=== design 1 ===
Figure 1. Sizing map (design 1).
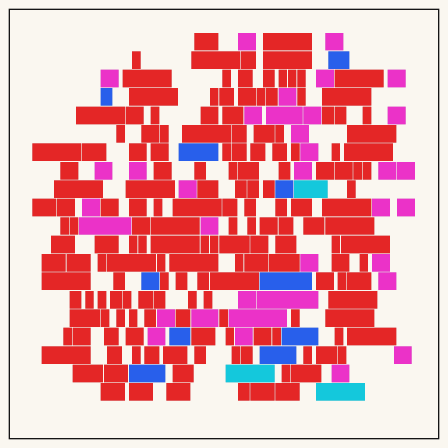

===== src/rtl/fpdecode.sv =====
// ----------------------------------------------------------------------------
// fpdecode
//
// Purpose:
//   Iterative decoder from an 8-bit floating-point code (sign, 3-bit exponent
//   E, 4-bit significand F) to a 12-bit two's-complement linear sample.
//   The magnitude F << E is rebuilt one bit per cycle by a small left
//   shifter under an FSM. The signed result is registered and held until
//   the consumer takes it.
//
// Handshake (both ports):
//   A transfer happens on a rising edge where valid and ready are both
//   high. The producer keeps in_code stable while in_valid is high and
//   in_ready is low. out/out_valid stay stable until out_ready is seen.
//   in_ready depends only on the FSM state, never on in_valid or out_ready.
//
// Ports:
//   clk        in   1   single clock, rising edge
//   rst        in   1   synchronous, active-high reset
//   in_code    in   8   [7] sign, [6:4] exponent E, [3:0] significand F
//   in_valid   in   1   in_code is valid this cycle
//   in_ready   out  1   block can accept a code (IDLE only)
//   out        out  12  registered two's-complement result
//   out_valid  out  1   out holds a completed result
//   out_ready  in   1   consumer accepts out this cycle
//   busy       out  1   FSM is in any state other than IDLE
// ----------------------------------------------------------------------------
module fpdecode (
    input  logic        clk,
    input  logic        rst,
    input  logic [7:0]  in_code,
    input  logic        in_valid,
    output logic        in_ready,
    output logic [11:0] out,
    output logic        out_valid,
    input  logic        out_ready,
    output logic        busy
);

    typedef enum logic [1:0] {
        IDLE   = 2'd0,
        SHIFT  = 2'd1,
        FINISH = 2'd2,
        HOLD   = 2'd3
    } state_t;

    state_t      state_q;
    logic        sign_q;
    logic [2:0]  cnt_q;
    logic [10:0] acc_q;
    logic [11:0] out_q;
    logic        out_valid_q;

    logic [10:0] acc_d;
    logic [11:0] result_d;

    // Shifted accumulator and signed result. The largest magnitude is
    // 15 << 7 = 1920, so the 11-bit accumulator never overflows and the
    // negated value always fits in 12 bits.
    always_comb begin
        acc_d    = acc_q << 1;
        result_d = {1'b0, acc_q};
        if (sign_q) begin
            result_d = 12'd0 - {1'b0, acc_q};
        end
    end

    always_ff @(posedge clk) begin
        if (rst) begin
            state_q     <= IDLE;
            sign_q      <= 1'b0;
            cnt_q       <= 3'd0;
            acc_q       <= 11'd0;
            out_q       <= 12'h000;
            out_valid_q <= 1'b0;
        end else begin
            case (state_q)
                IDLE: begin
                    if (in_valid) begin
                        sign_q <= in_code[7];
                        cnt_q  <= in_code[6:4];
                        acc_q  <= {7'b0, in_code[3:0]};
                        // E = 0 needs no shifting at all.
                        if (in_code[6:4] != 3'd0) begin
                            state_q <= SHIFT;
                        end else begin
                            state_q <= FINISH;
                        end
                    end
                end
                SHIFT: begin
                    acc_q <= acc_d;
                    cnt_q <= cnt_q - 3'd1;
                    // cnt_q == 1 means this edge performs the final shift.
                    if (cnt_q == 3'd1) begin
                        state_q <= FINISH;
                    end
                end
                FINISH: begin
                    out_q       <= result_d;
                    out_valid_q <= 1'b1;
                    state_q     <= HOLD;
                end
                HOLD: begin
                    // out_q keeps its last value after the handshake.
                    if (out_ready) begin
                        out_valid_q <= 1'b0;
                        state_q     <= IDLE;
                    end
                end
                default: begin
                    state_q <= IDLE;
                end
            endcase
        end
    end

    assign in_ready  = (state_q == IDLE);
    assign busy      = (state_q != IDLE);
    assign out       = out_q;
    assign out_valid = out_valid_q;

endmodule


===== config.mk =====
export PLATFORM = sky130hd
export DESIGN_NAME = fpdecode
export DESIGN_NICKNAME = d
export VERILOG_FILES = /design/src/rtl/fpdecode.sv
export SDC_FILE = /design/constraint.sdc
export NUM_CORES = 1
export LEC_CHECK = 0
export CORE_MARGIN = 3
export CORE_UTILIZATION = 47
export DETAILED_ROUTE_END_ITERATION = 10
export PLACE_DENSITY = 0.78
export SYNTH_ARGS = -nofsm -noshare
export SYNTH_HDL_FRONTEND = slang
export SYNTH_SLANG_ARGS = --single-unit

===== constraint.sdc =====
create_clock -name clk -period 1.8 [get_ports clk]
set_clock_uncertainty 0.2 [all_clocks]
set_input_delay 0.18 -clock clk [delete_from_list [all_inputs] [get_ports clk]]
set_output_delay 0.18 -clock clk [all_outputs]
set_load 0.05 [all_outputs]

=== design 2 ===
<file path="config.mk">
export PLATFORM = sky130hd
export DESIGN_NAME = product_accumulator
export DESIGN_NICKNAME = d
export VERILOG_FILES = /design/src/rtl/product_accumulator_pkg.sv /design/src/rtl/product_accumulator_acc_add_ovf.sv /design/src/rtl/product_accumulator.sv
export SDC_FILE = /design/constraint.sdc
export NUM_CORES = 1
export LEC_CHECK = 0
export CORE_ASPECT_RATIO = 1.2
export CORE_MARGIN = 10
export CORE_UTILIZATION = 45
export DETAILED_ROUTE_END_ITERATION = 6
export PLACE_DENSITY = 0.68
export SETUP_SLACK_MARGIN = 0.15
export SLEW_MARGIN = 15
export SYNTH_ARGS = -nofsm -noshare
export SYNTH_HDL_FRONTEND = slang
export SYNTH_HIERARCHICAL = 1
export SYNTH_SLANG_ARGS = --single-unit
</file>
<file path="constraint.sdc">
create_clock -name clk -period 6.7 [get_ports clk]
set_clock_uncertainty 0.15 [all_clocks]
set_input_delay 1.34 -clock clk [delete_from_list [all_inputs] [get_ports clk]]
set_output_delay 1.34 -clock clk [all_outputs]
set_load 0.02 [all_outputs]
</file>
<file path="src/rtl/product_accumulator_pkg.sv">
// Shared definitions for the product accumulator: product width and FSM state encoding.
// The product width matches the P output of the upstream Multi16 multiplier.
package product_accumulator_pkg;

   localparam int MULT_P_W = 32;

   typedef enum logic [1:0] {
      ST_IDLE  = 2'd0,
      ST_ACCUM = 2'd1,
      ST_FULL  = 2'd2
   } acc_state_t;

endpackage

</file>
<file path="src/rtl/product_accumulator_acc_add_ovf.sv">
// Combinational ACC_W+1-bit adder: accumulator plus a zero-extended product,
// returning the ACC_W-bit sum and the carry out of the top bit.
module acc_add_ovf #(
   parameter int DATA_W = 32,
   parameter int ACC_W  = 40
) (
   input  logic [ACC_W-1:0]  acc_in,
   input  logic [DATA_W-1:0] data_in,
   output logic [ACC_W-1:0]  sum,
   output logic              carry
);

   logic [ACC_W:0] wide;

   assign wide  = {1'b0, acc_in} + (ACC_W+1)'(data_in);
   assign sum   = wide[ACC_W-1:0];
   assign carry = wide[ACC_W];

endmodule

</file>
<file path="src/rtl/product_accumulator.sv">
// Sums LEN consecutive unsigned products into an ACC_W-bit block sum with a sticky
// overflow flag, and holds each finished block on a buffered valid/ready output.
module product_accumulator
   import product_accumulator_pkg::*;
#(
   parameter int DATA_W = MULT_P_W,
   parameter int ACC_W  = 40,
   parameter int LEN    = 4
) (
   input  logic              clk,
   input  logic              rst,
   input  logic              clr,
   input  logic              in_valid,
   output logic              in_ready,
   input  logic [DATA_W-1:0] in_data,
   output logic              out_valid,
   input  logic              out_ready,
   output logic [ACC_W-1:0]  out_sum,
   output logic              out_ovf,
   output logic              busy
);

   localparam int CNT_W = $clog2(LEN + 1);
   localparam logic [CNT_W-1:0] LAST = CNT_W'(LEN - 1);

   acc_state_t       state;
   logic [ACC_W-1:0] acc;
   logic             ovf;
   logic [CNT_W-1:0] cnt;

   logic             accept;
   logic             last_beat;
   logic             drain;
   logic [ACC_W-1:0] add_base;
   logic [ACC_W-1:0] add_sum;
   logic             add_carry;
   logic             ovf_next;

   // A pending result only stalls upstream while the consumer is not taking it.
   assign in_ready  = !clr && ((state != ST_FULL) || out_ready);
   assign accept    = in_valid && in_ready;
   assign last_beat = (cnt == LAST);
   assign drain     = (state == ST_FULL) && out_ready && !clr;

   // The first beat of a block starts from zero regardless of stale acc/ovf contents.
   assign add_base  = (cnt == '0) ? '0 : acc;
   assign ovf_next  = ((cnt != '0) && ovf) || add_carry;
   assign busy      = (cnt != '0);

   acc_add_ovf #(
      .DATA_W (DATA_W),
      .ACC_W  (ACC_W)
   ) u_add (
      .acc_in  (add_base),
      .data_in (in_data),
      .sum     (add_sum),
      .carry   (add_carry)
   );

   always_ff @(posedge clk or posedge rst) begin
      if (rst) begin
         state     <= ST_IDLE;
         acc       <= '0;
         ovf       <= 1'b0;
         cnt       <= '0;
         out_valid <= 1'b0;
         out_sum   <= '0;
         out_ovf   <= 1'b0;
      end else if (clr) begin
         acc <= '0;
         ovf <= 1'b0;
         cnt <= '0;
         if (state != ST_FULL) begin
            state <= ST_IDLE;
         end
      end else if (accept && last_beat) begin
         // Completing a block overwrites any result being drained this same cycle.
         out_sum   <= add_sum;
         out_ovf   <= ovf_next;
         out_valid <= 1'b1;
         acc       <= '0;
         ovf       <= 1'b0;
         cnt       <= '0;
         state     <= ST_FULL;
      end else begin
         if (accept) begin
            acc <= add_sum;
            ovf <= ovf_next;
            cnt <= cnt + 1'b1;
         end
         if (drain) begin
            out_valid <= 1'b0;
            state     <= (accept || (cnt != '0)) ? ST_ACCUM : ST_IDLE;
         end else if (accept) begin
            state <= ST_ACCUM;
         end
      end
   end

endmodule

</file>
=== design 3 ===
==> config.mk <==
export PLATFORM = sky130hd
export DESIGN_NAME = decode_stage
export DESIGN_NICKNAME = d
export VERILOG_FILES = /design/src/rtl/decode_stage.sv
export SDC_FILE = /design/constraint.sdc
export NUM_CORES = 1
export LEC_CHECK = 0
export ABC_AREA = 1
export CORE_MARGIN = 2
export CORE_UTILIZATION = 40
export DETAILED_ROUTE_END_ITERATION = 16
export SYNTH_ARGS = -nofsm -noshare
export SYNTH_HDL_FRONTEND = slang
export SYNTH_SLANG_ARGS = --single-unit
==> constraint.sdc <==
create_clock -name i_clk -period 17.7 [get_ports i_clk]
set_input_delay 4.425 -clock i_clk [delete_from_list [all_inputs] [get_ports i_clk]]
set_output_delay 4.425 -clock i_clk [all_outputs]
set_load 0.03 [all_outputs]
==> src/rtl/decode_stage.sv <==
// decode_stage: registered RV32I decoder with valid/ready handshake and optional skid buffer.
package decoder_pkg;
  typedef enum logic [1:0] {ALU_A_RS1, ALU_A_PC, ALU_A_ZERO} alu_a_sel_t;
  typedef enum logic {ALU_B_RS2, ALU_B_IMM_EXT} alu_b_sel_t;
  typedef enum logic [2:0] {ALU_ADD, ALU_SLL, ALU_SLT, ALU_SLTU, ALU_XOR, ALU_SRL, ALU_OR, ALU_AND} alu_op_t;
  typedef enum logic [2:0] {BR_EQ = 3'd0, BR_NE = 3'd1, BR_LT = 3'd4, BR_GE = 3'd5, BR_LTU = 3'd6, BR_GEU = 3'd7} branch_op_t;
  typedef enum logic [1:0] {WB_ALU, WB_MEM, WB_PC_PLUS_4, WB_CSR} wb_mux_sel_t;
  localparam logic [6:0] OP_LUI = 7'b0110111, OP_AUIPC = 7'b0010111, OP_JAL = 7'b1101111,
    OP_JALR = 7'b1100111, OP_BRANCH = 7'b1100011, OP_LOAD = 7'b0000011, OP_STORE = 7'b0100011,
    OP_IMM = 7'b0010011, OP_OP = 7'b0110011, OP_FENCE = 7'b0001111, OP_SYSTEM = 7'b1110011;
endpackage

module decode_stage import decoder_pkg::*; #(
  parameter int XLEN = 32,
  parameter int REG_ADDR_W = 5,
  parameter int SKID = 1
) (
  input  logic                  i_clk,
  input  logic                  i_reset,
  input  logic                  i_flush,
  input  logic                  i_in_valid,
  output logic                  o_in_ready,
  input  logic [31:0]           i_in_instr,
  input  logic [XLEN-1:0]       i_in_pc,
  output logic                  o_out_valid,
  input  logic                  i_out_ready,
  output logic [XLEN-1:0]       o_out_pc,
  output logic [REG_ADDR_W-1:0] o_rs1,
  output logic [REG_ADDR_W-1:0] o_rs2,
  output logic [REG_ADDR_W-1:0] o_rd,
  output logic [XLEN-1:0]       o_imm,
  output alu_a_sel_t            o_alu_a_mux_sel,
  output alu_b_sel_t            o_alu_b_mux_sel,
  output alu_op_t               o_alu_op,
  output branch_op_t            o_branch_op,
  output wb_mux_sel_t           o_wb_mux_sel,
  output logic                  o_sub_arith,
  output logic                  o_branch_instr,
  output logic                  o_branch_always,
  output logic                  o_csr_enable,
  output logic                  o_wb_write_enable,
  output logic                  o_dmem_read_enable,
  output logic                  o_dmem_write_enable,
  output logic [1:0]            o_dmem_width,
  output logic                  o_dmem_sign_ext,
  output logic                  o_illegal
);
  typedef struct packed {
    logic [XLEN-1:0]       pc;
    logic [XLEN-1:0]       imm;
    logic [REG_ADDR_W-1:0] rs1, rs2, rd;
    alu_a_sel_t            alu_a;
    alu_b_sel_t            alu_b;
    alu_op_t               alu_op;
    branch_op_t            br_op;
    wb_mux_sel_t           wb;
    logic                  sub_arith, br, br_always, csr, we, rd_en, wr_en;
    logic [1:0]            width;
    logic                  sign_ext, illegal;
  } dec_t;
  logic [31:0] w_ins, w_imm32;
  logic [6:0]  w_op, w_f7;
  logic [2:0]  w_f3;
  logic        w_use1, w_use2, w_use_rd, w_bad, w_stall, w_accept;
  dec_t        w_dec, r_out, r_skid;
  logic        r_out_valid, r_skid_valid;
  assign w_ins = i_in_instr;
  assign w_op  = w_ins[6:0];
  assign w_f3  = w_ins[14:12];
  assign w_f7  = w_ins[31:25];
  always_comb begin
    w_dec = '0;
    w_imm32 = {{20{w_ins[31]}}, w_ins[31:20]};
    {w_use1, w_use2, w_use_rd, w_bad} = '0;
    case (w_op)
      OP_LUI, OP_AUIPC: begin
        w_imm32 = {w_ins[31:12], 12'b0};
        w_dec.alu_a = w_op == OP_LUI ? ALU_A_ZERO : ALU_A_PC;
        w_dec.alu_b = ALU_B_IMM_EXT;
        {w_dec.we, w_use_rd} = 2'b11;
      end
      OP_JAL: begin
        w_imm32 = {{12{w_ins[31]}}, w_ins[19:12], w_ins[20], w_ins[30:21], 1'b0};
        w_dec.alu_a = ALU_A_PC;
        w_dec.alu_b = ALU_B_IMM_EXT;
        w_dec.wb = WB_PC_PLUS_4;
        {w_dec.br_always, w_dec.we, w_use_rd} = 3'b111;
      end
      OP_JALR: begin
        w_dec.alu_b = ALU_B_IMM_EXT;
        w_dec.wb = WB_PC_PLUS_4;
        {w_dec.br_always, w_dec.we, w_use1, w_use_rd} = 4'b1111;
        w_bad = w_f3 != 3'd0;
      end
      OP_BRANCH: begin
        w_imm32 = {{20{w_ins[31]}}, w_ins[7], w_ins[30:25], w_ins[11:8], 1'b0};
        w_dec.alu_a = ALU_A_PC;
        w_dec.alu_b = ALU_B_IMM_EXT;
        w_dec.br_op = branch_op_t'(w_f3);
        {w_dec.br, w_use1, w_use2} = 3'b111;
        w_bad = w_f3[2:1] == 2'b01;
      end
      OP_LOAD: begin
        w_dec.alu_b = ALU_B_IMM_EXT;
        w_dec.wb = WB_MEM;
        w_dec.width = w_f3[1:0];
        w_dec.sign_ext = !w_f3[2];
        {w_dec.rd_en, w_dec.we, w_use1, w_use_rd} = 4'b1111;
        w_bad = w_f3 == 3'd3 || w_f3[2:1] == 2'b11;
      end
      OP_STORE: begin
        w_imm32 = {{20{w_ins[31]}}, w_ins[31:25], w_ins[11:7]};
        w_dec.alu_b = ALU_B_IMM_EXT;
        w_dec.width = w_f3[1:0];
        {w_dec.wr_en, w_use1, w_use2} = 3'b111;
        w_bad = w_f3 > 3'd2;
      end
      OP_IMM: begin
        w_dec.alu_b = ALU_B_IMM_EXT;
        w_dec.alu_op = alu_op_t'(w_f3);
        w_dec.sub_arith = w_f3 == 3'd5 && w_f7[5];
        {w_dec.we, w_use1, w_use_rd} = 3'b111;
        w_bad = (w_f3 == 3'd1 && w_f7 != 7'h00) || (w_f3 == 3'd5 && w_f7 != 7'h00 && w_f7 != 7'h20);
      end
      OP_OP: begin
        w_dec.alu_op = alu_op_t'(w_f3);
        w_dec.sub_arith = w_f7[5];
        {w_dec.we, w_use1, w_use2, w_use_rd} = 4'b1111;
        w_bad = (w_f7 != 7'h00 && w_f7 != 7'h20) || (w_f7 == 7'h20 && w_f3 != 3'd0 && w_f3 != 3'd5);
      end
      OP_FENCE: ;
      OP_SYSTEM: begin
        w_dec.csr = w_f3 != 3'd0;
        w_dec.wb = w_dec.csr ? WB_CSR : WB_ALU;
        w_dec.we = w_dec.csr;
        w_use1 = w_dec.csr && !w_f3[2];
        w_use_rd = w_dec.csr;
      end
      default: w_bad = 1'b1;
    endcase
    w_dec.pc = i_in_pc;
    w_dec.imm = XLEN'($signed(w_imm32));
    w_dec.rs1 = REG_ADDR_W'(w_ins[19:15]);
    w_dec.rs2 = REG_ADDR_W'(w_ins[24:20]);
    w_dec.rd = REG_ADDR_W'(w_ins[11:7]);
    // Register indices beyond the configured file (e.g. x16+ on RV32E) are illegal.
    w_dec.illegal = w_bad || w_ins[1:0] != 2'b11 ||
      (w_use1 && (w_ins[19:15] >> REG_ADDR_W) != 5'd0) ||
      (w_use2 && (w_ins[24:20] >> REG_ADDR_W) != 5'd0) ||
      (w_use_rd && (w_ins[11:7] >> REG_ADDR_W) != 5'd0);
    if (w_dec.illegal) {w_dec.we, w_dec.br, w_dec.br_always, w_dec.rd_en, w_dec.wr_en, w_dec.csr} = '0;
  end
  assign w_stall = r_out_valid && !i_out_ready;
  assign o_in_ready = SKID != 0 ? !r_skid_valid : !w_stall;
  assign w_accept = i_in_valid && o_in_ready;
  // The skid entry only fills while the output is stalled and drains ahead of new input.
  always_ff @(posedge i_clk or posedge i_reset)
    if (i_reset) begin
      r_out <= '0;
      r_skid <= '0;
      r_out_valid <= 1'b0;
      r_skid_valid <= 1'b0;
    end else if (i_flush) begin
      r_out_valid <= 1'b0;
      r_skid_valid <= 1'b0;
    end else if (w_stall) begin
      if (w_accept) begin
        r_skid <= w_dec;
        r_skid_valid <= 1'b1;
      end
    end else if (r_skid_valid) begin
      r_out <= r_skid;
      r_out_valid <= 1'b1;
      r_skid_valid <= 1'b0;
    end else begin
      r_out_valid <= w_accept;
      if (w_accept) r_out <= w_dec;
    end
  assign o_out_valid = r_out_valid;
  assign o_out_pc = r_out.pc;
  assign o_rs1 = r_out.rs1;
  assign o_rs2 = r_out.rs2;
  assign o_rd = r_out.rd;
  assign o_imm = r_out.imm;
  assign o_alu_a_mux_sel = r_out.alu_a;
  assign o_alu_b_mux_sel = r_out.alu_b;
  assign o_alu_op = r_out.alu_op;
  assign o_branch_op = r_out.br_op;
  assign o_wb_mux_sel = r_out.wb;
  assign o_sub_arith = r_out.sub_arith;
  assign o_branch_instr = r_out.br;
  assign o_branch_always = r_out.br_always;
  assign o_csr_enable = r_out.csr;
  assign o_wb_write_enable = r_out.we;
  assign o_dmem_read_enable = r_out.rd_en;
  assign o_dmem_write_enable = r_out.wr_en;
  assign o_dmem_width = r_out.width;
  assign o_dmem_sign_ext = r_out.sign_ext;
  assign o_illegal = r_out.illegal;
endmodule
=== design 4 ===
**config.mk**
```make
export PLATFORM = sky130hd
export DESIGN_NAME = out_display
export DESIGN_NICKNAME = d
export VERILOG_FILES = /design/src/rtl/out_display.sv
export SDC_FILE = /design/constraint.sdc
export NUM_CORES = 1
export LEC_CHECK = 0
export CAP_MARGIN = 25
export CORE_UTILIZATION = 50
export CTS_CLUSTER_SIZE = 14
export DETAILED_ROUTE_END_ITERATION = 8
export PLACE_DENSITY = 0.7
export RECOVER_POWER = 50
export SLEW_MARGIN = 20
export SYNTH_ARGS = -nofsm -noshare
export SYNTH_HDL_FRONTEND = slang
export SYNTH_SLANG_ARGS = --single-unit
```
**constraint.sdc**
```tcl
create_clock -name CLK -period 2.4 [get_ports CLK]
set_input_delay 0.36 -clock CLK [delete_from_list [all_inputs] [get_ports CLK]]
set_output_delay 0.36 -clock CLK [all_outputs]
set_load 0.02 [all_outputs]
```
**src/rtl/out_display.sv**
```systemverilog
`default_nettype none
// ============================================================================
//  Module   : out_display
//  Purpose  : Converts the 8-bit OBUS value to three BCD digits with a
//             sequential shift-add-3 converter. Drives a multiplexed 3-digit
//             7-segment display over one shared segment bus.
//  Revision : 1.0  initial release
// ============================================================================
module out_display #(
    parameter int SCAN_DIV       = 1024,
    parameter bit BLANK_LZ       = 1'b1,
    parameter bit SEG_ACTIVE_LOW = 1'b0
) (
    input  logic       CLK,
    input  logic       CLR,
    input  logic [7:0] OBUS,
    output logic [6:0] SEG,
    output logic [2:0] DIG,
    output logic       BUSY
);

    localparam int PRE_W = (SCAN_DIV > 1) ? $clog2(SCAN_DIV) : 1;
    localparam logic [PRE_W-1:0] PRE_MAX = PRE_W'(SCAN_DIV - 1);

    typedef enum logic [1:0] {
        IDLE  = 2'd0,
        SHIFT = 2'd1,
        LATCH = 2'd2
    } state_t;

    state_t      state, state_nx;
    logic [7:0]  last, last_nx;
    logic [7:0]  bin, bin_nx;
    logic [11:0] bcd, bcd_nx;
    logic [2:0]  cnt, cnt_nx;
    logic [11:0] disp, disp_nx;
    logic [11:0] bcd_adj;

    logic [PRE_W-1:0] pre;
    logic [1:0]       idx;

    // Adjust one BCD nibble ahead of a shift so that it carries correctly.
    function automatic logic [3:0] add3(input logic [3:0] n);
        return (n >= 4'd5) ? n + 4'd3 : n;
    endfunction

    // Conversion state and datapath registers.
    always_ff @(posedge CLK or posedge CLR) begin
        if (CLR) begin
            state <= IDLE;
            last  <= '0;
            bin   <= '0;
            bcd   <= '0;
            cnt   <= '0;
            disp  <= '0;
        end else begin
            state <= state_nx;
            last  <= last_nx;
            bin   <= bin_nx;
            bcd   <= bcd_nx;
            cnt   <= cnt_nx;
            disp  <= disp_nx;
        end
    end

    // Next-state and datapath logic: capture, eight shift steps, then latch.
    always_comb begin
        state_nx = state;
        last_nx  = last;
        bin_nx   = bin;
        bcd_nx   = bcd;
        cnt_nx   = cnt;
        disp_nx  = disp;
        bcd_adj  = {add3(bcd[11:8]), add3(bcd[7:4]), add3(bcd[3:0])};
        case (state)
            IDLE: begin
                if (OBUS != last) begin
                    bin_nx   = OBUS;
                    last_nx  = OBUS;
                    bcd_nx   = '0;
                    cnt_nx   = '0;
                    state_nx = SHIFT;
                end
            end
            SHIFT: begin
                {bcd_nx, bin_nx} = {bcd_adj[10:0], bin, 1'b0};
                cnt_nx           = cnt + 3'd1;
                if (cnt == 3'd7) begin
                    state_nx = LATCH;
                end
            end
            LATCH: begin
                disp_nx  = bcd;
                state_nx = IDLE;
            end
            default: state_nx = IDLE;
        endcase
    end

    // Digit scan: prescaler wraps every SCAN_DIV cycles and steps the digit index.
    always_ff @(posedge CLK or posedge CLR) begin
        if (CLR) begin
            pre <= '0;
            idx <= '0;
        end else if (pre == PRE_MAX) begin
            pre <= '0;
            idx <= (idx == 2'd2) ? 2'd0 : idx + 2'd1;
        end else begin
            pre <= pre + 1'b1;
        end
    end

    logic [3:0] nib;
    logic       blank;
    logic [6:0] seg_raw;

    // Select the scanned digit, apply leading-zero blanking, decode segments.
    always_comb begin
        nib     = disp[3:0];
        blank   = 1'b0;
        seg_raw = 7'h00;
        DIG     = 3'b001;
        case (idx)
            2'd1: begin
                nib   = disp[7:4];
                blank = BLANK_LZ && (disp[11:8] == 4'd0) && (disp[7:4] == 4'd0);
                DIG   = 3'b010;
            end
            2'd2: begin
                nib   = disp[11:8];
                blank = BLANK_LZ && (disp[11:8] == 4'd0);
                DIG   = 3'b100;
            end
            default: begin
                nib = disp[3:0];
                DIG = 3'b001;
            end
        endcase
        case (nib)
            4'd0:    seg_raw = 7'h3F;
            4'd1:    seg_raw = 7'h06;
            4'd2:    seg_raw = 7'h5B;
            4'd3:    seg_raw = 7'h4F;
            4'd4:    seg_raw = 7'h66;
            4'd5:    seg_raw = 7'h6D;
            4'd6:    seg_raw = 7'h7D;
            4'd7:    seg_raw = 7'h07;
            4'd8:    seg_raw = 7'h7F;
            4'd9:    seg_raw = 7'h6F;
            default: seg_raw = 7'h00;
        endcase
        if (blank) begin
            seg_raw = 7'h00;
        end
        SEG = SEG_ACTIVE_LOW ? ~seg_raw : seg_raw;
    end

    assign BUSY = (state != IDLE);

endmodule
`default_nettype wire

```
Figure 2. Sizing map (design 4).
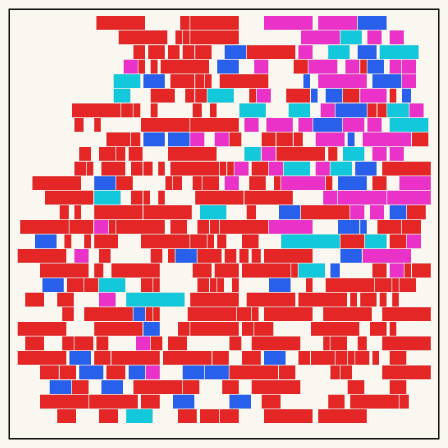
| color | size | cells |
|---|---|---|
| blue | drive 2 | 41 |
| magenta | drive 3 to 4 | 50 |
| cyan | drive 6 and up | 22 |
| red | drive 1 or less | 223 |
Setup WS post-layout: -391 ps
Non-clk bufs: 54
Syn-to-layout area delta: 30.7%
Finished Cell Area: 0.00397 mm2

==> reports/qor.csv, design 4 <==
metric,value,unit
ao+oa area frac,13.7,%
layout cell share with drive strength beyond 1,33.6,%
metal3 WL,140,um
worst setup path end,SEG[0],
Max IR drop VDD,0.822,mV
actual slew at the worst max-slew pin,1220,ps
Top-area cell share,47.0,%
CP required,2040,ps
fp_density,51.6,%
M2 GR Usage,34.3,%
buffer share of cell area,12.2,%
pre-CTS setup slack,-687,ps
pwr dens,1260,mW/mm2
leak pwr,1.73,nW
crit path kind,reg -> out,
fin crit period,2790,ps
Routed Antenna Nets,0,
number of cell rows,28,
top power group,combinational logic,
Unique masters post-synth,46,
combinational cell power,0.00239,W
yosys cell count,277,
met2 routed WL,2.95,mm
Core Area,0.00589,mm2
Setup WS post-layout,-391,ps
total power,0.00499,W
dominant kind of cell,combinational gates,
Int Power,0.00314,W
CTS tree,built,
"logic depth of the worst path, buffers included",9,
placed cell areas,0.00357,mm2
top cells by count,"dfrtp_1 (57), nand2_1 (28), mux2_2 (23)",
layout net count,360,
ys async rst share,100,%
P_clk,0.00102,W
Post-Place Cells,387,
"critical path, cell by cell",buf_6 > ha_4 > a22o_1 > mux2i_4 > inv_2 > ha_4 > mux2_4 > a211oi_4 > buf_6,
Slew headroom,18.4,%
WL per Instance,14.7,um
HPWL after DPL,3.94,mm
Via Count,2178,
crit-path max cell delay,410,ps
Reg2Reg Depth,5,
"reg-to-reg slack, setup",440,ps
area share of fa/ha/maj cells after synthesis,7.83,%
First DRT Iteration DRCs,97,
cell accounting for the most synthesized area,dfrtp_1,
Fillers,437,
hold crit path type,in -> async,
via/cell ratio,5.30,
clock latency (worst-skew pair),340,ps
Startpoint Class,register,
Post-synth seq share,47.0,%
antenna violations before repair,0,
Top cells excl fill/tap,"dfrtp_1 (57), buf_4 (30), nand2_1 (28)",
Post-Synthesis Cells,277,
final setup violation count,7,
P_seq,0.00157,W
status,"finished, violations left",
DRT met1 WL,2.87,mm
Multi-In Gates,196,
Inverters,13,
launch point of the worst path,idx[1],
vias in the first global route,2208,
yosys warning tally,0,
"FF+latch count, synth",57,
Max H-tree Level,3,
family with the most delay on the worst path,multiplexers,
syn avg cell area,11.0,um2
failing checks,negative setup slack,
Figure 3. Port wiring (design 1).
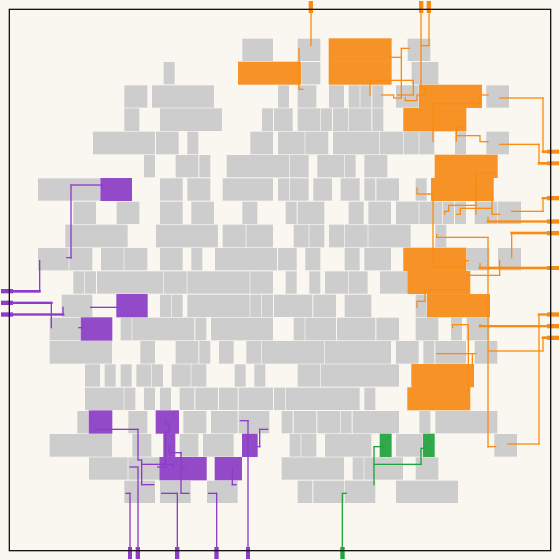
| color | port | bits | direction | end cells | buffers | wire |
|---|---|---|---|---|---|---|
| purple | in_code | 8 | input | 9 | 8 | 124 um |
| green | out_ready | 1 | input | 2 | 1 | 20.3 um |
| orange | out | 12 | output | 12 | 12 | 248 um |

## Picture notes: Figure 1
| color | size | cells |
|---|---|---|
| red | drive 1 or less | 170 |
| magenta | drive 3 to 4 | 35 |
| cyan | drive 6 and up | 3 |
| blue | drive 2 | 10 |
Syn-to-layout area delta: 28.9%
Non-clk bufs: 38
Setup WS post-layout: 73.0 ps
Finished Cell Area: 0.00198 mm2

==> reports/qor.csv, design 1 <==
metric,value,unit
P_clk,0.000406,W
First DRT Iteration DRCs,71,
RSZ-0062 raised after global routing,yes,
number of flip-flops under the largest register name,12,
Synth top cell by count,dfxtp_1,
Routed Antenna Nets,0,
final WL,3.39,mm
Reg2Reg Capture Point,state_q[0],
dominant kind of cell,combinational gates,
Boundary Pins,27,
fp_density,49.9,%
HPWL after DPL,2.66,mm
clock network area share,3.03,%
CP Data Arrival Time,1740,ps
cell accounting for the most synthesized area,dfxtp_1,
status,"finished, final reports clean",
yosys cell count,183,
clock power share,13.0,%
CTS Buffer Depth,2,
antenna violations before repair,0,
clock latency (worst-skew pair),320,ps
NetSw,0.00138,W
"logic depth of the worst path, buffers included",6,
Fillers,278,
actual slew at the worst max-slew pin,353,ps
Post-CTS Resized,2,
family with the most delay on the worst path,flip-flops,
Post-Synth XOR/XNOR Area,2.85,%
clock buffers,7,
final setup violation count,0,
met3 usage,4.10,%
flop share of the area,30.6,%
Post-Place Cells,254,
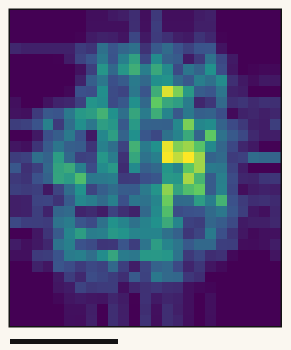
Figure 4: design 2, routed metal per tile.
Scale bar: 50 um. 25 x 29 tiles, from dark purple (low) to yellow (high), scaled to the fullest tile. Values are wire area over tile area, all layers added.
fullest tile: 0.61
emptiest ninth of the die: south-east
nearly empty tiles: 22%
tiles over half the peak: 9.8%
mean over tiles: 0.13

==> reports/qor.csv, design 2 <==
metric,value,unit
Pre-antenna DRT Iters,5,
RSZ-0062 raised after global routing,no,
Slew headroom,36.2,%
Max IR drop VDD,0.133,mV
family with the most delay on the worst path,buffers and inverters,
Finished Cell Area,0.00712,mm2
and+or+nand+nor area frac,21.5,%
crit share post-route,66.1,%
CTS Root Buffer Type,clkbuf_16,
Worst-path clk slew,60,ps
DIE AREA,0.0183,mm2
Post-synth seq share,36.8,%
Unique masters post-synth,63,
antenna violations before repair,0,
clock buffers,9,
DR DRC count,0,
CTS Buffer Depth,2,
CP max FO,50,
switching share of power,32.3,%
top cells by count,"dfrtp_1 (88), o21ai_0 (54), nand2b_1 (47), nand3_1 (47), and2_1 (45)",
crit path buf inv count,3,
Crit path top cell by count,clkdlybuf4s50_1,
Hold Path Origin,out_sum[22],
dominant kind of cell,combinational gates,
Reg2Reg Capture Point,out_sum[36],
status,"finished, final reports clean",
"logic depth of the worst path, buffers included",4,
Top logic family,simple AND/OR/NAND/NOR gates,
pwr dens,243,mW/mm2
crit path kind,in -> out,
setup TNS,0,ps
buffer share of cell area,11.9,%
CTS tree,built,
"Slew Viols, Final",0,
Synth top cell by count,dfrtp_1,
ANT cells,0,
Top Registers,"acc x40, out_sum x40, cnt x3",
crit-path max cell delay,580,ps
"FF+latch count, synth",88,
Top-area cell share,36.8,%
Min-Delay Path Depth,1,
Post-Synth XOR/XNOR Area,5.13,%
Port Buffer Count,80,
Placer Congestion,0.966,
pre-CTS setup slack,2200,ps
worst setup path end,in_ready,
Final Hold Vio Count,0,
ys async rst share,100,%
number of well taps,168,
Top Metal Used,met4,
Startpoint Class,input pin,
Figure 5. Congestion heat map (design 3).
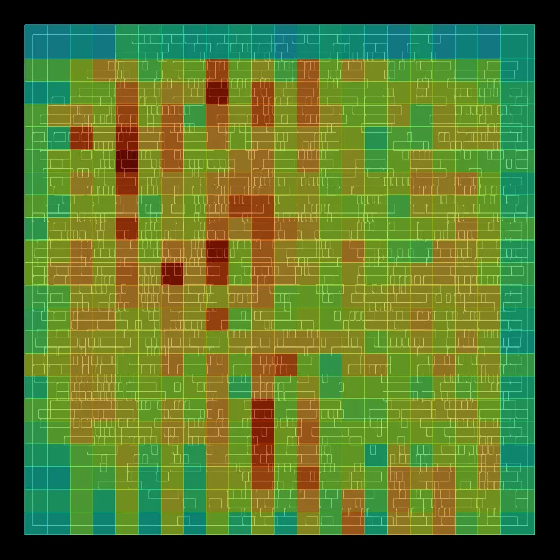
WL per Instance: 15.6 um
busiest grt layer: met2
M2 GR Usage: 31.6%
final core utilization: 52.2%

Figure 6. Port wiring (design 3).
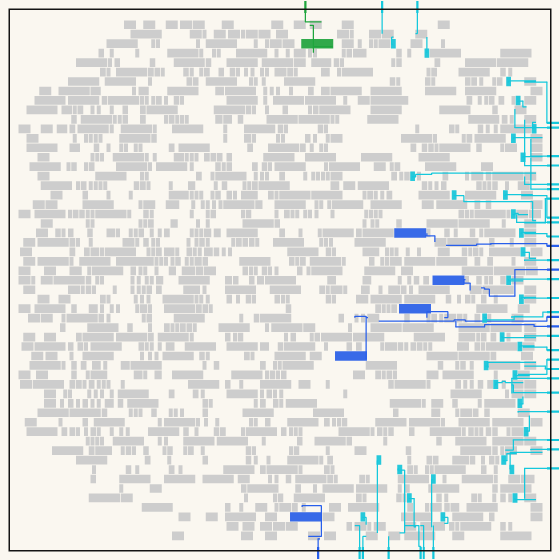
| color | port | bits | direction | end cells | buffers | wire |
|---|---|---|---|---|---|---|
| green | o_csr_enable | 1 | output | 1 | 1 | 22.0 um |
| blue | o_rd | 5 | output | 5 | 5 | 200 um |
| cyan | i_in_pc | 32 | input | 32 | 32 | 644 um |

==> reports/qor.csv, design 3 <==
metric,value,unit
Reg2Reg Capture Point,o_imm[10],
crit share post-route,39.6,%
"Slew Viols, Final",0,
Reg-to-Reg Start,r_skid_valid,
clock latency (worst-skew pair),500,ps
buffer share of cell area,15.0,%
sequential share of power,43.5,%
DR DRC count,0,
combinational cell power,0.000285,W
Multi-In Gates,776,
synthesis area per yosys,0.00914,mm2
final WL,24.5,mm
DRT met1 WL,12.0,mm
worst setup path end,o_in_ready,
largest net degree at the start of global routing,149,
Max H-tree Level,1,
fin crit period,7010,ps
Largest cells by area,"dfrtp_1 (56%), nand2_1 (15%), o21ai_0 (13%)",
"logic depth of the worst path, buffers included",3,
P_seq,0.000595,W
yosys warning tally,0,
met3 usage,3.12,%
total CTS buffers,23,
"reg-to-reg slack, setup",14560,ps
Post-CTS Setup Bufs,0,
number of flip-flops under the largest register name,101,
status,"finished, final reports clean",
Die Height,155,um
first-pass GRT wire length,39.8,mm
Pre-antenna DRT Iters,5,
top cells by count,"nand2_1 (373), o21ai_0 (234), dfrtp_1 (204)",
metal3 WL,1.23,mm
RSZ-0062 raised after global routing,no,
pwr dens,116,mW/mm2
Reg2Reg Depth,7,
Max Cap Violations,0,
Startpoint Class,register,
logic share of the area,29.3,%
crit path kind,reg -> out,
CP Data Arrival Time,2580,ps
crit-path max cell delay,800,ps
Non-clk bufs,178,
clock power share,35.6,%

==> layout pictures side by side <==
Placed cells, one color a class.
shot_01.png
Scale bar: 20 um.
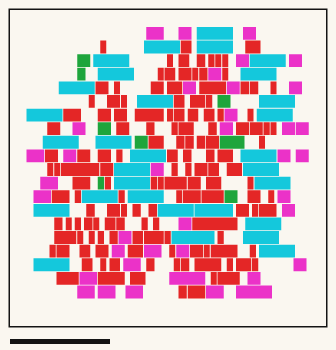
shot_02.png
Scale bar: 20 um.
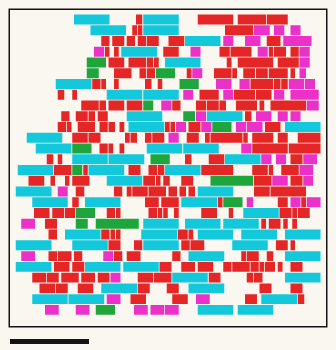
shot_03.png
Scale bar: 50 um.
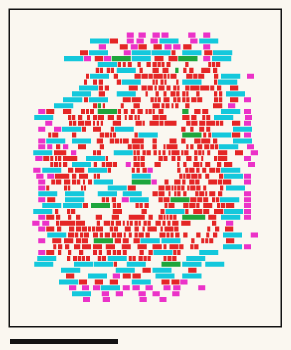
shot_04.png
Scale bar: 50 um.
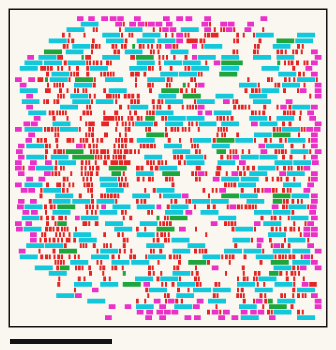
For design 3, see shot_04.png.
For design 2, see shot_03.png.
For design 4, see shot_02.png.
For design 1, see shot_01.png.

Key to shot_04.png:
| color | class | cells |
|---|---|---|
| green | clock drivers and dummy loads | 40 |
| red | all other logic | 861 |
| cyan | flip-flops | 204 |
| magenta | other buffers and delay cells | 178 |


=== design 5 ===
--- src/rtl/mac_operand_aligner_pkg.sv ---
// Shared defaults and sizing helpers for the MAC operand aligner.
package mac_operand_aligner_pkg;

  localparam int DEF_DATA_W    = 4;
  localparam int DEF_DEPTH     = 4;
  localparam int DEF_FRAME_LEN = 8;

  // Index width for n entries, never narrower than one bit.
  function automatic int width_of(input int n);
    return (n > 1) ? $clog2(n) : 1;
  endfunction

  localparam int DEF_PTR_W = width_of(DEF_DEPTH);

endpackage

--- src/rtl/mac_operand_aligner_op_fifo.sv ---
// One operand stream buffer: circular FIFO with wrapping pointers and an
// explicit 0..DEPTH occupancy count.
module op_fifo
  import mac_operand_aligner_pkg::*;
#(
  parameter int DATA_W = DEF_DATA_W,
  parameter int DEPTH  = DEF_DEPTH
) (
  input  logic              clk,
  input  logic              reset,
  input  logic              flush,
  input  logic [DATA_W-1:0] push_data,
  input  logic              push_valid,
  output logic              push_ready,
  input  logic              pop,
  output logic [DATA_W-1:0] head_data,
  output logic              not_empty
);

  localparam int PTR_W = width_of(DEPTH);
  localparam int CNT_W = $clog2(DEPTH + 1);

  logic [DATA_W-1:0] mem [DEPTH];
  logic [PTR_W-1:0]  wr_ptr;
  logic [PTR_W-1:0]  rd_ptr;
  logic [CNT_W-1:0]  count;
  logic              push;
  logic              pop_en;

  function automatic logic [PTR_W-1:0] wrap_inc(input logic [PTR_W-1:0] p);
    return (p == PTR_W'(DEPTH - 1)) ? '0 : p + PTR_W'(1);
  endfunction

  // Ready looks only at the stored count, so a full FIFO refuses a push even
  // while it is being popped on the same edge.
  assign push_ready = (count < CNT_W'(DEPTH));
  assign not_empty  = (count != '0);
  assign push       = push_valid && push_ready && !flush;
  assign pop_en     = pop && not_empty && !flush;
  assign head_data  = mem[rd_ptr];

  // NOTE: state registers use non-blocking assignments so every flop samples
  // the pre-edge values, regardless of statement order.
  always_ff @(posedge clk) begin
    if (!reset) begin
      wr_ptr <= '0;
      rd_ptr <= '0;
      count  <= '0;
    end else if (flush) begin
      wr_ptr <= '0;
      rd_ptr <= '0;
      count  <= '0;
    end else begin
      if (push)   wr_ptr <= wrap_inc(wr_ptr);
      if (pop_en) rd_ptr <= wrap_inc(rd_ptr);
      if (push && !pop_en)      count <= count + CNT_W'(1);
      else if (pop_en && !push) count <= count - CNT_W'(1);
    end
  end

  // NOTE: the storage array has no reset; the pointers and count alone decide
  // which entries are meaningful, so clearing the data would only cost area.
  always_ff @(posedge clk) begin
    if (push) mem[wr_ptr] <= push_data;
  end

endmodule

--- src/rtl/mac_operand_aligner.sv ---
// Aligns two independently arriving operand streams into lock-step pairs for a
// MAC, tagging each pair with its position in the accumulation frame.
module mac_operand_aligner
  import mac_operand_aligner_pkg::*;
#(
  parameter int DATA_W    = DEF_DATA_W,
  parameter int DEPTH     = DEF_DEPTH,
  parameter int FRAME_LEN = DEF_FRAME_LEN
) (
  input  logic                           clk,
  input  logic                           reset,
  input  logic                           flush,
  input  logic [DATA_W-1:0]              a_data,
  input  logic                           a_valid,
  output logic                           a_ready,
  input  logic [DATA_W-1:0]              b_data,
  input  logic                           b_valid,
  output logic                           b_ready,
  output logic [DATA_W-1:0]              in_a,
  output logic [DATA_W-1:0]              in_b,
  output logic                           in_valid_a,
  output logic                           in_valid_b,
  output logic [width_of(FRAME_LEN)-1:0] pair_idx,
  output logic                           frame_done
);

  localparam int IDX_W = width_of(FRAME_LEN);
  localparam logic [IDX_W-1:0] LAST_IDX = IDX_W'(FRAME_LEN - 1);

  logic [DATA_W-1:0] head_a;
  logic [DATA_W-1:0] head_b;
  logic              has_a;
  logic              has_b;
  logic              pop;
  logic              pair_valid;
  logic [IDX_W-1:0]  frame_cnt;

  // Both heads leave together; a lone operand waits for its partner.
  assign pop = has_a && has_b && !flush;

  op_fifo #(.DATA_W(DATA_W), .DEPTH(DEPTH)) u_fifo_a (
    .clk        (clk),
    .reset      (reset),
    .flush      (flush),
    .push_data  (a_data),
    .push_valid (a_valid),
    .push_ready (a_ready),
    .pop        (pop),
    .head_data  (head_a),
    .not_empty  (has_a)
  );

  op_fifo #(.DATA_W(DATA_W), .DEPTH(DEPTH)) u_fifo_b (
    .clk        (clk),
    .reset      (reset),
    .flush      (flush),
    .push_data  (b_data),
    .push_valid (b_valid),
    .push_ready (b_ready),
    .pop        (pop),
    .head_data  (head_b),
    .not_empty  (has_b)
  );

  // A single valid flop drives both valid outputs so they can never diverge.
  assign in_valid_a = pair_valid;
  assign in_valid_b = pair_valid;

  always_ff @(posedge clk) begin
    if (!reset || flush) begin
      in_a       <= '0;
      in_b       <= '0;
      pair_valid <= 1'b0;
      pair_idx   <= '0;
      frame_done <= 1'b0;
      frame_cnt  <= '0;
    end else if (pop) begin
      in_a       <= head_a;
      in_b       <= head_b;
      pair_valid <= 1'b1;
      pair_idx   <= frame_cnt;
      frame_done <= (frame_cnt == LAST_IDX);
      frame_cnt  <= (frame_cnt == LAST_IDX) ? '0 : frame_cnt + IDX_W'(1);
    end else begin
      in_a       <= '0;
      in_b       <= '0;
      pair_valid <= 1'b0;
      frame_done <= 1'b0;
    end
  end

endmodule

--- config.mk ---
export PLATFORM = sky130hd
export DESIGN_NAME = mac_operand_aligner
export DESIGN_NICKNAME = d
export VERILOG_FILES = /design/src/rtl/mac_operand_aligner_pkg.sv /design/src/rtl/mac_operand_aligner_op_fifo.sv /design/src/rtl/mac_operand_aligner.sv
export SDC_FILE = /design/constraint.sdc
export NUM_CORES = 1
export LEC_CHECK = 0
export ABC_AREA = 1
export CORE_ASPECT_RATIO = 1.5
export CORE_MARGIN = 4
export CORE_UTILIZATION = 39
export CTS_BUF_LIST = sky130_fd_sc_hd__clkbuf_16
export DETAILED_ROUTE_END_ITERATION = 8
export DONT_BUFFER_PORTS = 1
export PLACE_DENSITY = 0.63
export SYNTH_ARGS = -nofsm -noshare
export SYNTH_HDL_FRONTEND = slang
export SYNTH_SLANG_ARGS = --single-unit
--- constraint.sdc ---
create_clock -name clk -period 2.29 [get_ports clk]
set_input_delay 0.229 -clock clk [delete_from_list [all_inputs] [get_ports clk]]
set_output_delay 0.229 -clock clk [all_outputs]
set_load 0.1 [all_outputs]
=== design 6 ===
[src/rtl/fgmt_pkg.sv]
// rtl/fgmt_pkg.sv - shared types and constants for the multithreaded fetch path
//
// Purpose: instruction word/line/block types, the BUBBLE filler instruction,
// the refill FSM state encoding and a helper that unpacks an L2 line.
package fgmt_pkg;

  localparam int unsigned FGMT_WIDTH    = 32;
  localparam int unsigned FGMT_TID_BITS = 2;
  localparam int unsigned FGMT_WORDS    = 4;

  typedef logic [FGMT_TID_BITS-1:0]          tid_t;
  typedef logic [FGMT_WIDTH-1:0]             word_t;
  typedef logic [FGMT_WIDTH*FGMT_WORDS-1:0]  line_t;
  typedef word_t                             block_t [FGMT_WORDS];

  // Canonical no-op issued whenever no valid instruction is available.
  localparam word_t BUBBLE = 32'h0000_0013;

  typedef enum logic [2:0] {
    RS_IDLE  = 3'd0,
    RS_DREQ  = 3'd1,
    RS_DWAIT = 3'd2,
    RS_PREQ  = 3'd3,
    RS_PWAIT = 3'd4
  } refill_state_e;

  // Word 0 sits in the least significant bits of the line.
  function automatic block_t line_to_block(input line_t l);
    block_t b;
    for (int i = 0; i < int'(FGMT_WORDS); i++) begin
      b[i] = l[i*FGMT_WIDTH +: FGMT_WIDTH];
    end
    return b;
  endfunction

endpackage

[src/rtl/l1_icache_array.sv]
// rtl/l1_icache_array.sv - direct-mapped tag/valid/data storage for the L1 icache
//
// Purpose: one combinational lookup port (hit + selected word), one
// combinational tag probe (hit only, used for next-line presence) and one
// synchronous line write port. A write to the looked-up index in the same
// cycle is forwarded to the lookup port.
// Ports:
//   clock, reset          clock, asynchronous active-low reset (valid bits only)
//   rd_idx_i/rd_tag_i     lookup index/tag
//   rd_sel_i              word select within the line
//   rd_hit_o/rd_word_o    lookup result
//   probe_idx_i/_tag_i    probe index/tag, probe_hit_o result
//   wr_en_i/wr_idx_i      line write strobe and index
//   wr_tag_i/wr_line_i    tag and line data written
module l1_icache_array
  import fgmt_pkg::*;
#(
  parameter  int unsigned NUM_LINES = 4,
  parameter  int unsigned TAG_BITS  = 26,
  localparam int unsigned IDX_BITS  = $clog2(NUM_LINES),
  localparam int unsigned SEL_BITS  = $clog2(FGMT_WORDS)
) (
  input  logic                clock,
  input  logic                reset,
  input  logic [IDX_BITS-1:0] rd_idx_i,
  input  logic [TAG_BITS-1:0] rd_tag_i,
  input  logic [SEL_BITS-1:0] rd_sel_i,
  output logic                rd_hit_o,
  output word_t               rd_word_o,
  input  logic [IDX_BITS-1:0] probe_idx_i,
  input  logic [TAG_BITS-1:0] probe_tag_i,
  output logic                probe_hit_o,
  input  logic                wr_en_i,
  input  logic [IDX_BITS-1:0] wr_idx_i,
  input  logic [TAG_BITS-1:0] wr_tag_i,
  input  line_t               wr_line_i
);

  logic [NUM_LINES-1:0] valid_q;
  logic [TAG_BITS-1:0]  tag_q  [NUM_LINES];
  block_t               data_q [NUM_LINES];
  block_t               rd_blk;
  logic                 bypass;

  assign bypass = wr_en_i && (wr_idx_i == rd_idx_i);

  always_comb begin
    rd_blk   = data_q[rd_idx_i];
    rd_hit_o = valid_q[rd_idx_i] && (tag_q[rd_idx_i] == rd_tag_i);
    if (bypass) begin
      rd_blk   = line_to_block(wr_line_i);
      rd_hit_o = (wr_tag_i == rd_tag_i);
    end
  end

  assign rd_word_o   = rd_blk[rd_sel_i];
  assign probe_hit_o = valid_q[probe_idx_i] && (tag_q[probe_idx_i] == probe_tag_i);

  always_ff @(posedge clock or negedge reset) begin
    if (!reset) begin
      valid_q <= '0;
    end else if (wr_en_i) begin
      valid_q[wr_idx_i] <= 1'b1;
    end
  end

  always_ff @(posedge clock) begin
    if (wr_en_i) begin
      tag_q[wr_idx_i]  <= wr_tag_i;
      data_q[wr_idx_i] <= line_to_block(wr_line_i);
    end
  end

endmodule

[src/rtl/l1_icache_mt.sv]
// rtl/l1_icache_mt.sv - per-thread direct-mapped L1 instruction cache with next-line prefetch
//
// Purpose: zero-latency fetch hits for thread CTID, demand and next-line
// prefetch refills over a single-outstanding L2 request channel.
// Ports:
//   clock, reset                       clock, asynchronous active-low reset
//   tid_fetch, pc                      fetch slot owner and fetch address
//   br_valid, br_tid, br_target        branch redirect
//   l2_req_valid/ready/addr/tid/spec   refill request channel (spec=1 prefetch)
//   l2_rsp_valid/tid/addr/line         tagged L2 fill bus
//   instr_valid, instr, stall          fetch result (BUBBLE when not valid)
module l1_icache_mt
  import fgmt_pkg::*;
#(
  parameter int unsigned CTID           = 0,
  parameter int unsigned NUM_LINES      = 4,
  parameter int unsigned WORDS_PER_LINE = FGMT_WORDS,
  parameter int unsigned WIDTH          = FGMT_WIDTH,
  parameter int unsigned TID_BITS       = FGMT_TID_BITS,
  parameter int unsigned PREFETCH_EN    = 1
) (
  input  logic                      clock,
  input  logic                      reset,
  input  logic [TID_BITS-1:0]       tid_fetch,
  input  logic [WIDTH-1:0]          pc,
  input  logic                      br_valid,
  input  logic [TID_BITS-1:0]       br_tid,
  input  logic [WIDTH-1:0]          br_target,
  output logic                      l2_req_valid,
  input  logic                      l2_req_ready,
  output logic [WIDTH-1:0]          l2_req_addr,
  output logic [TID_BITS-1:0]       l2_req_tid,
  output logic                      l2_req_spec,
  input  logic                      l2_rsp_valid,
  input  logic [TID_BITS-1:0]       l2_rsp_tid,
  input  logic [WIDTH-1:0]          l2_rsp_addr,
  input  logic [WIDTH*WORDS_PER_LINE-1:0] l2_rsp_line,
  output logic                      instr_valid,
  output logic [WIDTH-1:0]          instr,
  output logic                      stall
);

  localparam int unsigned SEL_BITS = $clog2(WORDS_PER_LINE);
  localparam int unsigned OFF_BITS = SEL_BITS + 2;
  localparam int unsigned IDX_BITS = $clog2(NUM_LINES);
  localparam int unsigned TAG_BITS = WIDTH - OFF_BITS - IDX_BITS;
  localparam logic [TID_BITS-1:0] CTID_L = TID_BITS'(CTID);
  localparam logic [WIDTH-1:0] LINE_BYTES = WIDTH'(1) << OFF_BITS;

  refill_state_e    state_q;
  logic             req_valid_q, req_spec_q, pend_valid_q;
  logic [WIDTH-1:0] req_addr_q, pend_addr_q;

  logic             active, lookup, arr_hit, probe_hit, miss, pf_trigger;
  logic             waiting, fill_en;
  logic [WIDTH-1:0] lk_addr, lk_line, next_line;
  word_t            arr_word;
  logic             unused_bits;

  // The fetch slot owner wins; otherwise a redirect for this thread probes early.
  assign active  = (tid_fetch == CTID_L);
  assign lookup  = active || (br_valid && (br_tid == CTID_L));
  assign lk_addr = active ? pc : br_target;
  assign lk_line = {lk_addr[WIDTH-1:OFF_BITS], {OFF_BITS{1'b0}}};
  assign next_line = lk_line + LINE_BYTES;

  // req_addr_q keeps the outstanding line after the handshake.
  assign waiting = (state_q == RS_DWAIT) || (state_q == RS_PWAIT);
  assign fill_en = waiting && l2_rsp_valid && (l2_rsp_tid == CTID_L) &&
                   (l2_rsp_addr[WIDTH-1:OFF_BITS] == req_addr_q[WIDTH-1:OFF_BITS]);

  l1_icache_array #(
    .NUM_LINES (NUM_LINES),
    .TAG_BITS  (TAG_BITS)
  ) u_array (
    .clock       (clock),
    .reset       (reset),
    .rd_idx_i    (lk_addr[OFF_BITS +: IDX_BITS]),
    .rd_tag_i    (lk_addr[WIDTH-1 -: TAG_BITS]),
    .rd_sel_i    (lk_addr[2 +: SEL_BITS]),
    .rd_hit_o    (arr_hit),
    .rd_word_o   (arr_word),
    .probe_idx_i (next_line[OFF_BITS +: IDX_BITS]),
    .probe_tag_i (next_line[WIDTH-1 -: TAG_BITS]),
    .probe_hit_o (probe_hit),
    .wr_en_i     (fill_en),
    .wr_idx_i    (req_addr_q[OFF_BITS +: IDX_BITS]),
    .wr_tag_i    (req_addr_q[WIDTH-1 -: TAG_BITS]),
    .wr_line_i   (l2_rsp_line)
  );

  assign miss       = lookup && !arr_hit;
  assign pf_trigger = (PREFETCH_EN != 0) && active && arr_hit &&
                      (&lk_addr[2 +: SEL_BITS]) && !probe_hit;

  // Gated by reset so the fetch outputs read idle while reset is held.
  assign instr_valid = reset && active && arr_hit;
  assign stall       = reset && active && !arr_hit;
  assign instr       = instr_valid ? arr_word : BUBBLE;

  assign l2_req_valid = req_valid_q;
  assign l2_req_addr  = req_addr_q;
  assign l2_req_spec  = req_spec_q;
  assign l2_req_tid   = CTID_L;

  assign unused_bits = ^{lk_addr[1:0], l2_rsp_addr[OFF_BITS-1:0]};

  always_ff @(posedge clock or negedge reset) begin
    if (!reset) begin
      state_q      <= RS_IDLE;
      req_valid_q  <= 1'b0;
      req_addr_q   <= '0;
      req_spec_q   <= 1'b0;
      pend_valid_q <= 1'b0;
      pend_addr_q  <= '0;
    end else begin
      unique case (state_q)
        RS_IDLE: begin
          if (miss) begin
            state_q     <= RS_DREQ;
            req_valid_q <= 1'b1;
            req_addr_q  <= lk_line;
            req_spec_q  <= 1'b0;
          end else if (pf_trigger) begin
            state_q     <= RS_PREQ;
            req_valid_q <= 1'b1;
            req_addr_q  <= next_line;
            req_spec_q  <= 1'b1;
          end
        end
        RS_DREQ, RS_PREQ: begin
          if (l2_req_ready) begin
            req_valid_q <= 1'b0;
            state_q     <= (state_q == RS_DREQ) ? RS_DWAIT : RS_PWAIT;
          end
        end
        RS_DWAIT, RS_PWAIT: begin
          if (fill_en) begin
            // A lookup miss in the fill cycle already sees the bypassed line,
            // so it is necessarily for some other line.
            if (pend_valid_q) begin
              state_q      <= RS_DREQ;
              req_valid_q  <= 1'b1;
              req_addr_q   <= pend_addr_q;
              req_spec_q   <= 1'b0;
              pend_valid_q <= 1'b0;
            end else if (miss) begin
              state_q     <= RS_DREQ;
              req_valid_q <= 1'b1;
              req_addr_q  <= lk_line;
              req_spec_q  <= 1'b0;
            end else begin
              state_q <= RS_IDLE;
            end
          end else if (miss) begin
            if (lk_line == req_addr_q) begin
              state_q <= RS_DWAIT;
            end else begin
              pend_valid_q <= 1'b1;
              pend_addr_q  <= lk_line;
            end
          end
        end
        default: state_q <= RS_IDLE;
      endcase
    end
  end

endmodule

[config.mk]
export PLATFORM = sky130hd
export DESIGN_NAME = l1_icache_mt
export DESIGN_NICKNAME = d
export VERILOG_FILES = /design/src/rtl/fgmt_pkg.sv /design/src/rtl/l1_icache_array.sv /design/src/rtl/l1_icache_mt.sv
export SDC_FILE = /design/constraint.sdc
export NUM_CORES = 1
export LEC_CHECK = 0
export CAP_MARGIN = 20
export CELL_PAD_IN_SITES_DETAIL_PLACEMENT = 1
export CELL_PAD_IN_SITES_GLOBAL_PLACEMENT = 2
export CORE_MARGIN = 8
export CORE_UTILIZATION = 36
export DETAILED_ROUTE_END_ITERATION = 8
export PLACE_DENSITY_LB_ADDON = 0.1
export SLEW_MARGIN = 20
export SYNTH_ARGS = -nofsm -noshare
export SYNTH_HDL_FRONTEND = slang
export SYNTH_SLANG_ARGS = --single-unit
[constraint.sdc]
create_clock -name clock -period 9.1 [get_ports clock]
set_input_delay 0.91 -clock clock [delete_from_list [all_inputs] [get_ports clock]]
set_output_delay 0.91 -clock clock [all_outputs]
set_load 0.005 [all_outputs]
Figure 7. Congestion heat map (design 6).
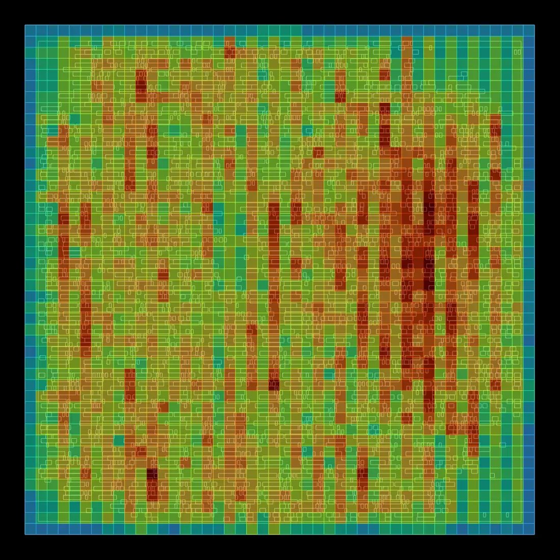
M2 GR Usage: 37.9%
GRT Util Overall: 22.4%
WL per Instance: 27.6 um
met3 usage: 3.84%
final core utilization: 44.0%

==> reports/qor.csv, design 6 <==
metric,value,unit
worst setup path end,instr[31],
Multi-In Gates,1856,
Reg2Reg Capture Point,l2_req_addr[23],
hold crit path type,in -> async,
logic area,0.0118,mm2
top cells by count,"nand2_1 (654), edfxtp_1 (616), nand3_1 (188)",
status,"finished, final reports clean",
ANT cells,6,
synthesis area per yosys,0.0327,mm2
CTS Hold Buffers Added,0,
Final Hold Vio Count,0,
Port Buffer Count,290,
CP Data Arrival Time,6290,ps
Post-Synthesis Cells,2744,
pre-CTS setup slack,1650,ps
Top Metal Used,met5,
Max Freq,0.139,GHz
Max IR drop VDD,0.128,mV
clock latency (worst-skew pair),630,ps
CTS Root Buffer Type,clkbuf_16,
Non-clk bufs,351,
total CTS buffers,79,
number of flip-flops under the largest register name,512,
Post-CTS Resized,0,
largest net degree at the start of global routing,195,
antenna violations before repair,10,
Setup WS post-layout,1900,ps
yosys cell count,2744,
Int Power,0.00632,W
Max Cap Violations,0,
Figure 8. Routed metal per tile (design 5).
Scale bar: 20 um. 15 x 22 tiles, from dark purple (low) to yellow (high), scaled to the fullest tile. Values are wire area over tile area, all layers added.
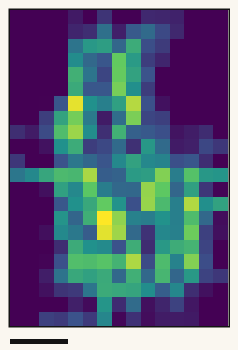
fullest tile: 0.35
nearly empty tiles: 32%
mean over tiles: 0.093
emptiest ninth of the die: north-east
tiles over half the peak: 23%
GRT Util Overall: 13.4%
Via Count: 1768
final WL: 4.81 mm
WL per Instance: 13.0 um

Figure 9. Congestion heat map (design 5).
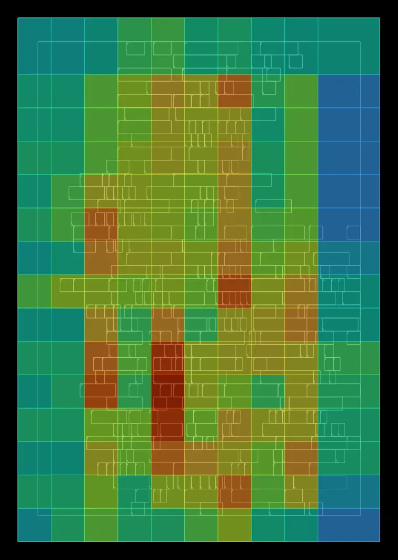
final core utilization: 49.5%
busiest grt layer: met2
met3 usage: 4.19%
GR Layer Usage met1: 14.3%

==> reports/qor.csv, design 5 <==
metric,value,unit
Reg-to-Reg Start,u_fifo_a.count[0],
flop share of the area,48.4,%
"reg-to-reg slack, setup",370,ps
Syn-to-layout area delta,23.5,%
Reg2Reg Capture Point,u_fifo_a.count[2],
top cells by count,"nor2_1 (56), edfxtp_1 (32), inv_1 (31)",
DR DRC count,0,
Die X,74.9,um
Max IR drop VDD,0.621,mV
Hold Path Origin,a_valid,
Synth top cell by count,nor2_1,
family with the most delay on the worst path,simple AND/OR/NAND/NOR gates,
Pre-antenna DRT Iters,4,
metal3 WL,189,um
OpenROAD warnings,32,
logic share of the area,27.4,%
total power,0.00293,W
"logic depth of the worst path, buffers included",10,
first-pass GRT wire length,8.02,mm
and+or+nand+nor area frac,16.5,%
Post-Synthesis Cells,259,
clk sinks,62,
nature of the critical path endpoint,register,
area share of fa/ha/maj cells after synthesis,8.23,%
status,"finished, final reports clean",
CTS Root Buffer Type,clkbuf_16,
Slew headroom,64.0,%
Port Buffer Count,0,
Hold Slack,166,ps
pre-CTS setup slack,369,ps
Routed Antenna Nets,0,
Top cells excl fill/tap,"nor2_1 (56), edfxtp_1 (32), inv_1 (30)",
First DRT Iteration DRCs,64,
total CTS buffers,9,
skew final,4.33,ps
Top Registers,"u_fifo_a.mem x16, u_fifo_b.mem x16",
yosys warning tally,0,
top logic cell by instance count in the layout,nor2_1,
Final Hold Vio Count,0,
Placer Congestion,0.809,
clock power share,54.3,%

=== design 7 ===
Figure 10. Routed metal per tile (design 7).
Scale bar: 20 um. 16 x 10 tiles, from dark purple (low) to yellow (high), scaled to the fullest tile. Values are wire area over tile area, all layers added.
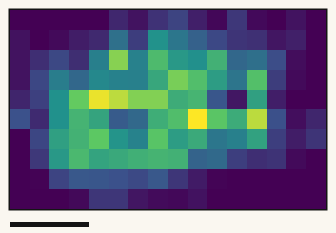

--- src/rtl/blk_lock_pkg.sv ---
// Shared types and defaults for the block-lock sequencer.
// One-hot FSM encoding, sweep length and counter widths.
package blk_lock_pkg;

  localparam int B_IDLE    = 0;
  localparam int B_WAIT    = 1;
  localparam int B_SLIP    = 2;
  localparam int B_SETTLE  = 3;
  localparam int B_LOCKED  = 4;
  localparam int B_RESTART = 5;

  typedef enum logic [5:0] {
    ST_IDLE    = 6'b000001,
    ST_WAIT    = 6'b000010,
    ST_SLIP    = 6'b000100,
    ST_SETTLE  = 6'b001000,
    ST_LOCKED  = 6'b010000,
    ST_RESTART = 6'b100000
  } state_e;

  // One full 64b/66b header search visits 66 bit positions.
  localparam int SWEEP_LEN  = 66;
  localparam int SLIP_CNT_W = 7;
  localparam int CNT_W_DEF  = 8;

endpackage

--- src/rtl/sat_counter.sv ---
// Saturating up-counter with synchronous clear.
// Ports: clk, rst_n, inc_i, clr_i -> cnt_o (W bits, sticks at all-ones).
module sat_counter #(
  parameter int W = 8
) (
  input  logic         clk,
  input  logic         rst_n,
  input  logic         inc_i,
  input  logic         clr_i,
  output logic [W-1:0] cnt_o
);

  logic [W-1:0] cnt_q;

  always_ff @(posedge clk or negedge rst_n) begin
    if (!rst_n) begin
      cnt_q <= '0;
    end else if (clr_i) begin
      cnt_q <= '0;
    end else if (inc_i && (cnt_q != '1)) begin
      cnt_q <= cnt_q + 1'b1;
    end
  end

  assign cnt_o = cnt_q;

endmodule

--- src/rtl/block_lock_ctrl.sv ---
// Slip/settle/restart sequencer between sync-header detector and RX gearbox.
// In: clk rst_n en slid_vld locked. Out: gb_slip sync_rst_n link_up
// slip_cnt retry_cnt sweep_fail; BLK_LOCK_STAT_EN adds lock_loss_cnt, slip_total.
module block_lock_ctrl
  import blk_lock_pkg::*;
#(
  parameter int SETTLE_CYC    = 32,
  parameter int MAX_SLIP      = SWEEP_LEN,
  parameter int LOCK_DEBOUNCE = 4,
  parameter int RESTART_CYC   = 16,
  parameter int CNT_W         = CNT_W_DEF
) (
  input  logic                  clk,
  input  logic                  rst_n,
  input  logic                  en,
  input  logic                  slid_vld,
  input  logic                  locked,
  output logic                  gb_slip,
  output logic                  sync_rst_n,
  output logic                  link_up,
  output logic [SLIP_CNT_W-1:0] slip_cnt,
  output logic [CNT_W-1:0]      retry_cnt,
  output logic                  sweep_fail
`ifdef BLK_LOCK_STAT_EN
  ,
  output logic [CNT_W-1:0]      lock_loss_cnt,
  output logic [CNT_W-1:0]      slip_total
`endif
);

  localparam int TMR_MAX =
    (SETTLE_CYC > RESTART_CYC) ? SETTLE_CYC : RESTART_CYC;
  localparam int TMR_W = $clog2(TMR_MAX) + 1;
  localparam int DEB_W = $clog2(LOCK_DEBOUNCE) + 1;

  state_e                  state_q, state_d;
  logic [TMR_W-1:0]        tmr_q, tmr_d;
  logic [DEB_W-1:0]        deb_q, deb_d;
  logic [SLIP_CNT_W-1:0]   slip_cnt_q, slip_cnt_d;
  logic                    gb_slip_q, gb_slip_d;
  logic                    sync_rst_n_q, sync_rst_n_d;
  logic                    link_up_q, link_up_d;
  logic                    sweep_fail_q, sweep_fail_d;
  logic                    retry_inc;

  always_comb begin
    state_d      = state_q;
    tmr_d        = '0;
    deb_d        = '0;
    slip_cnt_d   = slip_cnt_q;
    gb_slip_d    = 1'b0;
    sync_rst_n_d = 1'b1;
    link_up_d    = 1'b0;
    sweep_fail_d = 1'b0;
    retry_inc    = 1'b0;
    if (!en) begin
      state_d      = ST_IDLE;
      sync_rst_n_d = 1'b0;
    end else begin
      unique case (1'b1)
        state_q[B_IDLE]: begin
          state_d = ST_WAIT;
        end
        state_q[B_WAIT]: begin
          if (slid_vld) begin
            state_d = ST_SLIP;
          end else if (locked) begin
            deb_d = deb_q + 1'b1;
            if (deb_d == DEB_W'(LOCK_DEBOUNCE)) begin
              state_d    = ST_LOCKED;
              slip_cnt_d = '0;
            end
          end
        end
        state_q[B_SLIP]: begin
          // Last position of the sweep: give up instead of slipping.
          if (slip_cnt_q == SLIP_CNT_W'(MAX_SLIP - 1)) begin
            state_d      = ST_RESTART;
            sweep_fail_d = 1'b1;
            sync_rst_n_d = 1'b0;
            slip_cnt_d   = '0;
            retry_inc    = 1'b1;
          end else begin
            state_d    = ST_SETTLE;
            gb_slip_d  = 1'b1;
            slip_cnt_d = slip_cnt_q + 1'b1;
          end
        end
        state_q[B_SETTLE]: begin
          if (tmr_q == TMR_W'(SETTLE_CYC - 1)) begin
            state_d = ST_WAIT;
          end else begin
            tmr_d = tmr_q + 1'b1;
          end
        end
        state_q[B_LOCKED]: begin
          if (!locked || slid_vld) begin
            state_d = ST_WAIT;
          end else begin
            link_up_d = 1'b1;
          end
        end
        state_q[B_RESTART]: begin
          if (tmr_q == TMR_W'(RESTART_CYC - 1)) begin
            state_d = ST_WAIT;
          end else begin
            tmr_d        = tmr_q + 1'b1;
            sync_rst_n_d = 1'b0;
          end
        end
        default: begin
          state_d      = ST_IDLE;
          sync_rst_n_d = 1'b0;
        end
      endcase
    end
  end

  always_ff @(posedge clk or negedge rst_n) begin
    if (!rst_n) begin
      state_q      <= ST_IDLE;
      tmr_q        <= '0;
      deb_q        <= '0;
      slip_cnt_q   <= '0;
      gb_slip_q    <= 1'b0;
      sync_rst_n_q <= 1'b0;
      link_up_q    <= 1'b0;
      sweep_fail_q <= 1'b0;
    end else begin
      state_q      <= state_d;
      tmr_q        <= tmr_d;
      deb_q        <= deb_d;
      slip_cnt_q   <= slip_cnt_d;
      gb_slip_q    <= gb_slip_d;
      sync_rst_n_q <= sync_rst_n_d;
      link_up_q    <= link_up_d;
      sweep_fail_q <= sweep_fail_d;
    end
  end

  sat_counter #(.W(CNT_W)) u_retry (
    .clk   (clk),
    .rst_n (rst_n),
    .inc_i (retry_inc),
    .clr_i (1'b0),
    .cnt_o (retry_cnt)
  );

`ifdef BLK_LOCK_STAT_EN
  logic loss_inc;

  assign loss_inc = en && state_q[B_LOCKED] && (!locked || slid_vld);

  sat_counter #(.W(CNT_W)) u_loss (
    .clk   (clk),
    .rst_n (rst_n),
    .inc_i (loss_inc),
    .clr_i (1'b0),
    .cnt_o (lock_loss_cnt)
  );

  sat_counter #(.W(CNT_W)) u_slips (
    .clk   (clk),
    .rst_n (rst_n),
    .inc_i (gb_slip_d),
    .clr_i (1'b0),
    .cnt_o (slip_total)
  );
`endif

  assign gb_slip    = gb_slip_q;
  assign sync_rst_n = sync_rst_n_q;
  assign link_up    = link_up_q;
  assign slip_cnt   = slip_cnt_q;
  assign sweep_fail = sweep_fail_q;

endmodule

--- config.mk ---
export PLATFORM = sky130hd
export DESIGN_NAME = block_lock_ctrl
export DESIGN_NICKNAME = d
export VERILOG_FILES = /design/src/rtl/blk_lock_pkg.sv /design/src/rtl/sat_counter.sv /design/src/rtl/block_lock_ctrl.sv
export SDC_FILE = /design/constraint.sdc
export NUM_CORES = 1
export LEC_CHECK = 0
export ABC_CLOCK_PERIOD_IN_PS = 2400
export CAP_MARGIN = 30
export CORE_ASPECT_RATIO = 0.6
export CORE_MARGIN = 3
export CORE_UTILIZATION = 50
export DETAILED_ROUTE_END_ITERATION = 12
export GPL_ROUTABILITY_DRIVEN = 1
export MAX_ROUTING_LAYER = met4
export PLACE_DENSITY = 0.82
export SETUP_SLACK_MARGIN = 0.5
export SLEW_MARGIN = 20
export SYNTH_ARGS = -nofsm -noshare
export SYNTH_HDL_FRONTEND = slang
export SYNTH_SLANG_ARGS = --single-unit
--- constraint.sdc ---
create_clock -name clk -period 2.4 [get_ports clk]
set_input_delay 0.48 -clock clk [delete_from_list [all_inputs] [get_ports clk]]
set_output_delay 0.48 -clock clk [all_outputs]
set_load 0.05 [all_outputs]
=== design 8 ===
===== src/rtl/seq_pkg.sv =====
// Shared types, defaults and the pattern border function for the overlapping sequence blocks.
package seq_pkg;

    localparam int unsigned DEF_WIDTH = 4;
    localparam int unsigned DEF_CNT_W = 8;
    localparam int unsigned MAX_W     = 16;

    typedef enum logic [1:0] {
        IDLE      = 2'd0,
        SEND_FULL = 2'd1,
        SEND_TAIL = 2'd2,
        DONE      = 2'd3
    } seq_state_e;

    // Longest proper prefix of the w-bit pattern (MSB first) that is also its suffix.
    function automatic int unsigned border_len(input logic [MAX_W-1:0] pat, input int unsigned w);
        int unsigned     best;
        logic [MAX_W-1:0] mask;
        best = 0;
        for (int unsigned b = 1; b < MAX_W; b++) begin
            mask = (MAX_W'(1) << b) - MAX_W'(1);
            if ((b < w) && (((pat >> (w - b)) & mask) == (pat & mask))) begin
                best = b;
            end
        end
        return best;
    endfunction

endpackage


===== src/rtl/seq_border_calc.sv =====
// Combinational pattern-to-border-length calculator; result is registered by the caller.
module seq_border_calc
    import seq_pkg::*;
#(
    parameter int unsigned WIDTH = DEF_WIDTH,
    parameter int unsigned IDX_W = $clog2(DEF_WIDTH)
) (
    input  logic [WIDTH-1:0] pattern,
    output logic [IDX_W-1:0] border_c
);

    // Border is at most WIDTH-1, so it always fits the index width.
    assign border_c = IDX_W'(border_len(MAX_W'(pattern), WIDTH));

endmodule


===== src/rtl/overlapping_sequence_generator.sv =====
// Serial transmitter emitting N overlapping occurrences of a pattern over valid/ready.
module overlapping_sequence_generator
    import seq_pkg::*;
#(
    parameter int unsigned WIDTH = DEF_WIDTH,
    parameter int unsigned CNT_W = DEF_CNT_W
) (
    input  logic             clk,
    input  logic             reset_n,
    input  logic             start,
    input  logic [WIDTH-1:0] pattern,
    input  logic [CNT_W-1:0] count,
    output logic             bit_out,
    output logic             bit_valid,
    input  logic             bit_ready,
    output logic             busy,
    output logic             done
);

    localparam int unsigned IDX_W = $clog2(WIDTH);

    seq_state_e       state_q, state_d;
    logic [WIDTH-1:0] pat_q, pat_d;
    logic [CNT_W-1:0] rem_q, rem_d;
    logic [IDX_W-1:0] idx_q, idx_d;
    logic [IDX_W-1:0] tail_q, tail_d;       // K-1: first index of each tail repetition
    logic [IDX_W-1:0] border_c;
    logic             bit_out_q, bit_out_d;
    logic             bit_valid_q, bit_valid_d;
    logic             busy_q, busy_d;
    logic             done_q, done_d;

    seq_border_calc #(
        .WIDTH (WIDTH),
        .IDX_W (IDX_W)
    ) u_border (
        .pattern  (pattern),
        .border_c (border_c)
    );

    // Next-state, counters and look-ahead of the registered outputs.
    always_comb begin
        state_d = state_q;
        pat_d   = pat_q;
        rem_d   = rem_q;
        idx_d   = idx_q;
        tail_d  = tail_q;

        case (state_q)
            IDLE: begin
                if (start) begin
                    pat_d   = pattern;
                    rem_d   = count;
                    tail_d  = IDX_W'(WIDTH - 1) - border_c;
                    idx_d   = IDX_W'(WIDTH - 1);
                    state_d = (count == '0) ? DONE : SEND_FULL;
                end
            end
            SEND_FULL, SEND_TAIL: begin
                if (bit_ready) begin
                    if (idx_q == '0) begin
                        rem_d = rem_q - CNT_W'(1);
                        idx_d = tail_q;
                        if (rem_q == CNT_W'(1)) begin
                            state_d = DONE;
                        end else begin
                            state_d = SEND_TAIL;
                        end
                    end else begin
                        idx_d = idx_q - IDX_W'(1);
                    end
                end
            end
            DONE: begin
                state_d = IDLE;
            end
            default: begin
                state_d = IDLE;
            end
        endcase

        bit_valid_d = (state_d == SEND_FULL) || (state_d == SEND_TAIL);
        busy_d      = (state_d != IDLE);
        done_d      = (state_d == DONE);
        bit_out_d   = bit_valid_d ? pat_d[idx_d] : 1'b0;
    end

    // State, datapath and output registers.
    always_ff @(posedge clk or negedge reset_n) begin
        if (!reset_n) begin
            state_q     <= IDLE;
            pat_q       <= '0;
            rem_q       <= '0;
            idx_q       <= '0;
            tail_q      <= '0;
            bit_out_q   <= 1'b0;
            bit_valid_q <= 1'b0;
            busy_q      <= 1'b0;
            done_q      <= 1'b0;
        end else begin
            state_q     <= state_d;
            pat_q       <= pat_d;
            rem_q       <= rem_d;
            idx_q       <= idx_d;
            tail_q      <= tail_d;
            bit_out_q   <= bit_out_d;
            bit_valid_q <= bit_valid_d;
            busy_q      <= busy_d;
            done_q      <= done_d;
        end
    end

    assign bit_out   = bit_out_q;
    assign bit_valid = bit_valid_q;
    assign busy      = busy_q;
    assign done      = done_q;

endmodule


===== config.mk =====
export PLATFORM = sky130hd
export DESIGN_NAME = overlapping_sequence_generator
export DESIGN_NICKNAME = d
export VERILOG_FILES = /design/src/rtl/seq_pkg.sv /design/src/rtl/seq_border_calc.sv /design/src/rtl/overlapping_sequence_generator.sv
export SDC_FILE = /design/constraint.sdc
export NUM_CORES = 1
export LEC_CHECK = 0
export CAP_MARGIN = 30
export CORE_MARGIN = 2
export CORE_UTILIZATION = 25
export DETAILED_ROUTE_END_ITERATION = 12
export SYNTH_ARGS = -nofsm -noshare
export SYNTH_HDL_FRONTEND = slang
export SYNTH_HIERARCHICAL = 1
export SYNTH_SLANG_ARGS = --single-unit

===== constraint.sdc =====
create_clock -name clk -period 2.2 [get_ports clk]
set_input_delay 0.22 -clock clk [delete_from_list [all_inputs] [get_ports clk]]
set_output_delay 0.22 -clock clk [all_outputs]
set_load 0.02 [all_outputs]


==> notes/layouts.md <==
Pictures saved along the way, in no particular order.

Sizing map.
(a)
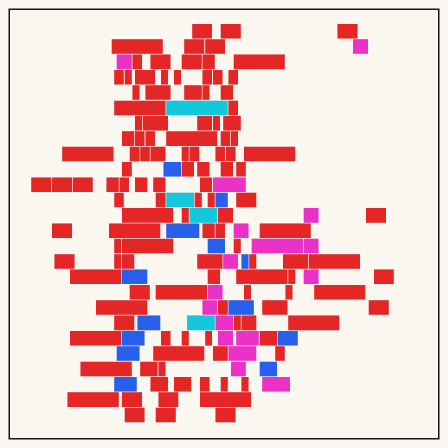
(b)
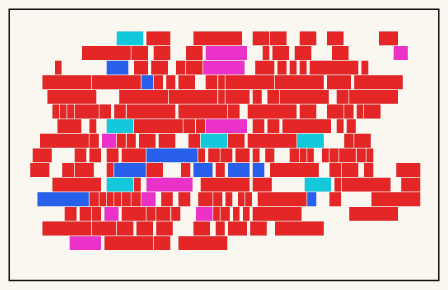
Design 8 is (a).
Design 7 is (b).

Key to (b):
| color | size | cells |
|---|---|---|
| blue | drive 2 | 9 |
| magenta | drive 3 to 4 | 10 |
| cyan | drive 6 and up | 6 |
| red | drive 1 or less | 163 |

Figure 11. Port wiring (design 8).
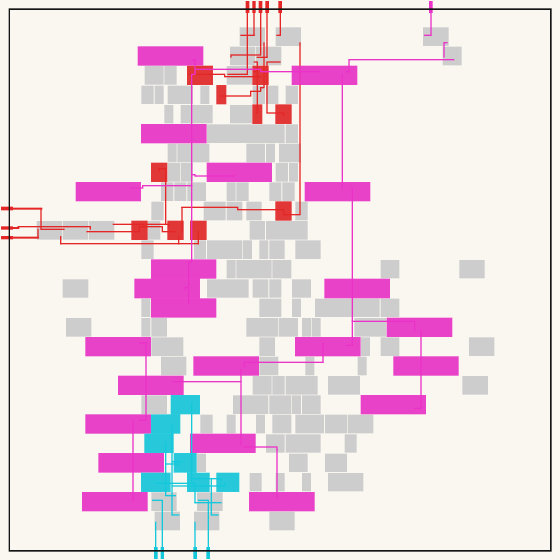
| color | port | bits | direction | end cells | buffers | wire |
|---|---|---|---|---|---|---|
| cyan | pattern | 4 | input | 7 | 4 | 90.1 um |
| magenta | reset_n | 1 | input | 22 | 2 | 224 um |
| red | count | 8 | input | 10 | 8 | 208 um |

==> reports/qor.csv, design 8 <==
metric,value,unit
status,"finished, final reports clean",
Max IR drop VDD,0.416,mV
Main synth FF type,dfrtp_1,
busiest grt layer,met2,
Unique masters post-synth,43,
area share of fa/ha/maj cells after synthesis,5.82,%
"logic depth of the worst path, buffers included",9,
Hold Slack,302,ps
buffer share of cell area,16.0,%
CTS Buffer Depth,2,
ANT cells,0,
met2 routed WL,1.31,mm
and+or+nand+nor area frac,19.2,%
Top Registers,"rem_q x8, pat_q x4",
"reg-to-reg slack, setup",190,ps
number of well taps,70,
Top logic family,simple AND/OR/NAND/NOR gates,
Via Count,1032,
vias in the first global route,1005,
logic area,671,um2
synthesized area,0.00129,mm2
Largest cells by area,"dfrtp_1 (43%), ha_1 (5.8%), mux2i_1 (3.9%)",
Syn-to-layout area delta,31.9,%
final WL,2.73,mm
Setup WS post-layout,192,ps
Multi-In Gates,89,
crit path buf inv count,2,
Port Buffer Count,19,
layout cell share with drive strength beyond 1,21.5,%
crit-path max cell delay,380,ps
clock network area share,4.19,%
DR DRC count,0,
final core utilization,33.7,%
Fillers,537,
combinational cell power,0.00155,W
M2 GR Usage,16.9,%
yosys cell count,130,
via/cell ratio,4.53,
metal3 WL,84,um
dominant kind of cell,combinational gates,
Post-Synth XOR/XNOR Area,2.04,%
skew final,4.76,ps
yosys warning tally,6,
Int Power,0.00162,W
switching share of power,39.6,%
Non-clk bufs,30,
fin cells,228,
pwr dens,1580,mW/mm2
CP max FO,7,
Top-area cell share,42.7,%
flip-flops,22,
GR Layer Usage met1,14.8,%
top power group,combinational logic,
Max Cap Violations,0,
P_seq,0.000750,W
Figure 12. Port wiring (design 7).
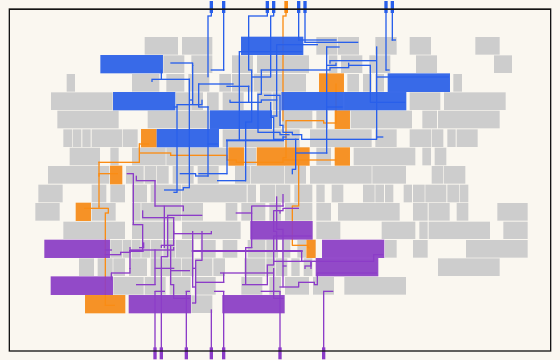
| color | port | bits | direction | end cells | buffers | wire |
|---|---|---|---|---|---|---|
| blue | retry_cnt | 8 | output | 8 | 8 | 394 um |
| orange | en | 1 | input | 10 | 1 | 123 um |
| purple | slip_cnt | 7 | output | 7 | 8 | 337 um |

About Figure 10:
fullest tile: 0.50
emptiest ninth of the die: south-east
mean over tiles: 0.14
nearly empty tiles: 21%
tiles over half the peak: 26%
WL per Instance: 15.5 um
final WL: 3.56 mm
Via Count: 1296

==> reports/qor.csv, design 7 <==
metric,value,unit
logic share of the area,38.2,%
family with the most delay on the worst path,buffers and inverters,
Top logic family,simple AND/OR/NAND/NOR gates,
Slowest cell on crit path,clkdlybuf4s50_1,
Slew headroom,61.9,%
yosys warning tally,0,
Startpoint Class,register,
DR DRC count,0,
Post-CTS Setup Bufs,0,
CP max FO,1,
Post-synth EDFFs,0,
clock power share,37.2,%
Top Metal Used,met4,
Pre-antenna DRT Iters,4,
mux share,1.31,%
Non-clk bufs,27,
Hold Path Origin,deb_q[0],
status,"finished, final reports clean",
clock network area share,4.42,%
Post-CTS Resized,17,
layout net count,198,
clock latency (worst-skew pair),280,ps
Core Area,0.00298,mm2
nature of the critical path endpoint,primary output,
GRT Util Overall,19.3,%
final setup violation count,0,
Min-Delay Path Depth,1,
Inverters,9,
"reg-to-reg slack, setup",570,ps
dominant kind of cell,flip-flops and latches,
combinational cell power,0.000109,W
Placer Congestion,0.805,
Port Buffer Count,23,
P_seq,0.000612,W
CP Data Arrival Time,1380,ps
ao+oa area frac,10.2,%
launch point of the worst path,gb_slip,
cell accounting for the most synthesized area,dfrtp_1,
Die X,79.6,um
Hold Slack,438,ps

=== design 9 ===
### src/rtl/int_ctrl_pkg.sv
// Shared definitions for the vectored interrupt controller: register map,
// FSM encoding and default source count.
package int_ctrl_pkg;

    localparam int N_SRC_DEFAULT = 8;

    localparam logic [1:0] OFF_MASK = 2'd0;
    localparam logic [1:0] OFF_PEND = 2'd1;
    localparam logic [1:0] OFF_INSV = 2'd2;
    localparam logic [1:0] OFF_CTRL = 2'd3;

    typedef enum logic {
        ST_IDLE = 1'b0,
        ST_REQ  = 1'b1
    } state_t;

endpackage

### src/rtl/int_ctrl_prio_enc.sv
// Lowest-index-first priority encoder; idx_o is meaningful only when valid_o=1.
module prio_enc #(
    parameter int N = 8,
    parameter int W = (N > 1) ? $clog2(N) : 1
) (
    input  logic [N-1:0] req_i,
    output logic [W-1:0] idx_o,
    output logic         valid_o
);

    // Scan from the top so the lowest set bit is the last one written.
    always_comb begin
        idx_o   = '0;
        valid_o = 1'b0;
        for (int i = N - 1; i >= 0; i--) begin
            if (req_i[i]) begin
                idx_o   = W'(i);
                valid_o = 1'b1;
            end
        end
    end

endmodule

### src/rtl/int_ctrl.sv
// Eight-source vectored interrupt controller with edge-detected pending bits,
// priority nesting and a req/ack/ret handshake to the CPU control unit.
module int_ctrl
    import int_ctrl_pkg::*;
#(
    parameter int          N_SRC      = N_SRC_DEFAULT,
    parameter logic [15:0] BASE_ADDR  = 16'hFF00,
    parameter logic [7:0]  VEC_BASE   = 8'h10,
    parameter logic [7:0]  VEC_STRIDE = 8'h04
) (
    input  logic             clk,
    input  logic             reset,
    input  logic [N_SRC-1:0] irq_in,
    input  logic             bus_we,
    input  logic [15:0]      bus_addr,
    input  logic [7:0]       bus_wdata,
    output logic [7:0]       bus_rdata,
    output logic             int_req,
    output logic [7:0]       int_vec,
    input  logic             int_ack,
    input  logic             int_ret
);

    localparam int IDX_W = (N_SRC > 1) ? $clog2(N_SRC) : 1;

    state_t             state_q, state_d;
    logic [IDX_W-1:0]   id_q, id_d;
    logic [7:0]         vec_q, vec_d;
    logic [N_SRC-1:0]   mask_q, mask_d, pend_q, pend_d, insv_q, insv_d, irq_prev_q;
    logic               gie_q, gie_d;

    logic [15:0]        off;
    logic               hit, wr_mask, wr_pend, wr_ctrl, ack_take;
    logic [N_SRC-1:0]   edges, below, elig;
    logic [IDX_W-1:0]   elig_idx, lvl_idx;
    logic               elig_vld, lvl_vld;

    assign off     = bus_addr - BASE_ADDR;
    assign hit     = (off[15:2] == 14'd0);
    assign wr_mask = bus_we && hit && (off[1:0] == OFF_MASK);
    assign wr_pend = bus_we && hit && (off[1:0] == OFF_PEND);
    assign wr_ctrl = bus_we && hit && (off[1:0] == OFF_CTRL);

    always_comb begin
        bus_rdata = 8'h00;
        if (hit) begin
            case (off[1:0])
                OFF_MASK: bus_rdata = 8'(mask_q);
                OFF_PEND: bus_rdata = 8'(pend_q);
                OFF_INSV: bus_rdata = 8'(insv_q);
                OFF_CTRL: bus_rdata = {7'd0, gie_q};
                default:  bus_rdata = 8'h00;
            endcase
        end
    end

    prio_enc #(.N(N_SRC), .W(IDX_W)) u_level (
        .req_i  (insv_q),
        .idx_o  (lvl_idx),
        .valid_o(lvl_vld)
    );

    // Only sources strictly above the current in-service level may nest.
    always_comb begin
        below = '0;
        for (int i = 0; i < N_SRC; i++) begin
            below[i] = !lvl_vld || (IDX_W'(i) < lvl_idx);
        end
    end

    assign elig = gie_q ? (pend_q & mask_q & below) : '0;

    prio_enc #(.N(N_SRC), .W(IDX_W)) u_elig (
        .req_i  (elig),
        .idx_o  (elig_idx),
        .valid_o(elig_vld)
    );

    assign ack_take = (state_q == ST_REQ) && int_ack;

    always_ff @(posedge clk or posedge reset) begin
        if (reset) begin
            state_q <= ST_IDLE;
            id_q    <= '0;
            vec_q   <= 8'h00;
        end else begin
            state_q <= state_d;
            id_q    <= id_d;
            vec_q   <= vec_d;
        end
    end

    always_comb begin
        state_d = state_q;
        id_d    = id_q;
        vec_d   = vec_q;
        case (state_q)
            ST_IDLE: begin
                if (elig_vld) begin
                    state_d = ST_REQ;
                    id_d    = elig_idx;
                    vec_d   = VEC_BASE + 8'(elig_idx) * VEC_STRIDE;
                end
            end
            ST_REQ: begin
                if (int_ack || !elig[id_q]) begin
                    state_d = ST_IDLE;
                    vec_d   = 8'h00;
                end
            end
            default: state_d = ST_IDLE;
        endcase
    end

    always_comb begin
        int_req = (state_q == ST_REQ);
        int_vec = vec_q;
    end

    // Edge sets are applied last so a coincident clear loses to a new edge.
    always_comb begin
        edges  = irq_in & ~irq_prev_q;
        mask_d = wr_mask ? bus_wdata[N_SRC-1:0] : mask_q;
        gie_d  = wr_ctrl ? bus_wdata[0] : gie_q;
        pend_d = pend_q;
        if (wr_pend)  pend_d = pend_d & ~bus_wdata[N_SRC-1:0];
        if (ack_take) pend_d[id_q] = 1'b0;
        pend_d = pend_d | edges;
        insv_d = insv_q;
        if (int_ret && lvl_vld) insv_d[lvl_idx] = 1'b0;
        if (ack_take)           insv_d[id_q]    = 1'b1;
    end

    always_ff @(posedge clk or posedge reset) begin
        if (reset) begin
            mask_q     <= '0;
            pend_q     <= '0;
            insv_q     <= '0;
            gie_q      <= 1'b0;
            irq_prev_q <= '1;
        end else begin
            mask_q     <= mask_d;
            pend_q     <= pend_d;
            insv_q     <= insv_d;
            gie_q      <= gie_d;
            irq_prev_q <= irq_in;
        end
    end

endmodule

### config.mk
export PLATFORM = sky130hd
export DESIGN_NAME = int_ctrl
export DESIGN_NICKNAME = d
export VERILOG_FILES = /design/src/rtl/int_ctrl_pkg.sv /design/src/rtl/int_ctrl_prio_enc.sv /design/src/rtl/int_ctrl.sv
export SDC_FILE = /design/constraint.sdc
export NUM_CORES = 1
export LEC_CHECK = 0
export CAP_MARGIN = 10
export CORE_MARGIN = 8
export CORE_UTILIZATION = 30
export CTS_BUF_LIST = sky130_fd_sc_hd__clkbuf_16
export DETAILED_ROUTE_END_ITERATION = 10
export PLACE_DENSITY = 0.54
export SYNTH_ARGS = -nofsm -noshare
export SYNTH_HDL_FRONTEND = slang
export SYNTH_SLANG_ARGS = --single-unit
export TNS_END_PERCENT = 30
### constraint.sdc
create_clock -name clk -period 4.8 [get_ports clk]
set_input_delay 1.44 -clock clk [delete_from_list [all_inputs] [get_ports clk]]
set_output_delay 1.44 -clock clk [all_outputs]
set_load 0.1 [all_outputs]
=== design 10 ===
===== config.mk =====
export PLATFORM = sky130hd
export DESIGN_NAME = fetch_redirect_unit
export DESIGN_NICKNAME = d
export VERILOG_FILES = /design/src/rtl/fetch_redirect_unit_pkg.sv /design/src/rtl/fetch_redirect_unit_pc_reg.sv /design/src/rtl/fetch_redirect_unit.sv
export SDC_FILE = /design/constraint.sdc
export NUM_CORES = 1
export LEC_CHECK = 0
export ABC_AREA = 1
export CAP_MARGIN = 20
export CORE_ASPECT_RATIO = 2
export CORE_MARGIN = 2
export CORE_UTILIZATION = 54
export CTS_CLUSTER_SIZE = 20
export DETAILED_ROUTE_END_ITERATION = 10
export PLACE_DENSITY = 0.93
export SKIP_LAST_GASP = 1
export SYNTH_ARGS = -nofsm -noshare
export SYNTH_HDL_FRONTEND = slang
export SYNTH_SLANG_ARGS = --single-unit

===== constraint.sdc =====
create_clock -name clk -period 3.4 [get_ports clk]
set_clock_uncertainty 0.2 [all_clocks]
set_input_delay 0.68 -clock clk [delete_from_list [all_inputs] [get_ports clk]]
set_output_delay 0.68 -clock clk [all_outputs]
set_load 0.05 [all_outputs]

===== src/rtl/fetch_redirect_unit_pkg.sv =====
// Shared core package: fetch FSM encoding, fetch defaults and the RV32I
// opcode/funct3 constants that the EX-stage branch and jump logic decodes.
package fetch_redirect_unit_pkg;

   localparam logic [1:0] ST_RUN   = 2'd0;
   localparam logic [1:0] ST_FLUSH = 2'd1;
   localparam logic [1:0] ST_HALT  = 2'd2;

   localparam logic [31:0] RESET_PC_DEFAULT = 32'h0000_0000;
   localparam int unsigned INCR_DEFAULT     = 4;

   localparam logic [6:0] OPC_BRANCH   = 7'b110_0011;
   localparam logic [6:0] OPC_JAL      = 7'b110_1111;
   localparam logic [6:0] OPC_JALR     = 7'b110_0111;
   localparam logic [6:0] OPC_SYSTEM   = 7'b111_0011;
   localparam logic [6:0] OPC_MISC_MEM = 7'b000_1111;

   localparam logic [2:0] F3_BEQ  = 3'b000;
   localparam logic [2:0] F3_BNE  = 3'b001;
   localparam logic [2:0] F3_BLT  = 3'b100;
   localparam logic [2:0] F3_BGE  = 3'b101;
   localparam logic [2:0] F3_BLTU = 3'b110;
   localparam logic [2:0] F3_BGEU = 3'b111;

   function automatic logic [15:0] sat_inc16(input logic [15:0] v);
      return (v == 16'hFFFF) ? v : v + 16'd1;
   endfunction

endpackage


===== src/rtl/fetch_redirect_unit_pc_reg.sv =====
// 32-bit program counter register with asynchronous reset and write enable.
module pc_reg #(
   parameter logic [31:0] RESET_PC = 32'h0000_0000
) (
   input  logic        clk,
   input  logic        rst,
   input  logic        i_we,
   input  logic [31:0] i_d,
   output logic [31:0] o_q
);

   logic [31:0] r_pc;

   always_ff @(posedge clk or posedge rst) begin
      if (rst) begin
         r_pc <= RESET_PC;
      end else if (i_we) begin
         r_pc <= i_d;
      end
   end

   assign o_q = r_pc;

endmodule


===== src/rtl/fetch_redirect_unit.sv =====
// Fetch-stage PC sequencer: resolves EX redirects, load-use stalls and halts,
// and squashes the two younger pipeline registers on a taken redirect.
module fetch_redirect_unit
   import fetch_redirect_unit_pkg::*;
#(
   parameter logic [31:0] RESET_PC = RESET_PC_DEFAULT,
   parameter int unsigned INCR     = INCR_DEFAULT
) (
   input  logic        clk,
   input  logic        rst,
   input  logic        Decision,
   input  logic        Jump,
   input  logic [31:0] target,
   input  logic        stall,
   input  logic        halt_req,
   output logic [31:0] pc,
   output logic        pc_write,
   output logic        if_id_flush,
   output logic        id_ex_flush,
   output logic        halted,
   output logic        misalign_err,
   output logic [15:0] redirect_count
);

   logic [1:0]  r_state;
   logic [1:0]  w_state_next;
   logic        r_misalign;
   logic [15:0] r_count;
   logic [31:0] w_pc;
   logic [31:0] w_pc_next;
   logic        w_pc_we;
   logic        w_flush;
   logic        w_set_misalign;
   logic        w_count_inc;
   logic        w_redirect;
   logic        w_target_misaligned;

   assign w_redirect          = Decision | Jump;
   assign w_target_misaligned = |target[1:0];

   always_comb begin
      w_state_next   = r_state;
      w_pc_we        = 1'b0;
      w_pc_next      = w_pc + 32'(INCR);
      w_flush        = 1'b0;
      w_set_misalign = 1'b0;
      w_count_inc    = 1'b0;
      case (r_state)
         ST_RUN: begin
            if (halt_req) begin
               w_state_next = ST_HALT;
            end else if (w_redirect && w_target_misaligned) begin
               w_set_misalign = 1'b1;
               w_state_next   = ST_HALT;
            end else if (w_redirect) begin
               w_pc_we      = 1'b1;
               w_pc_next    = target;
               w_flush      = 1'b1;
               w_count_inc  = 1'b1;
               w_state_next = ST_FLUSH;
            end else if (!stall) begin
               w_pc_we = 1'b1;
            end
         end
         // Redirects arriving here belong to already-squashed instructions.
         ST_FLUSH: begin
            if (halt_req) begin
               w_state_next = ST_HALT;
            end else begin
               w_state_next = ST_RUN;
               w_pc_we      = ~stall;
            end
         end
         ST_HALT: begin
            w_state_next = ST_HALT;
         end
         default: begin
            w_state_next = ST_RUN;
         end
      endcase
   end

   always_ff @(posedge clk or posedge rst) begin
      if (rst) begin
         r_state    <= ST_RUN;
         r_misalign <= 1'b0;
         r_count    <= 16'h0000;
      end else begin
         r_state <= w_state_next;
         if (w_set_misalign) begin
            r_misalign <= 1'b1;
         end
         if (w_count_inc) begin
            r_count <= sat_inc16(r_count);
         end
      end
   end

   pc_reg #(
      .RESET_PC (RESET_PC)
   ) u_pc_reg (
      .clk  (clk),
      .rst  (rst),
      .i_we (w_pc_we),
      .i_d  (w_pc_next),
      .o_q  (w_pc)
   );

   // Combinational strobes are masked so nothing leaks out while reset is held.
   assign pc             = w_pc;
   assign pc_write       = w_pc_we & ~rst;
   assign if_id_flush    = w_flush & ~rst;
   assign id_ex_flush    = w_flush & ~rst;
   assign halted         = (r_state == ST_HALT);
   assign misalign_err   = r_misalign;
   assign redirect_count = r_count;

endmodule


=== design 11 ===
**src/rtl/traffic_pkg.sv**
```systemverilog
// traffic_pkg: definitions shared by the signal-head decoder and its BCD
// converter.
//   - Phase codes OFF/LEFT/FORWARD/RIGHT as carried on the phase bus.
//   - state_t: decoder FSM states (SYNC, TRACK, FAULT).
//   - next_phase(): the one legal successor of a phase. The cycle is
//     OFF -> FORWARD -> RIGHT -> LEFT -> OFF.
//   - dd_step(): one double-dabble iteration on a {tens, ones, bin} register.
//   - BCD_MAX: the largest value the two-digit display can show.
package traffic_pkg;

    localparam logic [1:0] OFF     = 2'd0;
    localparam logic [1:0] LEFT    = 2'd1;
    localparam logic [1:0] FORWARD = 2'd2;
    localparam logic [1:0] RIGHT   = 2'd3;

    localparam int BCD_MAX = 99;

    typedef enum logic [1:0] {
        SYNC  = 2'd0,
        TRACK = 2'd1,
        FAULT = 2'd2
    } state_t;

    function automatic logic [1:0] next_phase(input logic [1:0] phase);
        logic [1:0] nxt;
        case (phase)
            OFF:     nxt = FORWARD;
            FORWARD: nxt = RIGHT;
            RIGHT:   nxt = LEFT;
            LEFT:    nxt = OFF;
            default: nxt = OFF;
        endcase
        return nxt;
    endfunction

    // Register layout: [14:11] tens, [10:7] ones, [6:0] binary still to shift.
    // Any digit of 5 or more gets +3 before the shift, so it carries correctly.
    function automatic logic [14:0] dd_step(input logic [14:0] sr);
        logic [14:0] adj;
        adj        = sr;
        adj[14:11] = (sr[14:11] >= 4'd5) ? (sr[14:11] + 4'd3) : sr[14:11];
        adj[10:7]  = (sr[10:7]  >= 4'd5) ? (sr[10:7]  + 4'd3) : sr[10:7];
        return adj << 1;
    endfunction

endpackage

```
**src/rtl/signal_head_decoder_if.sv**
```systemverilog
// signal_head_decoder_if: traffic-phase bus from the phase sequencer to the
// signal-head decoder.
//   phase_in : 2-bit phase code (OFF/LEFT/FORWARD/RIGHT)
//   count_in : remaining seconds of the current phase
// Modports: master = sequencer (drives), slave = decoder (receives).
interface signal_head_decoder_if #(
    parameter int CNT_W = 32
);
    logic [1:0]       phase_in;
    logic [CNT_W-1:0] count_in;

    modport master (output phase_in, output count_in);
    modport slave  (input  phase_in, input  count_in);
endinterface

```
**src/rtl/bin2bcd_seq.sv**
```systemverilog
// bin2bcd_seq: sequential double-dabble converter from a 7-bit value to two
// BCD digits.
// Timing: start is accepted on an idle edge, which loads the value. The next
// seven edges each perform one shift iteration. The seventh shift also latches
// tens/ones and pulses done, so done arrives on the 8th edge after start.
//   clk, reset : clock, asynchronous active-high reset
//   flush      : synchronous abort; drops any conversion, clears the digits
//   start      : begin a conversion of bin (ignored while busy)
//   bin        : value to convert (0..99)
//   busy       : a conversion is in progress
//   done       : one-cycle pulse when tens/ones take a new value
//   tens, ones : latched BCD result
module bin2bcd_seq
    import traffic_pkg::*;
(
    input  logic       clk,
    input  logic       reset,
    input  logic       flush,
    input  logic       start,
    input  logic [6:0] bin,
    output logic       busy,
    output logic       done,
    output logic [3:0] tens,
    output logic [3:0] ones
);

    logic [14:0] sr_r;
    logic [2:0]  cnt_r;
    logic        busy_r;
    logic        done_r;
    logic [3:0]  tens_r;
    logic [3:0]  ones_r;
    logic [14:0] step_s;

    assign step_s = dd_step(sr_r);

    // Load, shift seven times, and latch the result together with the last shift.
    always_ff @(posedge clk or posedge reset) begin
        if (reset) begin
            sr_r   <= 15'd0;
            cnt_r  <= 3'd0;
            busy_r <= 1'b0;
            done_r <= 1'b0;
            tens_r <= 4'd0;
            ones_r <= 4'd0;
        end else if (flush) begin
            sr_r   <= 15'd0;
            cnt_r  <= 3'd0;
            busy_r <= 1'b0;
            done_r <= 1'b0;
            tens_r <= 4'd0;
            ones_r <= 4'd0;
        end else begin
            done_r <= 1'b0;
            if (busy_r) begin
                sr_r  <= step_s;
                cnt_r <= cnt_r + 3'd1;
                if (cnt_r == 3'd6) begin
                    busy_r <= 1'b0;
                    done_r <= 1'b1;
                    tens_r <= step_s[14:11];
                    ones_r <= step_s[10:7];
                end
            end else if (start) begin
                sr_r   <= {8'd0, bin};
                cnt_r  <= 3'd0;
                busy_r <= 1'b1;
            end
        end
    end

    assign busy = busy_r;
    assign done = done_r;
    assign tens = tens_r;
    assign ones = ones_r;

endmodule

```
**src/rtl/signal_head_decoder.sv**
```systemverilog
// signal_head_decoder: the receive end of the traffic-phase bus. It drives the
// signal-head lamps and a 2-digit BCD countdown display. It also checks that
// phases arrive in the legal order; after an illegal step, the head flashes
// amber until the sequencer sends the OFF/0 override signature.
// Optional feature, enabled by the macro SEQ_DWELL_CHECK_EN: in TRACK, the
// count must fall by exactly one per cycle while the phase is held. On a phase
// change, the previous count must have been at or below 1.
// Ports:
//   clk, reset                 : clock, asynchronous active-high reset
//   bus (slave)                : phase_in / count_in from the sequencer
//   lamp_red, lamp_amber       : all-stop red, amber
//   arrow_left/fwd/right       : green arrows
//   bcd_tens, bcd_ones         : countdown digits
//   disp_valid                 : one-cycle pulse when the digits update
//   seq_err                    : high while in FAULT
module signal_head_decoder
    import traffic_pkg::*;
#(
    parameter int CNT_W      = 32,
    parameter int WARN_SECS  = 3,
    parameter int FLASH_HALF = 1
) (
    input  logic                  clk,
    input  logic                  reset,
    signal_head_decoder_if.slave  bus,
    output logic                  lamp_red,
    output logic                  lamp_amber,
    output logic                  arrow_left,
    output logic                  arrow_fwd,
    output logic                  arrow_right,
    output logic [3:0]            bcd_tens,
    output logic [3:0]            bcd_ones,
    output logic                  disp_valid,
    output logic                  seq_err
);

    localparam int              FC_W    = (FLASH_HALF > 1) ? $clog2(FLASH_HALF) : 1;
    localparam logic [FC_W-1:0] FC_LAST = FC_W'(FLASH_HALF - 1);

    logic [1:0]       phase_q;
    logic [1:0]       prev_phase_q;
    logic [CNT_W-1:0] count_q;
`ifdef SEQ_DWELL_CHECK_EN
    logic [CNT_W-1:0] prev_count_q;
`endif

    logic [FC_W-1:0] flash_cnt_r;
    logic            blink_r;

    state_t     state_r;
    logic       red_r;
    logic       amber_r;
    logic [2:0] arrows_r;   // {left, fwd, right}
    logic       seq_err_r;

    logic [6:0] last_r;
    logic       pend_r;

    logic       sync_hit_s;
    logic       order_bad_s;
    logic       dwell_bad_s;
    logic       fault_entry_s;
    logic       override_s;
    logic       warn_s;
    logic [2:0] dec_arrows_s;
    logic [2:0] track_arrows_s;
    logic [6:0] sat_s;
    logic       conv_en_s;
    logic       flush_s;
    logic       start_s;
    logic       busy_s;

    // Input stage, plus a one-cycle history used for the order checks.
    always_ff @(posedge clk or posedge reset) begin
        if (reset) begin
            phase_q      <= OFF;
            prev_phase_q <= OFF;
            count_q      <= '0;
`ifdef SEQ_DWELL_CHECK_EN
            prev_count_q <= '0;
`endif
        end else begin
            phase_q      <= bus.phase_in;
            prev_phase_q <= phase_q;
            count_q      <= bus.count_in;
`ifdef SEQ_DWELL_CHECK_EN
            prev_count_q <= count_q;
`endif
        end
    end

    // Free-running blink generator. Phase changes never restart it.
    always_ff @(posedge clk or posedge reset) begin
        if (reset) begin
            flash_cnt_r <= '0;
            blink_r     <= 1'b0;
        end else if (flash_cnt_r == FC_LAST) begin
            flash_cnt_r <= '0;
            blink_r     <= ~blink_r;
        end else begin
            flash_cnt_r <= flash_cnt_r + FC_W'(1);
        end
    end

    // Legality checks, lamp decode and converter control for the current cycle.
    always_comb begin
        sync_hit_s  = (prev_phase_q == OFF) && (phase_q == FORWARD);
        order_bad_s = (phase_q != prev_phase_q) && (phase_q != next_phase(prev_phase_q));
        dwell_bad_s = 1'b0;
`ifdef SEQ_DWELL_CHECK_EN
        if (phase_q == prev_phase_q) begin
            dwell_bad_s = (count_q != (prev_count_q - CNT_W'(1)));
        end else begin
            // A reload is only acceptable once the old phase has run out.
            dwell_bad_s = (prev_count_q > CNT_W'(1));
        end
`endif
        fault_entry_s = (state_r == TRACK) && (order_bad_s || dwell_bad_s);
        override_s    = (phase_q == OFF) && (count_q == '0);
        warn_s        = (phase_q != OFF) && (count_q <= CNT_W'(WARN_SECS));

        case (phase_q)
            LEFT:    dec_arrows_s = 3'b100;
            FORWARD: dec_arrows_s = 3'b010;
            RIGHT:   dec_arrows_s = 3'b001;
            default: dec_arrows_s = 3'b000;
        endcase
        track_arrows_s = warn_s ? (dec_arrows_s & {3{blink_r}}) : dec_arrows_s;

        sat_s = (count_q > CNT_W'(BCD_MAX)) ? 7'(BCD_MAX) : count_q[6:0];

        // The display runs only in TRACK, including the cycle that enters TRACK.
        // A FAULT entry on the same edge blanks the display and overrides a completion.
        conv_en_s = ((state_r == TRACK) && !fault_entry_s) ||
                    ((state_r == SYNC) && sync_hit_s);
        flush_s   = !conv_en_s;
        start_s   = conv_en_s && !busy_s && (pend_r || (sat_s != last_r));
    end

    // Sequence FSM with registered lamp outputs.
    always_ff @(posedge clk or posedge reset) begin
        if (reset) begin
            state_r   <= SYNC;
            red_r     <= 1'b1;
            amber_r   <= 1'b0;
            arrows_r  <= 3'b000;
            seq_err_r <= 1'b0;
        end else begin
            case (state_r)
                SYNC: begin
                    seq_err_r <= 1'b0;
                    if (sync_hit_s) begin
                        state_r  <= TRACK;
                        red_r    <= 1'b0;
                        amber_r  <= warn_s;
                        arrows_r <= track_arrows_s;
                    end else begin
                        red_r    <= 1'b1;
                        amber_r  <= 1'b0;
                        arrows_r <= 3'b000;
                    end
                end
                TRACK: begin
                    if (fault_entry_s) begin
                        state_r   <= FAULT;
                        seq_err_r <= 1'b1;
                        red_r     <= 1'b0;
                        amber_r   <= blink_r;
                        arrows_r  <= 3'b000;
                    end else begin
                        seq_err_r <= 1'b0;
                        red_r     <= (phase_q == OFF);
                        amber_r   <= warn_s;
                        arrows_r  <= track_arrows_s;
                    end
                end
                FAULT: begin
                    if (override_s) begin
                        state_r   <= SYNC;
                        seq_err_r <= 1'b0;
                        red_r     <= 1'b1;
                        amber_r   <= 1'b0;
                        arrows_r  <= 3'b000;
                    end else begin
                        seq_err_r <= 1'b1;
                        red_r     <= 1'b0;
                        amber_r   <= blink_r;
                        arrows_r  <= 3'b000;
                    end
                end
                default: begin
                    state_r   <= SYNC;
                    seq_err_r <= 1'b0;
                    red_r     <= 1'b1;
                    amber_r   <= 1'b0;
                    arrows_r  <= 3'b000;
                end
            endcase
        end
    end

    // Remember the last started value and hold at most one pending restart.
    always_ff @(posedge clk or posedge reset) begin
        if (reset) begin
            last_r <= 7'd0;
            pend_r <= 1'b0;
        end else if (flush_s) begin
            // The display is blanked to 0/0, so 0 is what it now shows.
            last_r <= 7'd0;
            pend_r <= 1'b0;
        end else if (start_s) begin
            last_r <= sat_s;
            pend_r <= 1'b0;
        end else if (busy_s && (sat_s != last_r)) begin
            pend_r <= 1'b1;
        end
    end

    bin2bcd_seq u_bcd (
        .clk   (clk),
        .reset (reset),
        .flush (flush_s),
        .start (start_s),
        .bin   (sat_s),
        .busy  (busy_s),
        .done  (disp_valid),
        .tens  (bcd_tens),
        .ones  (bcd_ones)
    );

    assign lamp_red    = red_r;
    assign lamp_amber  = amber_r;
    assign arrow_left  = arrows_r[2];
    assign arrow_fwd   = arrows_r[1];
    assign arrow_right = arrows_r[0];
    assign seq_err     = seq_err_r;

endmodule

```
**src/flat_wrapper.sv**
```systemverilog
// flat-port wrapper written by rule: the top's interface ports become plain ports
module signal_head_decoder_flat import traffic_pkg::*;
#(
    parameter int CNT_W      = 32,
    parameter int WARN_SECS  = 3,
    parameter int FLASH_HALF = 1
)
  (clk, reset, lamp_red, lamp_amber, arrow_left, arrow_fwd, arrow_right, bcd_tens, bcd_ones, disp_valid, seq_err, bus_phase_in, bus_count_in);
  signal_head_decoder_if #(.CNT_W(CNT_W)) bus_i ();
  input  logic clk;
  input  logic reset;
  output logic lamp_red;
  output logic lamp_amber;
  output logic arrow_left;
  output logic arrow_fwd;
  output logic arrow_right;
  output logic [3:0] bcd_tens;
  output logic [3:0] bcd_ones;
  output logic disp_valid;
  output logic seq_err;
  input wire logic [$bits(bus_i.phase_in)-1:0] bus_phase_in;
  input wire logic [$bits(bus_i.count_in)-1:0] bus_count_in;
  assign bus_i.phase_in = bus_phase_in;
  assign bus_i.count_in = bus_count_in;
  signal_head_decoder #(.CNT_W(CNT_W), .WARN_SECS(WARN_SECS), .FLASH_HALF(FLASH_HALF)) u_core (.clk(clk), .reset(reset), .bus(bus_i), .lamp_red(lamp_red), .lamp_amber(lamp_amber), .arrow_left(arrow_left), .arrow_fwd(arrow_fwd), .arrow_right(arrow_right), .bcd_tens(bcd_tens), .bcd_ones(bcd_ones), .disp_valid(disp_valid), .seq_err(seq_err));
endmodule
```
**config.mk**
```make
export PLATFORM = sky130hd
export DESIGN_NAME = signal_head_decoder_flat
export DESIGN_NICKNAME = d
export VERILOG_FILES = /design/src/rtl/traffic_pkg.sv /design/src/rtl/signal_head_decoder_if.sv /design/src/rtl/bin2bcd_seq.sv /design/src/rtl/signal_head_decoder.sv /design/src/flat_wrapper.sv
export SDC_FILE = /design/constraint.sdc
export NUM_CORES = 1
export LEC_CHECK = 0
export ABC_AREA = 0
export CAP_MARGIN = 0
export CELL_PAD_IN_SITES_DETAIL_PLACEMENT = 0
export CELL_PAD_IN_SITES_GLOBAL_PLACEMENT = 1
export CORE_ASPECT_RATIO = 1.4
export CORE_MARGIN = 3
export CORE_UTILIZATION = 46
export CTS_CLUSTER_DIAMETER = 100
export DETAILED_ROUTE_END_ITERATION = 10
export HOLD_SLACK_MARGIN = 0.06
export MAX_ROUTING_LAYER = met4
export PLACE_DENSITY_LB_ADDON = 0.1
export SYNTH_ARGS = -nofsm -noshare
export SYNTH_HDL_FRONTEND = slang
export SYNTH_SLANG_ARGS = --single-unit
```
**constraint.sdc**
```tcl
create_clock -name clk -period 6.6 [get_ports clk]
set_input_delay 0.99 -clock clk [delete_from_list [all_inputs] [get_ports clk]]
set_output_delay 0.99 -clock clk [all_outputs]
set_load 0.01 [all_outputs]
```
Figure 13. Congestion heat map (design 10).
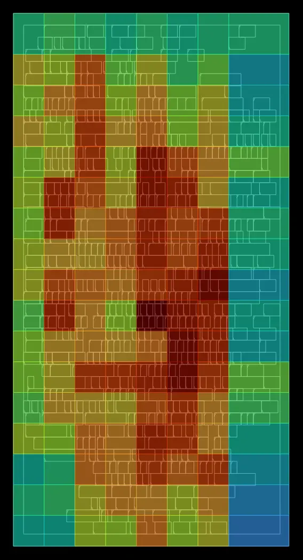
WL per Instance: 14.0 um
busiest grt layer: met2
GRT Util Overall: 29.0%
M2 GR Usage: 51.3%

==> reports/qor.csv, design 10 <==
metric,value,unit
setup TNS,0,ps
Unique masters post-synth,33,
vias in the first global route,3730,
worst setup path end,if_id_flush,
syn nets,592,
Pre-antenna DRT Iters,5,
Post-Synthesis Cells,552,
switching share of power,31.5,%
nature of the critical path endpoint,primary output,
fp_density,54.9,%
"logic depth of the worst path, buffers included",8,
Top logic family,simple AND/OR/NAND/NOR gates,
layout net count,681,
Reg-to-Reg Start,r_state[1],
met2 routed WL,5.51,mm
Port Buffer Count,90,
via/cell ratio,5.25,
yosys cell count,552,
area share of fa/ha/maj cells after synthesis,0.693,%
Top cells excl fill/tap,"nand2_1 (193), nor2_1 (92), clkdlybuf4s50_1 (87)",
Multi-In Gates,427,
flip-flops,51,
hold crit path type,reg -> reg,
Setup WS post-layout,347,ps
Finished Cell Area,0.00475,mm2
combinational cell power,0.000375,W
crit path buf inv count,4,
DIE AREA,0.00739,mm2
top logic cell by instance count in the layout,nand2_1,
synthesis area per yosys,0.00361,mm2
number of well taps,88,
gr ovfl total,0,
Slowest cell on crit path,clkdlybuf4s50_1,
dominant kind of cell,combinational gates,
Comb power frac,23.4,%
fin crit period,3050,ps
Placer Congestion,0.967,
Worst-path clk slew,70,ps
Final Hold Vio Count,0,
crit path kind,in -> out,
status,"finished, final reports clean",
ys async rst share,100,%
Core Area,0.00657,mm2
Inverters,59,
yosys warning tally,0,
number of flip-flops under the largest register name,32,
CTS Root Buffer Type,clkbuf_16,
syn avg cell area,6.54,um2
clk sinks,51,
HPWL after DPL,8.00,mm
NetSw,0.000505,W
P_clk,0.000536,W
CTS Hold Buffers Added,0,
clock buffers,8,
First DRT Iteration DRCs,297,
Die Height,120,um
OpenROAD warnings,26,
DR DRC count,0,
Top-area cell share,35.4,%
Figure 14. Routed metal per tile (design 11).
Scale bar: 20 um. 16 x 22 tiles, from dark purple (low) to yellow (high), scaled to the fullest tile. Values are wire area over tile area, all layers added.
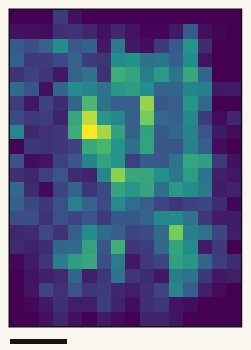
densest ninth of the die: center
fullest tile: 0.49
emptiest ninth of the die: south-west
tiles over half the peak: 13%
mean over tiles: 0.12
nearly empty tiles: 13%

==> reports/qor.csv, design 11 <==
metric,value,unit
combinational cell power,0.000189,W
DIE AREA,0.00886,mm2
Register Area,0.00203,mm2
ys async rst share,100,%
logic area,0.00138,mm2
flip-flops,81,
Max IR drop VDD,0.157,mV
total CTS buffers,9,
WL per Instance,14.3,um
number of well taps,97,
top power group,sequential cells,
Boundary Pins,51,
NetSw,0.000321,W
actual slew at the worst max-slew pin,1050,ps
Top cells excl fill/tap,"dfrtp_1 (80), clkdlybuf4s50_1 (50), nand2_1 (33)",
Max H-tree Level,3,
CTS Buffer Depth,2,
DR DRC count,0,
Inverters,18,
P_clk,0.000317,W
Top logic family,simple AND/OR/NAND/NOR gates,
Syn-to-layout area delta,20.1,%
Top Metal Used,met4,
skew final,12.2,ps
Die X,80.4,um
CP Data Arrival Time,3630,ps
via/cell ratio,5.42,
Reg-to-Reg Start,u_core.count_q[7],
Fillers,648,
first-pass GRT wire length,11.5,mm
Post-synth seq share,56.9,%
Worst-path clk slew,80,ps
Startpoint Class,register,
Top reg by flops,u_core.count_q,
Largest cells by area,"dfrtp_1 (56%), ha_1 (3.5%), nand2_1 (3.5%)",
clock latency (worst-skew pair),340,ps
"Slew Viols, Final",0,
Die Height,110,um
CTS Root Buffer Type,clkbuf_8,
crit path kind,reg -> reg,
status,"finished, final reports clean",
worst setup path end,u_core.u_bcd.sr_r[1],
nature of the critical path endpoint,register,
"critical path, cell by cell",or4_4 > or3_4 > or4_1 > a32oi_1 > and4_1 > nand4_1 > o311ai_0,
Max Freq,0.294,GHz
Finished Cell Area,0.00428,mm2
fin crit period,3400,ps
vias in the first global route,2496,
switching share of power,29.7,%
fin cells,472,
CTS Hold Buffers Added,0,
Post-CTS Resized,0,
Final Hold Vio Count,0,
Slew headroom,29.9,%
Top Registers,"u_core.count_q x32, u_core.u_bcd.sr_r x15, u_core.last_r x7",
M2 GR Usage,29.0,%
busiest grt layer,met2,
top cells by count,"dfrtp_1 (80), nand2_1 (33), nor2_1 (21)",
clk sinks,81,
Routed Antenna Nets,0,
mux share,2.60,%
Port Buffer Count,50,
Figure 15. Routed metal per tile (design 9).
Scale bar: 20 um. 21 x 21 tiles, from dark purple (low) to yellow (high), scaled to the fullest tile. Values are wire area over tile area, all layers added.
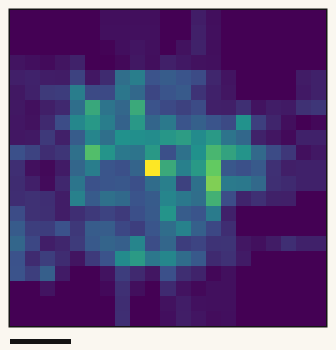
densest ninth of the die: center
mean over tiles: 0.093
tiles over half the peak: 5.2%
fullest tile: 0.61
nearly empty tiles: 30%
final WL: 6.16 mm
GRT Util Overall: 12.5%
WL per Instance: 15.9 um

==> reports/qor.csv, design 9 <==
metric,value,unit
status,"finished, final reports clean",
nature of the critical path endpoint,primary output,
Synth top cell by count,nand2_1,
sequential share of power,44.0,%
antenna violations before repair,0,
CTS tree,built,
top cells by count,"nand2_1 (39), dfrtp_1 (33), o21ai_0 (15)",
Int Power,0.000630,W
Post-CTS Resized,0,
yosys warning tally,0,
worst setup path end,bus_rdata[0],
first-pass GRT wire length,10.2,mm
largest net degree at the start of global routing,42,
Post-Synthesis Cells,231,
Worst-path clk slew,60,ps
crit-path max cell delay,540,ps
logic share of the area,35.9,%
placed cell areas,0.00296,mm2
"reg-to-reg slack, setup",2400,ps
Syn-to-layout area delta,38.3,%
total power,0.000802,W
HPWL after DPL,4.84,mm
Min-Delay Path Depth,2,
Via Count,1947,
CP required,3360,ps
Top cells excl fill/tap,"clkdlybuf4s50_1 (41), nand2_1 (39), dfrtp_1 (33)",
Top Metal Used,met4,
combinational cell power,0.0000710,W
mux share,9.02,%
pwr dens,256,mW/mm2
fp_density,31.0,%
ANT cells,0,
pre-CTS setup slack,94.7,ps
DR DRC count,0,
Final Hold Vio Count,0,
M2 GR Usage,19.6,%
Max Freq,0.213,GHz
buffer share of cell area,19.9,%
CTS Hold Buffers Added,0,
"critical path, cell by cell",clkdlybuf4s50_1 > or4_4 > nor4_4 > buf_4 > and2_1 > buf_12,
Boundary Pins,54,
DIE AREA,0.0106,mm2
clock power share,47.2,%
CTS Buffer Depth,2,
Routed Antenna Nets,0,
logic area,0.00112,mm2
First DRT Iteration DRCs,132,
synthesized area,0.00226,mm2
OpenROAD warnings,26,
Main synth FF type,dfrtp_1,
Startpoint Class,input pin,
Inverters,14,
gr ovfl total,0,
GR Layer Usage met1,16.6,%

=== design 12 ===
Figure 16. Port wiring (design 12).
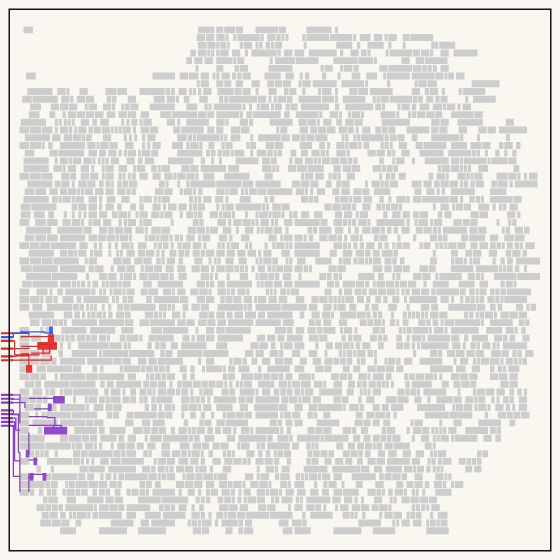

### src/rtl/rs_pkg.sv
// Shared GF(256) definitions for the Reed-Solomon single-error corrector.
package rs_pkg;

    typedef logic [7:0] sym_t;

    localparam sym_t GF_POLY  = 8'h1D;
    localparam sym_t GF_ALPHA = 8'h02;

    typedef enum logic [2:0] {
        IDLE,
        INV,
        CHECK,
        SEARCH,
        DONE
    } state_e;

    function automatic sym_t gf_mul(sym_t a, sym_t b);
        sym_t p;
        sym_t t;
        p = '0;
        t = a;
        for (int i = 0; i < 8; i++) begin
            if (b[i]) p = p ^ t;
            t = {t[6:0], 1'b0} ^ (t[7] ? GF_POLY : 8'h00);
        end
        return p;
    endfunction

endpackage

### src/rtl/gf256_inv.sv
// GF(256) inverse as a^254; the inverse of zero reads as zero.
module gf256_inv
    import rs_pkg::*;
(
    input  logic [7:0] a_i,
    output logic [7:0] inv_o
);

    always_comb begin
        sym_t sq;
        sym_t acc;
        sq  = a_i;
        acc = 8'h01;
        // a^2 * a^4 * ... * a^128 = a^254
        for (int i = 0; i < 7; i++) begin
            sq  = gf_mul(sq, sq);
            acc = gf_mul(acc, sq);
        end
        inv_o = acc;
    end

endmodule

### src/rtl/gf256_mult.sv
// GF(256) multiplier, polynomial product reduced mod x^8+x^4+x^3+x^2+1.
module gf256_mult
    import rs_pkg::*;
(
    input  logic [7:0] a_i,
    input  logic [7:0] b_i,
    output logic [7:0] p_o
);

    assign p_o = gf_mul(a_i, b_i);

endmodule

### src/rtl/rs_single_corr.sv
// Single-symbol RS corrector: locates X = S1/S0 by stepping alpha^j.
module rs_single_corr
    import rs_pkg::*;
#(
    parameter int N = 32
) (
    input  logic       i_clk,
    input  logic       i_rst,
    input  logic       i_valid,
    output logic       o_ready,
    input  logic [7:0] i_s0,
    input  logic [7:0] i_s1,
    input  logic [7:0] i_s2,
    input  logic [7:0] i_s3,
    output logic       o_valid,
    input  logic       i_ready,
    output logic       o_err,
    output logic       o_fail,
    output logic [4:0] o_pos,
    output logic [7:0] o_mag
);

    localparam logic [4:0] LAST = 5'(N - 1);

    state_e state_q, state_d;
    sym_t s0_q, s1_q, s2_q, s3_q;
    sym_t s0_d, s1_d, s2_d, s3_d;
    sym_t inv_q, inv_d;
    sym_t x_q, x_d;
    sym_t p_q, p_d;
    logic [4:0] j_q, j_d;
    logic err_q, err_d;
    logic fail_q, fail_d;
    logic [4:0] pos_q, pos_d;
    sym_t mag_q, mag_d;

    sym_t inv_w, x_w, s1x_w, s2x_w, pa_w;

    gf256_inv u_inv (.a_i(s0_q), .inv_o(inv_w));
    gf256_mult u_mx (.a_i(s1_q), .b_i(inv_q), .p_o(x_w));
    gf256_mult u_m1 (.a_i(s1_q), .b_i(x_q), .p_o(s1x_w));
    gf256_mult u_m2 (.a_i(s2_q), .b_i(x_q), .p_o(s2x_w));
    gf256_mult u_ma (.a_i(p_q), .b_i(GF_ALPHA), .p_o(pa_w));

    always_comb begin
        state_d = state_q;
        s0_d    = s0_q;
        s1_d    = s1_q;
        s2_d    = s2_q;
        s3_d    = s3_q;
        inv_d   = inv_q;
        x_d     = x_q;
        p_d     = p_q;
        j_d     = j_q;
        err_d   = err_q;
        fail_d  = fail_q;
        pos_d   = pos_q;
        mag_d   = mag_q;
        unique case (state_q)
            IDLE: begin
                if (i_valid) begin
                    s0_d    = i_s0;
                    s1_d    = i_s1;
                    s2_d    = i_s2;
                    s3_d    = i_s3;
                    err_d   = 1'b0;
                    fail_d  = 1'b0;
                    pos_d   = '0;
                    mag_d   = '0;
                    state_d = INV;
                end
            end
            INV: begin
                if ((s0_q | s1_q | s2_q | s3_q) == 8'h00) begin
                    state_d = DONE;
                end else if (s0_q == 8'h00) begin
                    fail_d  = 1'b1;
                    state_d = DONE;
                end else begin
                    inv_d   = inv_w;
                    state_d = CHECK;
                end
            end
            CHECK: begin
                x_d     = x_w;
                p_d     = 8'h01;
                j_d     = '0;
                state_d = SEARCH;
            end
            SEARCH: begin
                // Consistency test runs on the registered X in the first step
                if (j_q == 5'd0 && (s1x_w != s2_q || s2x_w != s3_q)) begin
                    fail_d  = 1'b1;
                    state_d = DONE;
                end else if (p_q == x_q) begin
                    err_d   = 1'b1;
                    pos_d   = LAST - j_q;
                    mag_d   = s0_q;
                    state_d = DONE;
                end else if (j_q == LAST) begin
                    fail_d  = 1'b1;
                    state_d = DONE;
                end else begin
                    p_d = pa_w;
                    j_d = j_q + 5'd1;
                end
            end
            DONE: begin
                if (i_ready) begin
                    err_d   = 1'b0;
                    fail_d  = 1'b0;
                    pos_d   = '0;
                    mag_d   = '0;
                    state_d = IDLE;
                end
            end
            default: state_d = IDLE;
        endcase
    end

    always_ff @(posedge i_clk or posedge i_rst) begin
        if (i_rst) begin
            state_q <= IDLE;
            s0_q    <= '0;
            s1_q    <= '0;
            s2_q    <= '0;
            s3_q    <= '0;
            inv_q   <= '0;
            x_q     <= '0;
            p_q     <= '0;
            j_q     <= '0;
            err_q   <= 1'b0;
            fail_q  <= 1'b0;
            pos_q   <= '0;
            mag_q   <= '0;
        end else begin
            state_q <= state_d;
            s0_q    <= s0_d;
            s1_q    <= s1_d;
            s2_q    <= s2_d;
            s3_q    <= s3_d;
            inv_q   <= inv_d;
            x_q     <= x_d;
            p_q     <= p_d;
            j_q     <= j_d;
            err_q   <= err_d;
            fail_q  <= fail_d;
            pos_q   <= pos_d;
            mag_q   <= mag_d;
        end
    end

    assign o_ready = (state_q == IDLE);
    assign o_valid = (state_q == DONE);
    assign o_err   = o_valid & err_q;
    assign o_fail  = o_valid & fail_q & ~err_q;
    assign o_pos   = o_err ? pos_q : 5'd0;
    assign o_mag   = o_err ? mag_q : 8'h00;

endmodule

### config.mk
export PLATFORM = sky130hd
export DESIGN_NAME = rs_single_corr
export DESIGN_NICKNAME = d
export VERILOG_FILES = /design/src/rtl/rs_pkg.sv /design/src/rtl/gf256_inv.sv /design/src/rtl/gf256_mult.sv /design/src/rtl/rs_single_corr.sv
export SDC_FILE = /design/constraint.sdc
export NUM_CORES = 1
export LEC_CHECK = 0
export CORE_MARGIN = 3
export CORE_UTILIZATION = 59
export DETAILED_ROUTE_END_ITERATION = 16
export PLACE_DENSITY = 0.79
export RECOVER_POWER = 100
export SLEW_MARGIN = 15
export SYNTH_ARGS = -nofsm -noshare
export SYNTH_HDL_FRONTEND = slang
export SYNTH_SLANG_ARGS = --single-unit
### constraint.sdc
create_clock -name i_clk -period 14.1 [get_ports i_clk]
set_input_delay 2.82 -clock i_clk [delete_from_list [all_inputs] [get_ports i_clk]]
set_output_delay 2.82 -clock i_clk [all_outputs]
set_load 0.03 [all_outputs]
=== design 13 ===
===== config.mk =====
export PLATFORM = sky130hd
export DESIGN_NAME = array_9_port_ctrl
export DESIGN_NICKNAME = d
export VERILOG_FILES = /design/src/rtl/array_9_pkg.sv /design/src/rtl/array_9_rr_arb.sv /design/src/rtl/array_9_port_ctrl.sv
export SDC_FILE = /design/constraint.sdc
export NUM_CORES = 1
export LEC_CHECK = 0
export CORE_AREA = 2 2 148 150
export DETAILED_ROUTE_END_ITERATION = 12
export DIE_AREA = 0 0 150 152
export SYNTH_ARGS = -nofsm -noshare
export SYNTH_HDL_FRONTEND = slang
export SYNTH_SLANG_ARGS = --single-unit

===== constraint.sdc =====
create_clock -name clock -period 6.81 [get_ports clock]
set_input_delay 1.362 -clock clock [delete_from_list [all_inputs] [get_ports clock]]
set_output_delay 1.362 -clock clock [all_outputs]
set_load 0.05 [all_outputs]

===== src/rtl/array_9_pkg.sv =====
// Shared constants and types for the array_9 port controller.
// Covers the clear/run FSM, grant encoding and arbiter request indices.
package array_9_pkg;

    localparam int ARR9_DEPTH = 256;
    localparam int ARR9_WIDTH = 86;
    localparam int ARR9_LANES = 2;
    localparam int ARR9_AW    = 8;

    // Bit positions of the two requesters in the arbiter req/gnt vectors.
    localparam int ARR9_RD = 0;
    localparam int ARR9_WR = 1;

    typedef enum logic {
        INIT,
        RUN
    } arr9_state_t;

    typedef enum logic [1:0] {
        GNT_NONE,
        GNT_RD,
        GNT_WR
    } arr9_gnt_t;

    function automatic arr9_gnt_t arr9_decode_gnt(input logic [1:0] gnt);
        case (gnt)
            2'b01:   return GNT_RD;
            2'b10:   return GNT_WR;
            default: return GNT_NONE;
        endcase
    endfunction

endpackage


===== src/rtl/array_9_rr_arb.sv =====
// Two-way round-robin arbiter between the read and write requesters.
// The priority bit only moves on a contended cycle, so contention alternates exactly.
module array_9_rr_arb
    import array_9_pkg::*;
(
    input  logic       clock,
    input  logic       reset_n,
    input  logic       en,
    input  logic [1:0] req,
    output logic [1:0] gnt
);

    logic prio;  // 0: read wins the next tie, 1: write wins it

    // NOTE: give every combinational output a default before any branch,
    // otherwise a path that leaves it unassigned infers a latch.
    always_comb begin
        gnt = 2'b00;
        if (en) begin
            if (&req) begin
                gnt[ARR9_RD] = ~prio;
                gnt[ARR9_WR] = prio;
            end else begin
                gnt = req;
            end
        end
    end

    // NOTE: state registers use non-blocking assignments so every flop
    // samples the pre-edge values regardless of statement order.
    always_ff @(posedge clock) begin
        if (!reset_n) begin
            prio <= 1'b0;
        end else if (en && (&req)) begin
            prio <= ~prio;
        end
    end

endmodule


===== src/rtl/array_9_port_ctrl.sv =====
// Clears the 256x86 single-port array after reset, then arbitrates its RW port
// between one read and one write requester and returns read data one cycle later.
module array_9_port_ctrl
    import array_9_pkg::*;
#(
    parameter  int DEPTH = ARR9_DEPTH,
    parameter  int WIDTH = ARR9_WIDTH,
    parameter  int LANES = ARR9_LANES,
    localparam int AW    = $clog2(DEPTH)
) (
    input  logic             clock,
    input  logic             reset_n,
    input  logic             rd_valid,
    output logic             rd_ready,
    input  logic [AW-1:0]    rd_addr,
    input  logic             wr_valid,
    output logic             wr_ready,
    input  logic [AW-1:0]    wr_addr,
    input  logic [LANES-1:0] wr_mask,
    input  logic [WIDTH-1:0] wr_data,
    output logic             rsp_valid,
    output logic [WIDTH-1:0] rsp_data,
    output logic             init_done,
    output logic             mem_en,
    output logic             mem_wmode,
    output logic [AW-1:0]    mem_addr,
    output logic [LANES-1:0] mem_wmask,
    output logic [WIDTH-1:0] mem_wdata,
    input  logic [WIDTH-1:0] mem_rdata
);

    arr9_state_t   state_q, state_d;
    logic [AW-1:0] clr_idx_q, clr_idx_d;
    logic          rsp_valid_q;
    logic [1:0]    gnt;
    arr9_gnt_t     gnt_kind;

    // Requests are only considered once the clear has finished and reset is off.
    array_9_rr_arb u_arb (
        .clock   (clock),
        .reset_n (reset_n),
        .en      (reset_n && (state_q == RUN)),
        .req     ({wr_valid, rd_valid}),
        .gnt     (gnt)
    );

    assign gnt_kind = arr9_decode_gnt(gnt);

    always_ff @(posedge clock) begin
        if (!reset_n) begin
            state_q     <= INIT;
            clr_idx_q   <= '0;
            rsp_valid_q <= 1'b0;
        end else begin
            state_q     <= state_d;
            clr_idx_q   <= clr_idx_d;
            rsp_valid_q <= (gnt_kind == GNT_RD);
        end
    end

    always_comb begin
        state_d   = state_q;
        clr_idx_d = clr_idx_q;
        rd_ready  = 1'b0;
        wr_ready  = 1'b0;
        mem_en    = 1'b0;
        mem_wmode = 1'b0;
        mem_addr  = '0;
        mem_wmask = '0;
        mem_wdata = '0;

        unique case (state_q)
            INIT: begin
                // The port stays quiet while reset is held, even though INIT is the reset state.
                if (reset_n) begin
                    mem_en    = 1'b1;
                    mem_wmode = 1'b1;
                    mem_addr  = clr_idx_q;
                    mem_wmask = '1;
                    clr_idx_d = clr_idx_q + AW'(1);
                    if (clr_idx_q == AW'(DEPTH - 1)) begin
                        state_d = RUN;
                    end
                end
            end
            RUN: begin
                rd_ready = gnt[ARR9_RD];
                wr_ready = gnt[ARR9_WR];
                unique case (gnt_kind)
                    GNT_RD: begin
                        mem_en   = 1'b1;
                        mem_addr = rd_addr;
                    end
                    GNT_WR: begin
                        mem_en    = 1'b1;
                        mem_wmode = 1'b1;
                        mem_addr  = wr_addr;
                        mem_wmask = wr_mask;
                        mem_wdata = wr_data;
                    end
                    default: ;
                endcase
            end
            default: ;
        endcase
    end

    assign init_done = (state_q == RUN);
    assign rsp_valid = rsp_valid_q;
    assign rsp_data  = mem_rdata;

endmodule

=== design 14 ===
`config.mk`:
```
export PLATFORM = sky130hd
export DESIGN_NAME = bcd_seg7_scan
export DESIGN_NICKNAME = d
export VERILOG_FILES = /design/src/rtl/bcd_seg7_scan.sv
export SDC_FILE = /design/constraint.sdc
export NUM_CORES = 1
export LEC_CHECK = 0
export ABC_CLOCK_PERIOD_IN_PS = 7000
export CORE_MARGIN = 2
export CORE_UTILIZATION = 40
export CTS_CLUSTER_SIZE = 14
export DETAILED_ROUTE_END_ITERATION = 8
export SLEW_MARGIN = 20
export SYNTH_ARGS = -nofsm -noshare
export SYNTH_HDL_FRONTEND = slang
export SYNTH_SLANG_ARGS = --single-unit
```
`constraint.sdc`:
```
create_clock -name clk -period 7 [get_ports clk]
set_clock_uncertainty 0.1 [all_clocks]
set_input_delay 1.4 -clock clk [delete_from_list [all_inputs] [get_ports clk]]
set_output_delay 1.4 -clock clk [all_outputs]
set_load 0.01 [all_outputs]
```
`src/rtl/bcd_seg7_scan.sv`:
```
// Three-digit BCD display driver for a 4-digit common-anode 7-segment module.
// Shadows the digits on a load strobe, scans one anode at a time, with optional
// leading-zero blanking and whole-display blink. All outputs are active-low.
module bcd_seg7_scan #(
  parameter int REFRESH_DIV = 100000,
  parameter int BLINK_DIV   = 25000000
) (
  input  logic       clk,
  input  logic       rst_n,
  input  logic       load,
  input  logic [3:0] ones,
  input  logic [3:0] tens,
  input  logic [1:0] hundreds,
  input  logic       lz_blank,
  input  logic       blink,
  output logic [6:0] seg,
  output logic [3:0] an,
  output logic       dp
);

  localparam int RW = $clog2(REFRESH_DIV);
  localparam int BW = $clog2(BLINK_DIV);
  localparam logic [RW-1:0] REFRESH_LAST = RW'(REFRESH_DIV - 1);
  localparam logic [BW-1:0] BLINK_LAST   = BW'(BLINK_DIV - 1);

  localparam logic [6:0] SEG_DARK = 7'b1111111;
  localparam logic [3:0] AN_DARK  = 4'b1111;

  // Slot 3 is never lit; it exists so every digit gets a 1/4 duty cycle.
  typedef enum logic [1:0] {
    SLOT_ONES = 2'd0,
    SLOT_TENS = 2'd1,
    SLOT_HUND = 2'd2,
    SLOT_DARK = 2'd3
  } slot_e;

  function automatic logic [6:0] seg7_decode(input logic [3:0] digit);
    case (digit)
      4'd0:    seg7_decode = 7'b1000000;
      4'd1:    seg7_decode = 7'b1111001;
      4'd2:    seg7_decode = 7'b0100100;
      4'd3:    seg7_decode = 7'b0110000;
      4'd4:    seg7_decode = 7'b0011001;
      4'd5:    seg7_decode = 7'b0010010;
      4'd6:    seg7_decode = 7'b0000010;
      4'd7:    seg7_decode = 7'b1111000;
      4'd8:    seg7_decode = 7'b0000000;
      4'd9:    seg7_decode = 7'b0010000;
      default: seg7_decode = 7'b0111111;
    endcase
  endfunction

  logic [3:0]    ones_q, ones_d;
  logic [3:0]    tens_q, tens_d;
  logic [3:0]    hund_q, hund_d;
  logic [RW-1:0] refresh_q, refresh_d;
  slot_e         slot_q, slot_d;
  logic [BW-1:0] blink_cnt_q, blink_cnt_d;
  logic          blink_on_q, blink_on_d;
  logic [6:0]    seg_q, seg_d;
  logic [3:0]    an_q, an_d;

  logic [3:0]    digit;
  logic          slot_lit;

  // NOTE: every signal assigned here gets a default first, so no path can leave
  // a value unassigned and infer a latch.
  always_comb begin
    ones_d      = ones_q;
    tens_d      = tens_q;
    hund_d      = hund_q;
    refresh_d   = refresh_q + RW'(1);
    slot_d      = slot_q;
    blink_cnt_d = '0;
    blink_on_d  = 1'b1;
    digit       = ones_q;
    slot_lit    = 1'b0;
    seg_d       = SEG_DARK;
    an_d        = AN_DARK;

    if (load) begin
      ones_d = ones;
      tens_d = tens;
      hund_d = {2'b00, hundreds};
    end

    if (refresh_q == REFRESH_LAST) begin
      refresh_d = '0;
      slot_d    = slot_e'(slot_q + 2'd1);
    end

    // Dropping blink clears the counter and forces the phase on immediately.
    if (blink) begin
      blink_on_d = blink_on_q;
      if (blink_cnt_q == BLINK_LAST) begin
        blink_on_d = ~blink_on_q;
      end else begin
        blink_cnt_d = blink_cnt_q + BW'(1);
      end
    end

    case (slot_q)
      SLOT_ONES: begin
        digit    = ones_q;
        slot_lit = 1'b1;
      end
      SLOT_TENS: begin
        digit    = tens_q;
        slot_lit = !(lz_blank && hund_q == 4'd0 && tens_q == 4'd0);
      end
      SLOT_HUND: begin
        digit    = hund_q;
        slot_lit = !(lz_blank && hund_q == 4'd0);
      end
      default: begin
        digit    = ones_q;
        slot_lit = 1'b0;
      end
    endcase

    // Blanked or blinked-off slots also darken the segments to avoid ghosting.
    if (slot_lit && blink_on_q) begin
      seg_d = seg7_decode(digit);
      an_d  = ~(4'b0001 << slot_q);
    end
  end

  // NOTE: sequential state uses non-blocking assignments so every register
  // samples the pre-edge values, independent of statement order.
  always_ff @(posedge clk or negedge rst_n) begin
    if (!rst_n) begin
      ones_q      <= '0;
      tens_q      <= '0;
      hund_q      <= '0;
      refresh_q   <= '0;
      slot_q      <= SLOT_ONES;
      blink_cnt_q <= '0;
      blink_on_q  <= 1'b1;
      seg_q       <= SEG_DARK;
      an_q        <= AN_DARK;
    end else begin
      ones_q      <= ones_d;
      tens_q      <= tens_d;
      hund_q      <= hund_d;
      refresh_q   <= refresh_d;
      slot_q      <= slot_d;
      blink_cnt_q <= blink_cnt_d;
      blink_on_q  <= blink_on_d;
      seg_q       <= seg_d;
      an_q        <= an_d;
    end
  end

  assign seg = seg_q;
  assign an  = an_q;
  assign dp  = 1'b1;

endmodule
```
Figure 17. Routed metal per tile (design 14).
Scale bar: 20 um. 19 x 19 tiles, from dark purple (low) to yellow (high), scaled to the fullest tile. Values are wire area over tile area, all layers added.
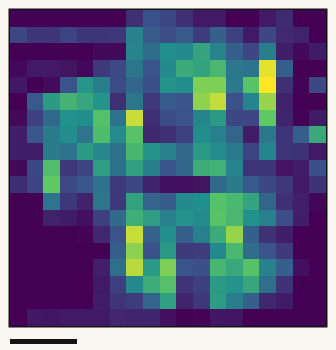
emptiest ninth of the die: south-west
tiles over half the peak: 18%
nearly empty tiles: 21%
mean over tiles: 0.10
fullest tile: 0.38
WL per Instance: 13.1 um
final WL: 5.65 mm
GRT Util Overall: 14.3%

==> reports/qor.csv, design 14 <==
metric,value,unit
Worst-path clk slew,70,ps
metal3 WL,155,um
crit path kind,reg -> out,
Via Count,2155,
syn nets,322,
synthesis area per yosys,0.00322,mm2
Hold Path End,refresh_q[4],
syn avg cell area,10.9,um2
DIE AREA,0.00878,mm2
First DRT Iteration DRCs,97,
Pre-antenna DRT Iters,4,
M2 GR Usage,21.1,%
status,"finished, final reports clean",
number of cell rows,32,
Figure 18. Routed metal per tile (design 12).
Scale bar: 50 um. 38 x 38 tiles, from dark purple (low) to yellow (high), scaled to the fullest tile. Values are wire area over tile area, all layers added.
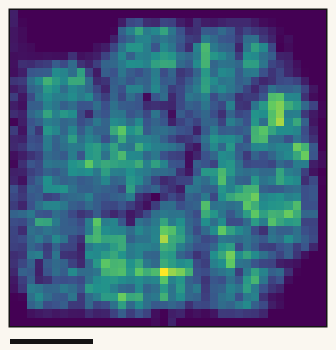
fullest tile: 0.86
emptiest ninth of the die: north-west
mean over tiles: 0.25
nearly empty tiles: 14%
tiles over half the peak: 13%
WL per Instance: 18.2 um
final WL: 55.0 mm
Via Count: 18300
GRT Util Overall: 29.8%

## Picture notes: Figure 16
| color | port | bits | direction | end cells | buffers | wire |
|---|---|---|---|---|---|---|
| blue | o_valid | 1 | output | 1 | 1 | 19.2 um |
| red | o_pos | 5 | output | 5 | 5 | 94.1 um |
| purple | i_s0 | 8 | input | 8 | 8 | 173 um |
Port Buffer Count: 52
Boundary Pins: 53

==> reports/qor.csv, design 12 <==
metric,value,unit
DIE AREA,0.0363,mm2
cell accounting for the most synthesized area,xnor2_1,
antenna violations before repair,0,
DR DRC count,0,
failing checks,"max-capacitance violations, max-slew violations",
clock buffers,9,
synthesis area per yosys,0.0201,mm2
setup TNS,0,ps
Min-Delay Path Depth,2,
number of cell rows,66,
Max Cap Violations,2,
Post-CTS Resized,2,
and+or+nand+nor area frac,20.1,%
CTS Root Buffer Type,clkbuf_16,
first-pass GRT wire length,90.2,mm
logic share of the area,79.7,%
via/cell ratio,6.06,
yosys cell count,2574,
ys async rst share,100,%
"Slew Viols, Final",99,
Post-synth seq share,9.83,%
crit path kind,reg -> reg,
area share of fa/ha/maj cells after synthesis,0.871,%
number of well taps,442,
busiest grt layer,met2,
Post-Synth XOR/XNOR Area,45.0,%
fin crit period,13560,ps
flop share of the area,9.04,%
Synth top cell by count,xnor2_1,
"reg-to-reg slack, setup",540,ps
Finished Cell Area,0.0219,mm2
nature of the critical path endpoint,register,
Main synth FF type,dfrtp_1,
Largest cells by area,"xnor2_1 (22%), dfrtp_1 (9.8%), xnor3_1 (9.2%)",
status,"finished, violations left",
DRT met1 WL,23.8,mm
syn nets,2624,
Top Metal Used,met4,
Final Hold Vio Count,0,
synthesized area,0.0201,mm2
HPWL after DPL,40.3,mm
Reg2Reg Capture Point,inv_q[5],
Core Area,0.0330,mm2
GR Layer Usage met1,40.7,%
yosys warning tally,0,
top cells by count,"xnor2_1 (513), nand2_1 (376), nor2_1 (246)",
family with the most delay on the worst path,XOR/XNOR gates,
syn avg cell area,7.81,um2
Slew headroom,-193,%
crit-path max cell delay,580,ps
Max Freq,0.0738,GHz
M2 GR Usage,50.2,%
flip-flops,79,
Figure 19. Sizing map (design 13).
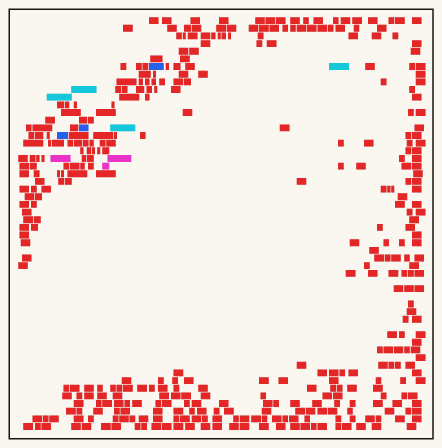
| color | size | cells |
|---|---|---|
| magenta | drive 3 to 4 | 3 |
| red | drive 1 or less | 380 |
| cyan | drive 6 and up | 4 |
| blue | drive 2 | 3 |
Finished Cell Area: 0.00382 mm2
Syn-to-layout area delta: 89.3%
Non-clk bufs: 211

==> reports/qor.csv, design 13 <==
metric,value,unit
status,"finished, final reports clean",
Setup WS post-layout,946,ps
OpenROAD warnings,30,
fin crit period,5860,ps
Post-Synth XOR/XNOR Area,1.73,%
met3 usage,3.51,%
GR Layer Usage met1,9.58,%
nature of the critical path endpoint,primary output,
hold crit path type,reg -> reg,
HPWL after DPL,8.48,mm
crit-path max cell delay,810,ps
Post-Place Cells,666,
Hold Path Origin,clr_idx_q[7],
and+or+nand+nor area frac,38.3,%
final setup violation count,0,
Startpoint Class,input pin,
buffer share of cell area,55.4,%
Max Freq,0.171,GHz
clk sinks,11,
setup TNS,0,ps
family with the most delay on the worst path,buffers and inverters,
Post-Synthesis Cells,287,
CTS tree,built,
"reg-to-reg slack, setup",4760,ps
Max Cap Violations,0,
Post-synth seq share,10.9,%
crit share post-route,86.1,%
WL per Instance,15.4,um
pre-CTS setup slack,889,ps
launch point of the worst path,reset_n,
Core Area,0.0214,mm2
RSZ-0062 raised after global routing,no,
largest net degree at the start of global routing,111,
clock network area share,2.06,%
actual slew at the worst max-slew pin,923,ps
Routed Antenna Nets,0,
clock buffers,4,
Die Height,152,um
CTS Root Buffer Type,clkbuf_16,
Worst-path clk slew,40,ps
placed cell areas,0.00375,mm2
Fillers,2443,
Pre-antenna DRT Iters,4,
yosys cell count,287,


==> screenshots <==
Routed metal per tile.
picture 1
Scale bar: 50 um. 31 x 31 tiles, from dark purple (low) to yellow (high), scaled to the fullest tile. Values are wire area over tile area, all layers added.
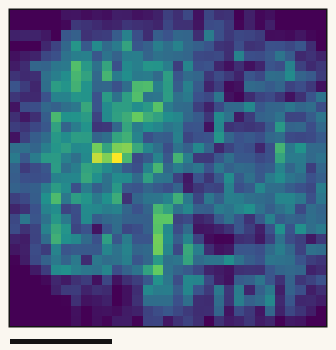
picture 2
Scale bar: 50 um. 30 x 30 tiles, from dark purple (low) to yellow (high), scaled to the fullest tile. Values are wire area over tile area, all layers added.
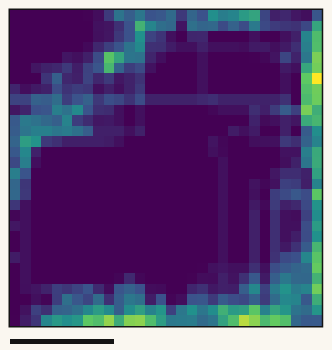
picture 3
Scale bar: 20 um. 12 x 24 tiles, from dark purple (low) to yellow (high), scaled to the fullest tile. Values are wire area over tile area, all layers added.
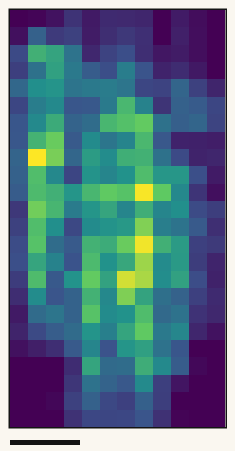
picture 4
Scale bar: 20 um. 16 x 16 tiles, from dark purple (low) to yellow (high), scaled to the fullest tile. Values are wire area over tile area, all layers added.
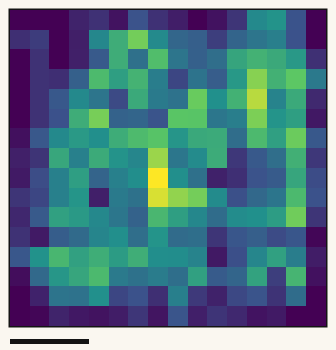
picture 5
Scale bar: 20 um. 13 x 13 tiles, from dark purple (low) to yellow (high), scaled to the fullest tile. Values are wire area over tile area, all layers added.
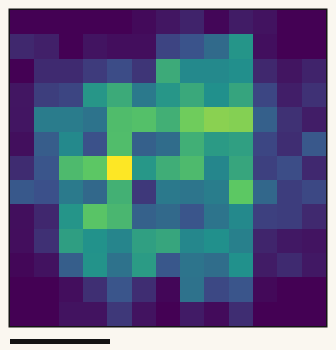
picture 6
Scale bar: 100 um. 32 x 32 tiles, from dark purple (low) to yellow (high), scaled to the fullest tile. Values are wire area over tile area, all layers added.
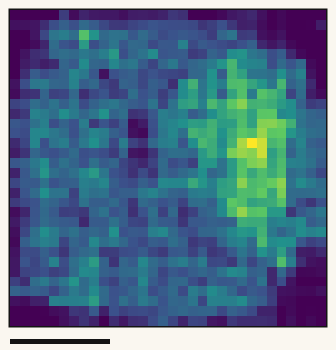
| from | picture |
|---|---|
| design 3 | picture 1 |
| design 1 | picture 5 |
| design 13 | picture 2 |
| design 4 | picture 4 |
| design 6 | picture 6 |
| design 10 | picture 3 |
The one with the largest die is picture 6.
The one with the smallest die is picture 5.


==> screenshots <==
Port wiring.
panel A
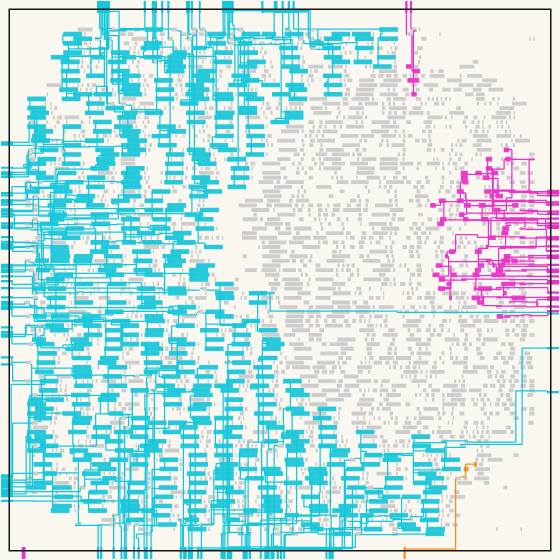
panel B
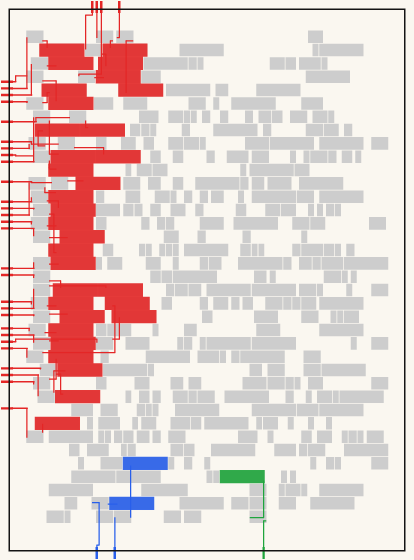
panel C
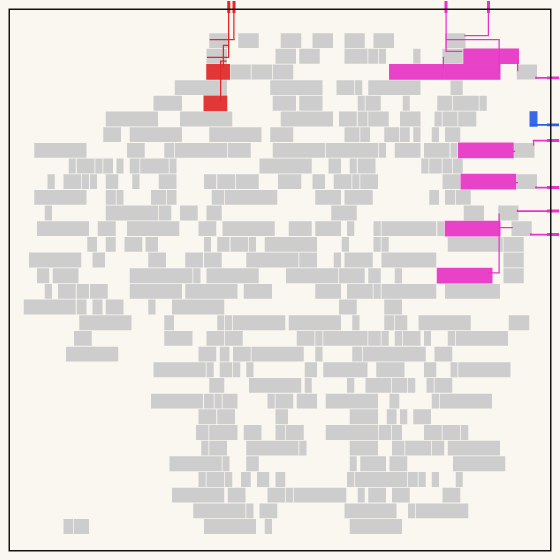
panel D
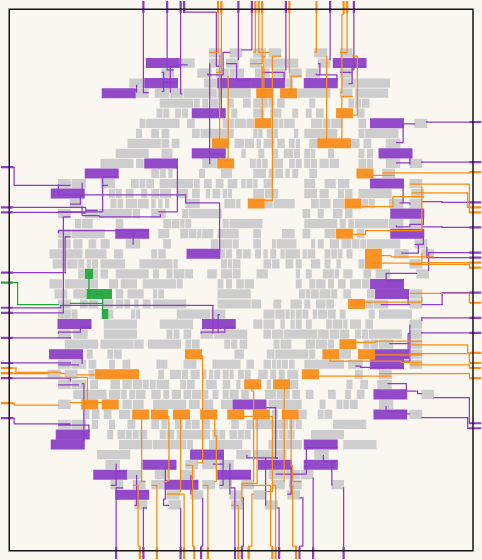
panel E
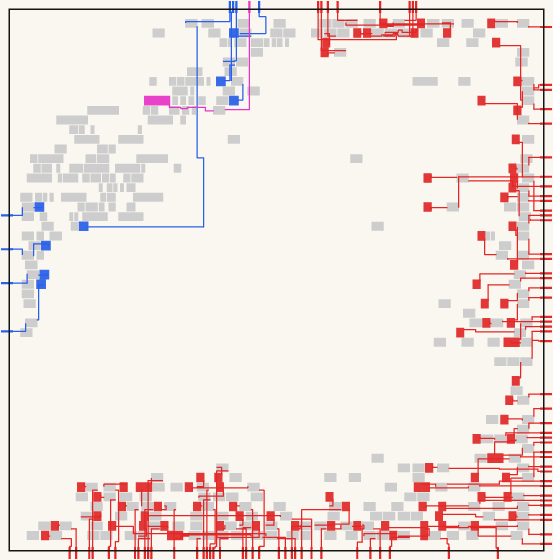
panel F
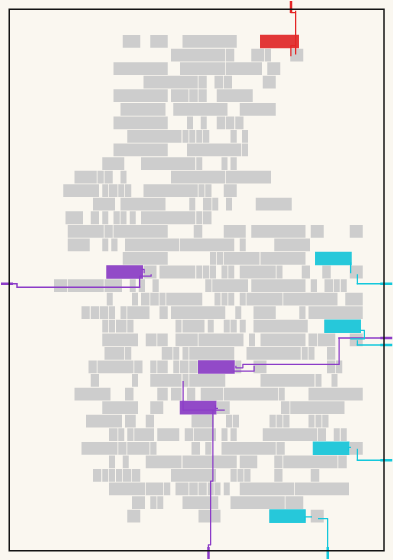
| picture | from |
|---|---|
| panel A | design 6 |
| panel E | design 13 |
| panel B | design 11 |
| panel C | design 14 |
| panel F | design 5 |
| panel D | design 2 |
The one with the fewest cells is panel F.
The one with the most cells is panel A.

Power and IR drop assume default switching activity.
